######## block 1 ########
==> block_1/final_placement.png <==
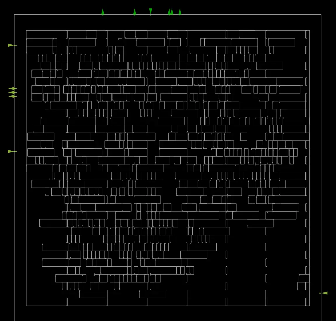

`config.mk`:
```
export PLATFORM = sky130hd
export DESIGN_NAME = reset_sequencer
export DESIGN_NICKNAME = d
export VERILOG_FILES = /design/src/rtl/reset_sequencer.sv
export SDC_FILE = /design/constraint.sdc
export NUM_CORES = 1
export LEC_CHECK = 0
export ABC_AREA = 1
export CAP_MARGIN = 25
export CORE_MARGIN = 4
export CORE_UTILIZATION = 40
export DETAILED_ROUTE_END_ITERATION = 8
export GPL_ROUTABILITY_DRIVEN = 0
export GPL_TIMING_DRIVEN = 0
export PLACE_DENSITY = 0.56
export SLEW_MARGIN = 15
export SYNTH_ARGS = -nofsm -noshare
export SYNTH_HDL_FRONTEND = slang
export SYNTH_SLANG_ARGS = --single-unit
```
`constraint.sdc`:
```
create_clock -name clock -period 2.1 [get_ports clock]
set_input_delay 0.42 -clock clock [delete_from_list [all_inputs] [get_ports clock]]
set_output_delay 0.42 -clock clock [all_outputs]
set_load 0.01 [all_outputs]
```
`src/rtl/reset_sequencer.sv`:
```
// Reset sequencer for the game logic and display pipeline.
// All reset channels assert together. Once the reset source goes away
// they stay asserted for HOLD_CYCLES edges, then release one at a time
// (bit 0 first), GAP_CYCLES edges apart. A restart comes from the
// synchronised, debounced board button or from a single-cycle soft
// request. A held button stretches the reset until it is let go.
module reset_sequencer #(
  parameter int CHANNELS        = 3,
  parameter int HOLD_CYCLES     = 50000000,
  parameter int GAP_CYCLES      = 1000,
  parameter int DEBOUNCE_CYCLES = 500000,
  parameter int SYNC_STAGES     = 2,
  parameter int OUT_ACTIVE_HIGH = 1
) (
  input  logic                clock,
  input  logic                reset_n,
  input  logic                req_n,
  input  logic                soft_req,
  output logic [CHANNELS-1:0] reset_out,
  output logic                busy,
  output logic [3:0]          stage
);

  // One counter width covers the hold, gap and debounce counts.
  localparam int MAX_HG  = (HOLD_CYCLES > GAP_CYCLES) ? HOLD_CYCLES : GAP_CYCLES;
  localparam int MAX_ALL = (MAX_HG > DEBOUNCE_CYCLES) ? MAX_HG : DEBOUNCE_CYCLES;
  localparam int CNT_W   = $clog2(MAX_ALL + 1);

  // A counter "reaches" N on the edge where it would step from N-1 to N.
  localparam logic [CNT_W-1:0] HOLD_LAST = CNT_W'(HOLD_CYCLES - 1);
  localparam logic [CNT_W-1:0] GAP_LAST  = CNT_W'(GAP_CYCLES - 1);
  localparam logic [CNT_W-1:0] DEB_LAST  = CNT_W'(DEBOUNCE_CYCLES - 1);

  localparam logic       ACT_LVL    = (OUT_ACTIVE_HIGH != 0) ? 1'b1 : 1'b0;
  localparam logic       INACT_LVL  = ~ACT_LVL;
  localparam logic [3:0] ALL_STAGES = 4'(CHANNELS);
  localparam logic [3:0] LAST_STAGE = 4'(CHANNELS - 1);

  typedef enum logic [1:0] {
    ST_HOLD    = 2'd0,
    ST_STAGGER = 2'd1,
    ST_RUN     = 2'd2
  } state_t;

  logic [SYNC_STAGES-1:0] sync_r;
  logic                   sampled_s;
  logic                   deb_r;
  logic [CNT_W-1:0]       deb_cnt_r;
  logic                   deb_fall_s;
  logic                   restart_s;

  state_t                 state_r;
  logic [CNT_W-1:0]       cnt_r;
  logic [3:0]             stage_r;
  logic                   busy_r;
  logic [CHANNELS-1:0]    out_r;

  // Bring the asynchronous button into the clock domain; idle level is 1.
  always_ff @(posedge clock or negedge reset_n) begin
    if (!reset_n) begin
      sync_r <= {SYNC_STAGES{1'b1}};
    end else begin
      sync_r <= {sync_r[SYNC_STAGES-2:0], req_n};
    end
  end

  assign sampled_s = sync_r[SYNC_STAGES-1];

  // Debounce: the level flips only after DEBOUNCE_CYCLES differing samples in a row.
  always_ff @(posedge clock or negedge reset_n) begin
    if (!reset_n) begin
      deb_r     <= 1'b1;
      deb_cnt_r <= '0;
    end else if (sampled_s == deb_r) begin
      deb_cnt_r <= '0;
    end else if (deb_cnt_r == DEB_LAST) begin
      deb_r     <= sampled_s;
      deb_cnt_r <= '0;
    end else begin
      deb_cnt_r <= deb_cnt_r + 1'b1;
    end
  end

  // A press is recognised on the very edge the debounced level falls, so the
  // restart lands together with the level change rather than one edge later.
  assign deb_fall_s = deb_r & ~sampled_s & (deb_cnt_r == DEB_LAST);
  assign restart_s  = soft_req | deb_fall_s;

  // Sequencer: hold all channels, then stagger releases, then run.
  always_ff @(posedge clock or negedge reset_n) begin
    if (!reset_n) begin
      state_r <= ST_HOLD;
      cnt_r   <= '0;
      stage_r <= 4'd0;
      busy_r  <= 1'b1;
      out_r   <= {CHANNELS{ACT_LVL}};
    end else if (restart_s) begin
      // A restart beats any release scheduled on the same edge.
      state_r <= ST_HOLD;
      cnt_r   <= '0;
      stage_r <= 4'd0;
      busy_r  <= 1'b1;
      out_r   <= {CHANNELS{ACT_LVL}};
    end else begin
      case (state_r)
        ST_HOLD: begin
          if (!deb_r) begin
            // Button still held: stretch the reset.
            cnt_r <= '0;
          end else if (cnt_r == HOLD_LAST) begin
            cnt_r    <= '0;
            out_r[0] <= INACT_LVL;
            stage_r  <= 4'd1;
            if (CHANNELS == 1) begin
              state_r <= ST_RUN;
              busy_r  <= 1'b0;
            end else begin
              state_r <= ST_STAGGER;
            end
          end else begin
            cnt_r <= cnt_r + 1'b1;
          end
        end
        ST_STAGGER: begin
          if (cnt_r == GAP_LAST) begin
            cnt_r <= '0;
            // stage_r is the index of the next channel to release.
            for (int i = 0; i < CHANNELS; i++) begin
              if (i == int'(stage_r)) begin
                out_r[i] <= INACT_LVL;
              end else begin
                out_r[i] <= out_r[i];
              end
            end
            stage_r <= stage_r + 4'd1;
            if (stage_r == LAST_STAGE) begin
              state_r <= ST_RUN;
              busy_r  <= 1'b0;
            end else begin
              state_r <= ST_STAGGER;
            end
          end else begin
            cnt_r <= cnt_r + 1'b1;
          end
        end
        ST_RUN: begin
          cnt_r   <= '0;
          stage_r <= ALL_STAGES;
          busy_r  <= 1'b0;
          out_r   <= {CHANNELS{INACT_LVL}};
        end
        default: begin
          state_r <= ST_HOLD;
          cnt_r   <= '0;
          stage_r <= 4'd0;
          busy_r  <= 1'b1;
          out_r   <= {CHANNELS{ACT_LVL}};
        end
      endcase
    end
  end

  assign reset_out = out_r;
  assign busy      = busy_r;
  assign stage     = stage_r;

endmodule

```
######## block 2 ########
==> src/rtl/core_axi_pkg.sv <==
// Shared AXI4 constants and arbiter types for the core's single memory master port.
package core_axi_pkg;

    localparam int ADDR_W = 29;
    localparam int DATA_W = 512;
    localparam int WORD_W = 32;
    localparam int STRB_W = DATA_W / 8;
    localparam int LANES  = DATA_W / WORD_W;

    localparam logic [7:0] AXI_LEN   = 8'd0;
    localparam logic [2:0] AXI_SIZE  = 3'b010;
    localparam logic [1:0] AXI_BURST = 2'b00;
    localparam logic [3:0] AXI_CACHE = 4'b0011;
    localparam logic [3:0] AXI_ID    = 4'd0;

    typedef enum logic [2:0] {
        IDLE,
        RADDR,
        RDATA,
        WRITE,
        WRESP
    } arb_state_t;

    typedef enum logic {
        REQ_IF,
        REQ_EX
    } req_id_t;

endpackage

==> src/rtl/axi_lane.sv <==
// Maps a 32-bit word onto one lane of the 512-bit AXI bus selected by addr[5:2].
module axi_lane
    import core_axi_pkg::*;
(
    input  logic [3:0]        lane,
    input  logic [DATA_W-1:0] rdata,
    input  logic [WORD_W-1:0] wword,
    input  logic [3:0]        wbe,
    output logic [WORD_W-1:0] rword,
    output logic [DATA_W-1:0] wline,
    output logic [STRB_W-1:0] wstrb
);

    assign rword = rdata[{lane, 5'b00000} +: WORD_W];
    assign wline = {LANES{wword}};
    assign wstrb = {{(STRB_W-4){1'b0}}, wbe} << {lane, 2'b00};

endmodule

==> src/rtl/mem_arbiter.sv <==
// Arbitrates fetch and exec word requests onto one single-beat AXI4 master port.
// Define MEM_ARB_RR_EN for round-robin tie breaking; otherwise exec wins ties.
module mem_arbiter
    import core_axi_pkg::*;
(
    input  logic          clk,
    input  logic          rstn,
    input  logic          if_req,
    input  logic [28:0]   if_addr,
    output logic          if_done,
    output logic [31:0]   if_rdata,
    input  logic          ex_req,
    input  logic          ex_we,
    input  logic [28:0]   ex_addr,
    input  logic [31:0]   ex_wdata,
    input  logic [3:0]    ex_wbe,
    output logic          ex_done,
    output logic [31:0]   ex_rdata,
    output logic          resp_err,
    output logic [28:0]   araddr,
    output logic [1:0]    arburst,
    output logic [3:0]    arcache,
    output logic [3:0]    arid,
    output logic [7:0]    arlen,
    output logic          arlock,
    output logic [2:0]    arprot,
    output logic [3:0]    arqos,
    output logic [2:0]    arsize,
    output logic          arvalid,
    input  logic          arready,
    input  logic [511:0]  rdata,
    input  logic [3:0]    rid,
    input  logic          rlast,
    input  logic [1:0]    rresp,
    input  logic          rvalid,
    output logic          rready,
    output logic [28:0]   awaddr,
    output logic [1:0]    awburst,
    output logic [3:0]    awcache,
    output logic [3:0]    awid,
    output logic [7:0]    awlen,
    output logic          awlock,
    output logic [2:0]    awprot,
    output logic [3:0]    awqos,
    output logic [2:0]    awsize,
    output logic          awvalid,
    input  logic          awready,
    output logic [511:0]  wdata,
    output logic [63:0]   wstrb,
    output logic          wlast,
    output logic          wvalid,
    input  logic          wready,
    input  logic          bvalid,
    input  logic [3:0]    bid,
    input  logic [1:0]    bresp,
    output logic          bready
);

    assign arburst = AXI_BURST;
    assign arcache = AXI_CACHE;
    assign arid    = AXI_ID;
    assign arlen   = AXI_LEN;
    assign arlock  = 1'b0;
    assign arprot  = 3'b000;
    assign arqos   = 4'd0;
    assign arsize  = AXI_SIZE;
    assign awburst = AXI_BURST;
    assign awcache = AXI_CACHE;
    assign awid    = AXI_ID;
    assign awlen   = AXI_LEN;
    assign awlock  = 1'b0;
    assign awprot  = 3'b000;
    assign awqos   = 4'd0;
    assign awsize  = AXI_SIZE;

    logic unused_ids;
    assign unused_ids = ^{rid, bid};

    arb_state_t          state_q, state_d;
    req_id_t             gnt_q, gnt_d;
    logic [3:0]          lane_q, lane_d;
    logic                arvalid_d, rready_d, awvalid_d, wvalid_d, wlast_d, bready_d;
    logic [28:0]         araddr_d, awaddr_d;
    logic [DATA_W-1:0]   wdata_d;
    logic [STRB_W-1:0]   wstrb_d;
    logic                if_done_d, ex_done_d, resp_err_d;
    logic [WORD_W-1:0]   if_rdata_d, ex_rdata_d;

    logic [3:0]          lane_sel;
    logic [WORD_W-1:0]   lane_rword;
    logic [DATA_W-1:0]   lane_wline;
    logic [STRB_W-1:0]   lane_wstrb;

    // In IDLE the lane steers a fresh write grant; afterwards it reads back the latched one.
    assign lane_sel = (state_q == IDLE) ? ex_addr[5:2] : lane_q;

    axi_lane u_lane (
        .lane  (lane_sel),
        .rdata (rdata),
        .wword (ex_wdata),
        .wbe   (ex_wbe),
        .rword (lane_rword),
        .wline (lane_wline),
        .wstrb (lane_wstrb)
    );

    logic if_act, ex_act, tie_ex, pick_ex;

    // A requester whose done is showing this cycle is still holding a stale req.
    assign if_act  = if_req && !if_done;
    assign ex_act  = ex_req && !ex_done;
    assign pick_ex = ex_act && (!if_act || tie_ex);

`ifdef MEM_ARB_RR_EN
    req_id_t last_q, last_d;
    assign tie_ex = (last_q == REQ_IF);
`else
    assign tie_ex = 1'b1;
`endif

    always_comb begin
        state_d    = state_q;
        gnt_d      = gnt_q;
        lane_d     = lane_q;
        arvalid_d  = arvalid;
        araddr_d   = araddr;
        rready_d   = rready;
        awvalid_d  = awvalid;
        awaddr_d   = awaddr;
        wvalid_d   = wvalid;
        wdata_d    = wdata;
        wstrb_d    = wstrb;
        wlast_d    = wlast;
        bready_d   = bready;
        if_done_d  = 1'b0;
        ex_done_d  = 1'b0;
        resp_err_d = 1'b0;
        if_rdata_d = if_rdata;
        ex_rdata_d = ex_rdata;
`ifdef MEM_ARB_RR_EN
        last_d     = last_q;
`endif
        case (state_q)
            IDLE: begin
                if (if_act || ex_act) begin
                    gnt_d = pick_ex ? REQ_EX : REQ_IF;
`ifdef MEM_ARB_RR_EN
                    last_d = pick_ex ? REQ_EX : REQ_IF;
`endif
                    if (pick_ex && ex_we) begin
                        lane_d    = ex_addr[5:2];
                        awvalid_d = 1'b1;
                        awaddr_d  = ex_addr;
                        wvalid_d  = 1'b1;
                        wlast_d   = 1'b1;
                        wdata_d   = lane_wline;
                        wstrb_d   = lane_wstrb;
                        state_d   = WRITE;
                    end else begin
                        lane_d    = pick_ex ? ex_addr[5:2] : if_addr[5:2];
                        arvalid_d = 1'b1;
                        araddr_d  = pick_ex ? ex_addr : if_addr;
                        state_d   = RADDR;
                    end
                end
            end
            RADDR: begin
                if (arready) begin
                    arvalid_d = 1'b0;
                    rready_d  = 1'b1;
                    state_d   = RDATA;
                end
            end
            RDATA: begin
                if (rvalid && rlast) begin
                    rready_d   = 1'b0;
                    resp_err_d = |rresp;
                    if (gnt_q == REQ_EX) begin
                        ex_done_d  = 1'b1;
                        ex_rdata_d = lane_rword;
                    end else begin
                        if_done_d  = 1'b1;
                        if_rdata_d = lane_rword;
                    end
                    state_d = IDLE;
                end
            end
            WRITE: begin
                if (awready) begin
                    awvalid_d = 1'b0;
                end
                if (wready) begin
                    wvalid_d = 1'b0;
                    wlast_d  = 1'b0;
                end
                if (!awvalid_d && !wvalid_d) begin
                    bready_d = 1'b1;
                    state_d  = WRESP;
                end
            end
            WRESP: begin
                if (bvalid) begin
                    bready_d   = 1'b0;
                    ex_done_d  = 1'b1;
                    resp_err_d = |bresp;
                    state_d    = IDLE;
                end
            end
            default: state_d = IDLE;
        endcase
    end

    always_ff @(posedge clk or negedge rstn) begin
        if (!rstn) begin
            state_q  <= IDLE;
            gnt_q    <= REQ_IF;
            lane_q   <= 4'd0;
            arvalid  <= 1'b0;
            araddr   <= '0;
            rready   <= 1'b0;
            awvalid  <= 1'b0;
            awaddr   <= '0;
            wvalid   <= 1'b0;
            wdata    <= '0;
            wstrb    <= '0;
            wlast    <= 1'b0;
            bready   <= 1'b0;
            if_done  <= 1'b0;
            ex_done  <= 1'b0;
            resp_err <= 1'b0;
            if_rdata <= '0;
            ex_rdata <= '0;
        end else begin
            state_q  <= state_d;
            gnt_q    <= gnt_d;
            lane_q   <= lane_d;
            arvalid  <= arvalid_d;
            araddr   <= araddr_d;
            rready   <= rready_d;
            awvalid  <= awvalid_d;
            awaddr   <= awaddr_d;
            wvalid   <= wvalid_d;
            wdata    <= wdata_d;
            wstrb    <= wstrb_d;
            wlast    <= wlast_d;
            bready   <= bready_d;
            if_done  <= if_done_d;
            ex_done  <= ex_done_d;
            resp_err <= resp_err_d;
            if_rdata <= if_rdata_d;
            ex_rdata <= ex_rdata_d;
        end
    end

`ifdef MEM_ARB_RR_EN
    always_ff @(posedge clk or negedge rstn) begin
        if (!rstn) begin
            last_q <= REQ_IF;
        end else begin
            last_q <= last_d;
        end
    end
`endif

endmodule

==> config.mk <==
export PLATFORM = sky130hd
export DESIGN_NAME = mem_arbiter
export DESIGN_NICKNAME = d
export VERILOG_FILES = /design/src/rtl/core_axi_pkg.sv /design/src/rtl/axi_lane.sv /design/src/rtl/mem_arbiter.sv
export SDC_FILE = /design/constraint.sdc
export NUM_CORES = 1
export LEC_CHECK = 0
export CAP_MARGIN = 30
export CORE_AREA = 2 2 539 541
export DETAILED_ROUTE_END_ITERATION = 6
export DIE_AREA = 0 0 541 543
export PLACE_DENSITY_LB_ADDON = 0.08
export SKIP_CTS_REPAIR_TIMING = 1
export SLEW_MARGIN = 15
export SYNTH_ARGS = -nofsm -noshare
export SYNTH_HDL_FRONTEND = slang
export SYNTH_SLANG_ARGS = --single-unit
==> constraint.sdc <==
create_clock -name clk -period 4.05 [get_ports clk]
set_input_delay 0.81 -clock clk [delete_from_list [all_inputs] [get_ports clk]]
set_output_delay 0.81 -clock clk [all_outputs]
set_load 0.02 [all_outputs]
######## block 3 ########
[config.mk]
export PLATFORM = sky130hd
export DESIGN_NAME = cam_ctrl
export DESIGN_NICKNAME = d
export VERILOG_FILES = /design/src/rtl/cam_pkg.sv /design/src/rtl/cam_prio_enc.sv /design/src/rtl/cam_ctrl.sv
export SDC_FILE = /design/constraint.sdc
export NUM_CORES = 1
export LEC_CHECK = 0
export CORE_MARGIN = 2
export CORE_UTILIZATION = 35
export CTS_BUF_LIST = sky130_fd_sc_hd__clkbuf_4
export CTS_CLUSTER_SIZE = 20
export DETAILED_ROUTE_END_ITERATION = 7
export GPL_TIMING_DRIVEN = 0
export PLACE_DENSITY_LB_ADDON = 0.1
export SLEW_MARGIN = 20
export SYNTH_ARGS = -nofsm -noshare
export SYNTH_HDL_FRONTEND = slang
export SYNTH_SLANG_ARGS = --single-unit
[constraint.sdc]
create_clock -name clk -period 2.3 [get_ports clk]
set_input_delay 0.345 -clock clk [delete_from_list [all_inputs] [get_ports clk]]
set_output_delay 0.345 -clock clk [all_outputs]
set_load 0.005 [all_outputs]
[src/rtl/cam_pkg.sv]
// Shared types and sizing helpers for the FIX tag-CAM controller.
package cam_pkg;

    typedef enum logic [2:0] {
        IDLE   = 3'd0,
        SEARCH = 3'd1,
        WAIT   = 3'd2,
        WRITE  = 3'd3,
        RESP   = 3'd4
    } cam_ctrl_state_t;

    localparam int DEF_ADDR_WIDTH = 5;
    localparam int DEF_KEY_WIDTH  = 32;
    localparam int DEF_CAM_DEPTH  = 1 << DEF_ADDR_WIDTH;

    function automatic int cam_depth(input int addr_width);
        return 1 << addr_width;
    endfunction

endpackage

[src/rtl/cam_prio_enc.sv]
// Lowest-index priority encoder: multi-hot vector to binary index plus an any flag.
module cam_prio_enc
    import cam_pkg::*;
#(
    parameter int ADDR_WIDTH = 5
) (
    input  logic [cam_depth(ADDR_WIDTH)-1:0] vec_i,
    output logic [ADDR_WIDTH-1:0]            idx_o,
    output logic                             any_o
);

    localparam int DEPTH = cam_depth(ADDR_WIDTH);

    always_comb begin
        // NOTE: outputs get defaults before the loop so no path infers a latch.
        idx_o = '0;
        any_o = 1'b0;
        // Scan downwards so the last assignment made is the lowest set index.
        for (int i = DEPTH - 1; i >= 0; i--) begin
            if (vec_i[i]) begin
                idx_o = ADDR_WIDTH'(i);
                any_o = 1'b1;
            end
        end
    end

endmodule

[src/rtl/cam_ctrl.sv]
// Arbitration/sequencing controller for the FIX parser tag CAM (valid bitmap, free-slot allocator).
// Optional write duplicate check enabled by defining CAM_CTRL_DUP_CHECK_EN.
module cam_ctrl
    import cam_pkg::*;
#(
    parameter int ADDR_WIDTH = 5,
    parameter int KEY_WIDTH  = 32
) (
    input  logic                             clk,
    input  logic                             rst_n,
    input  logic                             wr_req_i,
    input  logic [KEY_WIDTH-1:0]             wr_key_i,
    output logic                             wr_gnt_o,
    output logic                             wr_done_o,
    output logic [ADDR_WIDTH-1:0]            wr_addr_o,
    output logic                             wr_dup_o,
    output logic                             wr_full_o,
    input  logic                             lk_req_i,
    input  logic [KEY_WIDTH-1:0]             lk_key_i,
    output logic                             lk_gnt_o,
    output logic                             lk_valid_o,
    output logic                             lk_hit_o,
    output logic [ADDR_WIDTH-1:0]            lk_addr_o,
    input  logic                             clr_i,
    output logic [cam_depth(ADDR_WIDTH)-1:0] cam_we_o,
    output logic [KEY_WIDTH-1:0]             cam_wkey_o,
    output logic                             cam_search_o,
    output logic [KEY_WIDTH-1:0]             cam_skey_o,
    input  logic [cam_depth(ADDR_WIDTH)-1:0] cam_match_i
);

    localparam int CAM_DEPTH = cam_depth(ADDR_WIDTH);

    cam_ctrl_state_t         state_q, state_d;
    logic [CAM_DEPTH-1:0]    valid_q, valid_d;
    logic                    clr_pend_q, clr_pend_d;
    logic                    last_wr_q, last_wr_d;
    logic                    wr_gnt_q, wr_gnt_d;
    logic                    lk_gnt_q, lk_gnt_d;
    logic [KEY_WIDTH-1:0]    key_q, key_d;
    logic [ADDR_WIDTH-1:0]   waddr_q, waddr_d;
    logic                    wr_done_q, wr_done_d;
    logic [ADDR_WIDTH-1:0]   wr_addr_q, wr_addr_d;
    logic                    lk_valid_q, lk_valid_d;
    logic                    lk_hit_q, lk_hit_d;
    logic [ADDR_WIDTH-1:0]   lk_addr_q, lk_addr_d;
`ifdef CAM_CTRL_DUP_CHECK_EN
    logic                    op_wr_q, op_wr_d;
    logic                    wr_dup_q, wr_dup_d;
`endif

    logic [CAM_DEPTH-1:0]    match_masked;
    logic [ADDR_WIDTH-1:0]   match_idx;
    logic                    match_any;
    logic [ADDR_WIDTH-1:0]   free_idx;
    logic                    free_any;
    logic                    wr_elig;

    assign match_masked = cam_match_i & valid_q;

    cam_prio_enc #(.ADDR_WIDTH(ADDR_WIDTH)) u_match_enc (
        .vec_i (match_masked),
        .idx_o (match_idx),
        .any_o (match_any)
    );

    cam_prio_enc #(.ADDR_WIDTH(ADDR_WIDTH)) u_free_enc (
        .vec_i (~valid_q),
        .idx_o (free_idx),
        .any_o (free_any)
    );

    // No free slot is exactly the AND of the valid bitmap.
    assign wr_full_o = ~free_any;
    assign wr_elig   = wr_req_i & free_any;

    always_comb begin
        state_d    = state_q;
        valid_d    = valid_q;
        clr_pend_d = clr_pend_q | clr_i;
        last_wr_d  = last_wr_q;
        wr_gnt_d   = 1'b0;
        lk_gnt_d   = 1'b0;
        key_d      = key_q;
        waddr_d    = waddr_q;
        wr_done_d  = 1'b0;
        wr_addr_d  = '0;
        lk_valid_d = 1'b0;
        lk_hit_d   = 1'b0;
        lk_addr_d  = '0;
`ifdef CAM_CTRL_DUP_CHECK_EN
        op_wr_d    = op_wr_q;
        wr_dup_d   = 1'b0;
`endif

        case (state_q)
            IDLE: begin
                // A grant issued last cycle commits this cycle; clears wait as pending.
                if (wr_gnt_q) begin
                    key_d   = wr_key_i;
                    waddr_d = free_idx;
`ifdef CAM_CTRL_DUP_CHECK_EN
                    op_wr_d = 1'b1;
                    state_d = SEARCH;
`else
                    state_d = WRITE;
`endif
                end else if (lk_gnt_q) begin
                    key_d   = lk_key_i;
`ifdef CAM_CTRL_DUP_CHECK_EN
                    op_wr_d = 1'b0;
`endif
                    state_d = SEARCH;
                end else if (clr_pend_q || clr_i) begin
                    valid_d    = '0;
                    clr_pend_d = 1'b0;
                end else if (lk_req_i && (last_wr_q || !wr_elig)) begin
                    lk_gnt_d  = 1'b1;
                    last_wr_d = 1'b0;
                end else if (wr_elig) begin
                    wr_gnt_d  = 1'b1;
                    last_wr_d = 1'b1;
                end
            end
            SEARCH: state_d = WAIT;
            WAIT: begin
                state_d = RESP;
`ifdef CAM_CTRL_DUP_CHECK_EN
                if (op_wr_q) begin
                    if (match_any) begin
                        wr_done_d = 1'b1;
                        wr_dup_d  = 1'b1;
                        wr_addr_d = match_idx;
                    end else begin
                        state_d = WRITE;
                    end
                end else begin
                    lk_valid_d = 1'b1;
                    lk_hit_d   = match_any;
                    lk_addr_d  = match_idx;
                end
`else
                lk_valid_d = 1'b1;
                lk_hit_d   = match_any;
                lk_addr_d  = match_idx;
`endif
            end
            WRITE: begin
                valid_d[waddr_q] = 1'b1;
                wr_done_d        = 1'b1;
                wr_addr_d        = waddr_q;
                state_d          = RESP;
            end
            RESP:    state_d = IDLE;
            default: state_d = IDLE;
        endcase
    end

    always_ff @(posedge clk or negedge rst_n) begin
        if (!rst_n) begin
            state_q    <= IDLE;
            // NOTE: the valid bitmap is control state and must reset; the CAM key storage itself needs no reset.
            valid_q    <= '0;
            clr_pend_q <= 1'b0;
            last_wr_q  <= 1'b1;
            wr_gnt_q   <= 1'b0;
            lk_gnt_q   <= 1'b0;
            key_q      <= '0;
            waddr_q    <= '0;
            wr_done_q  <= 1'b0;
            wr_addr_q  <= '0;
            lk_valid_q <= 1'b0;
            lk_hit_q   <= 1'b0;
            lk_addr_q  <= '0;
`ifdef CAM_CTRL_DUP_CHECK_EN
            op_wr_q    <= 1'b0;
            wr_dup_q   <= 1'b0;
`endif
        end else begin
            // NOTE: non-blocking so every flop samples the pre-edge value of its _d.
            state_q    <= state_d;
            valid_q    <= valid_d;
            clr_pend_q <= clr_pend_d;
            last_wr_q  <= last_wr_d;
            wr_gnt_q   <= wr_gnt_d;
            lk_gnt_q   <= lk_gnt_d;
            key_q      <= key_d;
            waddr_q    <= waddr_d;
            wr_done_q  <= wr_done_d;
            wr_addr_q  <= wr_addr_d;
            lk_valid_q <= lk_valid_d;
            lk_hit_q   <= lk_hit_d;
            lk_addr_q  <= lk_addr_d;
`ifdef CAM_CTRL_DUP_CHECK_EN
            op_wr_q    <= op_wr_d;
            wr_dup_q   <= wr_dup_d;
`endif
        end
    end

    assign wr_gnt_o     = wr_gnt_q;
    assign lk_gnt_o     = lk_gnt_q;
    assign wr_done_o    = wr_done_q;
    assign wr_addr_o    = wr_addr_q;
    assign lk_valid_o   = lk_valid_q;
    assign lk_hit_o     = lk_hit_q;
    assign lk_addr_o    = lk_addr_q;
`ifdef CAM_CTRL_DUP_CHECK_EN
    assign wr_dup_o     = wr_dup_q;
`else
    assign wr_dup_o     = 1'b0;
`endif

    // Address decoder output, qualified by the WRITE state.
    assign cam_we_o     = (state_q == WRITE) ? (CAM_DEPTH'(1) << waddr_q) : '0;
    assign cam_search_o = (state_q == SEARCH);
    assign cam_wkey_o   = key_q;
    assign cam_skey_o   = key_q;

endmodule

######## block 4 ########
`config.mk`:
```
export PLATFORM = sky130hd
export DESIGN_NAME = instr_decoder_pipe
export DESIGN_NICKNAME = d
export VERILOG_FILES = /design/src/rtl/instr_decoder_pipe.sv
export SDC_FILE = /design/constraint.sdc
export NUM_CORES = 1
export LEC_CHECK = 0
export CAP_MARGIN = 20
export CORE_UTILIZATION = 45
export CTS_BUF_LIST = sky130_fd_sc_hd__clkbuf_8
export DETAILED_ROUTE_END_ITERATION = 16
export MAX_ROUTING_LAYER = met4
export PLACE_DENSITY = 0.77
export SYNTH_ARGS = -nofsm -noshare
export SYNTH_HDL_FRONTEND = slang
export SYNTH_SLANG_ARGS = --single-unit
```
`constraint.sdc`:
```
create_clock -name clk -period 5.75 [get_ports clk]
set_clock_uncertainty 0.05 [all_clocks]
set_input_delay 0.8625 -clock clk [delete_from_list [all_inputs] [get_ports clk]]
set_output_delay 0.8625 -clock clk [all_outputs]
set_load 0.02 [all_outputs]
```
`src/rtl/instr_decoder_pipe.sv`:
```
// instr_decoder_pipe: pipelined decoder for the 16-bit RISC core.
// The decoded fields sit in a single output register. A one-entry skid
// buffer lets the upstream handshake be registered. A load-use interlock
// inserts one bubble when the next instruction reads the register that a
// LOAD leaving the stage will write.
//
// Instruction layout (MSB first): opcode[4] | selD[RA_W] | aluflag |
// selA[RA_W] | selB[RA_W] | 2 spare bits. The low IMM_W bits double as the
// immediate, so selA/selB/spare overlap the immediate field.
module instr_decoder_pipe #(
    parameter int INSTR_W = 16,
    parameter int RA_W    = 3,
    parameter int DATA_W  = 16
) (
    input  logic               clk,
    input  logic               rst,
    input  logic               en,
    input  logic               flush,
    input  logic [INSTR_W-1:0] instr,
    input  logic               in_valid,
    output logic               in_ready,
    output logic               out_valid,
    input  logic               out_ready,
    output logic [3:0]         aluop,
    output logic               aluflag,
    output logic [RA_W-1:0]    selD,
    output logic [RA_W-1:0]    selA,
    output logic [RA_W-1:0]    selB,
    output logic [DATA_W-1:0]  imm,
    output logic               regwe,
    output logic               is_mem,
    output logic               is_branch
);
    localparam int IMM_W = INSTR_W - 4 - RA_W - 1;

    localparam logic [3:0] OP_LI     = 4'h8;
    localparam logic [3:0] OP_JUMP   = 4'hC;
    localparam logic [3:0] OP_JUMPEQ = 4'hD;
    localparam logic [3:0] OP_LOAD   = 4'hE;
    localparam logic [3:0] OP_STORE  = 4'hF;

    typedef struct packed {
        logic [3:0]        aluop;
        logic              aluflag;
        logic [RA_W-1:0]   selD;
        logic [RA_W-1:0]   selA;
        logic [RA_W-1:0]   selB;
        logic [DATA_W-1:0] imm;
        logic              regwe;
        logic              is_mem;
        logic              is_branch;
    } dec_t;

    function automatic logic is_alu(input logic [3:0] op);
        return (op <= 4'h7) || (op >= 4'h9 && op <= 4'hB);
    endfunction

    function automatic dec_t decode(input logic [INSTR_W-1:0] w);
        dec_t             d;
        logic [IMM_W-1:0] lo;
        lo        = w[IMM_W-1:0];
        d.aluop   = w[INSTR_W-1 -: 4];
        d.selD    = w[INSTR_W-5 -: RA_W];
        d.aluflag = w[INSTR_W-5-RA_W];
        d.selA    = w[2*RA_W+1 -: RA_W];
        d.selB    = w[RA_W+1 -: RA_W];
        // LI either zero-extends or parks the immediate in the top bits
        if (d.aluop == OP_LI)
            d.imm = d.aluflag ? (DATA_W'(lo) << (DATA_W - IMM_W)) : DATA_W'(lo);
        else
            d.imm = DATA_W'($signed(lo));
        d.regwe     = is_alu(d.aluop) || d.aluop == OP_LI || d.aluop == OP_LOAD;
        d.is_mem    = (d.aluop == OP_LOAD) || (d.aluop == OP_STORE);
        d.is_branch = (d.aluop == OP_JUMP) || (d.aluop == OP_JUMPEQ);
        return d;
    endfunction

    dec_t               dec_q;
    dec_t               cand_dec;
    logic               out_valid_q;
    logic               skid_valid;
    logic [INSTR_W-1:0] skid_instr;
    logic [INSTR_W-1:0] cand_instr;
    logic               in_beat;
    logic               out_beat;
    logic               out_free;
    logic               cand_valid;
    logic               use_a;
    logic               use_b;
    logic               hazard;
    logic               load_out;

    // in_ready is the registered "skid empty" flag, gated off while frozen
    assign in_ready   = en && !skid_valid;
    assign in_beat    = in_valid && in_ready;
    assign out_beat   = out_valid_q && out_ready && en;
    assign out_free   = !out_valid_q || out_ready;

    // The skid entry is always older than the live input, so it goes first
    assign cand_instr = skid_valid ? skid_instr : instr;
    assign cand_valid = skid_valid || in_beat;
    assign cand_dec   = decode(cand_instr);

    // Load-use check: does the next instruction read the departing LOAD's destination
    always_comb begin
        use_a  = (cand_dec.aluop != OP_LI) && (cand_dec.aluop != OP_JUMP);
        use_b  = is_alu(cand_dec.aluop) || cand_dec.aluop == OP_JUMPEQ ||
                 cand_dec.aluop == OP_STORE;
        hazard = out_beat && (dec_q.aluop == OP_LOAD) && cand_valid &&
                 ((use_a && cand_dec.selA == dec_q.selD) ||
                  (use_b && cand_dec.selB == dec_q.selD));
    end

    assign load_out = out_free && cand_valid && !hazard;

    // Output register and skid buffer; a hazard leaves the output empty for one cycle
    always_ff @(posedge clk) begin
        if (rst) begin
            out_valid_q <= 1'b0;
            dec_q       <= '0;
            skid_valid  <= 1'b0;
            skid_instr  <= '0;
        end else if (en) begin
            if (flush) begin
                out_valid_q <= 1'b0;
                skid_valid  <= 1'b0;
            end else begin
                if (out_free) begin
                    out_valid_q <= load_out;
                    if (load_out)
                        dec_q <= cand_dec;
                end
                if (skid_valid) begin
                    if (load_out)
                        skid_valid <= 1'b0;
                end else if (in_beat && !load_out) begin
                    skid_valid <= 1'b1;
                    skid_instr <= instr;
                end
            end
        end
    end

    assign out_valid = out_valid_q;
    assign aluop     = dec_q.aluop;
    assign aluflag   = dec_q.aluflag;
    assign selD      = dec_q.selD;
    assign selA      = dec_q.selA;
    assign selB      = dec_q.selB;
    assign imm       = dec_q.imm;
    assign regwe     = dec_q.regwe;
    assign is_mem    = dec_q.is_mem;
    assign is_branch = dec_q.is_branch;

endmodule

```
==> block_2/cell_classes.png <==
Fill, decap, tap and diode cells in grey.
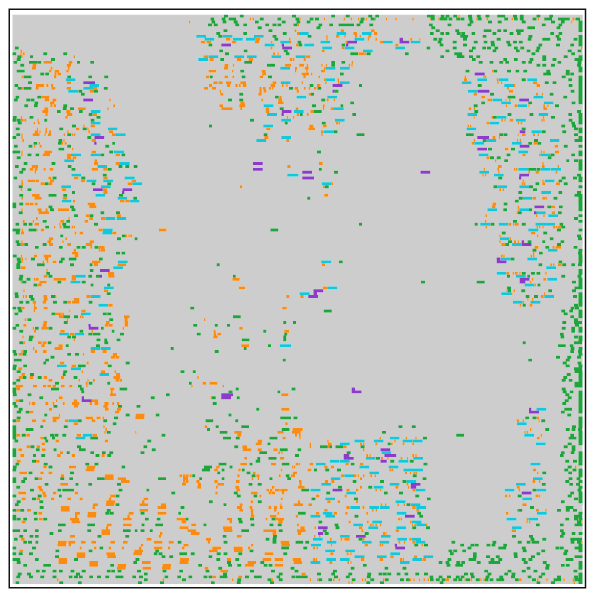
- purple: clock drivers and dummy loads (cells 71)
- green: other buffers and delay cells (cells 1457)
- orange: all other logic (cells 1334)
- cyan: flip-flops (cells 235)
flop share of the area: 0.161
Placeable Area: 287000 um2
post-route cell area: 36500 um2

==> notes.md, block 2 <==
run metrics: CP arrival 3960 ps, largest power group combinational cells, drt drc 0, status finished clean, synthesized area per cell 9.12 um2, Logic family by area buffers and inverters, clock buf count 55, Comb/total area 0.268, fin util 0.127, Yosys top cell by instances buf_4, Total Routing Usage GR 0.119, Max-area cell share 0.292, maximum VDD drop 0.338 mV, Signal buffers 1457, Min Clock Period, post-route 3430 ps, first-pass GRT wire length 230000 um, most frequent logic cell in the layout clkdlybuf4s50_1, RSZ-0062 raised after global routing no, Seq pwr share 0.158, count of tool warnings 34, TritonCTS clock tree done, Fillers 32788, vias in the first global route 21251, final hold vios 0, WL met1 59300 um, CTS buffer count 40
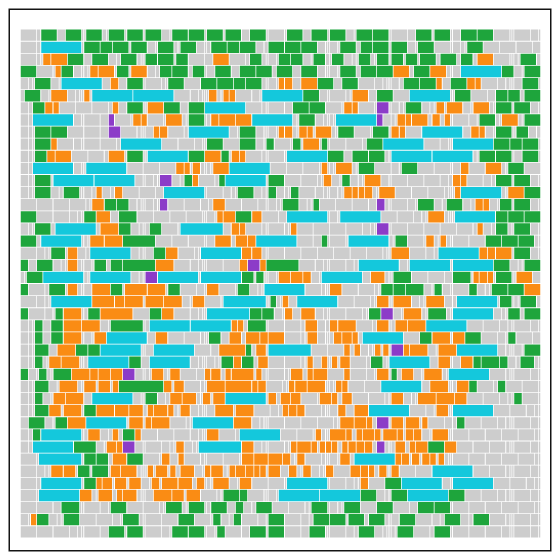
(block_3/cell_classes.png)
Fill, decap, tap and diode cells in grey.
- purple: clock drivers and dummy loads (cells 16)
- orange: all other logic (cells 362)
- green: other buffers and delay cells (cells 312)
- cyan: flip-flops (cells 89)
# rows: 42
Placeable Area: 13300 um2

==> notes.md, block 3 <==
run metrics: layout cells sized above 1 0.241, status complete, but fails checks, Fillers 1222, reg2reg end valid_q[30]$_DFFE_PN0P_, Final WS setup -77.4 ps, clock tree buffer depth 2, flip-flops 89, Clock Latency Late Sink 460 ps, GRT Residual Overflow 0, Post-synth EDFFs 0, Layout clock area frac 0.0134, postcts setup bufs 36, Max-area cell share 0.458, Seq pwr share 0.381, Max Fclk 421 MHz, 1st-pass router iterations 5, vias per std cell 5.19, adder share 0, setup TNS -443 ps, Syn Std Cell Area 4810 um2, sequential logic power 0.00221 W, Worst setup EP type output pin, flop2flop setup slack 280 ps, met3 usage 0.0428, count of tool warnings 28, wire length on met3 1070 um, Crit path max-delay family simple AND/OR/NAND/NOR gates, Worst Setup Start Kind flip-flop, Slowest-stage cell, CP dfrtp_1, failing checks setup timing, flop share of the area 0.285, ys async rst share 1.00, Internal 0.00387 W, Sequential Area 2230 um2, TritonCTS clock tree done, CTS buffer count 9, Logic family by area AND-OR/OR-AND gates, Gate Area 2450 um2, initial antenna violation count 0, worst min path class in2async, layout overhead on the synthesized area 62.9%, CP Data Required Time 1960 ps, routed len/inst 17.4 um, Multi-In Gates 356, Multiplexer share 0.0686, CP arrival 2030 ps, clock power share 0.133, Fin Hold WS 274 ps, maximum VDD drop 0.373 mV, Die H 121 um, Registers, synthesis 89, Finish-stage setup viols 8, most frequent logic cell in the layout clkdlybuf4s50_1
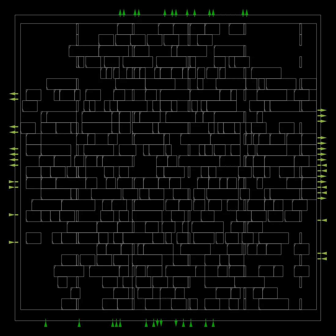
(block_4/final_placement.png)
flip-flops: 51
fin util: 0.603
Placeable Area: 5170 um2

==> notes.md, block 4 <==
run metrics: Min Clock Period, post-route 3740 ps, Reg clk slew, reported paths 100 ps, Gate power share 0.182, ys async rst share 0, wire length on met3 210 um, highest metal used met4, postcts setup bufs 0, Crit path max-delay family simple AND/OR/NAND/NOR gates, Layout clock area frac 0.0317, RSZ-0062 raised after global routing no, crit share post-route 0.650, hold endpoint skid_instr[9]$_SDFFE_PP0P_, status finished clean, Total Routing Usage GR 0.213, Placer Congestion 0.855, CTS buffer count 5, CP Data Required Time 5940 ps, Placed Area 3020 um2, Worst Setup Start Kind input pin, worst setup path end skid_instr[7]$_SDFFE_PP0P_, Worst Path Buf+Inv 2, Internal 0.000528 W, Distinct lib cells used 32, count of tool warnings 26, P_clk 0.000223 W, Comb/total area 0.419, XOR/XNOR Fraction of Synth Area 0.0216, Yosys top cell by instances dfxtp_1, Hold Path Depth 2, clock tree buffer depth 2, worst min path class reg2reg, Chip Area, Yosys 2430 um2, Synth Instances 258, initial antenna violation count 0, crit-path max cell delay 810 ps, r2r worst-path depth 8, synthesized area per cell 9.44 um2, routed len/inst 14.4 um, Final WS setup 2010 ps, Seq pwr share 0.513, layout overhead on the synthesized area 28.2%, Well Taps 70, GRT Residual Overflow 0, leakage 1.05 nW, die area 5710 um2, Power, Total 0.000732 W, M1 GR Usage 0.276, Clock Latency Late Sink 310 ps, clock power share 0.305, # rows 26, flop share of the area 0.327, Die Wd 75.6 um, Post-Place Cells 369, signal buffers share of area 0.185, Sequential Area 1020 um2, Multiplexer share 0.181, Slew @ Worst Pin 1020 ps, total of max-cap violations 0, critical register-to-register path startpoint skid_valid$_SDFFE_PP0P_, largest power group sequential cells, Seq/Total Area, Yosys 0.419, ANT cells 0, first-pass GRT wire length 8800 um, routed length on met2 2480 um, critical path depth 8, switching power share of the total 0.278, Simple-Gate Area Share 0.208, Signal buffers 59
==> block_1/cell_classes.png <==
Fill, decap, tap and diode cells in grey.
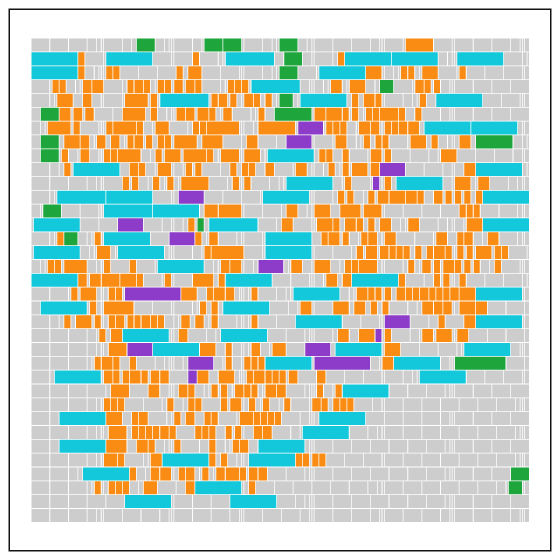
- green: other buffers and delay cells (cells 19)
- orange: all other logic (cells 428)
- cyan: flip-flops (cells 64)
- purple: clock drivers and dummy loads (cells 16)
post-route cell area: 4460 um2
flop share of the area: 0.361
Placeable Area: 9330 um2
fin util: 0.478

==> block_1/metal_stack.png <==
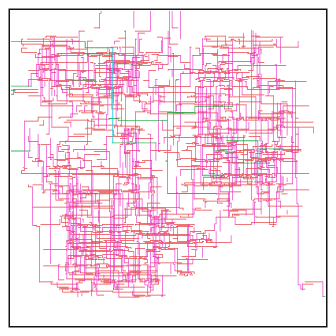
- red: met1 (wire length 4050 um)
- green: met3 (wire length 235 um)
- magenta: met2 (wire length 3780 um)
- cyan: met4 (wire length 81.6 um)
via count: 3190
WL final: 8140 um
Total Routing Usage GR: 0.157
routed len/inst: 12.4 um

About block_1/final_placement.png:
flip-flops: 64
post-route insts no fill: 656
# rows: 35
Well Taps: 129

==> notes.md, block 1 <==
run metrics: worst min path class reg2reg, CP arrival 2170 ps, initial antenna violation count 0, WL met1 4050 um, # Cells Yosys 495, clock buf count 13, Logic family by area simple AND/OR/NAND/NOR gates, most frequent logic cell in the layout nand2_1, Fillers 933, Worst setup EP type flip-flop, commonest non-fill, non-tap cells in the layout nand2_1, nor2_1, dfrtp_1, met2 Usage GRT 0.248, Net Count, Synth 510, Die Wd 106 um, Worst Skew 13.6 ps, NetSw 0.000947 W, drt drc 0, most used routing layer met2, Placed Area 4150 um2, M1 GR Usage 0.214, Seq/Total Area, Yosys 0.417, Worst Setup Start Kind flip-flop, top cells by count, synth nand2_1, nor2_1, dfrtp_1, inv_1, nand3_1, worst setup path end cnt_r[12]$_DFF_PN0_, Max FO, Critical Path 10, Die H 106 um, NumNets Final 537, Internal 0.00236 W, clock power share 0.363, Yosys top cell by instances nand2_1, status finished clean, Hold Path Depth 0, Max-area cell share 0.377, Final ANT Viol Nets 0, Multi-In Gates 370, PortBufs 11, worst rel slew slack 0.639, leakage 1.85 nW, setup TNS 0 ps, Comb/total area 0.455, pre-CTS setup slack 9.62 ps, die area 11300 um2, Clock Latency Late Sink 340 ps, worst path cell trace ha_2, nand2_1, nor2_2, nand2_2, nor2_2, nand4_1, or2_4, nand2_8, buf_12, nor2_2, flop2flop setup slack 150 ps, CTS buffer count 9, Signal buffers 19, Chip Area, Yosys 3850 um2, signal buffers share of area 0.0474, wire length on met3 234 um, routed length on met2 3780 um, combinational logic power 0.000712 W, Post-synth EDFFs 0, ANT cells 0, 1st-pass router iterations 4

==> gallery <==
Clock network drawn from the DEF.
(a)
The bar under the picture is 200 um long.
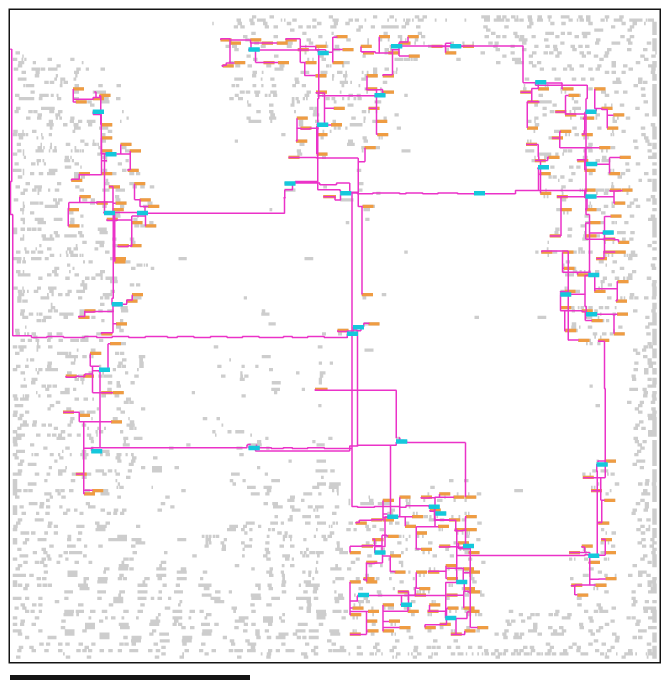
(b)
The bar under the picture is 20 um long.
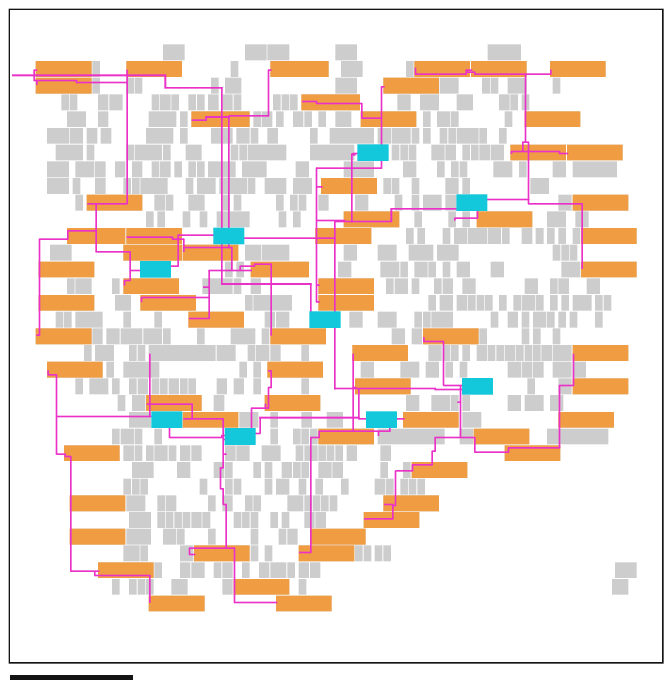
(c)
The bar under the picture is 20 um long.
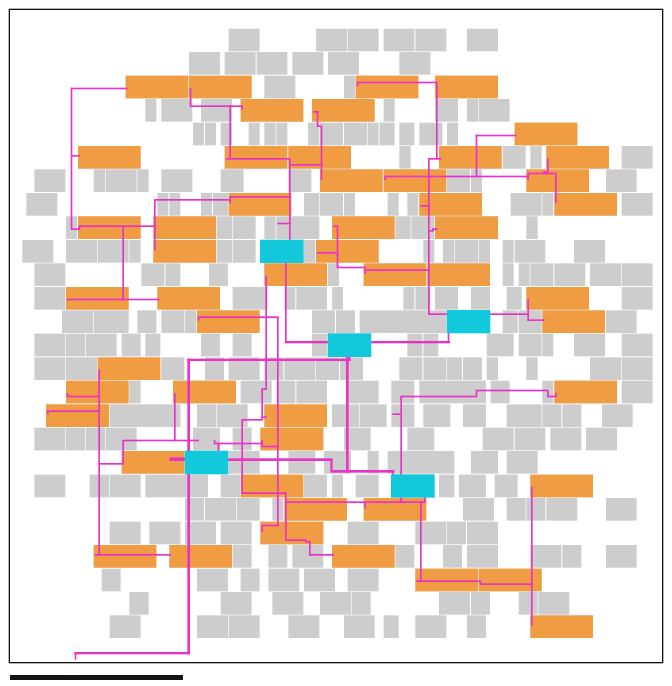
(d)
The bar under the picture is 20 um long.
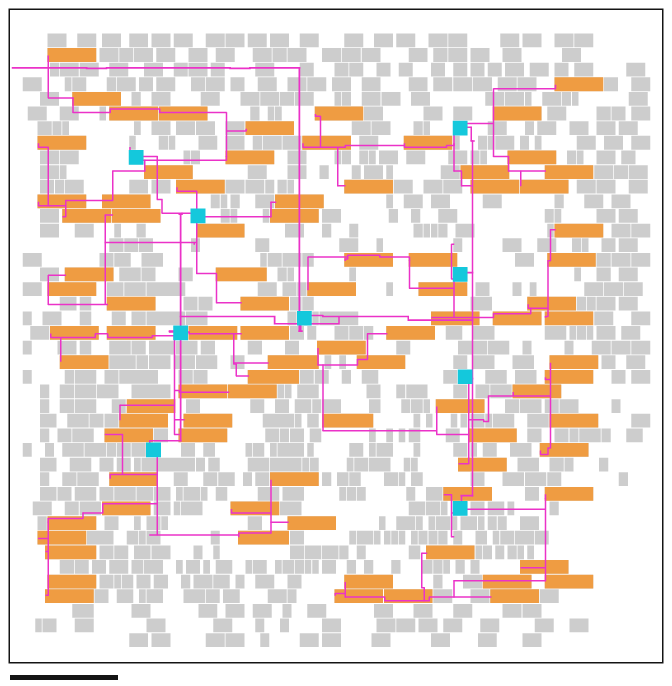
- fewest sequential cells: (c)
| from | picture |
|---|---|
| block 2 | (a) |
| block 3 | (d) |
| block 4 | (c) |
| block 1 | (b) |

Key to (c):
- orange: flip-flops (count 51)
- magenta: clock wires (length 629 um)
- cyan: cells driving clock nets (count 5)
- flops lie: widely spread
- routed clock nets: 6


######## block 5 ########
==> block_5/cell_classes.png <==
Fill, decap, tap and diode cells in grey.
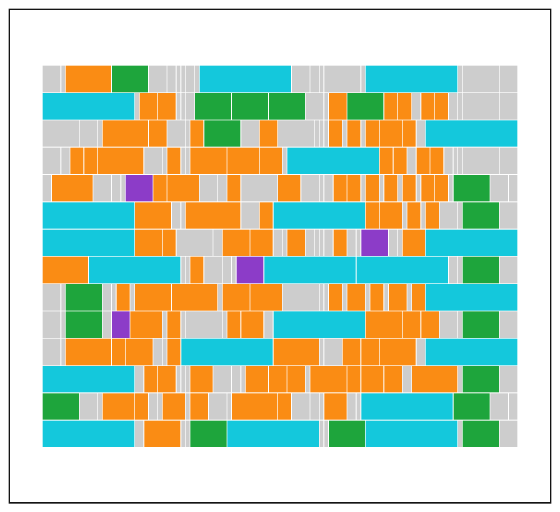

[config.mk]
export PLATFORM = sky130hd
export DESIGN_NAME = conv_add_sequencer
export DESIGN_NICKNAME = d
export VERILOG_FILES = /design/src/rtl/conv_add_sequencer.sv
export SDC_FILE = /design/constraint.sdc
export NUM_CORES = 1
export LEC_CHECK = 0
export ABC_AREA = 0
export CORE_ASPECT_RATIO = 0.9
export CORE_MARGIN = 3
export CORE_UTILIZATION = 56
export DETAILED_ROUTE_END_ITERATION = 8
export GPL_TIMING_DRIVEN = 1
export PLACE_DENSITY_LB_ADDON = 0.1
export SYNTH_ARGS = -nofsm -noshare
export SYNTH_HDL_FRONTEND = slang
export SYNTH_SLANG_ARGS = --single-unit
export TNS_END_PERCENT = 1
[constraint.sdc]
create_clock -name clk -period 5.8 [get_ports clk]
set_input_delay 1.16 -clock clk [delete_from_list [all_inputs] [get_ports clk]]
set_output_delay 1.16 -clock clk [all_outputs]
set_load 0.1 [all_outputs]
[src/rtl/conv_add_sequencer.sv]
// conv_add_sequencer: issue sequencer for the conv adder-tree pipeline
// (mult -> Add1st -> Add2nd -> Add3rd). Walks every (cnt, pos) pair,
// drives the shared stage enable, tracks in-flight items with valid/last
// shift registers and honours downstream back-pressure on stall.
// Optional: define SEQ_STALL_CNT_EN to add the saturating stall_cycles counter.
module conv_add_sequencer #(
  parameter int CNT_NUM    = 32,
  parameter int POS_NUM    = 9,
  parameter int PIPE_DEPTH = 4,
  parameter int CNT_W      = 5,
  parameter int POS_W      = 4
) (
  input  logic             clk,
  input  logic             rst_b,
  input  logic             start,
  input  logic             stall,
  output logic             en,
  output logic [CNT_W-1:0] cnt_in,
  output logic [POS_W-1:0] pos_in,
  output logic             head_vld,
  output logic             tail_vld,
  output logic             tail_last,
  output logic             busy,
  output logic             done
`ifdef SEQ_STALL_CNT_EN
  ,
  output logic [15:0]      stall_cycles
`endif
);

  localparam logic [CNT_W-1:0] LP_CNT_LAST = CNT_W'(CNT_NUM - 1);
  localparam logic [POS_W-1:0] LP_POS_LAST = POS_W'(POS_NUM - 1);

  typedef enum logic [1:0] {
    S_IDLE,
    S_RUN,
    S_DRAIN,
    S_DONE
  } state_t;

  state_t                r_state;
  logic                  r_busy;
  logic                  r_done;
  logic [CNT_W-1:0]      r_cnt;
  logic [POS_W-1:0]      r_pos;
  logic [PIPE_DEPTH-1:0] r_vld;
  logic [PIPE_DEPTH-1:0] r_last;

  logic w_en;
  logic w_head_vld;
  logic w_final_pair;
  logic w_upper_vld;
  logic w_drain_done;

  assign w_final_pair = (r_cnt == LP_CNT_LAST) && (r_pos == LP_POS_LAST);
  assign w_head_vld   = (r_state == S_RUN) & ~stall;
  assign w_en         = r_busy & ~stall;

  // Any item still in stages 0..PIPE_DEPTH-2 (none exist when PIPE_DEPTH=1)
  always_comb begin
    w_upper_vld = 1'b0;
    for (int unsigned i = 0; i + 1 < PIPE_DEPTH; i++) begin
      w_upper_vld = w_upper_vld | r_vld[i];
    end
  end

  // Run is drained once the final item is leaving the tail un-stalled
  assign w_drain_done = ~w_upper_vld & r_vld[PIPE_DEPTH-1] &
                        r_last[PIPE_DEPTH-1] & ~stall;

  // Control FSM with pair counters and registered busy/done
  always_ff @(posedge clk or negedge rst_b) begin
    if (!rst_b) begin
      r_state <= S_IDLE;
      r_busy  <= 1'b0;
      r_done  <= 1'b0;
      r_cnt   <= '0;
      r_pos   <= '0;
    end else begin
      case (r_state)
        S_IDLE: begin
          if (start) begin
            r_state <= S_RUN;
            r_busy  <= 1'b1;
            r_cnt   <= '0;
            r_pos   <= '0;
          end
        end
        S_RUN: begin
          if (!stall) begin
            if (w_final_pair) begin
              r_state <= S_DRAIN;
            end else if (r_pos == LP_POS_LAST) begin
              r_pos <= '0;
              r_cnt <= r_cnt + CNT_W'(1);
            end else begin
              r_pos <= r_pos + POS_W'(1);
            end
          end
        end
        S_DRAIN: begin
          if (w_drain_done) begin
            r_state <= S_DONE;
            r_busy  <= 1'b0;
            r_done  <= 1'b1;
          end
        end
        S_DONE: begin
          r_state <= S_IDLE;
          r_done  <= 1'b0;
        end
        default: begin
          r_state <= S_IDLE;
          r_busy  <= 1'b0;
          r_done  <= 1'b0;
        end
      endcase
    end
  end

  // In-flight valid/last tracking; advances only with the stage enable
  always_ff @(posedge clk or negedge rst_b) begin
    if (!rst_b) begin
      r_vld  <= '0;
      r_last <= '0;
    end else if (w_en) begin
      for (int unsigned i = 1; i < PIPE_DEPTH; i++) begin
        r_vld[i]  <= r_vld[i-1];
        r_last[i] <= r_last[i-1];
      end
      r_vld[0]  <= w_head_vld;
      r_last[0] <= w_head_vld & w_final_pair;
    end
  end

`ifdef SEQ_STALL_CNT_EN
  logic [15:0] r_stall_cycles;

  // Saturating count of stalled busy cycles, cleared when a run is accepted
  always_ff @(posedge clk or negedge rst_b) begin
    if (!rst_b) begin
      r_stall_cycles <= '0;
    end else if ((r_state == S_IDLE) && start) begin
      r_stall_cycles <= '0;
    end else if (r_busy && stall && (r_stall_cycles != '1)) begin
      r_stall_cycles <= r_stall_cycles + 16'd1;
    end
  end

  assign stall_cycles = r_stall_cycles;
`endif

  assign en        = w_en;
  assign head_vld  = w_head_vld;
  assign cnt_in    = r_cnt;
  assign pos_in    = r_pos;
  assign tail_vld  = r_vld[PIPE_DEPTH-1];
  assign tail_last = r_last[PIPE_DEPTH-1];
  assign busy      = r_busy;
  assign done      = r_done;

endmodule

######## block 6 ########
**src/rtl/hold_pkg.sv**
```systemverilog
// Shared types and default constants for the hold-style gate/toggle receiver.
package hold_pkg;

    typedef enum logic [1:0] {
        IDLE  = 2'd0,
        BURST = 2'd1,
        GAP   = 2'd2,
        HUNT  = 2'd3
    } hold_state_e;

    localparam int HOLD_CNT_W   = 4;
    localparam int HOLD_EXP_LEN = 5;

endpackage

```
**src/rtl/hold_tog_det.sv**
```systemverilog
// Registers the frame flag and flags any change against its previous value.
module hold_tog_det (
    input  logic clk,
    input  logic rst,
    input  logic i_f,
    output logic o_tg
);

    logic r_f_q;

    // NOTE: synchronous reset lives inside the clocked block, so rst is only sampled on clk.
    always_ff @(posedge clk) begin
        if (rst) begin
            r_f_q <= 1'b0;
        end else begin
            r_f_q <= i_f;
        end
    end

    assign o_tg = i_f ^ r_f_q;

endmodule

```
**src/rtl/hold_rx.sv**
```systemverilog
// Receive side of the hold gate/toggle link: measures bursts, reports frames,
// protocol errors and a lock indication. All outputs are registered.
module hold_rx
    import hold_pkg::*;
#(
    parameter int CNT_W   = HOLD_CNT_W,
    parameter int EXP_LEN = HOLD_EXP_LEN,
    parameter int MAX_LEN = 15,
    parameter int LOCK_N  = 3
) (
    input  logic             clk,
    input  logic             rst,
    input  logic             g_in,
    input  logic             f_in,
    output logic             frame_done,
    output logic [CNT_W-1:0] frame_len,
    output logic             len_err,
    output logic             toggle_err,
    output logic             gap_err,
    output logic             ovf_err,
    output logic [15:0]      frame_cnt,
    output logic             locked
);

    localparam int GOOD_W = (LOCK_N < 1) ? 1 : $clog2(LOCK_N + 1);

    hold_state_e       r_state;
    logic [CNT_W-1:0]  r_len_cnt;
    logic [GOOD_W-1:0] r_good_cnt;

    hold_state_e       w_state_nxt;
    logic [CNT_W-1:0]  w_len_nxt;
    logic [CNT_W-1:0]  w_len_inc;
    logic [GOOD_W-1:0] w_good_nxt;
    logic              w_tg;
    logic              w_done;
    logic              w_len_err;
    logic              w_tog_err;
    logic              w_gap_err;
    logic              w_ovf_err;
    logic              w_any_err;

    hold_tog_det u_tog_det (
        .clk  (clk),
        .rst  (rst),
        .i_f  (f_in),
        .o_tg (w_tg)
    );

    assign w_len_inc = r_len_cnt + CNT_W'(1);

    // NOTE: every signal gets a default before the case so no path leaves it unassigned (no latch).
    always_comb begin
        w_state_nxt = r_state;
        w_len_nxt   = r_len_cnt;
        w_done      = 1'b0;
        w_len_err   = 1'b0;
        w_tog_err   = 1'b0;
        w_gap_err   = 1'b0;
        w_ovf_err   = 1'b0;
        case (r_state)
            IDLE: begin
                w_tog_err = w_tg;
                if (g_in) begin
                    w_state_nxt = BURST;
                    w_len_nxt   = CNT_W'(1);
                end
            end
            BURST: begin
                if (g_in) begin
                    w_len_nxt = w_len_inc;
                    w_tog_err = w_tg;
                    if (w_len_inc == CNT_W'(MAX_LEN)) begin
                        w_ovf_err   = 1'b1;
                        w_state_nxt = HUNT;
                    end
                end else if (w_tg) begin
                    w_done      = 1'b1;
                    w_len_err   = (r_len_cnt != CNT_W'(EXP_LEN));
                    w_state_nxt = GAP;
                end else begin
                    w_tog_err   = 1'b1;
                    w_state_nxt = IDLE;
                end
            end
            GAP: begin
                w_tog_err = w_tg;
                if (g_in) begin
                    // Too-short gap is reported, but the new burst is still measured.
                    w_gap_err   = 1'b1;
                    w_state_nxt = BURST;
                    w_len_nxt   = CNT_W'(1);
                end else begin
                    w_state_nxt = IDLE;
                end
            end
            HUNT: begin
                if (!g_in) begin
                    w_state_nxt = IDLE;
                end
            end
            default: w_state_nxt = IDLE;
        endcase
    end

    // Any error pulse drops lock immediately; clean frames climb to LOCK_N and saturate.
    always_comb begin
        w_any_err  = w_len_err | w_tog_err | w_gap_err | w_ovf_err;
        w_good_nxt = r_good_cnt;
        if (w_any_err) begin
            w_good_nxt = '0;
        end else if (w_done && (r_good_cnt != GOOD_W'(LOCK_N))) begin
            w_good_nxt = r_good_cnt + GOOD_W'(1);
        end
    end

    always_ff @(posedge clk) begin
        if (rst) begin
            r_state    <= IDLE;
            r_len_cnt  <= '0;
            r_good_cnt <= '0;
            frame_done <= 1'b0;
            frame_len  <= '0;
            len_err    <= 1'b0;
            toggle_err <= 1'b0;
            gap_err    <= 1'b0;
            ovf_err    <= 1'b0;
            frame_cnt  <= '0;
            locked     <= 1'b0;
        end else begin
            r_state    <= w_state_nxt;
            r_len_cnt  <= w_len_nxt;
            r_good_cnt <= w_good_nxt;
            frame_done <= w_done;
            len_err    <= w_len_err;
            toggle_err <= w_tog_err;
            gap_err    <= w_gap_err;
            ovf_err    <= w_ovf_err;
            locked     <= (w_good_nxt == GOOD_W'(LOCK_N));
            if (w_done) begin
                frame_len <= r_len_cnt;
                frame_cnt <= frame_cnt + 16'd1;
            end
        end
    end

endmodule

```
**config.mk**
```make
export PLATFORM = sky130hd
export DESIGN_NAME = hold_rx
export DESIGN_NICKNAME = d
export VERILOG_FILES = /design/src/rtl/hold_pkg.sv /design/src/rtl/hold_tog_det.sv /design/src/rtl/hold_rx.sv
export SDC_FILE = /design/constraint.sdc
export NUM_CORES = 1
export LEC_CHECK = 0
export ABC_AREA = 1
export CAP_MARGIN = 20
export CORE_ASPECT_RATIO = 2
export CORE_MARGIN = 4
export CORE_UTILIZATION = 30
export CTS_CLUSTER_DIAMETER = 60
export DETAILED_ROUTE_END_ITERATION = 10
export PLACE_DENSITY = 0.61
export SETUP_SLACK_MARGIN = 0.1
export SLEW_MARGIN = 25
export SYNTH_ARGS = -nofsm -noshare
export SYNTH_HDL_FRONTEND = slang
export SYNTH_SLANG_ARGS = --single-unit
```
**constraint.sdc**
```tcl
create_clock -name clk -period 1.7 [get_ports clk]
set_clock_uncertainty 0.05 [all_clocks]
set_input_delay 0.34 -clock clk [delete_from_list [all_inputs] [get_ports clk]]
set_output_delay 0.34 -clock clk [all_outputs]
set_load 0.02 [all_outputs]
```
######## block 7 ########
==> config.mk <==
export PLATFORM = sky130hd
export DESIGN_NAME = vga_scan_ctrl
export DESIGN_NICKNAME = d
export VERILOG_FILES = /design/src/rtl/vga_scan_ctrl.sv
export SDC_FILE = /design/constraint.sdc
export NUM_CORES = 1
export LEC_CHECK = 0
export CAP_MARGIN = 20
export CORE_AREA = 2 2 66 75
export CTS_BUF_LIST = sky130_fd_sc_hd__clkbuf_4 sky130_fd_sc_hd__clkbuf_8 sky130_fd_sc_hd__clkbuf_16
export CTS_CLUSTER_DIAMETER = 80
export DETAILED_ROUTE_END_ITERATION = 6
export DIE_AREA = 0 0 68 77
export PLACE_DENSITY = 0.77
export SETUP_SLACK_MARGIN = 0.15
export SKIP_LAST_GASP = 1
export SYNTH_ARGS = -nofsm -noshare
export SYNTH_HDL_FRONTEND = slang
export SYNTH_SLANG_ARGS = --single-unit
==> constraint.sdc <==
create_clock -name Clk -period 4.78 [get_ports Clk]
set_input_delay 0.956 -clock Clk [delete_from_list [all_inputs] [get_ports Clk]]
set_output_delay 0.956 -clock Clk [all_outputs]
set_load 0.05 [all_outputs]
==> src/rtl/vga_scan_ctrl.sv <==
// Raster scan generator with a registered, blanked RGB output stage.
// DrawX/DrawY come straight from the counters; syncs, vde and RGB lag them by one pixel.
module vga_scan_ctrl #(
    parameter int H_VIS  = 640,
    parameter int H_FP   = 16,
    parameter int H_SYNC = 96,
    parameter int H_BP   = 48,
    parameter int V_VIS  = 480,
    parameter int V_FP   = 10,
    parameter int V_SYNC = 2,
    parameter int V_BP   = 33
) (
    input  logic       Clk,
    input  logic       Reset_n,
    input  logic       pix_en,
    input  logic [3:0] Red_in,
    input  logic [3:0] Green_in,
    input  logic [3:0] Blue_in,
    output logic [9:0] DrawX,
    output logic [9:0] DrawY,
    output logic       hs,
    output logic       vs,
    output logic       vde,
    output logic [3:0] Red,
    output logic [3:0] Green,
    output logic [3:0] Blue,
    output logic       frame_start,
    output logic [7:0] frame_count
);

    localparam int HTOT = H_VIS + H_FP + H_SYNC + H_BP;
    localparam int VTOT = V_VIS + V_FP + V_SYNC + V_BP;

    localparam logic [9:0] H_LAST     = 10'(HTOT - 1);
    localparam logic [9:0] V_LAST     = 10'(VTOT - 1);
    localparam logic [9:0] H_ACT_END  = 10'(H_VIS);
    localparam logic [9:0] V_ACT_END  = 10'(V_VIS);
    localparam logic [9:0] H_SYNC_BEG = 10'(H_VIS + H_FP);
    localparam logic [9:0] H_SYNC_END = 10'(H_VIS + H_FP + H_SYNC);
    localparam logic [9:0] V_SYNC_BEG = 10'(V_VIS + V_FP);
    localparam logic [9:0] V_SYNC_END = 10'(V_VIS + V_FP + V_SYNC);

    logic [9:0] hc;
    logic [9:0] vc;
    logic       h_last;
    logic       v_last;
    logic       h_act;
    logic       v_act;
    logic       h_sync_n;
    logic       v_sync_n;
    logic       frame_wrap;

    assign h_last     = (hc == H_LAST);
    assign v_last     = (vc == V_LAST);
    assign frame_wrap = h_last & v_last;

    assign h_act    = (hc < H_ACT_END);
    assign v_act    = (vc < V_ACT_END);
    assign h_sync_n = ~((hc >= H_SYNC_BEG) && (hc < H_SYNC_END));
    assign v_sync_n = ~((vc >= V_SYNC_BEG) && (vc < V_SYNC_END));

    assign DrawX = hc;
    assign DrawY = vc;

    always_ff @(posedge Clk or negedge Reset_n) begin
        if (!Reset_n) begin
            hc <= '0;
            vc <= '0;
        end else if (pix_en) begin
            if (h_last) begin
                hc <= '0;
                vc <= v_last ? 10'd0 : vc + 10'd1;
            end else begin
                hc <= hc + 10'd1;
            end
        end
    end

    // Output stage: everything here describes the pixel the counters just left.
    always_ff @(posedge Clk or negedge Reset_n) begin
        if (!Reset_n) begin
            hs    <= 1'b1;
            vs    <= 1'b1;
            vde   <= 1'b0;
            Red   <= 4'h0;
            Green <= 4'h0;
            Blue  <= 4'h0;
        end else if (pix_en) begin
            hs    <= h_sync_n;
            vs    <= v_sync_n;
            vde   <= h_act & v_act;
            Red   <= (h_act & v_act) ? Red_in   : 4'h0;
            Green <= (h_act & v_act) ? Green_in : 4'h0;
            Blue  <= (h_act & v_act) ? Blue_in  : 4'h0;
        end
    end

    // frame_start is cleared on every Clk, so it never stretches across idle cycles.
    always_ff @(posedge Clk or negedge Reset_n) begin
        if (!Reset_n) begin
            frame_start <= 1'b0;
            frame_count <= '0;
        end else begin
            frame_start <= pix_en & frame_wrap;
            if (pix_en && frame_wrap) begin
                frame_count <= frame_count + 8'd1;
            end
        end
    end

endmodule

######## block 8 ########
===== config.mk =====
export PLATFORM = sky130hd
export DESIGN_NAME = reg_busy_sched
export DESIGN_NICKNAME = d
export VERILOG_FILES = /design/src/rtl/reg_busy_sched.sv
export SDC_FILE = /design/constraint.sdc
export NUM_CORES = 1
export LEC_CHECK = 0
export CAP_MARGIN = 20
export CORE_MARGIN = 10
export CORE_UTILIZATION = 60
export CTS_BUF_LIST = sky130_fd_sc_hd__clkbuf_8
export DETAILED_ROUTE_END_ITERATION = 7
export DONT_BUFFER_PORTS = 1
export PLACE_DENSITY = 0.76
export SETUP_SLACK_MARGIN = 0.1
export SYNTH_ARGS = -nofsm -noshare
export SYNTH_HDL_FRONTEND = slang
export SYNTH_SLANG_ARGS = --single-unit

===== constraint.sdc =====
create_clock -name clk -period 3.7 [get_ports clk]
set_input_delay 0.37 -clock clk [delete_from_list [all_inputs] [get_ports clk]]
set_output_delay 0.37 -clock clk [all_outputs]
set_load 0.005 [all_outputs]

===== src/rtl/reg_busy_sched.sv =====
// Dispatch-side register hazard scheduler: tracks in-flight writes per architectural
// register and stalls DE1 on RAW hazards, counter saturation, drain and flush.
module reg_busy_sched #(
    parameter int NUM_REGS = 32,
    parameter int CNT_W    = 2,
    localparam int REG_W   = $clog2(NUM_REGS)
) (
    input  logic                clk,
    input  logic                reset,
    input  logic                disp_valid,
    input  logic                disp_rs1_en,
    input  logic [REG_W-1:0]    disp_rs1,
    input  logic                disp_rs2_en,
    input  logic [REG_W-1:0]    disp_rs2,
    input  logic                disp_rd_en,
    input  logic [REG_W-1:0]    disp_rd,
    output logic                stall,
    input  logic                wb_valid,
    input  logic [REG_W-1:0]    wb_rd,
    input  logic                drain_req,
    output logic                drained,
    input  logic                flush,
    output logic [NUM_REGS-1:0] busy_mask
);

    localparam logic [1:0] ST_RUN   = 2'd0;
    localparam logic [1:0] ST_DRAIN = 2'd1;
    localparam logic [1:0] ST_FLUSH = 2'd2;

    localparam logic [CNT_W-1:0] CNT_MAX = '1;

    logic [1:0]       state, state_nxt;
    logic [CNT_W-1:0] cnt [NUM_REGS];

    logic                hz;
    logic                accept;
    logic                inc, dec;
    logic [NUM_REGS-1:0] inc_vec, dec_vec;
    logic                all_zero;

    // Register 0 is never tracked, so its enables are masked before any lookup.
    always_comb begin
        hz = 1'b0;
        if (disp_rs1_en && disp_rs1 != '0 && cnt[disp_rs1] != '0)
            hz = 1'b1;
        if (disp_rs2_en && disp_rs2 != '0 && cnt[disp_rs2] != '0)
            hz = 1'b1;
        if (disp_rd_en && disp_rd != '0 && cnt[disp_rd] == CNT_MAX)
            hz = 1'b1;
    end

    assign stall  = disp_valid & (hz | (state != ST_RUN) | flush);
    assign accept = disp_valid & ~stall;
    assign inc    = accept & disp_rd_en & (disp_rd != '0);
    assign dec    = wb_valid & (wb_rd != '0);

    always_comb begin
        // NOTE: every combinational output gets a default first so no path infers a latch.
        inc_vec = '0;
        dec_vec = '0;
        if (inc)
            inc_vec[disp_rd] = 1'b1;
        if (dec)
            dec_vec[wb_rd] = 1'b1;
    end

    always_comb begin
        for (int r = 0; r < NUM_REGS; r++)
            busy_mask[r] = (cnt[r] != '0);
    end

    assign all_zero = ~|busy_mask;
    assign drained  = (state == ST_DRAIN) & all_zero;

    always_comb begin
        state_nxt = state;
        if (flush)
            state_nxt = ST_FLUSH;
        else if (drain_req)
            state_nxt = ST_DRAIN;
        else
            state_nxt = ST_RUN;
    end

    always_ff @(posedge clk) begin
        // NOTE: sequential state uses non-blocking assignments so all registers update together.
        if (reset)
            state <= ST_RUN;
        else
            state <= state_nxt;
    end

    // Simultaneous inc and dec on one register cancel; a dec at zero is absorbed.
    always_ff @(posedge clk) begin
        for (int r = 0; r < NUM_REGS; r++) begin
            // NOTE: the counter array is reset explicitly because stale counts would stall forever.
            if (reset || flush)
                cnt[r] <= '0;
            else if (inc_vec[r] && !dec_vec[r])
                cnt[r] <= cnt[r] + 1'b1;
            else if (dec_vec[r] && !inc_vec[r] && cnt[r] != '0)
                cnt[r] <= cnt[r] - 1'b1;
        end
    end

`ifdef ASSERT
    always_ff @(posedge clk) begin
        if (!reset && !flush && dec)
            assert (cnt[wb_rd] != '0)
            else $error("reg_busy_sched: writeback to r%0d with no pending write", wb_rd);
    end
`endif

`ifdef SIMULATION
    always_ff @(posedge clk) begin
        if (!reset) begin
            if (state == ST_RUN && state_nxt == ST_DRAIN)
                $display("reg_busy_sched: RUN -> DRAIN at %0t", $time);
            if (state == ST_DRAIN && state_nxt == ST_RUN)
                $display("reg_busy_sched: DRAIN -> RUN at %0t", $time);
            if (state_nxt == ST_FLUSH)
                $display("reg_busy_sched: entering FLUSH at %0t", $time);
        end
    end
`endif

endmodule


######## block 9 ########
===== src/rtl/lut_wvf_loader_pkg.sv =====
// lut_wvf_loader_pkg: loader FSM encoding and LUT address width helper
package lut_wvf_loader_pkg;

    typedef enum logic [1:0] {
        IDLE = 2'd0,
        LOAD = 2'd1,
        PEND = 2'd2
    } state_t;

    // Address width for an n-entry LUT, shared with the waveform generator
    function automatic int lut_addr_w(input int n);
        return (n > 1) ? $clog2(n) : 1;
    endfunction

endpackage


===== src/rtl/lut_wvf_loader.sv =====
// lut_wvf_loader: fills a shadow LUT over valid/ready and commits it atomically to LUT_ROM
//   CLK_SYS, nRST             clock, async active-low reset
//   EN, START                 enable (low aborts), load request
//   DATA_IN/VALID/READY       sample stream, entry 0 first
//   LUT_END_IN                generator end-of-waveform, the commit window
//   LUT_ROM                   active waveform, entry i at [i*BIT_WIDTH +: BIT_WIDTH]
//   WR_ADDR, LOAD_BUSY, LOAD_DONE  status
module lut_wvf_loader
    import lut_wvf_loader_pkg::*;
#(
    parameter int LUT_WIDTH   = 32,
    parameter int BIT_WIDTH   = 16,
    parameter bit SYNC_COMMIT = 1
) (
    input  logic                            CLK_SYS,
    input  logic                            nRST,
    input  logic                            EN,
    input  logic                            START,
    input  logic [BIT_WIDTH-1:0]            DATA_IN,
    input  logic                            DATA_VALID,
    output logic                            DATA_READY,
    input  logic                            LUT_END_IN,
    output logic [BIT_WIDTH*LUT_WIDTH-1:0]  LUT_ROM,
    output logic [lut_addr_w(LUT_WIDTH)-1:0] WR_ADDR,
    output logic                            LOAD_BUSY,
    output logic                            LOAD_DONE
);

    localparam int AW = lut_addr_w(LUT_WIDTH);

    state_t state, state_nx;
    logic [BIT_WIDTH-1:0] shadow [LUT_WIDTH];
    logic xfer, last, commit;

    always_comb begin
        xfer       = EN && state == LOAD && DATA_VALID;
        last       = xfer && WR_ADDR == AW'(LUT_WIDTH - 1);
        // EN low blocks the commit so an abort never touches LUT_ROM
        commit     = EN && state == PEND && (!SYNC_COMMIT || LUT_END_IN);
        DATA_READY = state == LOAD;
        LOAD_BUSY  = state != IDLE;
        LOAD_DONE  = commit;
        state_nx   = state;
        if (!EN)
            state_nx = IDLE;
        else if (state == IDLE)
            state_nx = START ? LOAD : IDLE;
        else if (state == LOAD)
            state_nx = last ? PEND : LOAD;
        else if (state == PEND)
            state_nx = commit ? (START ? LOAD : IDLE) : PEND;
        else
            state_nx = IDLE;
    end

    always_ff @(posedge CLK_SYS or negedge nRST) begin
        if (!nRST) begin
            state   <= IDLE;
            WR_ADDR <= '0;
        end else begin
            state   <= state_nx;
            WR_ADDR <= (!EN || last || (state == IDLE && START)) ? '0 :
                       xfer ? WR_ADDR + 1'b1 : WR_ADDR;
        end
    end

    always_ff @(posedge CLK_SYS or negedge nRST) begin
        if (!nRST) begin
            for (int i = 0; i < LUT_WIDTH; i++) shadow[i] <= '0;
            LUT_ROM <= '0;
        end else begin
            if (xfer) shadow[WR_ADDR] <= DATA_IN;
            if (commit)
                for (int i = 0; i < LUT_WIDTH; i++) LUT_ROM[i*BIT_WIDTH +: BIT_WIDTH] <= shadow[i];
        end
    end

endmodule


===== config.mk =====
export PLATFORM = sky130hd
export DESIGN_NAME = lut_wvf_loader
export DESIGN_NICKNAME = d
export VERILOG_FILES = /design/src/rtl/lut_wvf_loader_pkg.sv /design/src/rtl/lut_wvf_loader.sv
export SDC_FILE = /design/constraint.sdc
export NUM_CORES = 2
export LEC_CHECK = 0
export ABC_AREA = 0
export CAP_MARGIN = 20
export CORE_MARGIN = 2
export CORE_UTILIZATION = 55
export CTS_CLUSTER_SIZE = 25
export DETAILED_ROUTE_END_ITERATION = 6
export GPL_TIMING_DRIVEN = 0
export PLACE_DENSITY = 0.91
export SKIP_CTS_REPAIR_TIMING = 1
export SLEW_MARGIN = 20
export SYNTH_ARGS = -nofsm -noshare
export SYNTH_HDL_FRONTEND = slang
export SYNTH_SLANG_ARGS = --single-unit

===== constraint.sdc =====
create_clock -name CLK_SYS -period 2.5 [get_ports CLK_SYS]
set_clock_uncertainty 0.05 [all_clocks]
set_input_delay 0.375 -clock CLK_SYS [delete_from_list [all_inputs] [get_ports CLK_SYS]]
set_output_delay 0.375 -clock CLK_SYS [all_outputs]
set_load 0.005 [all_outputs]

==> block_7/metal_stack.png <==
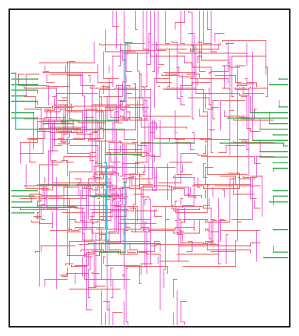
- green: met3 (wire length 314 um)
- red: met1 (wire length 1860 um)
- magenta: met2 (wire length 2110 um)
- cyan: met4 (wire length 64.6 um)
WL final: 4350 um
Total Routing Usage GR: 0.179
via count: 1605
routed len/inst: 14.8 um

==> notes.md, block 7 <==
run metrics: met3 usage 0.0528, status finished clean, routed length on met2 2110 um, initial DRC count 87, initial antenna violation count 0, Worst setup EP type flip-flop, Synth Instances 178, Final ANT Viol Nets 0, Final WS setup 1610 ps, final hold vios 0, Layout clock area frac 0.0421, hold_sp frame_count[7]$_DFFE_PN0P_, worst setup path end frame_count[1]$_DFFE_PN0P_, Root Buffer clkbuf_8, r2r worst-path depth 4, CP arrival 3350 ps, first-pass GRT wire length 7230 um, Well Taps 56, Placer Congestion 0.820, Logic family by area simple AND/OR/NAND/NOR gates, crit-path max cell delay 730 ps, post-route cell area 2730 um2, XOR/XNOR Fraction of Synth Area 0.0920, fin util 0.609, critical register-to-register path startpoint DrawX[7]$_DFFE_PN0P_, hpwl dp 3060 um
==> block_9/final_placement.png <==
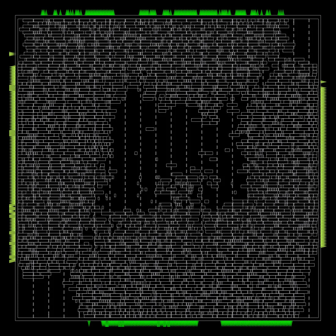
flop share of the area: 0.504
post-route insts no fill: 5070
# rows: 99
flip-flops: 1031

==> block_9/clock_map.png <==
The bar under the picture is 100 um long.
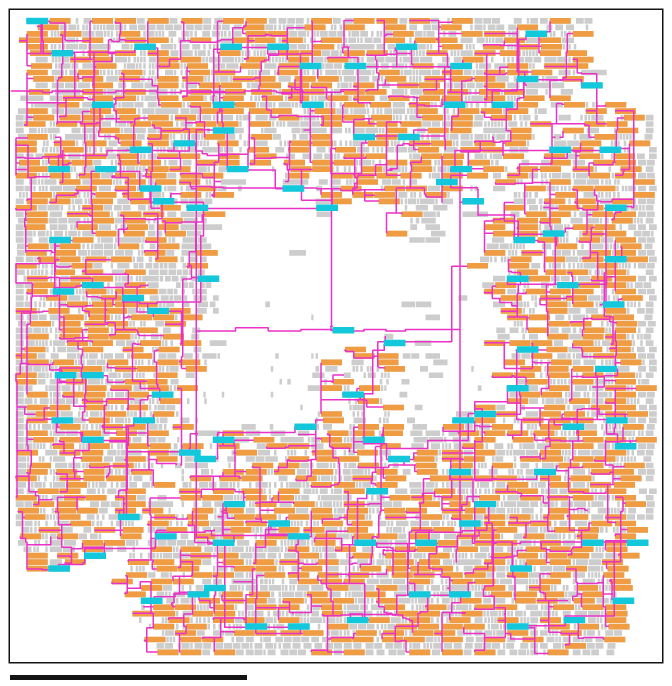
- orange: flip-flops (count 1031)
- magenta: clock wires (length 11800 um)
- cyan: cells driving clock nets (count 100)
- flops lie: widely spread
Clock Latency Late Sink: 660 ps

==> notes.md, block 9 <==
run metrics: status complete, but fails checks, failing checks hold timing, CP arrival 3030 ps, Fin Hold WS -312 ps, inverter count 6, Sequential Area 25800 um2, vias per std cell 5.71, Max FO, Critical Path 10, die area 75800 um2, Worst Path Buf+Inv 4, PortBufs 541, Total Routing Usage GR 0.334, Root Buffer clkbuf_16, Well Taps 959, TritonCTS clock tree done, top cells by count, synth nand2_1, dfrtp_1, mux2_4, mux2_2, clkbuf_1, crit share post-route 0.983, pre-CTS setup slack -828 ps, adder share 0.00155, flop2flop setup slack 40 ps, NumNets Final 4051, worst rel slew slack 0.195, initial DRC count 2951, Most common reg cell dfrtp_1, Reg clk slew, reported paths 70 ps, worst path cell trace nand4b_1, buf_12, inv_16, clkbuf_1, clkbuf_1, nand2_1, nand2_1, WL met1 47200 um, Finish-stage setup viols 0, setup TNS 0 ps, Comb/total area 0.264, final hold vios 243, Net Count, Synth 3393, Multiplexer share 0.170
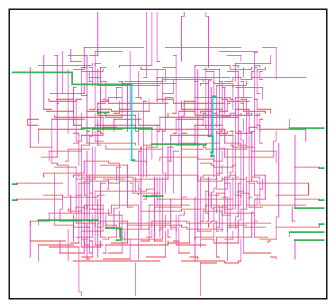
(block_5/metal_stack.png)
- magenta: met2 (wire length 1240 um)
- green: met3 (wire length 93.2 um)
- red: met1 (wire length 1140 um)
- cyan: met4 (wire length 23.1 um)
WL final: 2490 um
via count: 995
Total Routing Usage GR: 0.213
routed len/inst: 14.9 um

==> block_5/final_placement.png <==
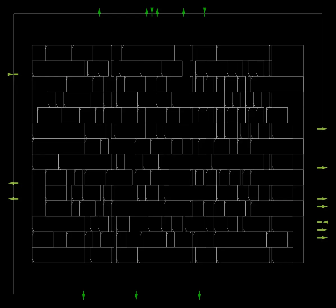
fin util: 0.760
Fillers: 137
# rows: 14
Well Taps: 24
flop share of the area: 0.383

Notes on block_5/cell_classes.png above:
- green: other buffers and delay cells (cells 18)
- orange: all other logic (cells 100)
- cyan: flip-flops (cells 21)
- purple: clock drivers and dummy loads (cells 4)
Placeable Area: 1800 um2
post-route cell area: 1370 um2

==> notes.md, block 5 <==
run metrics: clock tree buffer depth 2, crit-path max cell delay 1030 ps, I/O Pins 19, Placed Area 1340 um2, worst path cell trace clkdlybuf4s50_1, nand2b_1, clkinv_1, clkdlybuf4s50_1, Worst setup EP type output pin, Die H 49.0 um, worst min path class reg2reg, ANT cells 0, XOR/XNOR Fraction of Synth Area 0, signal buffers share of area 0.131, synthesized area per cell 9.22 um2, reg2reg end cnt_in[2]$_DFFE_PN0P_, Registers, synthesis 21, initial DRC count 33, GRT Residual Overflow 0, Multi-In Gates 94, drt drc 0, Yosys top cell by instances nand2_1, Yosys warning count 0, hold endpoint r_last[1]$_DFFE_PN0P_, Root Buffer clkbuf_4, CP arrival 3320 ps, crit share post-route 0.772, Max-area cell share 0.456, Min Clock Period, post-route 4480 ps, Worst Skew 1.88 ps, clk sinks 21, NumNets Final 156, hold_sp r_last[1]$_DFFE_PN0P_, clock buf count 3, CP most frequent cell clkdlybuf4s50_1, ys async rst share 1.00, status finished clean, Net Count, Synth 137, critical path class in2out, Post-synth EDFFs 0, Slew @ Worst Pin 974 ps, Max FO, Critical Path 9, most used routing layer met2, cts hold-fix bufs 0, Simple-Gate Area Share 0.304, Crit path max-delay family buffers and inverters, adder share 0.0869, Gate Area 586 um2, final hold vios 0, initial antenna violation count 0, layout overhead on the synthesized area 19.0%, Syn Std Cell Area 1150 um2, routed length on met2 1240 um, Final WS setup 1320 ps, Seq/Total Area, Yosys 0.456, total of max-cap violations 0, Post-Place Cells 163, most frequent logic cell in the layout nand2_1, TritonCTS clock tree done, highest metal used met4, Sequential Area 526 um2
==> block_8/clock_map.png <==
The bar under the picture is 20 um long.
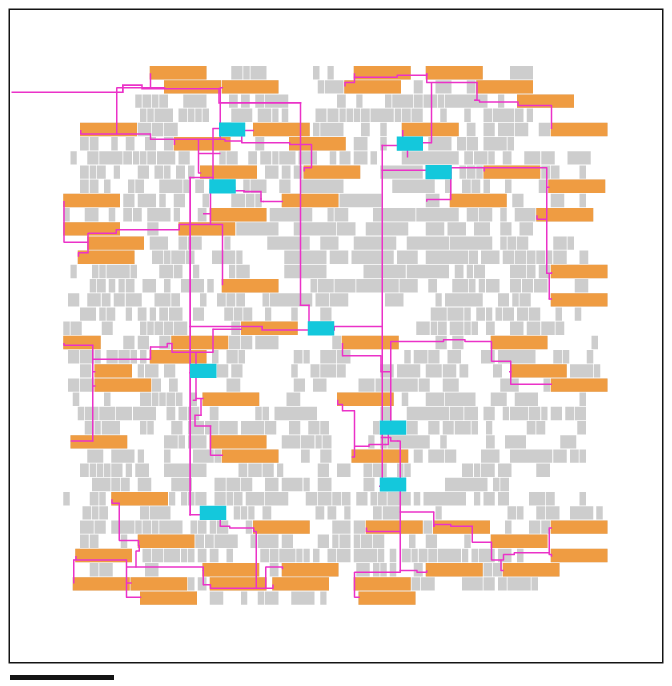
- magenta: clock wires (length 1030 um)
- cyan: cells driving clock nets (count 9)
- orange: flip-flops (count 66)
- flops lie: widely spread
- routed clock nets: 10
Clock Latency Late Sink: 360 ps
Worst Skew: 10.6 ps

==> notes.md, block 8 <==
run metrics: # Cells Yosys 761, layout cells sized above 1 0.0943, synthesized area per cell 8.67 um2, largest net degree at the start of global routing 46, Placer Congestion 0.995, Slowest-stage cell, CP mux4_2, hpwl dp 17000 um, CP arrival 3500 ps, Multi-In Gates 543, Synth area leader edfxtp_1, vias in the first global route 6031, most frequent logic cell in the layout inv_1, drt drc 0, WL met1 8580 um, setup TNS 0 ps, 1st-pass router iterations 6, Multiplexer share 0.148, met3 usage 0.0945, Hold Path Depth 1, layout overhead on the synthesized area 3.66%, Largest regs cnt x64, state x2, status finished clean, Seq/Total Area, Yosys 0.297, Final WS setup 409 ps, pre-CTS setup slack 489 ps, vias per std cell 7.43, Final ANT Viol Nets 0, Layout clock area frac 0.0271, GRT Residual Overflow 0, Max Fclk 304 MHz, Post-synth EDFFs 64, I/O Pins 63
==> block_6/clock_map.png <==
The bar under the picture is 20 um long.
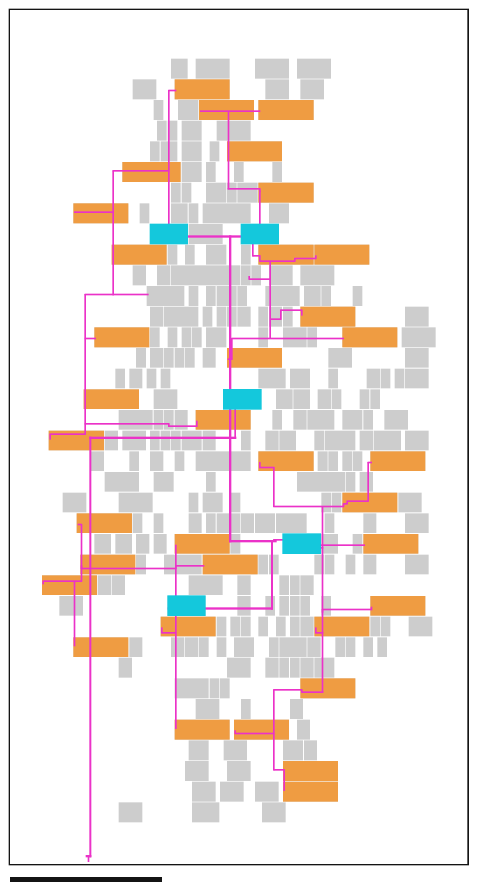
- orange: flip-flops (count 35)
- cyan: cells driving clock nets (count 5)
- magenta: clock wires (length 509 um)
- routed clock nets: 6
Clock Latency Late Sink: 290 ps

==> notes.md, block 6 <==
run metrics: synthesized area per cell 7.41 um2, status finished clean, Pre-Place Util 0.313, flip-flops 35, post-route insts no fill 333, routed len/inst 11.8 um, GRT Residual Overflow 0, met2 Usage GRT 0.242, critical register-to-register path startpoint u_tog_det.r_f_q$_SDFF_PP0_, highest metal used met4, r2r worst-path depth 10, Leading cell kind logic gates, Fin Hold WS 379 ps, vias per std cell 4.62, PortBufs 29, max reg flops 16, Placed Area 2100 um2, Hold Path Depth 3, Placer Congestion 0.811, wire length on met3 114 um, setup TNS 0 ps, CTS buffer count 5, Simple-Gate Area Share 0.305, Slew @ Worst Pin 378 ps, Well Taps 58, Registers, synthesis 35, initial antenna violation count 0, Resized cells post-CTS 27, Crit. Startpoint u_tog_det.r_f_q$_SDFF_PP0_, Total Routing Usage GR 0.129, clk sinks 35, Multi-In Gates 150, TritonCTS clock tree done, # rows 37, Sequential Area 702 um2, layout overhead on the synthesized area 39.4%, routed length on met2 2310 um, Worst Path Buf+Inv 2, Die H 112 um, Reg with most FFs frame_cnt, WL final 3930 um, total of max-cap violations 0, H-tree Lvls 2, critical path class reg2reg, clock tree buffer depth 2, postcts setup bufs 5, clock buf count 8, drt drc 0

==> layout pictures side by side <==
I/O pins on the die edge.
Pins as bars across the die edge, other pins in grey.
Plate I
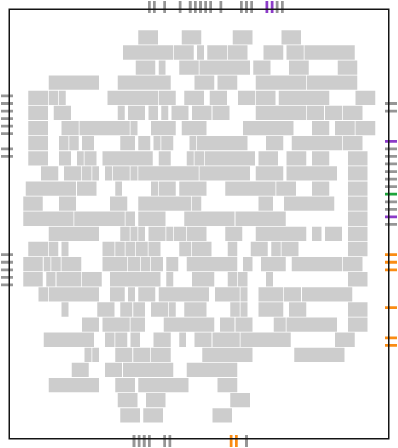
Plate II
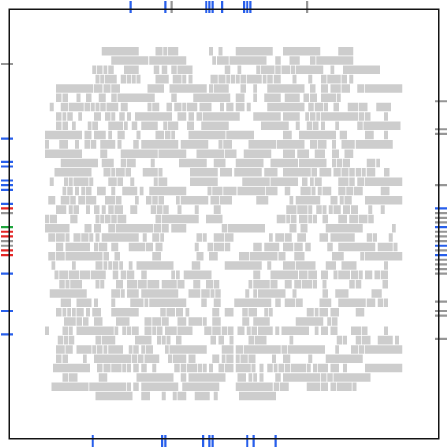
Plate III
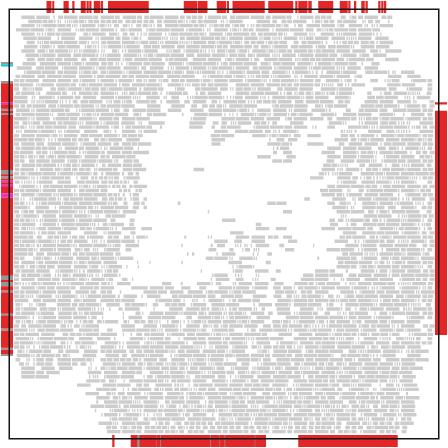
Plate IV
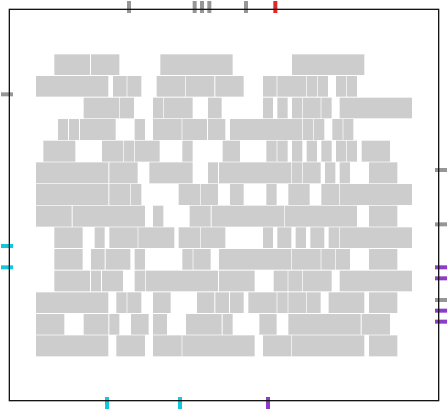
Plate V
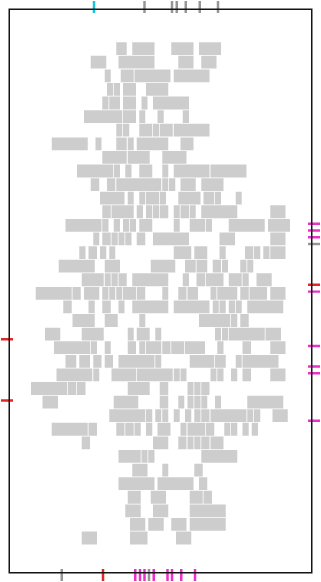
- Plate I = block 7
- Plate V = block 6
- Plate II = block 8
- Plate IV = block 5
- Plate III = block 9
Of these, most pins: Plate III

Key to Plate II:
- green: `drain_req` (pins 1; direction input; edge west)
- blue: `busy_mask` (pins 32; direction output; edge 10 west, 9 south, 9 north, 4 east)
- red: `wb_rd` (pins 5; direction input; edge west)
- all pins by edge: 23 east, 20 west, 11 north, 9 south


######## block 10 ########
[config.mk]
export PLATFORM = sky130hd
export DESIGN_NAME = gonsolo_reset_watchdog_flat
export DESIGN_NICKNAME = d
export VERILOG_FILES = /design/src/rtl/gonsolo_pkg.sv /design/src/rtl/gonsolo_reset_watchdog_if.sv /design/src/rtl/gonsolo_reset_sync.sv /design/src/rtl/gonsolo_reset_watchdog.sv /design/src/flat_wrapper.sv
export SDC_FILE = /design/constraint.sdc
export NUM_CORES = 1
export LEC_CHECK = 0
export CAP_MARGIN = 25
export CORE_MARGIN = 10
export CORE_UTILIZATION = 30
export DETAILED_ROUTE_END_ITERATION = 12
export PLACE_DENSITY = 0.5
export SLEW_MARGIN = 20
export SYNTH_ARGS = -nofsm -noshare
export SYNTH_HDL_FRONTEND = slang
export SYNTH_SLANG_ARGS = --single-unit
[constraint.sdc]
create_clock -name clock -period 1.85 [get_ports clock]
set_clock_uncertainty 0.2 [all_clocks]
set_input_delay 0.185 -clock clock [delete_from_list [all_inputs] [get_ports clock]]
set_output_delay 0.185 -clock clock [all_outputs]
set_load 0.03 [all_outputs]
[src/rtl/gonsolo_pkg.sv]
// Shared definitions for the gonsolo reset sequencer / watchdog:
// controller state encoding, tick counter width and a ceil-log2 helper.
package gonsolo_pkg;

    typedef enum logic [1:0] {
        IDLE    = 2'd0,
        SEQ     = 2'd1,
        RUN     = 2'd2,
        TIMEOUT = 2'd3
    } wdt_state_t;

    localparam int TICK_CNT_W = 8;

    // Number of bits needed to count 0..value-1 (0 for value <= 1).
    function automatic int clog2(input int value);
        int result;
        int rem;
        result = 0;
        rem = value - 1;
        while (rem > 0) begin
            result = result + 1;
            rem = rem >> 1;
        end
        return result;
    endfunction

endpackage

[src/rtl/gonsolo_reset_watchdog_if.sv]
// Control/status bundle between the gonsolo reset watchdog (slave side)
// and whatever enables, kicks and observes it (master side).
interface gonsolo_reset_watchdog_if #(
    parameter int NUM_RST = 3
);
    import gonsolo_pkg::*;

    logic                  enable;
    logic                  kick;
    logic [NUM_RST-1:0]    rst_n_out;
    logic                  seq_done;
    logic                  tick;
    logic [TICK_CNT_W-1:0] tick_cnt;
    logic                  timeout;
    logic [TICK_CNT_W-1:0] restart_cnt;

    modport master (
        output enable,
        output kick,
        input  rst_n_out,
        input  seq_done,
        input  tick,
        input  tick_cnt,
        input  timeout,
        input  restart_cnt
    );

    modport slave (
        input  enable,
        input  kick,
        output rst_n_out,
        output seq_done,
        output tick,
        output tick_cnt,
        output timeout,
        output restart_cnt
    );

endinterface

[src/rtl/gonsolo_reset_sync.sv]
// Two-flop reset synchroniser: assertion follows resetb immediately,
// release reaches rst_sync_n on the second clock edge after resetb rises.
module gonsolo_reset_sync (
    input  logic clock,
    input  logic resetb,
    output logic rst_sync_n
);

    logic meta;

    // Shift a constant 1 through two flops once resetb is released.
    always_ff @(posedge clock or negedge resetb) begin
        if (!resetb) begin
            meta       <= 1'b0;
            rst_sync_n <= 1'b0;
        end else begin
            meta       <= 1'b1;
            rst_sync_n <= meta;
        end
    end

endmodule

[src/rtl/gonsolo_reset_watchdog.sv]
// Power-on reset sequencer and cycle watchdog for the gonsolo user project.
// Releases NUM_RST active-low resets one by one, then counts ticks of
// TICK_PERIOD cycles and times out after TICK_LIMIT ticks without a kick.
// Optional macro GONSOLO_WDT_AUTO_RESTART_EN: when defined, TIMEOUT lasts
// one cycle and the block restarts the release sequence; when undefined,
// TIMEOUT is sticky until resetb and restart_cnt stays 0.
module gonsolo_reset_watchdog
    import gonsolo_pkg::*;
#(
    parameter int NUM_RST        = 3,
    parameter int STAGGER_CYCLES = 4,
    parameter int TICK_PERIOD    = 1000,
    parameter int TICK_LIMIT     = 10
) (
    input  logic clock,
    input  logic resetb,
    gonsolo_reset_watchdog_if.slave wdt
);

    localparam int SEQ_LAST = STAGGER_CYCLES * NUM_RST;
    localparam int SEQ_W    = clog2(SEQ_LAST + 1);
    localparam int CYC_W    = clog2(TICK_PERIOD);

    localparam logic [SEQ_W-1:0]      SEQ_END  = SEQ_W'(SEQ_LAST);
    localparam logic [CYC_W-1:0]      CYC_LAST = CYC_W'(TICK_PERIOD - 1);
    localparam logic [TICK_CNT_W-1:0] TICK_MAX = TICK_CNT_W'(TICK_LIMIT);

    logic                  rst_sync_n;
    wdt_state_t            state;
    logic [SEQ_W-1:0]      seq_cnt;
    logic [SEQ_W-1:0]      seq_next;
    logic [NUM_RST-1:0]    release_mask;
    logic [CYC_W-1:0]      cyc_cnt;
    logic [NUM_RST-1:0]    rst_q;
    logic                  seq_done_q;
    logic                  tick_q;
    logic [TICK_CNT_W-1:0] tick_cnt_q;
    logic                  timeout_q;

    gonsolo_reset_sync u_reset_sync (
        .clock      (clock),
        .resetb     (resetb),
        .rst_sync_n (rst_sync_n)
    );

    // Channels whose release point has been reached on the coming edge.
    always_comb begin
        seq_next     = seq_cnt + SEQ_W'(1);
        release_mask = '0;
        for (int i = 0; i < NUM_RST; i++) begin
            if (int'(seq_next) >= STAGGER_CYCLES * (i + 1)) begin
                release_mask[i] = 1'b1;
            end
        end
    end

    // Main controller: sequencing, tick counting, timeout, all outputs registered.
    always_ff @(posedge clock or negedge rst_sync_n) begin
        if (!rst_sync_n) begin
            state      <= IDLE;
            seq_cnt    <= '0;
            cyc_cnt    <= '0;
            rst_q      <= '0;
            seq_done_q <= 1'b0;
            tick_q     <= 1'b0;
            tick_cnt_q <= '0;
            timeout_q  <= 1'b0;
        end else begin
            tick_q <= 1'b0;
            if ((state == SEQ || state == RUN) && !wdt.enable) begin
                state      <= IDLE;
                seq_cnt    <= '0;
                cyc_cnt    <= '0;
                rst_q      <= '0;
                seq_done_q <= 1'b0;
                tick_cnt_q <= '0;
            end else begin
                case (state)
                    IDLE: begin
                        seq_cnt    <= '0;
                        cyc_cnt    <= '0;
                        rst_q      <= '0;
                        seq_done_q <= 1'b0;
                        tick_cnt_q <= '0;
                        timeout_q  <= 1'b0;
                        if (wdt.enable) begin
                            state <= SEQ;
                        end
                    end
                    SEQ: begin
                        seq_cnt <= seq_next;
                        rst_q   <= rst_q | release_mask;
                        if (seq_next == SEQ_END) begin
                            state      <= RUN;
                            seq_done_q <= 1'b1;
                            cyc_cnt    <= '0;
                            tick_cnt_q <= '0;
                        end
                    end
                    RUN: begin
                        if (wdt.kick) begin
                            cyc_cnt    <= '0;
                            tick_cnt_q <= '0;
                        end else if (tick_cnt_q == TICK_MAX) begin
                            state      <= TIMEOUT;
                            timeout_q  <= 1'b1;
                            rst_q      <= '0;
                            seq_done_q <= 1'b0;
                        end else if (cyc_cnt == CYC_LAST) begin
                            cyc_cnt    <= '0;
                            tick_q     <= 1'b1;
                            tick_cnt_q <= tick_cnt_q + TICK_CNT_W'(1);
                        end else begin
                            cyc_cnt <= cyc_cnt + CYC_W'(1);
                        end
                    end
                    TIMEOUT: begin
`ifdef GONSOLO_WDT_AUTO_RESTART_EN
                        timeout_q  <= 1'b0;
                        tick_cnt_q <= '0;
                        cyc_cnt    <= '0;
                        seq_cnt    <= '0;
                        state      <= wdt.enable ? SEQ : IDLE;
`else
                        state <= TIMEOUT;
`endif
                    end
                    default: begin
                        state <= IDLE;
                    end
                endcase
            end
        end
    end

`ifdef GONSOLO_WDT_AUTO_RESTART_EN
    logic [TICK_CNT_W-1:0] restart_q;

    // Count restarts taken on each TIMEOUT exit, saturating at all-ones.
    always_ff @(posedge clock or negedge rst_sync_n) begin
        if (!rst_sync_n) begin
            restart_q <= '0;
        end else if (state == TIMEOUT && restart_q != '1) begin
            restart_q <= restart_q + TICK_CNT_W'(1);
        end
    end

    assign wdt.restart_cnt = restart_q;
`else
    assign wdt.restart_cnt = '0;
`endif

    assign wdt.rst_n_out = rst_q;
    assign wdt.seq_done  = seq_done_q;
    assign wdt.tick      = tick_q;
    assign wdt.tick_cnt  = tick_cnt_q;
    assign wdt.timeout   = timeout_q;

endmodule
[src/flat_wrapper.sv]
// flat-port wrapper written by rule: the top's interface ports become plain ports
module gonsolo_reset_watchdog_flat import gonsolo_pkg::*;
#(
    parameter int NUM_RST        = 3,
    parameter int STAGGER_CYCLES = 4,
    parameter int TICK_PERIOD    = 1000,
    parameter int TICK_LIMIT     = 10
)
  (clock, resetb, wdt_enable, wdt_kick, wdt_rst_n_out, wdt_seq_done, wdt_tick, wdt_tick_cnt, wdt_timeout, wdt_restart_cnt);
  gonsolo_reset_watchdog_if #(.NUM_RST(NUM_RST)) wdt_i ();
  input  logic clock;
  input  logic resetb;
  input wire logic [$bits(wdt_i.enable)-1:0] wdt_enable;
  input wire logic [$bits(wdt_i.kick)-1:0] wdt_kick;
  output wire logic [$bits(wdt_i.rst_n_out)-1:0] wdt_rst_n_out;
  output wire logic [$bits(wdt_i.seq_done)-1:0] wdt_seq_done;
  output wire logic [$bits(wdt_i.tick)-1:0] wdt_tick;
  output wire logic [$bits(wdt_i.tick_cnt)-1:0] wdt_tick_cnt;
  output wire logic [$bits(wdt_i.timeout)-1:0] wdt_timeout;
  output wire logic [$bits(wdt_i.restart_cnt)-1:0] wdt_restart_cnt;
  assign wdt_i.enable = wdt_enable;
  assign wdt_i.kick = wdt_kick;
  assign wdt_rst_n_out = wdt_i.rst_n_out;
  assign wdt_seq_done = wdt_i.seq_done;
  assign wdt_tick = wdt_i.tick;
  assign wdt_tick_cnt = wdt_i.tick_cnt;
  assign wdt_timeout = wdt_i.timeout;
  assign wdt_restart_cnt = wdt_i.restart_cnt;
  gonsolo_reset_watchdog #(.NUM_RST(NUM_RST), .STAGGER_CYCLES(STAGGER_CYCLES), .TICK_PERIOD(TICK_PERIOD), .TICK_LIMIT(TICK_LIMIT)) u_core (.clock(clock), .resetb(resetb), .wdt(wdt_i));
endmodule
######## block 11 ########
File: src/rtl/barrel_rightshifter_16bit_pipe_if.sv
// Handshake/data bundle for the pipelined right barrel shifter.
//   master : operand source + result sink (drives in_valid/in/ctrl/arith/out_ready)
//   slave  : the shifter (drives in_ready/out_valid/out)
// Signals:
//   in_valid / in_ready   input-side handshake
//   in, ctrl, arith       operand, shift amount, 1 = sign fill / 0 = zero fill
//   out_valid / out_ready output-side handshake
//   out                   shifted result (0 whenever out_valid is low)
interface barrel_rightshifter_16bit_pipe_if #(
  parameter int WIDTH = 16,
  parameter int CTRLW = 4
);
  logic             in_valid;
  logic             in_ready;
  logic [WIDTH-1:0] in;
  logic [CTRLW-1:0] ctrl;
  logic             arith;
  logic             out_valid;
  logic             out_ready;
  logic [WIDTH-1:0] out;

  modport master (
    output in_valid, in, ctrl, arith, out_ready,
    input  in_ready, out_valid, out
  );

  modport slave (
    input  in_valid, in, ctrl, arith, out_ready,
    output in_ready, out_valid, out
  );
endinterface

File: src/rtl/barrel_rightshifter_16bit_pipe.sv
// Pipelined logical/arithmetic right barrel shifter.
// One registered stage per shift-amount bit, largest shift first: stage 1
// applies the 2^(CTRLW-1) shift while capturing the operand, the last stage
// applies the shift by 1 and drives the result. Latency CTRLW clocks, one
// result per clock, single global advance enable.
// Ports:
//   clk    rising-edge clock
//   rst_n  asynchronous active-low reset, clears every stage
//   bus    barrel_rightshifter_16bit_pipe_if slave modport (handshakes + data)
module barrel_rightshifter_16bit_pipe #(
  parameter int WIDTH = 16,
  parameter int CTRLW = 4
) (
  input logic                            clk,
  input logic                            rst_n,
  barrel_rightshifter_16bit_pipe_if.slave bus
);

  // Per-stage registers. The shift-amount copy is shifted left as it travels,
  // so the bit a stage consumes is always the MSB of what it receives.
  logic             vld_q   [1:CTRLW];
  logic [WIDTH-1:0] data_q  [1:CTRLW];
  logic [CTRLW-1:0] ctrl_q  [1:CTRLW-1];
  logic             arith_q [1:CTRLW-1];
  logic             sign_q  [1:CTRLW-1];
  logic             adv;

  // Fill with ones is done as complement / logical shift / complement, which
  // keeps every shift a plain vector shift of the operand width.
  function automatic logic [WIDTH-1:0] shr_stage(
    input logic [WIDTH-1:0] d,
    input logic             en,
    input int               sh,
    input logic             fill
  );
    if (!en)
      return d;
    else if (fill)
      return ~((~d) >> sh);
    else
      return d >> sh;
  endfunction

  assign adv          = !vld_q[CTRLW] || bus.out_ready;
  assign bus.in_ready = adv;
  assign bus.out_valid = vld_q[CTRLW];
  assign bus.out       = vld_q[CTRLW] ? data_q[CTRLW] : '0;

  always_ff @(posedge clk or negedge rst_n) begin
    if (!rst_n) begin
      for (int k = 1; k <= CTRLW; k++) begin
        vld_q[k]  <= 1'b0;
        data_q[k] <= '0;
      end
      for (int k = 1; k < CTRLW; k++) begin
        ctrl_q[k]  <= '0;
        arith_q[k] <= 1'b0;
        sign_q[k]  <= 1'b0;
      end
    end else if (adv) begin
      // Sign is taken from the original operand and carried with the item,
      // so later stages fill from it rather than from partially shifted data.
      vld_q[1]   <= bus.in_valid;
      data_q[1]  <= shr_stage(bus.in, bus.ctrl[CTRLW-1], 1 << (CTRLW-1),
                              bus.arith && bus.in[WIDTH-1]);
      ctrl_q[1]  <= bus.ctrl << 1;
      arith_q[1] <= bus.arith;
      sign_q[1]  <= bus.in[WIDTH-1];
      for (int k = 2; k <= CTRLW; k++) begin
        vld_q[k]  <= vld_q[k-1];
        data_q[k] <= shr_stage(data_q[k-1], ctrl_q[k-1][CTRLW-1], 1 << (CTRLW-k),
                               arith_q[k-1] && sign_q[k-1]);
      end
      for (int k = 2; k < CTRLW; k++) begin
        ctrl_q[k]  <= ctrl_q[k-1] << 1;
        arith_q[k] <= arith_q[k-1];
        sign_q[k]  <= sign_q[k-1];
      end
    end
  end

endmodule

File: src/flat_wrapper.sv
// flat-port wrapper written by rule: the top's interface ports become plain ports
module barrel_rightshifter_16bit_pipe_flat 
#(
  parameter int WIDTH = 16,
  parameter int CTRLW = 4
)
  (clk, rst_n, bus_in_valid, bus_in, bus_ctrl, bus_arith, bus_out_ready, bus_in_ready, bus_out_valid, bus_out);
  barrel_rightshifter_16bit_pipe_if #(.WIDTH(WIDTH), .CTRLW(CTRLW)) bus_i ();
  input logic clk;
  input logic rst_n;
  input wire logic [$bits(bus_i.in_valid)-1:0] bus_in_valid;
  input wire logic [$bits(bus_i.in)-1:0] bus_in;
  input wire logic [$bits(bus_i.ctrl)-1:0] bus_ctrl;
  input wire logic [$bits(bus_i.arith)-1:0] bus_arith;
  input wire logic [$bits(bus_i.out_ready)-1:0] bus_out_ready;
  output wire logic [$bits(bus_i.in_ready)-1:0] bus_in_ready;
  output wire logic [$bits(bus_i.out_valid)-1:0] bus_out_valid;
  output wire logic [$bits(bus_i.out)-1:0] bus_out;
  assign bus_i.in_valid = bus_in_valid;
  assign bus_i.in = bus_in;
  assign bus_i.ctrl = bus_ctrl;
  assign bus_i.arith = bus_arith;
  assign bus_i.out_ready = bus_out_ready;
  assign bus_in_ready = bus_i.in_ready;
  assign bus_out_valid = bus_i.out_valid;
  assign bus_out = bus_i.out;
  barrel_rightshifter_16bit_pipe #(.WIDTH(WIDTH), .CTRLW(CTRLW)) u_core (.clk(clk), .rst_n(rst_n), .bus(bus_i));
endmodule
File: config.mk
export PLATFORM = sky130hd
export DESIGN_NAME = barrel_rightshifter_16bit_pipe_flat
export DESIGN_NICKNAME = d
export VERILOG_FILES = /design/src/rtl/barrel_rightshifter_16bit_pipe_if.sv /design/src/rtl/barrel_rightshifter_16bit_pipe.sv /design/src/flat_wrapper.sv
export SDC_FILE = /design/constraint.sdc
export NUM_CORES = 1
export LEC_CHECK = 0
export CORE_ASPECT_RATIO = 1.4
export CORE_MARGIN = 4
export CORE_UTILIZATION = 63
export CTS_BUF_LIST = sky130_fd_sc_hd__clkbuf_8 sky130_fd_sc_hd__clkbuf_16
export DETAILED_ROUTE_END_ITERATION = 7
export DONT_BUFFER_PORTS = 1
export GPL_TIMING_DRIVEN = 0
export PLACE_DENSITY = 0.79
export SYNTH_ARGS = -nofsm -noshare
export SYNTH_HDL_FRONTEND = slang
export SYNTH_SLANG_ARGS = --single-unit
File: constraint.sdc
create_clock -name clk -period 1.5 [get_ports clk]
set_input_delay 0.15 -clock clk [delete_from_list [all_inputs] [get_ports clk]]
set_output_delay 0.15 -clock clk [all_outputs]
set_load 0.05 [all_outputs]
######## block 12 ########
**src/rtl/spu_pkg.sv**
```systemverilog
// spu_pkg: shared dm geometry and arbiter owner encoding
package spu_pkg;
  localparam int DM_AW = 8;
  localparam int DM_DW = 16;
  typedef enum logic [1:0] {IDLE, SPU, HOST} owner_t;
endpackage

```
**src/rtl/dm_arbiter.sv**
```systemverilog
// dm_arbiter: shares the single-port dm between the SPU (priority) and a host port with burst and anti-starvation limits
module dm_arbiter
  import spu_pkg::*;
#(
  parameter int AW = DM_AW,
  parameter int DW = DM_DW,
  parameter int HOST_BURST = 4,
  parameter int STARVE_LIMIT = 8
) (
  input  logic          clk,
  input  logic          rst,
  input  logic [AW-1:0] spu_addr,
  input  logic          spu_rd,
  input  logic          spu_wr,
  input  logic [DW-1:0] spu_w_data,
  output logic          spu_wait,
  output logic          spu_r_valid,
  input  logic          host_req,
  input  logic          host_we,
  input  logic [AW-1:0] host_addr,
  input  logic [DW-1:0] host_w_data,
  output logic          host_gnt,
  output logic          host_r_valid,
  output logic [AW-1:0] dm_addr,
  output logic          dm_rd,
  output logic          dm_wr,
  output logic [DW-1:0] dm_w_data,
  input  logic [DW-1:0] dm_r_data
);
  localparam int HW = $clog2(HOST_BURST + 1);
  localparam int SW = $clog2(STARVE_LIMIT + 1);
  localparam logic [HW-1:0] HB = HW'(HOST_BURST);
  localparam logic [SW-1:0] SL = SW'(STARVE_LIMIT);
  owner_t owner;
  logic [HW-1:0] host_cnt;
  logic [SW-1:0] starve_cnt;
  logic spu_req, spu_win, host_win, spu_rv, host_rv;
  always_comb begin
    spu_req = spu_rd | spu_wr;
    host_win = ~rst & host_req & (~spu_req | (owner == HOST && host_cnt < HB) | (starve_cnt == SL));
    spu_win = ~rst & spu_req & ~host_win;
    host_gnt = host_win;
    spu_wait = spu_req & ~spu_win;
    dm_addr = host_win ? host_addr : spu_win ? spu_addr : '0;
    dm_w_data = host_win ? host_w_data : spu_win ? spu_w_data : '0;
    dm_wr = (host_win & host_we) | (spu_win & spu_wr);
    dm_rd = (host_win & ~host_we) | (spu_win & spu_rd & ~spu_wr);
    // a read return pending across a reset edge is suppressed
    spu_r_valid = spu_rv & ~rst;
    host_r_valid = host_rv & ~rst;
  end
  always_ff @(posedge clk) begin
    if (rst) begin
      owner <= IDLE;
      host_cnt <= '0;
      starve_cnt <= '0;
      spu_rv <= 1'b0;
      host_rv <= 1'b0;
    end else begin
      owner <= host_win ? HOST : spu_win ? SPU : IDLE;
      host_cnt <= host_win ? host_cnt + HW'(spu_req) : '0;
      starve_cnt <= (host_req & ~host_win) ? ((starve_cnt == SL) ? SL : starve_cnt + 1'b1) : '0;
      spu_rv <= spu_win & spu_rd & ~spu_wr;
      host_rv <= host_win & ~host_we;
    end
  end
endmodule

```
**config.mk**
```make
export PLATFORM = sky130hd
export DESIGN_NAME = dm_arbiter
export DESIGN_NICKNAME = d
export VERILOG_FILES = /design/src/rtl/spu_pkg.sv /design/src/rtl/dm_arbiter.sv
export SDC_FILE = /design/constraint.sdc
export NUM_CORES = 1
export LEC_CHECK = 0
export CAP_MARGIN = 10
export CORE_UTILIZATION = 28
export DETAILED_ROUTE_END_ITERATION = 12
export GPL_TIMING_DRIVEN = 1
export MAX_ROUTING_LAYER = met4
export PLACE_DENSITY = 0.86
export SLEW_MARGIN = 10
export SYNTH_ARGS = -nofsm -noshare
export SYNTH_HDL_FRONTEND = slang
export SYNTH_SLANG_ARGS = --single-unit
```
**constraint.sdc**
```tcl
create_clock -name clk -period 4.3 [get_ports clk]
set_input_delay 0.86 -clock clk [delete_from_list [all_inputs] [get_ports clk]]
set_output_delay 0.86 -clock clk [all_outputs]
set_load 0.1 [all_outputs]
```
######## block 13 ########
### src/rtl/instr_decode_stage_if.sv
// instr_decode_stage_if: fetch-side and decode-side handshake bundle for instr_decode_stage.
//   flush                        : synchronous discard of all buffered instructions
//   in_valid/in_ready/in_instr/in_pc : fetch -> decode handshake
//   out_valid/out_ready          : decode -> downstream handshake
//   out_opcode..out_target       : bit fields of the head instruction
//   out_fmt                      : 0=R, 1=I, 2=J
//   out_pc                       : PC of the head instruction
//   out_count                    : delivered-instruction counter
// master drives the stage (fetch and downstream together); slave is the stage itself.
interface instr_decode_stage_if #(parameter int PC_W = 32);
   logic            flush;
   logic            in_valid;
   logic            in_ready;
   logic [31:0]     in_instr;
   logic [PC_W-1:0] in_pc;
   logic            out_valid;
   logic            out_ready;
   logic [5:0]      out_opcode;
   logic [4:0]      out_rs;
   logic [4:0]      out_rt;
   logic [4:0]      out_rd;
   logic [4:0]      out_shamt;
   logic [5:0]      out_funct;
   logic [15:0]     out_imm16;
   logic [25:0]     out_target;
   logic [1:0]      out_fmt;
   logic [PC_W-1:0] out_pc;
   logic [31:0]     out_count;

   modport master (
      output flush, in_valid, in_instr, in_pc, out_ready,
      input  in_ready, out_valid, out_opcode, out_rs, out_rt, out_rd, out_shamt,
             out_funct, out_imm16, out_target, out_fmt, out_pc, out_count
   );

   modport slave (
      input  flush, in_valid, in_instr, in_pc, out_ready,
      output in_ready, out_valid, out_opcode, out_rs, out_rt, out_rd, out_shamt,
             out_funct, out_imm16, out_target, out_fmt, out_pc, out_count
   );
endinterface

### src/rtl/instr_decode_stage.sv
// instr_decode_stage: 2-entry skid buffer for fetched instructions plus field/format decode of the head.
//   clk : system clock, rising edge
//   rst : asynchronous active-high reset
//   bus : instr_decode_stage_if.slave (handshakes, decoded fields, out_pc, out_count)
// Optional: define DECODE_STATS_EN to count delivered instructions on out_count;
// otherwise out_count is tied to zero.
module instr_decode_stage #(
   parameter int PC_W = 32
) (
   input logic                 clk,
   input logic                 rst,
   instr_decode_stage_if.slave bus
);
   typedef enum logic [1:0] {EMPTY = 2'd0, ONE = 2'd1, FULL = 2'd2} state_t;

   state_t          state, state_nxt;
   logic [31:0]     head_instr, head_instr_nxt, tail_instr, tail_instr_nxt;
   logic [PC_W-1:0] head_pc, head_pc_nxt, tail_pc, tail_pc_nxt;
   logic            push, pop;

   // in_ready depends only on the registered state, never on out_ready
   assign bus.in_ready  = state != FULL;
   assign bus.out_valid = state != EMPTY;
   // an instruction offered during flush is dropped even when in_ready is high
   assign push = bus.in_valid && bus.in_ready && !bus.flush;
   assign pop  = bus.out_valid && bus.out_ready;

   always_ff @(posedge clk or posedge rst) begin
      if (rst) begin
         state      <= EMPTY;
         head_instr <= '0;
         head_pc    <= '0;
         tail_instr <= '0;
         tail_pc    <= '0;
      end else begin
         state      <= state_nxt;
         head_instr <= head_instr_nxt;
         head_pc    <= head_pc_nxt;
         tail_instr <= tail_instr_nxt;
         tail_pc    <= tail_pc_nxt;
      end
   end

   always_comb begin
      state_nxt      = state;
      head_instr_nxt = head_instr;
      head_pc_nxt    = head_pc;
      tail_instr_nxt = tail_instr;
      tail_pc_nxt    = tail_pc;
      case (state)
         EMPTY: begin
            if (push) begin
               state_nxt      = ONE;
               head_instr_nxt = bus.in_instr;
               head_pc_nxt    = bus.in_pc;
            end
         end
         ONE: begin
            if (push && pop) begin
               // pass-through: the new entry replaces the departing head, no bubble
               head_instr_nxt = bus.in_instr;
               head_pc_nxt    = bus.in_pc;
            end else if (push) begin
               state_nxt      = FULL;
               tail_instr_nxt = bus.in_instr;
               tail_pc_nxt    = bus.in_pc;
            end else if (pop) begin
               state_nxt = EMPTY;
            end
         end
         FULL: begin
            if (pop) begin
               state_nxt      = ONE;
               head_instr_nxt = tail_instr;
               head_pc_nxt    = tail_pc;
            end
         end
         default: state_nxt = EMPTY;
      endcase
      if (bus.flush) state_nxt = EMPTY;
   end

   assign bus.out_opcode = head_instr[31:26];
   assign bus.out_rs     = head_instr[25:21];
   assign bus.out_rt     = head_instr[20:16];
   assign bus.out_rd     = head_instr[15:11];
   assign bus.out_shamt  = head_instr[10:6];
   assign bus.out_funct  = head_instr[5:0];
   assign bus.out_imm16  = head_instr[15:0];
   assign bus.out_target = head_instr[25:0];
   assign bus.out_pc     = head_pc;
   assign bus.out_fmt    = (head_instr[31:26] == 6'h00) ? 2'd0 :
                           (head_instr[31:26] == 6'h02 || head_instr[31:26] == 6'h03) ? 2'd2 : 2'd1;

`ifdef DECODE_STATS_EN
   logic [31:0] count;

   // counts every deliver, including one in a flush cycle; wraps naturally
   always_ff @(posedge clk or posedge rst) begin
      if (rst) count <= '0;
      else     count <= count + 32'(pop);
   end

   assign bus.out_count = count;
`else
   assign bus.out_count = 32'h0;
`endif
endmodule

### src/flat_wrapper.sv
// flat-port wrapper written by rule: the top's interface ports become plain ports
module instr_decode_stage_flat 
#(
   parameter int PC_W = 32
)
  (clk, rst, bus_flush, bus_in_valid, bus_in_instr, bus_in_pc, bus_out_ready, bus_in_ready, bus_out_valid, bus_out_opcode, bus_out_rs, bus_out_rt, bus_out_rd, bus_out_shamt, bus_out_funct, bus_out_imm16, bus_out_target, bus_out_fmt, bus_out_pc, bus_out_count);
  instr_decode_stage_if #(.PC_W(PC_W)) bus_i ();
  input logic clk;
  input logic rst;
  input wire logic [$bits(bus_i.flush)-1:0] bus_flush;
  input wire logic [$bits(bus_i.in_valid)-1:0] bus_in_valid;
  input wire logic [$bits(bus_i.in_instr)-1:0] bus_in_instr;
  input wire logic [$bits(bus_i.in_pc)-1:0] bus_in_pc;
  input wire logic [$bits(bus_i.out_ready)-1:0] bus_out_ready;
  output wire logic [$bits(bus_i.in_ready)-1:0] bus_in_ready;
  output wire logic [$bits(bus_i.out_valid)-1:0] bus_out_valid;
  output wire logic [$bits(bus_i.out_opcode)-1:0] bus_out_opcode;
  output wire logic [$bits(bus_i.out_rs)-1:0] bus_out_rs;
  output wire logic [$bits(bus_i.out_rt)-1:0] bus_out_rt;
  output wire logic [$bits(bus_i.out_rd)-1:0] bus_out_rd;
  output wire logic [$bits(bus_i.out_shamt)-1:0] bus_out_shamt;
  output wire logic [$bits(bus_i.out_funct)-1:0] bus_out_funct;
  output wire logic [$bits(bus_i.out_imm16)-1:0] bus_out_imm16;
  output wire logic [$bits(bus_i.out_target)-1:0] bus_out_target;
  output wire logic [$bits(bus_i.out_fmt)-1:0] bus_out_fmt;
  output wire logic [$bits(bus_i.out_pc)-1:0] bus_out_pc;
  output wire logic [$bits(bus_i.out_count)-1:0] bus_out_count;
  assign bus_i.flush = bus_flush;
  assign bus_i.in_valid = bus_in_valid;
  assign bus_i.in_instr = bus_in_instr;
  assign bus_i.in_pc = bus_in_pc;
  assign bus_i.out_ready = bus_out_ready;
  assign bus_in_ready = bus_i.in_ready;
  assign bus_out_valid = bus_i.out_valid;
  assign bus_out_opcode = bus_i.out_opcode;
  assign bus_out_rs = bus_i.out_rs;
  assign bus_out_rt = bus_i.out_rt;
  assign bus_out_rd = bus_i.out_rd;
  assign bus_out_shamt = bus_i.out_shamt;
  assign bus_out_funct = bus_i.out_funct;
  assign bus_out_imm16 = bus_i.out_imm16;
  assign bus_out_target = bus_i.out_target;
  assign bus_out_fmt = bus_i.out_fmt;
  assign bus_out_pc = bus_i.out_pc;
  assign bus_out_count = bus_i.out_count;
  instr_decode_stage #(.PC_W(PC_W)) u_core (.clk(clk), .rst(rst), .bus(bus_i));
endmodule
### config.mk
export PLATFORM = sky130hd
export DESIGN_NAME = instr_decode_stage_flat
export DESIGN_NICKNAME = d
export VERILOG_FILES = /design/src/rtl/instr_decode_stage_if.sv /design/src/rtl/instr_decode_stage.sv /design/src/flat_wrapper.sv
export SDC_FILE = /design/constraint.sdc
export NUM_CORES = 1
export LEC_CHECK = 0
export CORE_MARGIN = 4
export CORE_UTILIZATION = 40
export DETAILED_ROUTE_END_ITERATION = 7
export PLACE_DENSITY_LB_ADDON = 0.3
export SYNTH_ARGS = -nofsm -noshare
export SYNTH_HDL_FRONTEND = slang
export SYNTH_SLANG_ARGS = --single-unit
### constraint.sdc
create_clock -name clk -period 7.7 [get_ports clk]
set_clock_uncertainty 0.1 [all_clocks]
set_input_delay 1.155 -clock clk [delete_from_list [all_inputs] [get_ports clk]]
set_output_delay 1.155 -clock clk [all_outputs]
set_load 0.05 [all_outputs]
==> block_10/pins.png <==
Pins as bars across the die edge, other pins in grey.
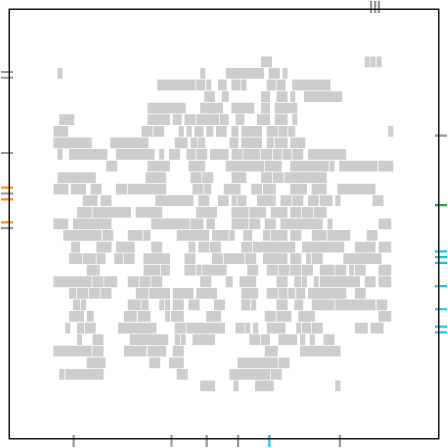
- green: `wdt_tick` (pins 1; direction output; edge east)
- orange: `wdt_rst_n_out` (pins 3; direction output; edge west)
- cyan: `wdt_tick_cnt` (pins 8; direction output; edge 7 east, 1 south)
- all pins by edge: 9 east, 8 west, 6 south, 3 north
Die Wd: 101 um
Die H: 101 um
PortBufs: 17

==> notes.md, block 10 <==
run metrics: status complete, but fails checks, failing checks setup timing, Yosys warning count 0, Max-area cell share 0.411, Power, Total 0.00382 W, Placer Congestion 0.824, CP Data Required Time 1830 ps, first-pass GRT wire length 9690 um, CTS buffer count 5, most used routing layer met2, highest metal used met4, CP arrival 2200 ps, layout overhead on the synthesized area 63.9%, initial DRC count 58, max reg flops 10, Chip Area, Yosys 1950 um2, signal buffers share of area 0.254, final count of pins violating max slew 0, Min Clock Period, post-route 2220 ps, Reg with most FFs u_core.cyc_cnt, critical path class reg2reg, # Cells Yosys 205, WL final 5810 um, Post-synth EDFFs 0, Max Fclk 450 MHz, postcts setup bufs 13, cts hold-fix bufs 1, ys async rst share 1.00, switching power share of the total 0.375, Multiplexer share 0.0161, top cells by count, synth dfrtp_1, inv_1, nand3_1, o22ai_1, Crit. Startpoint u_core.wdt.tick_cnt[0]$_DFFE_PN0P_, Finish-stage setup viols 24, Final WS setup -370 ps, Gate power share 0.631, final hold vios 0, flip-flops 32, M1 GR Usage 0.142, via count 1994, reg2reg end u_core.state[0]$_DFFE_PN0P_, vias in the first global route 2041, H-tree Lvls 2, Placeable Area 6310 um2
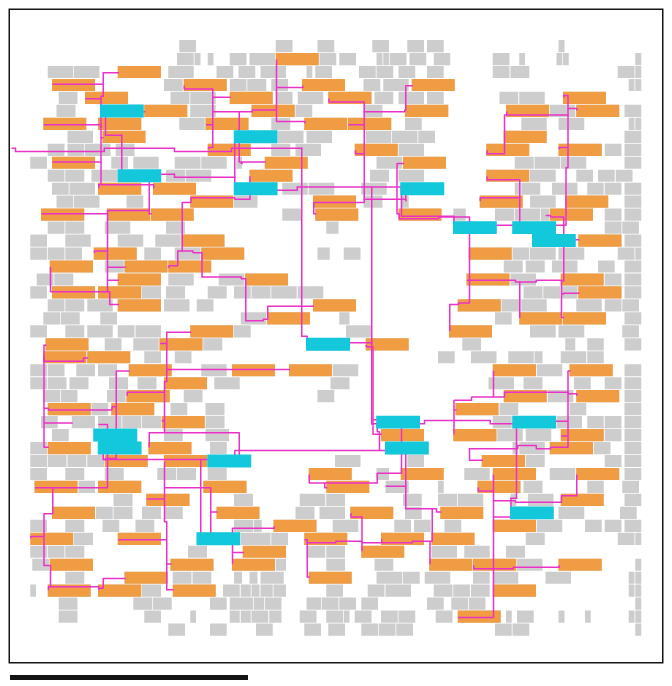
(block_13/clock_map.png)
The bar under the picture is 50 um long.
- orange: flip-flops (count 130)
- cyan: cells driving clock nets (count 17)
- magenta: clock wires (length 1740 um)
- routed clock nets: 18
P_clk: 0.000723 W
clock power share: 0.269

==> block_13/final_placement.png <==
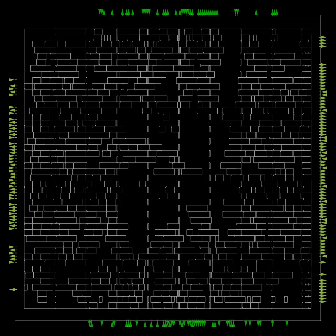
Placeable Area: 16100 um2
# rows: 46

==> notes.md, block 13 <==
run metrics: routed length on met2 5950 um, Synth Instances 438, NumNets Final 642, Post-synth EDFFs 0, cts hold-fix bufs 0, status finished clean, top cells by count, synth dfrtp_1, mux2_4, mux2_1, buf_4, hold_sp u_core.bus.out_pc[23]$_DFFE_PP0P_, Die Wd 137 um, largest net degree at the start of global routing 77, Well Taps 216, Resized cells post-CTS 0, worst setup path end bus_out_fmt[1], Slew @ Worst Pin 1140 ps, Leading cell kind registers, routed len/inst 16.0 um, Gate Area 2770 um2, Multiplexer share 0.380, worst rel slew slack 0.238, die area 18700 um2
==> block_12/clock_map.png <==
The bar under the picture is 20 um long.
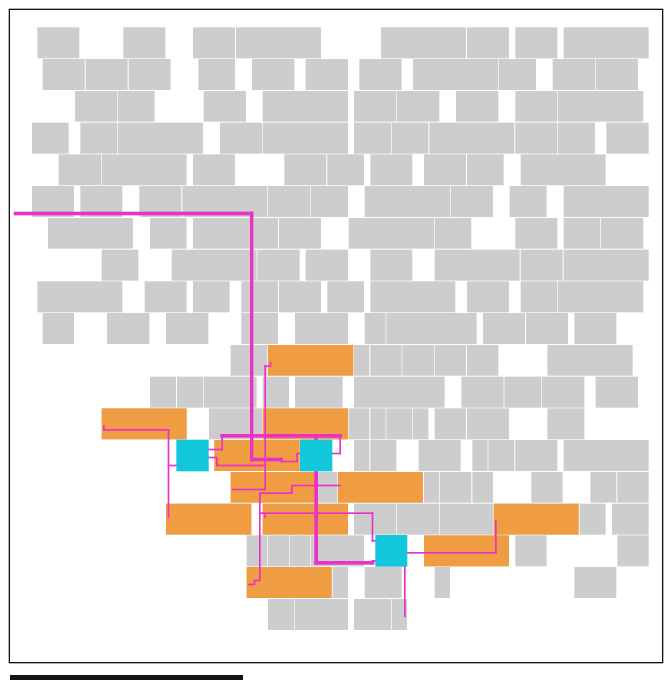
- cyan: cells driving clock nets (count 3)
- magenta: clock wires (length 163 um)
- orange: flip-flops (count 11)
- routed clock nets: 4
P_clk: 0.0000703 W
Clock Latency Late Sink: 270 ps
clock power share: 0.147
Worst Skew: 5.76 ps

==> notes.md, block 12 <==
run metrics: status finished clean, CP arrival 2860 ps, layout overhead on the synthesized area 136%, hold endpoint starve_cnt[0]$_SDFF_PP0_, # Cells Yosys 83, WL met1 1170 um, Final ANT Viol Nets 0, Largest regs starve_cnt x4, host_cnt x3, owner x2, setup TNS 0 ps, Seq pwr share 0.222, final count of pins violating max slew 0, NumNets Final 242, ranking of synthesized cells by area dfxtp_1, a22o_1, ha_1, M1 GR Usage 0.226, Crit path max-delay family buffers and inverters, Reg clk slew, reported paths 60 ps, CP Data Required Time 3440 ps, flop2flop setup slack 2580 ps, PortBufs 83, via count 1032, Max Fclk 269 MHz, 1st-pass router iterations 4, routed len/inst 17.9 um, largest power group combinational cells, Layout clock area frac 0.0137, Post-Place Cells 194, Power, Total 0.000479 W, Worst Path Buf+Inv 3, critical register-to-register path startpoint starve_cnt[0]$_SDFF_PP0_, Registers, synthesis 11, total of max-cap violations 0, combinational logic power 0.000302 W, layout cells sized above 1 0.251, Root Buffer clkbuf_4, Multiplexer share 0, Yosys top cell by instances a22o_1, vias per std cell 5.21, Yosys warning count 0, Reg with most FFs starve_cnt, Net Count, Synth 157, Multi-In Gates 60, Die H 55.9 um, worst min path class reg2reg, Leading cell kind buffers, Sequential Area 220 um2, wire length on met3 250 um, Internal 0.000263 W, Fin Hold WS 528 ps, crit share post-route 0.865, commonest non-fill, non-tap cells in the layout clkdlybuf4s50_1, buf_12, a22o_1, Fillers 207, switching power share of the total 0.450, met2 Usage GRT 0.477
==> block_11/final_placement.png <==
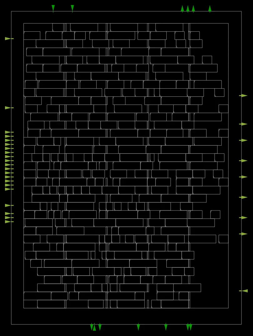
Fillers: 391
post-route insts no fill: 392
flip-flops: 80

==> notes.md, block 11 <==
run metrics: CTS buffer count 9, final count of pins violating max slew 0, CP most frequent cell buf_12, wire length on met3 336 um, Seq pwr share 0.359, vias in the first global route 2488, Gate Area 1990 um2, final hold vios 80, status complete, but fails checks, Power, Total 0.0109 W, Pre-Place Util 0.645, Finish-stage setup viols 45, failing checks hold timing, setup timing, Net Count, Synth 306, Largest regs u_core.data_q x64, u_core.ctrl_q x6, ANT cells 0, Syn Std Cell Area 4210 um2, Signal buffers 42, Yosys warning count 0, Fin Hold WS -514 ps, sequential logic power 0.00392 W, postcts setup bufs 4, Comb/total area 0.410, Min Clock Period, post-route 1530 ps, post-route cell area 4850 um2, via count 2286, Resized cells post-CTS 51, clock buf count 9, PortBufs 0, Final WS setup -27.5 ps, CP Data Required Time 1730 ps, drt drc 0, Clock Latency Late Sink 350 ps

==> screenshots <==
Signal wires by layer.
shot_01.png
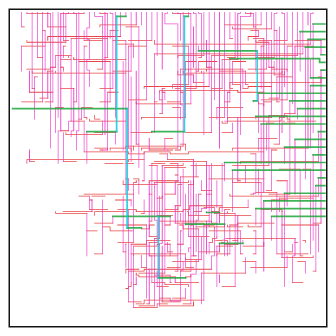
shot_02.png
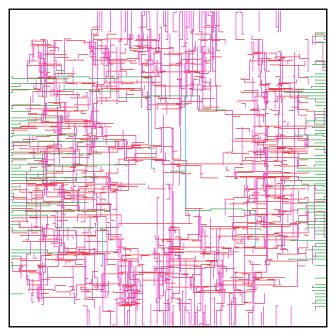
shot_03.png
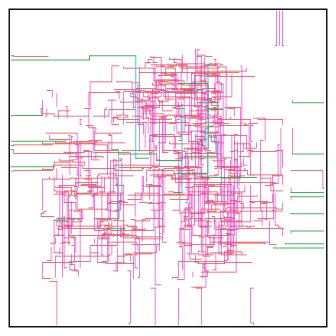
shot_04.png
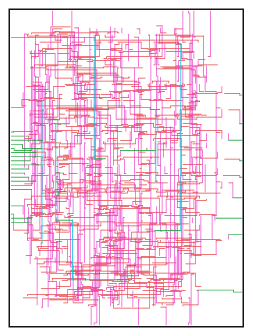
For block 13, see shot_02.png.
For block 10, see shot_03.png.
For block 11, see shot_04.png.
For block 12, see shot_01.png.
The one with the most wire is shot_02.png.

Key to shot_04.png:
- green: met3 (wire length 337 um)
- cyan: met4 (wire length 224 um)
- red: met1 (wire length 3280 um)
- magenta: met2 (wire length 4050 um)



==> notes/layouts.md <==
Pictures saved along the way, in no particular order.

Cell classes on the final placement.
Fill, decap, tap and diode cells in grey.
panel A
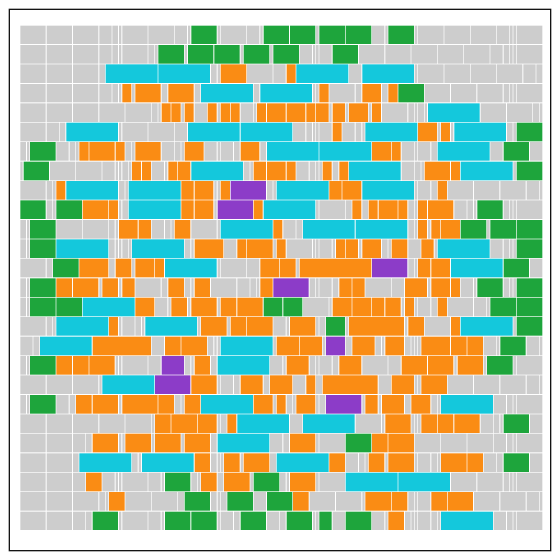
panel B
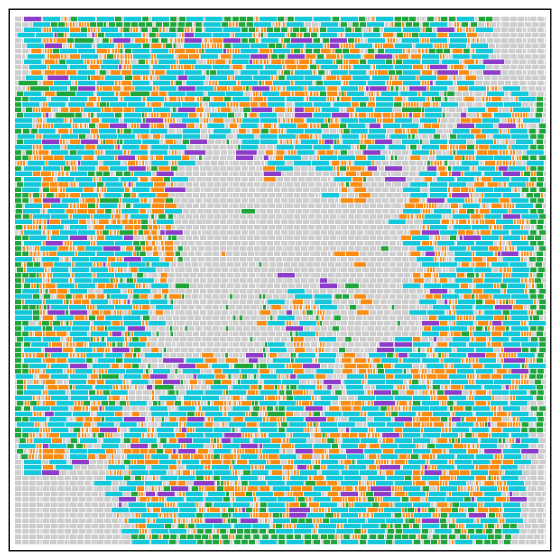
panel C
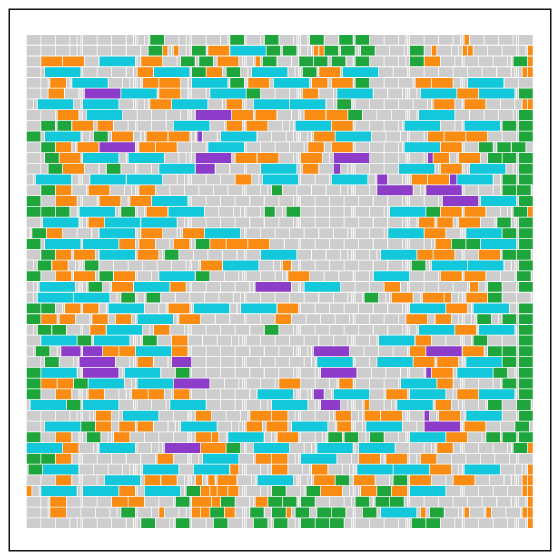
panel D
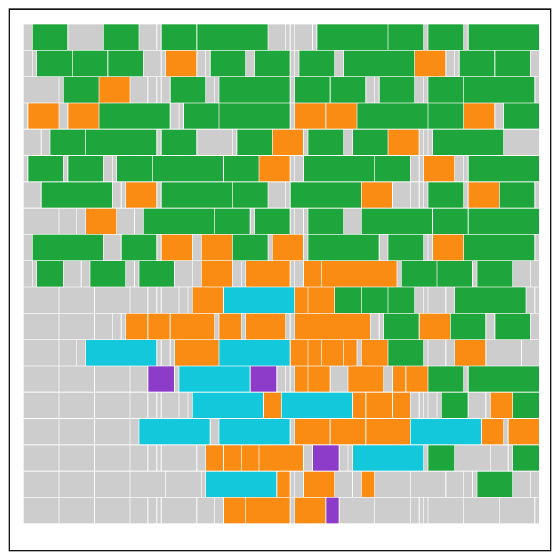
panel E
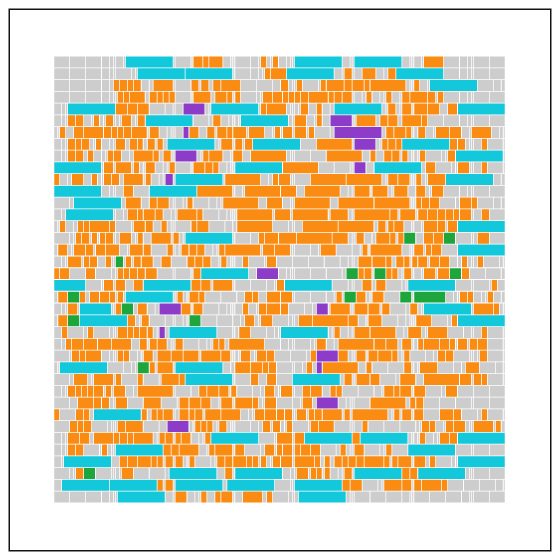
panel F
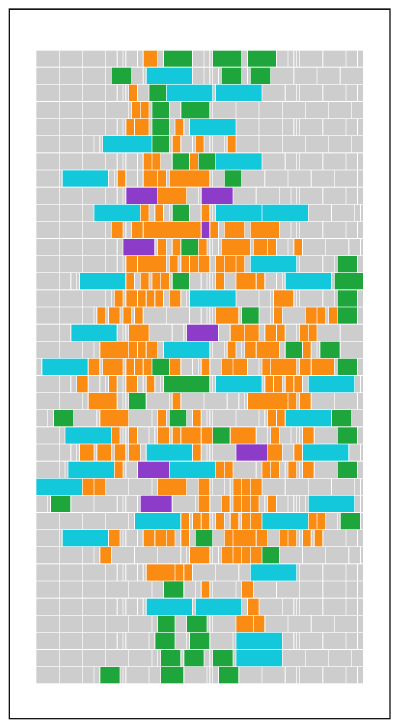
- fewest cells: panel D
- most sequential cells: panel B
panel E -> block 8
panel D -> block 12
panel A -> block 4
panel C -> block 13
panel B -> block 9
panel F -> block 6


==> layout pictures side by side <==
Placement view.
picture 1
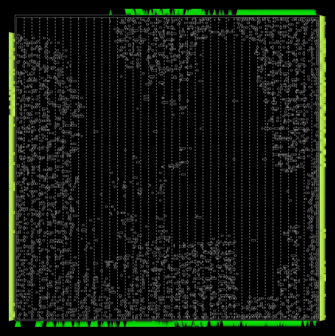
picture 2
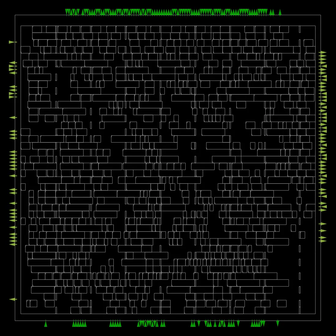
picture 3
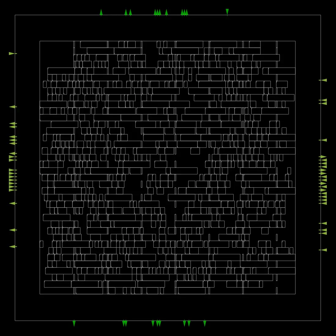
picture 4
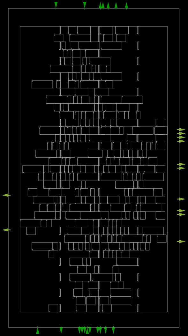
picture 5
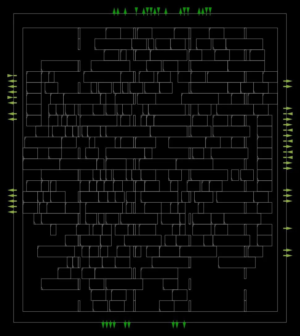
picture 6
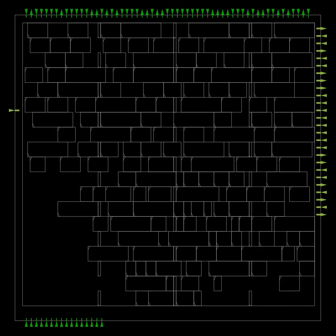
Picture 5 comes from block 7.
Picture 6 comes from block 12.
Picture 3 comes from block 8.
Picture 1 comes from block 2.
Picture 4 comes from block 6.
Picture 2 comes from block 3.
Of these, most sequential cells: picture 1

Power and IR drop assume default switching activity.
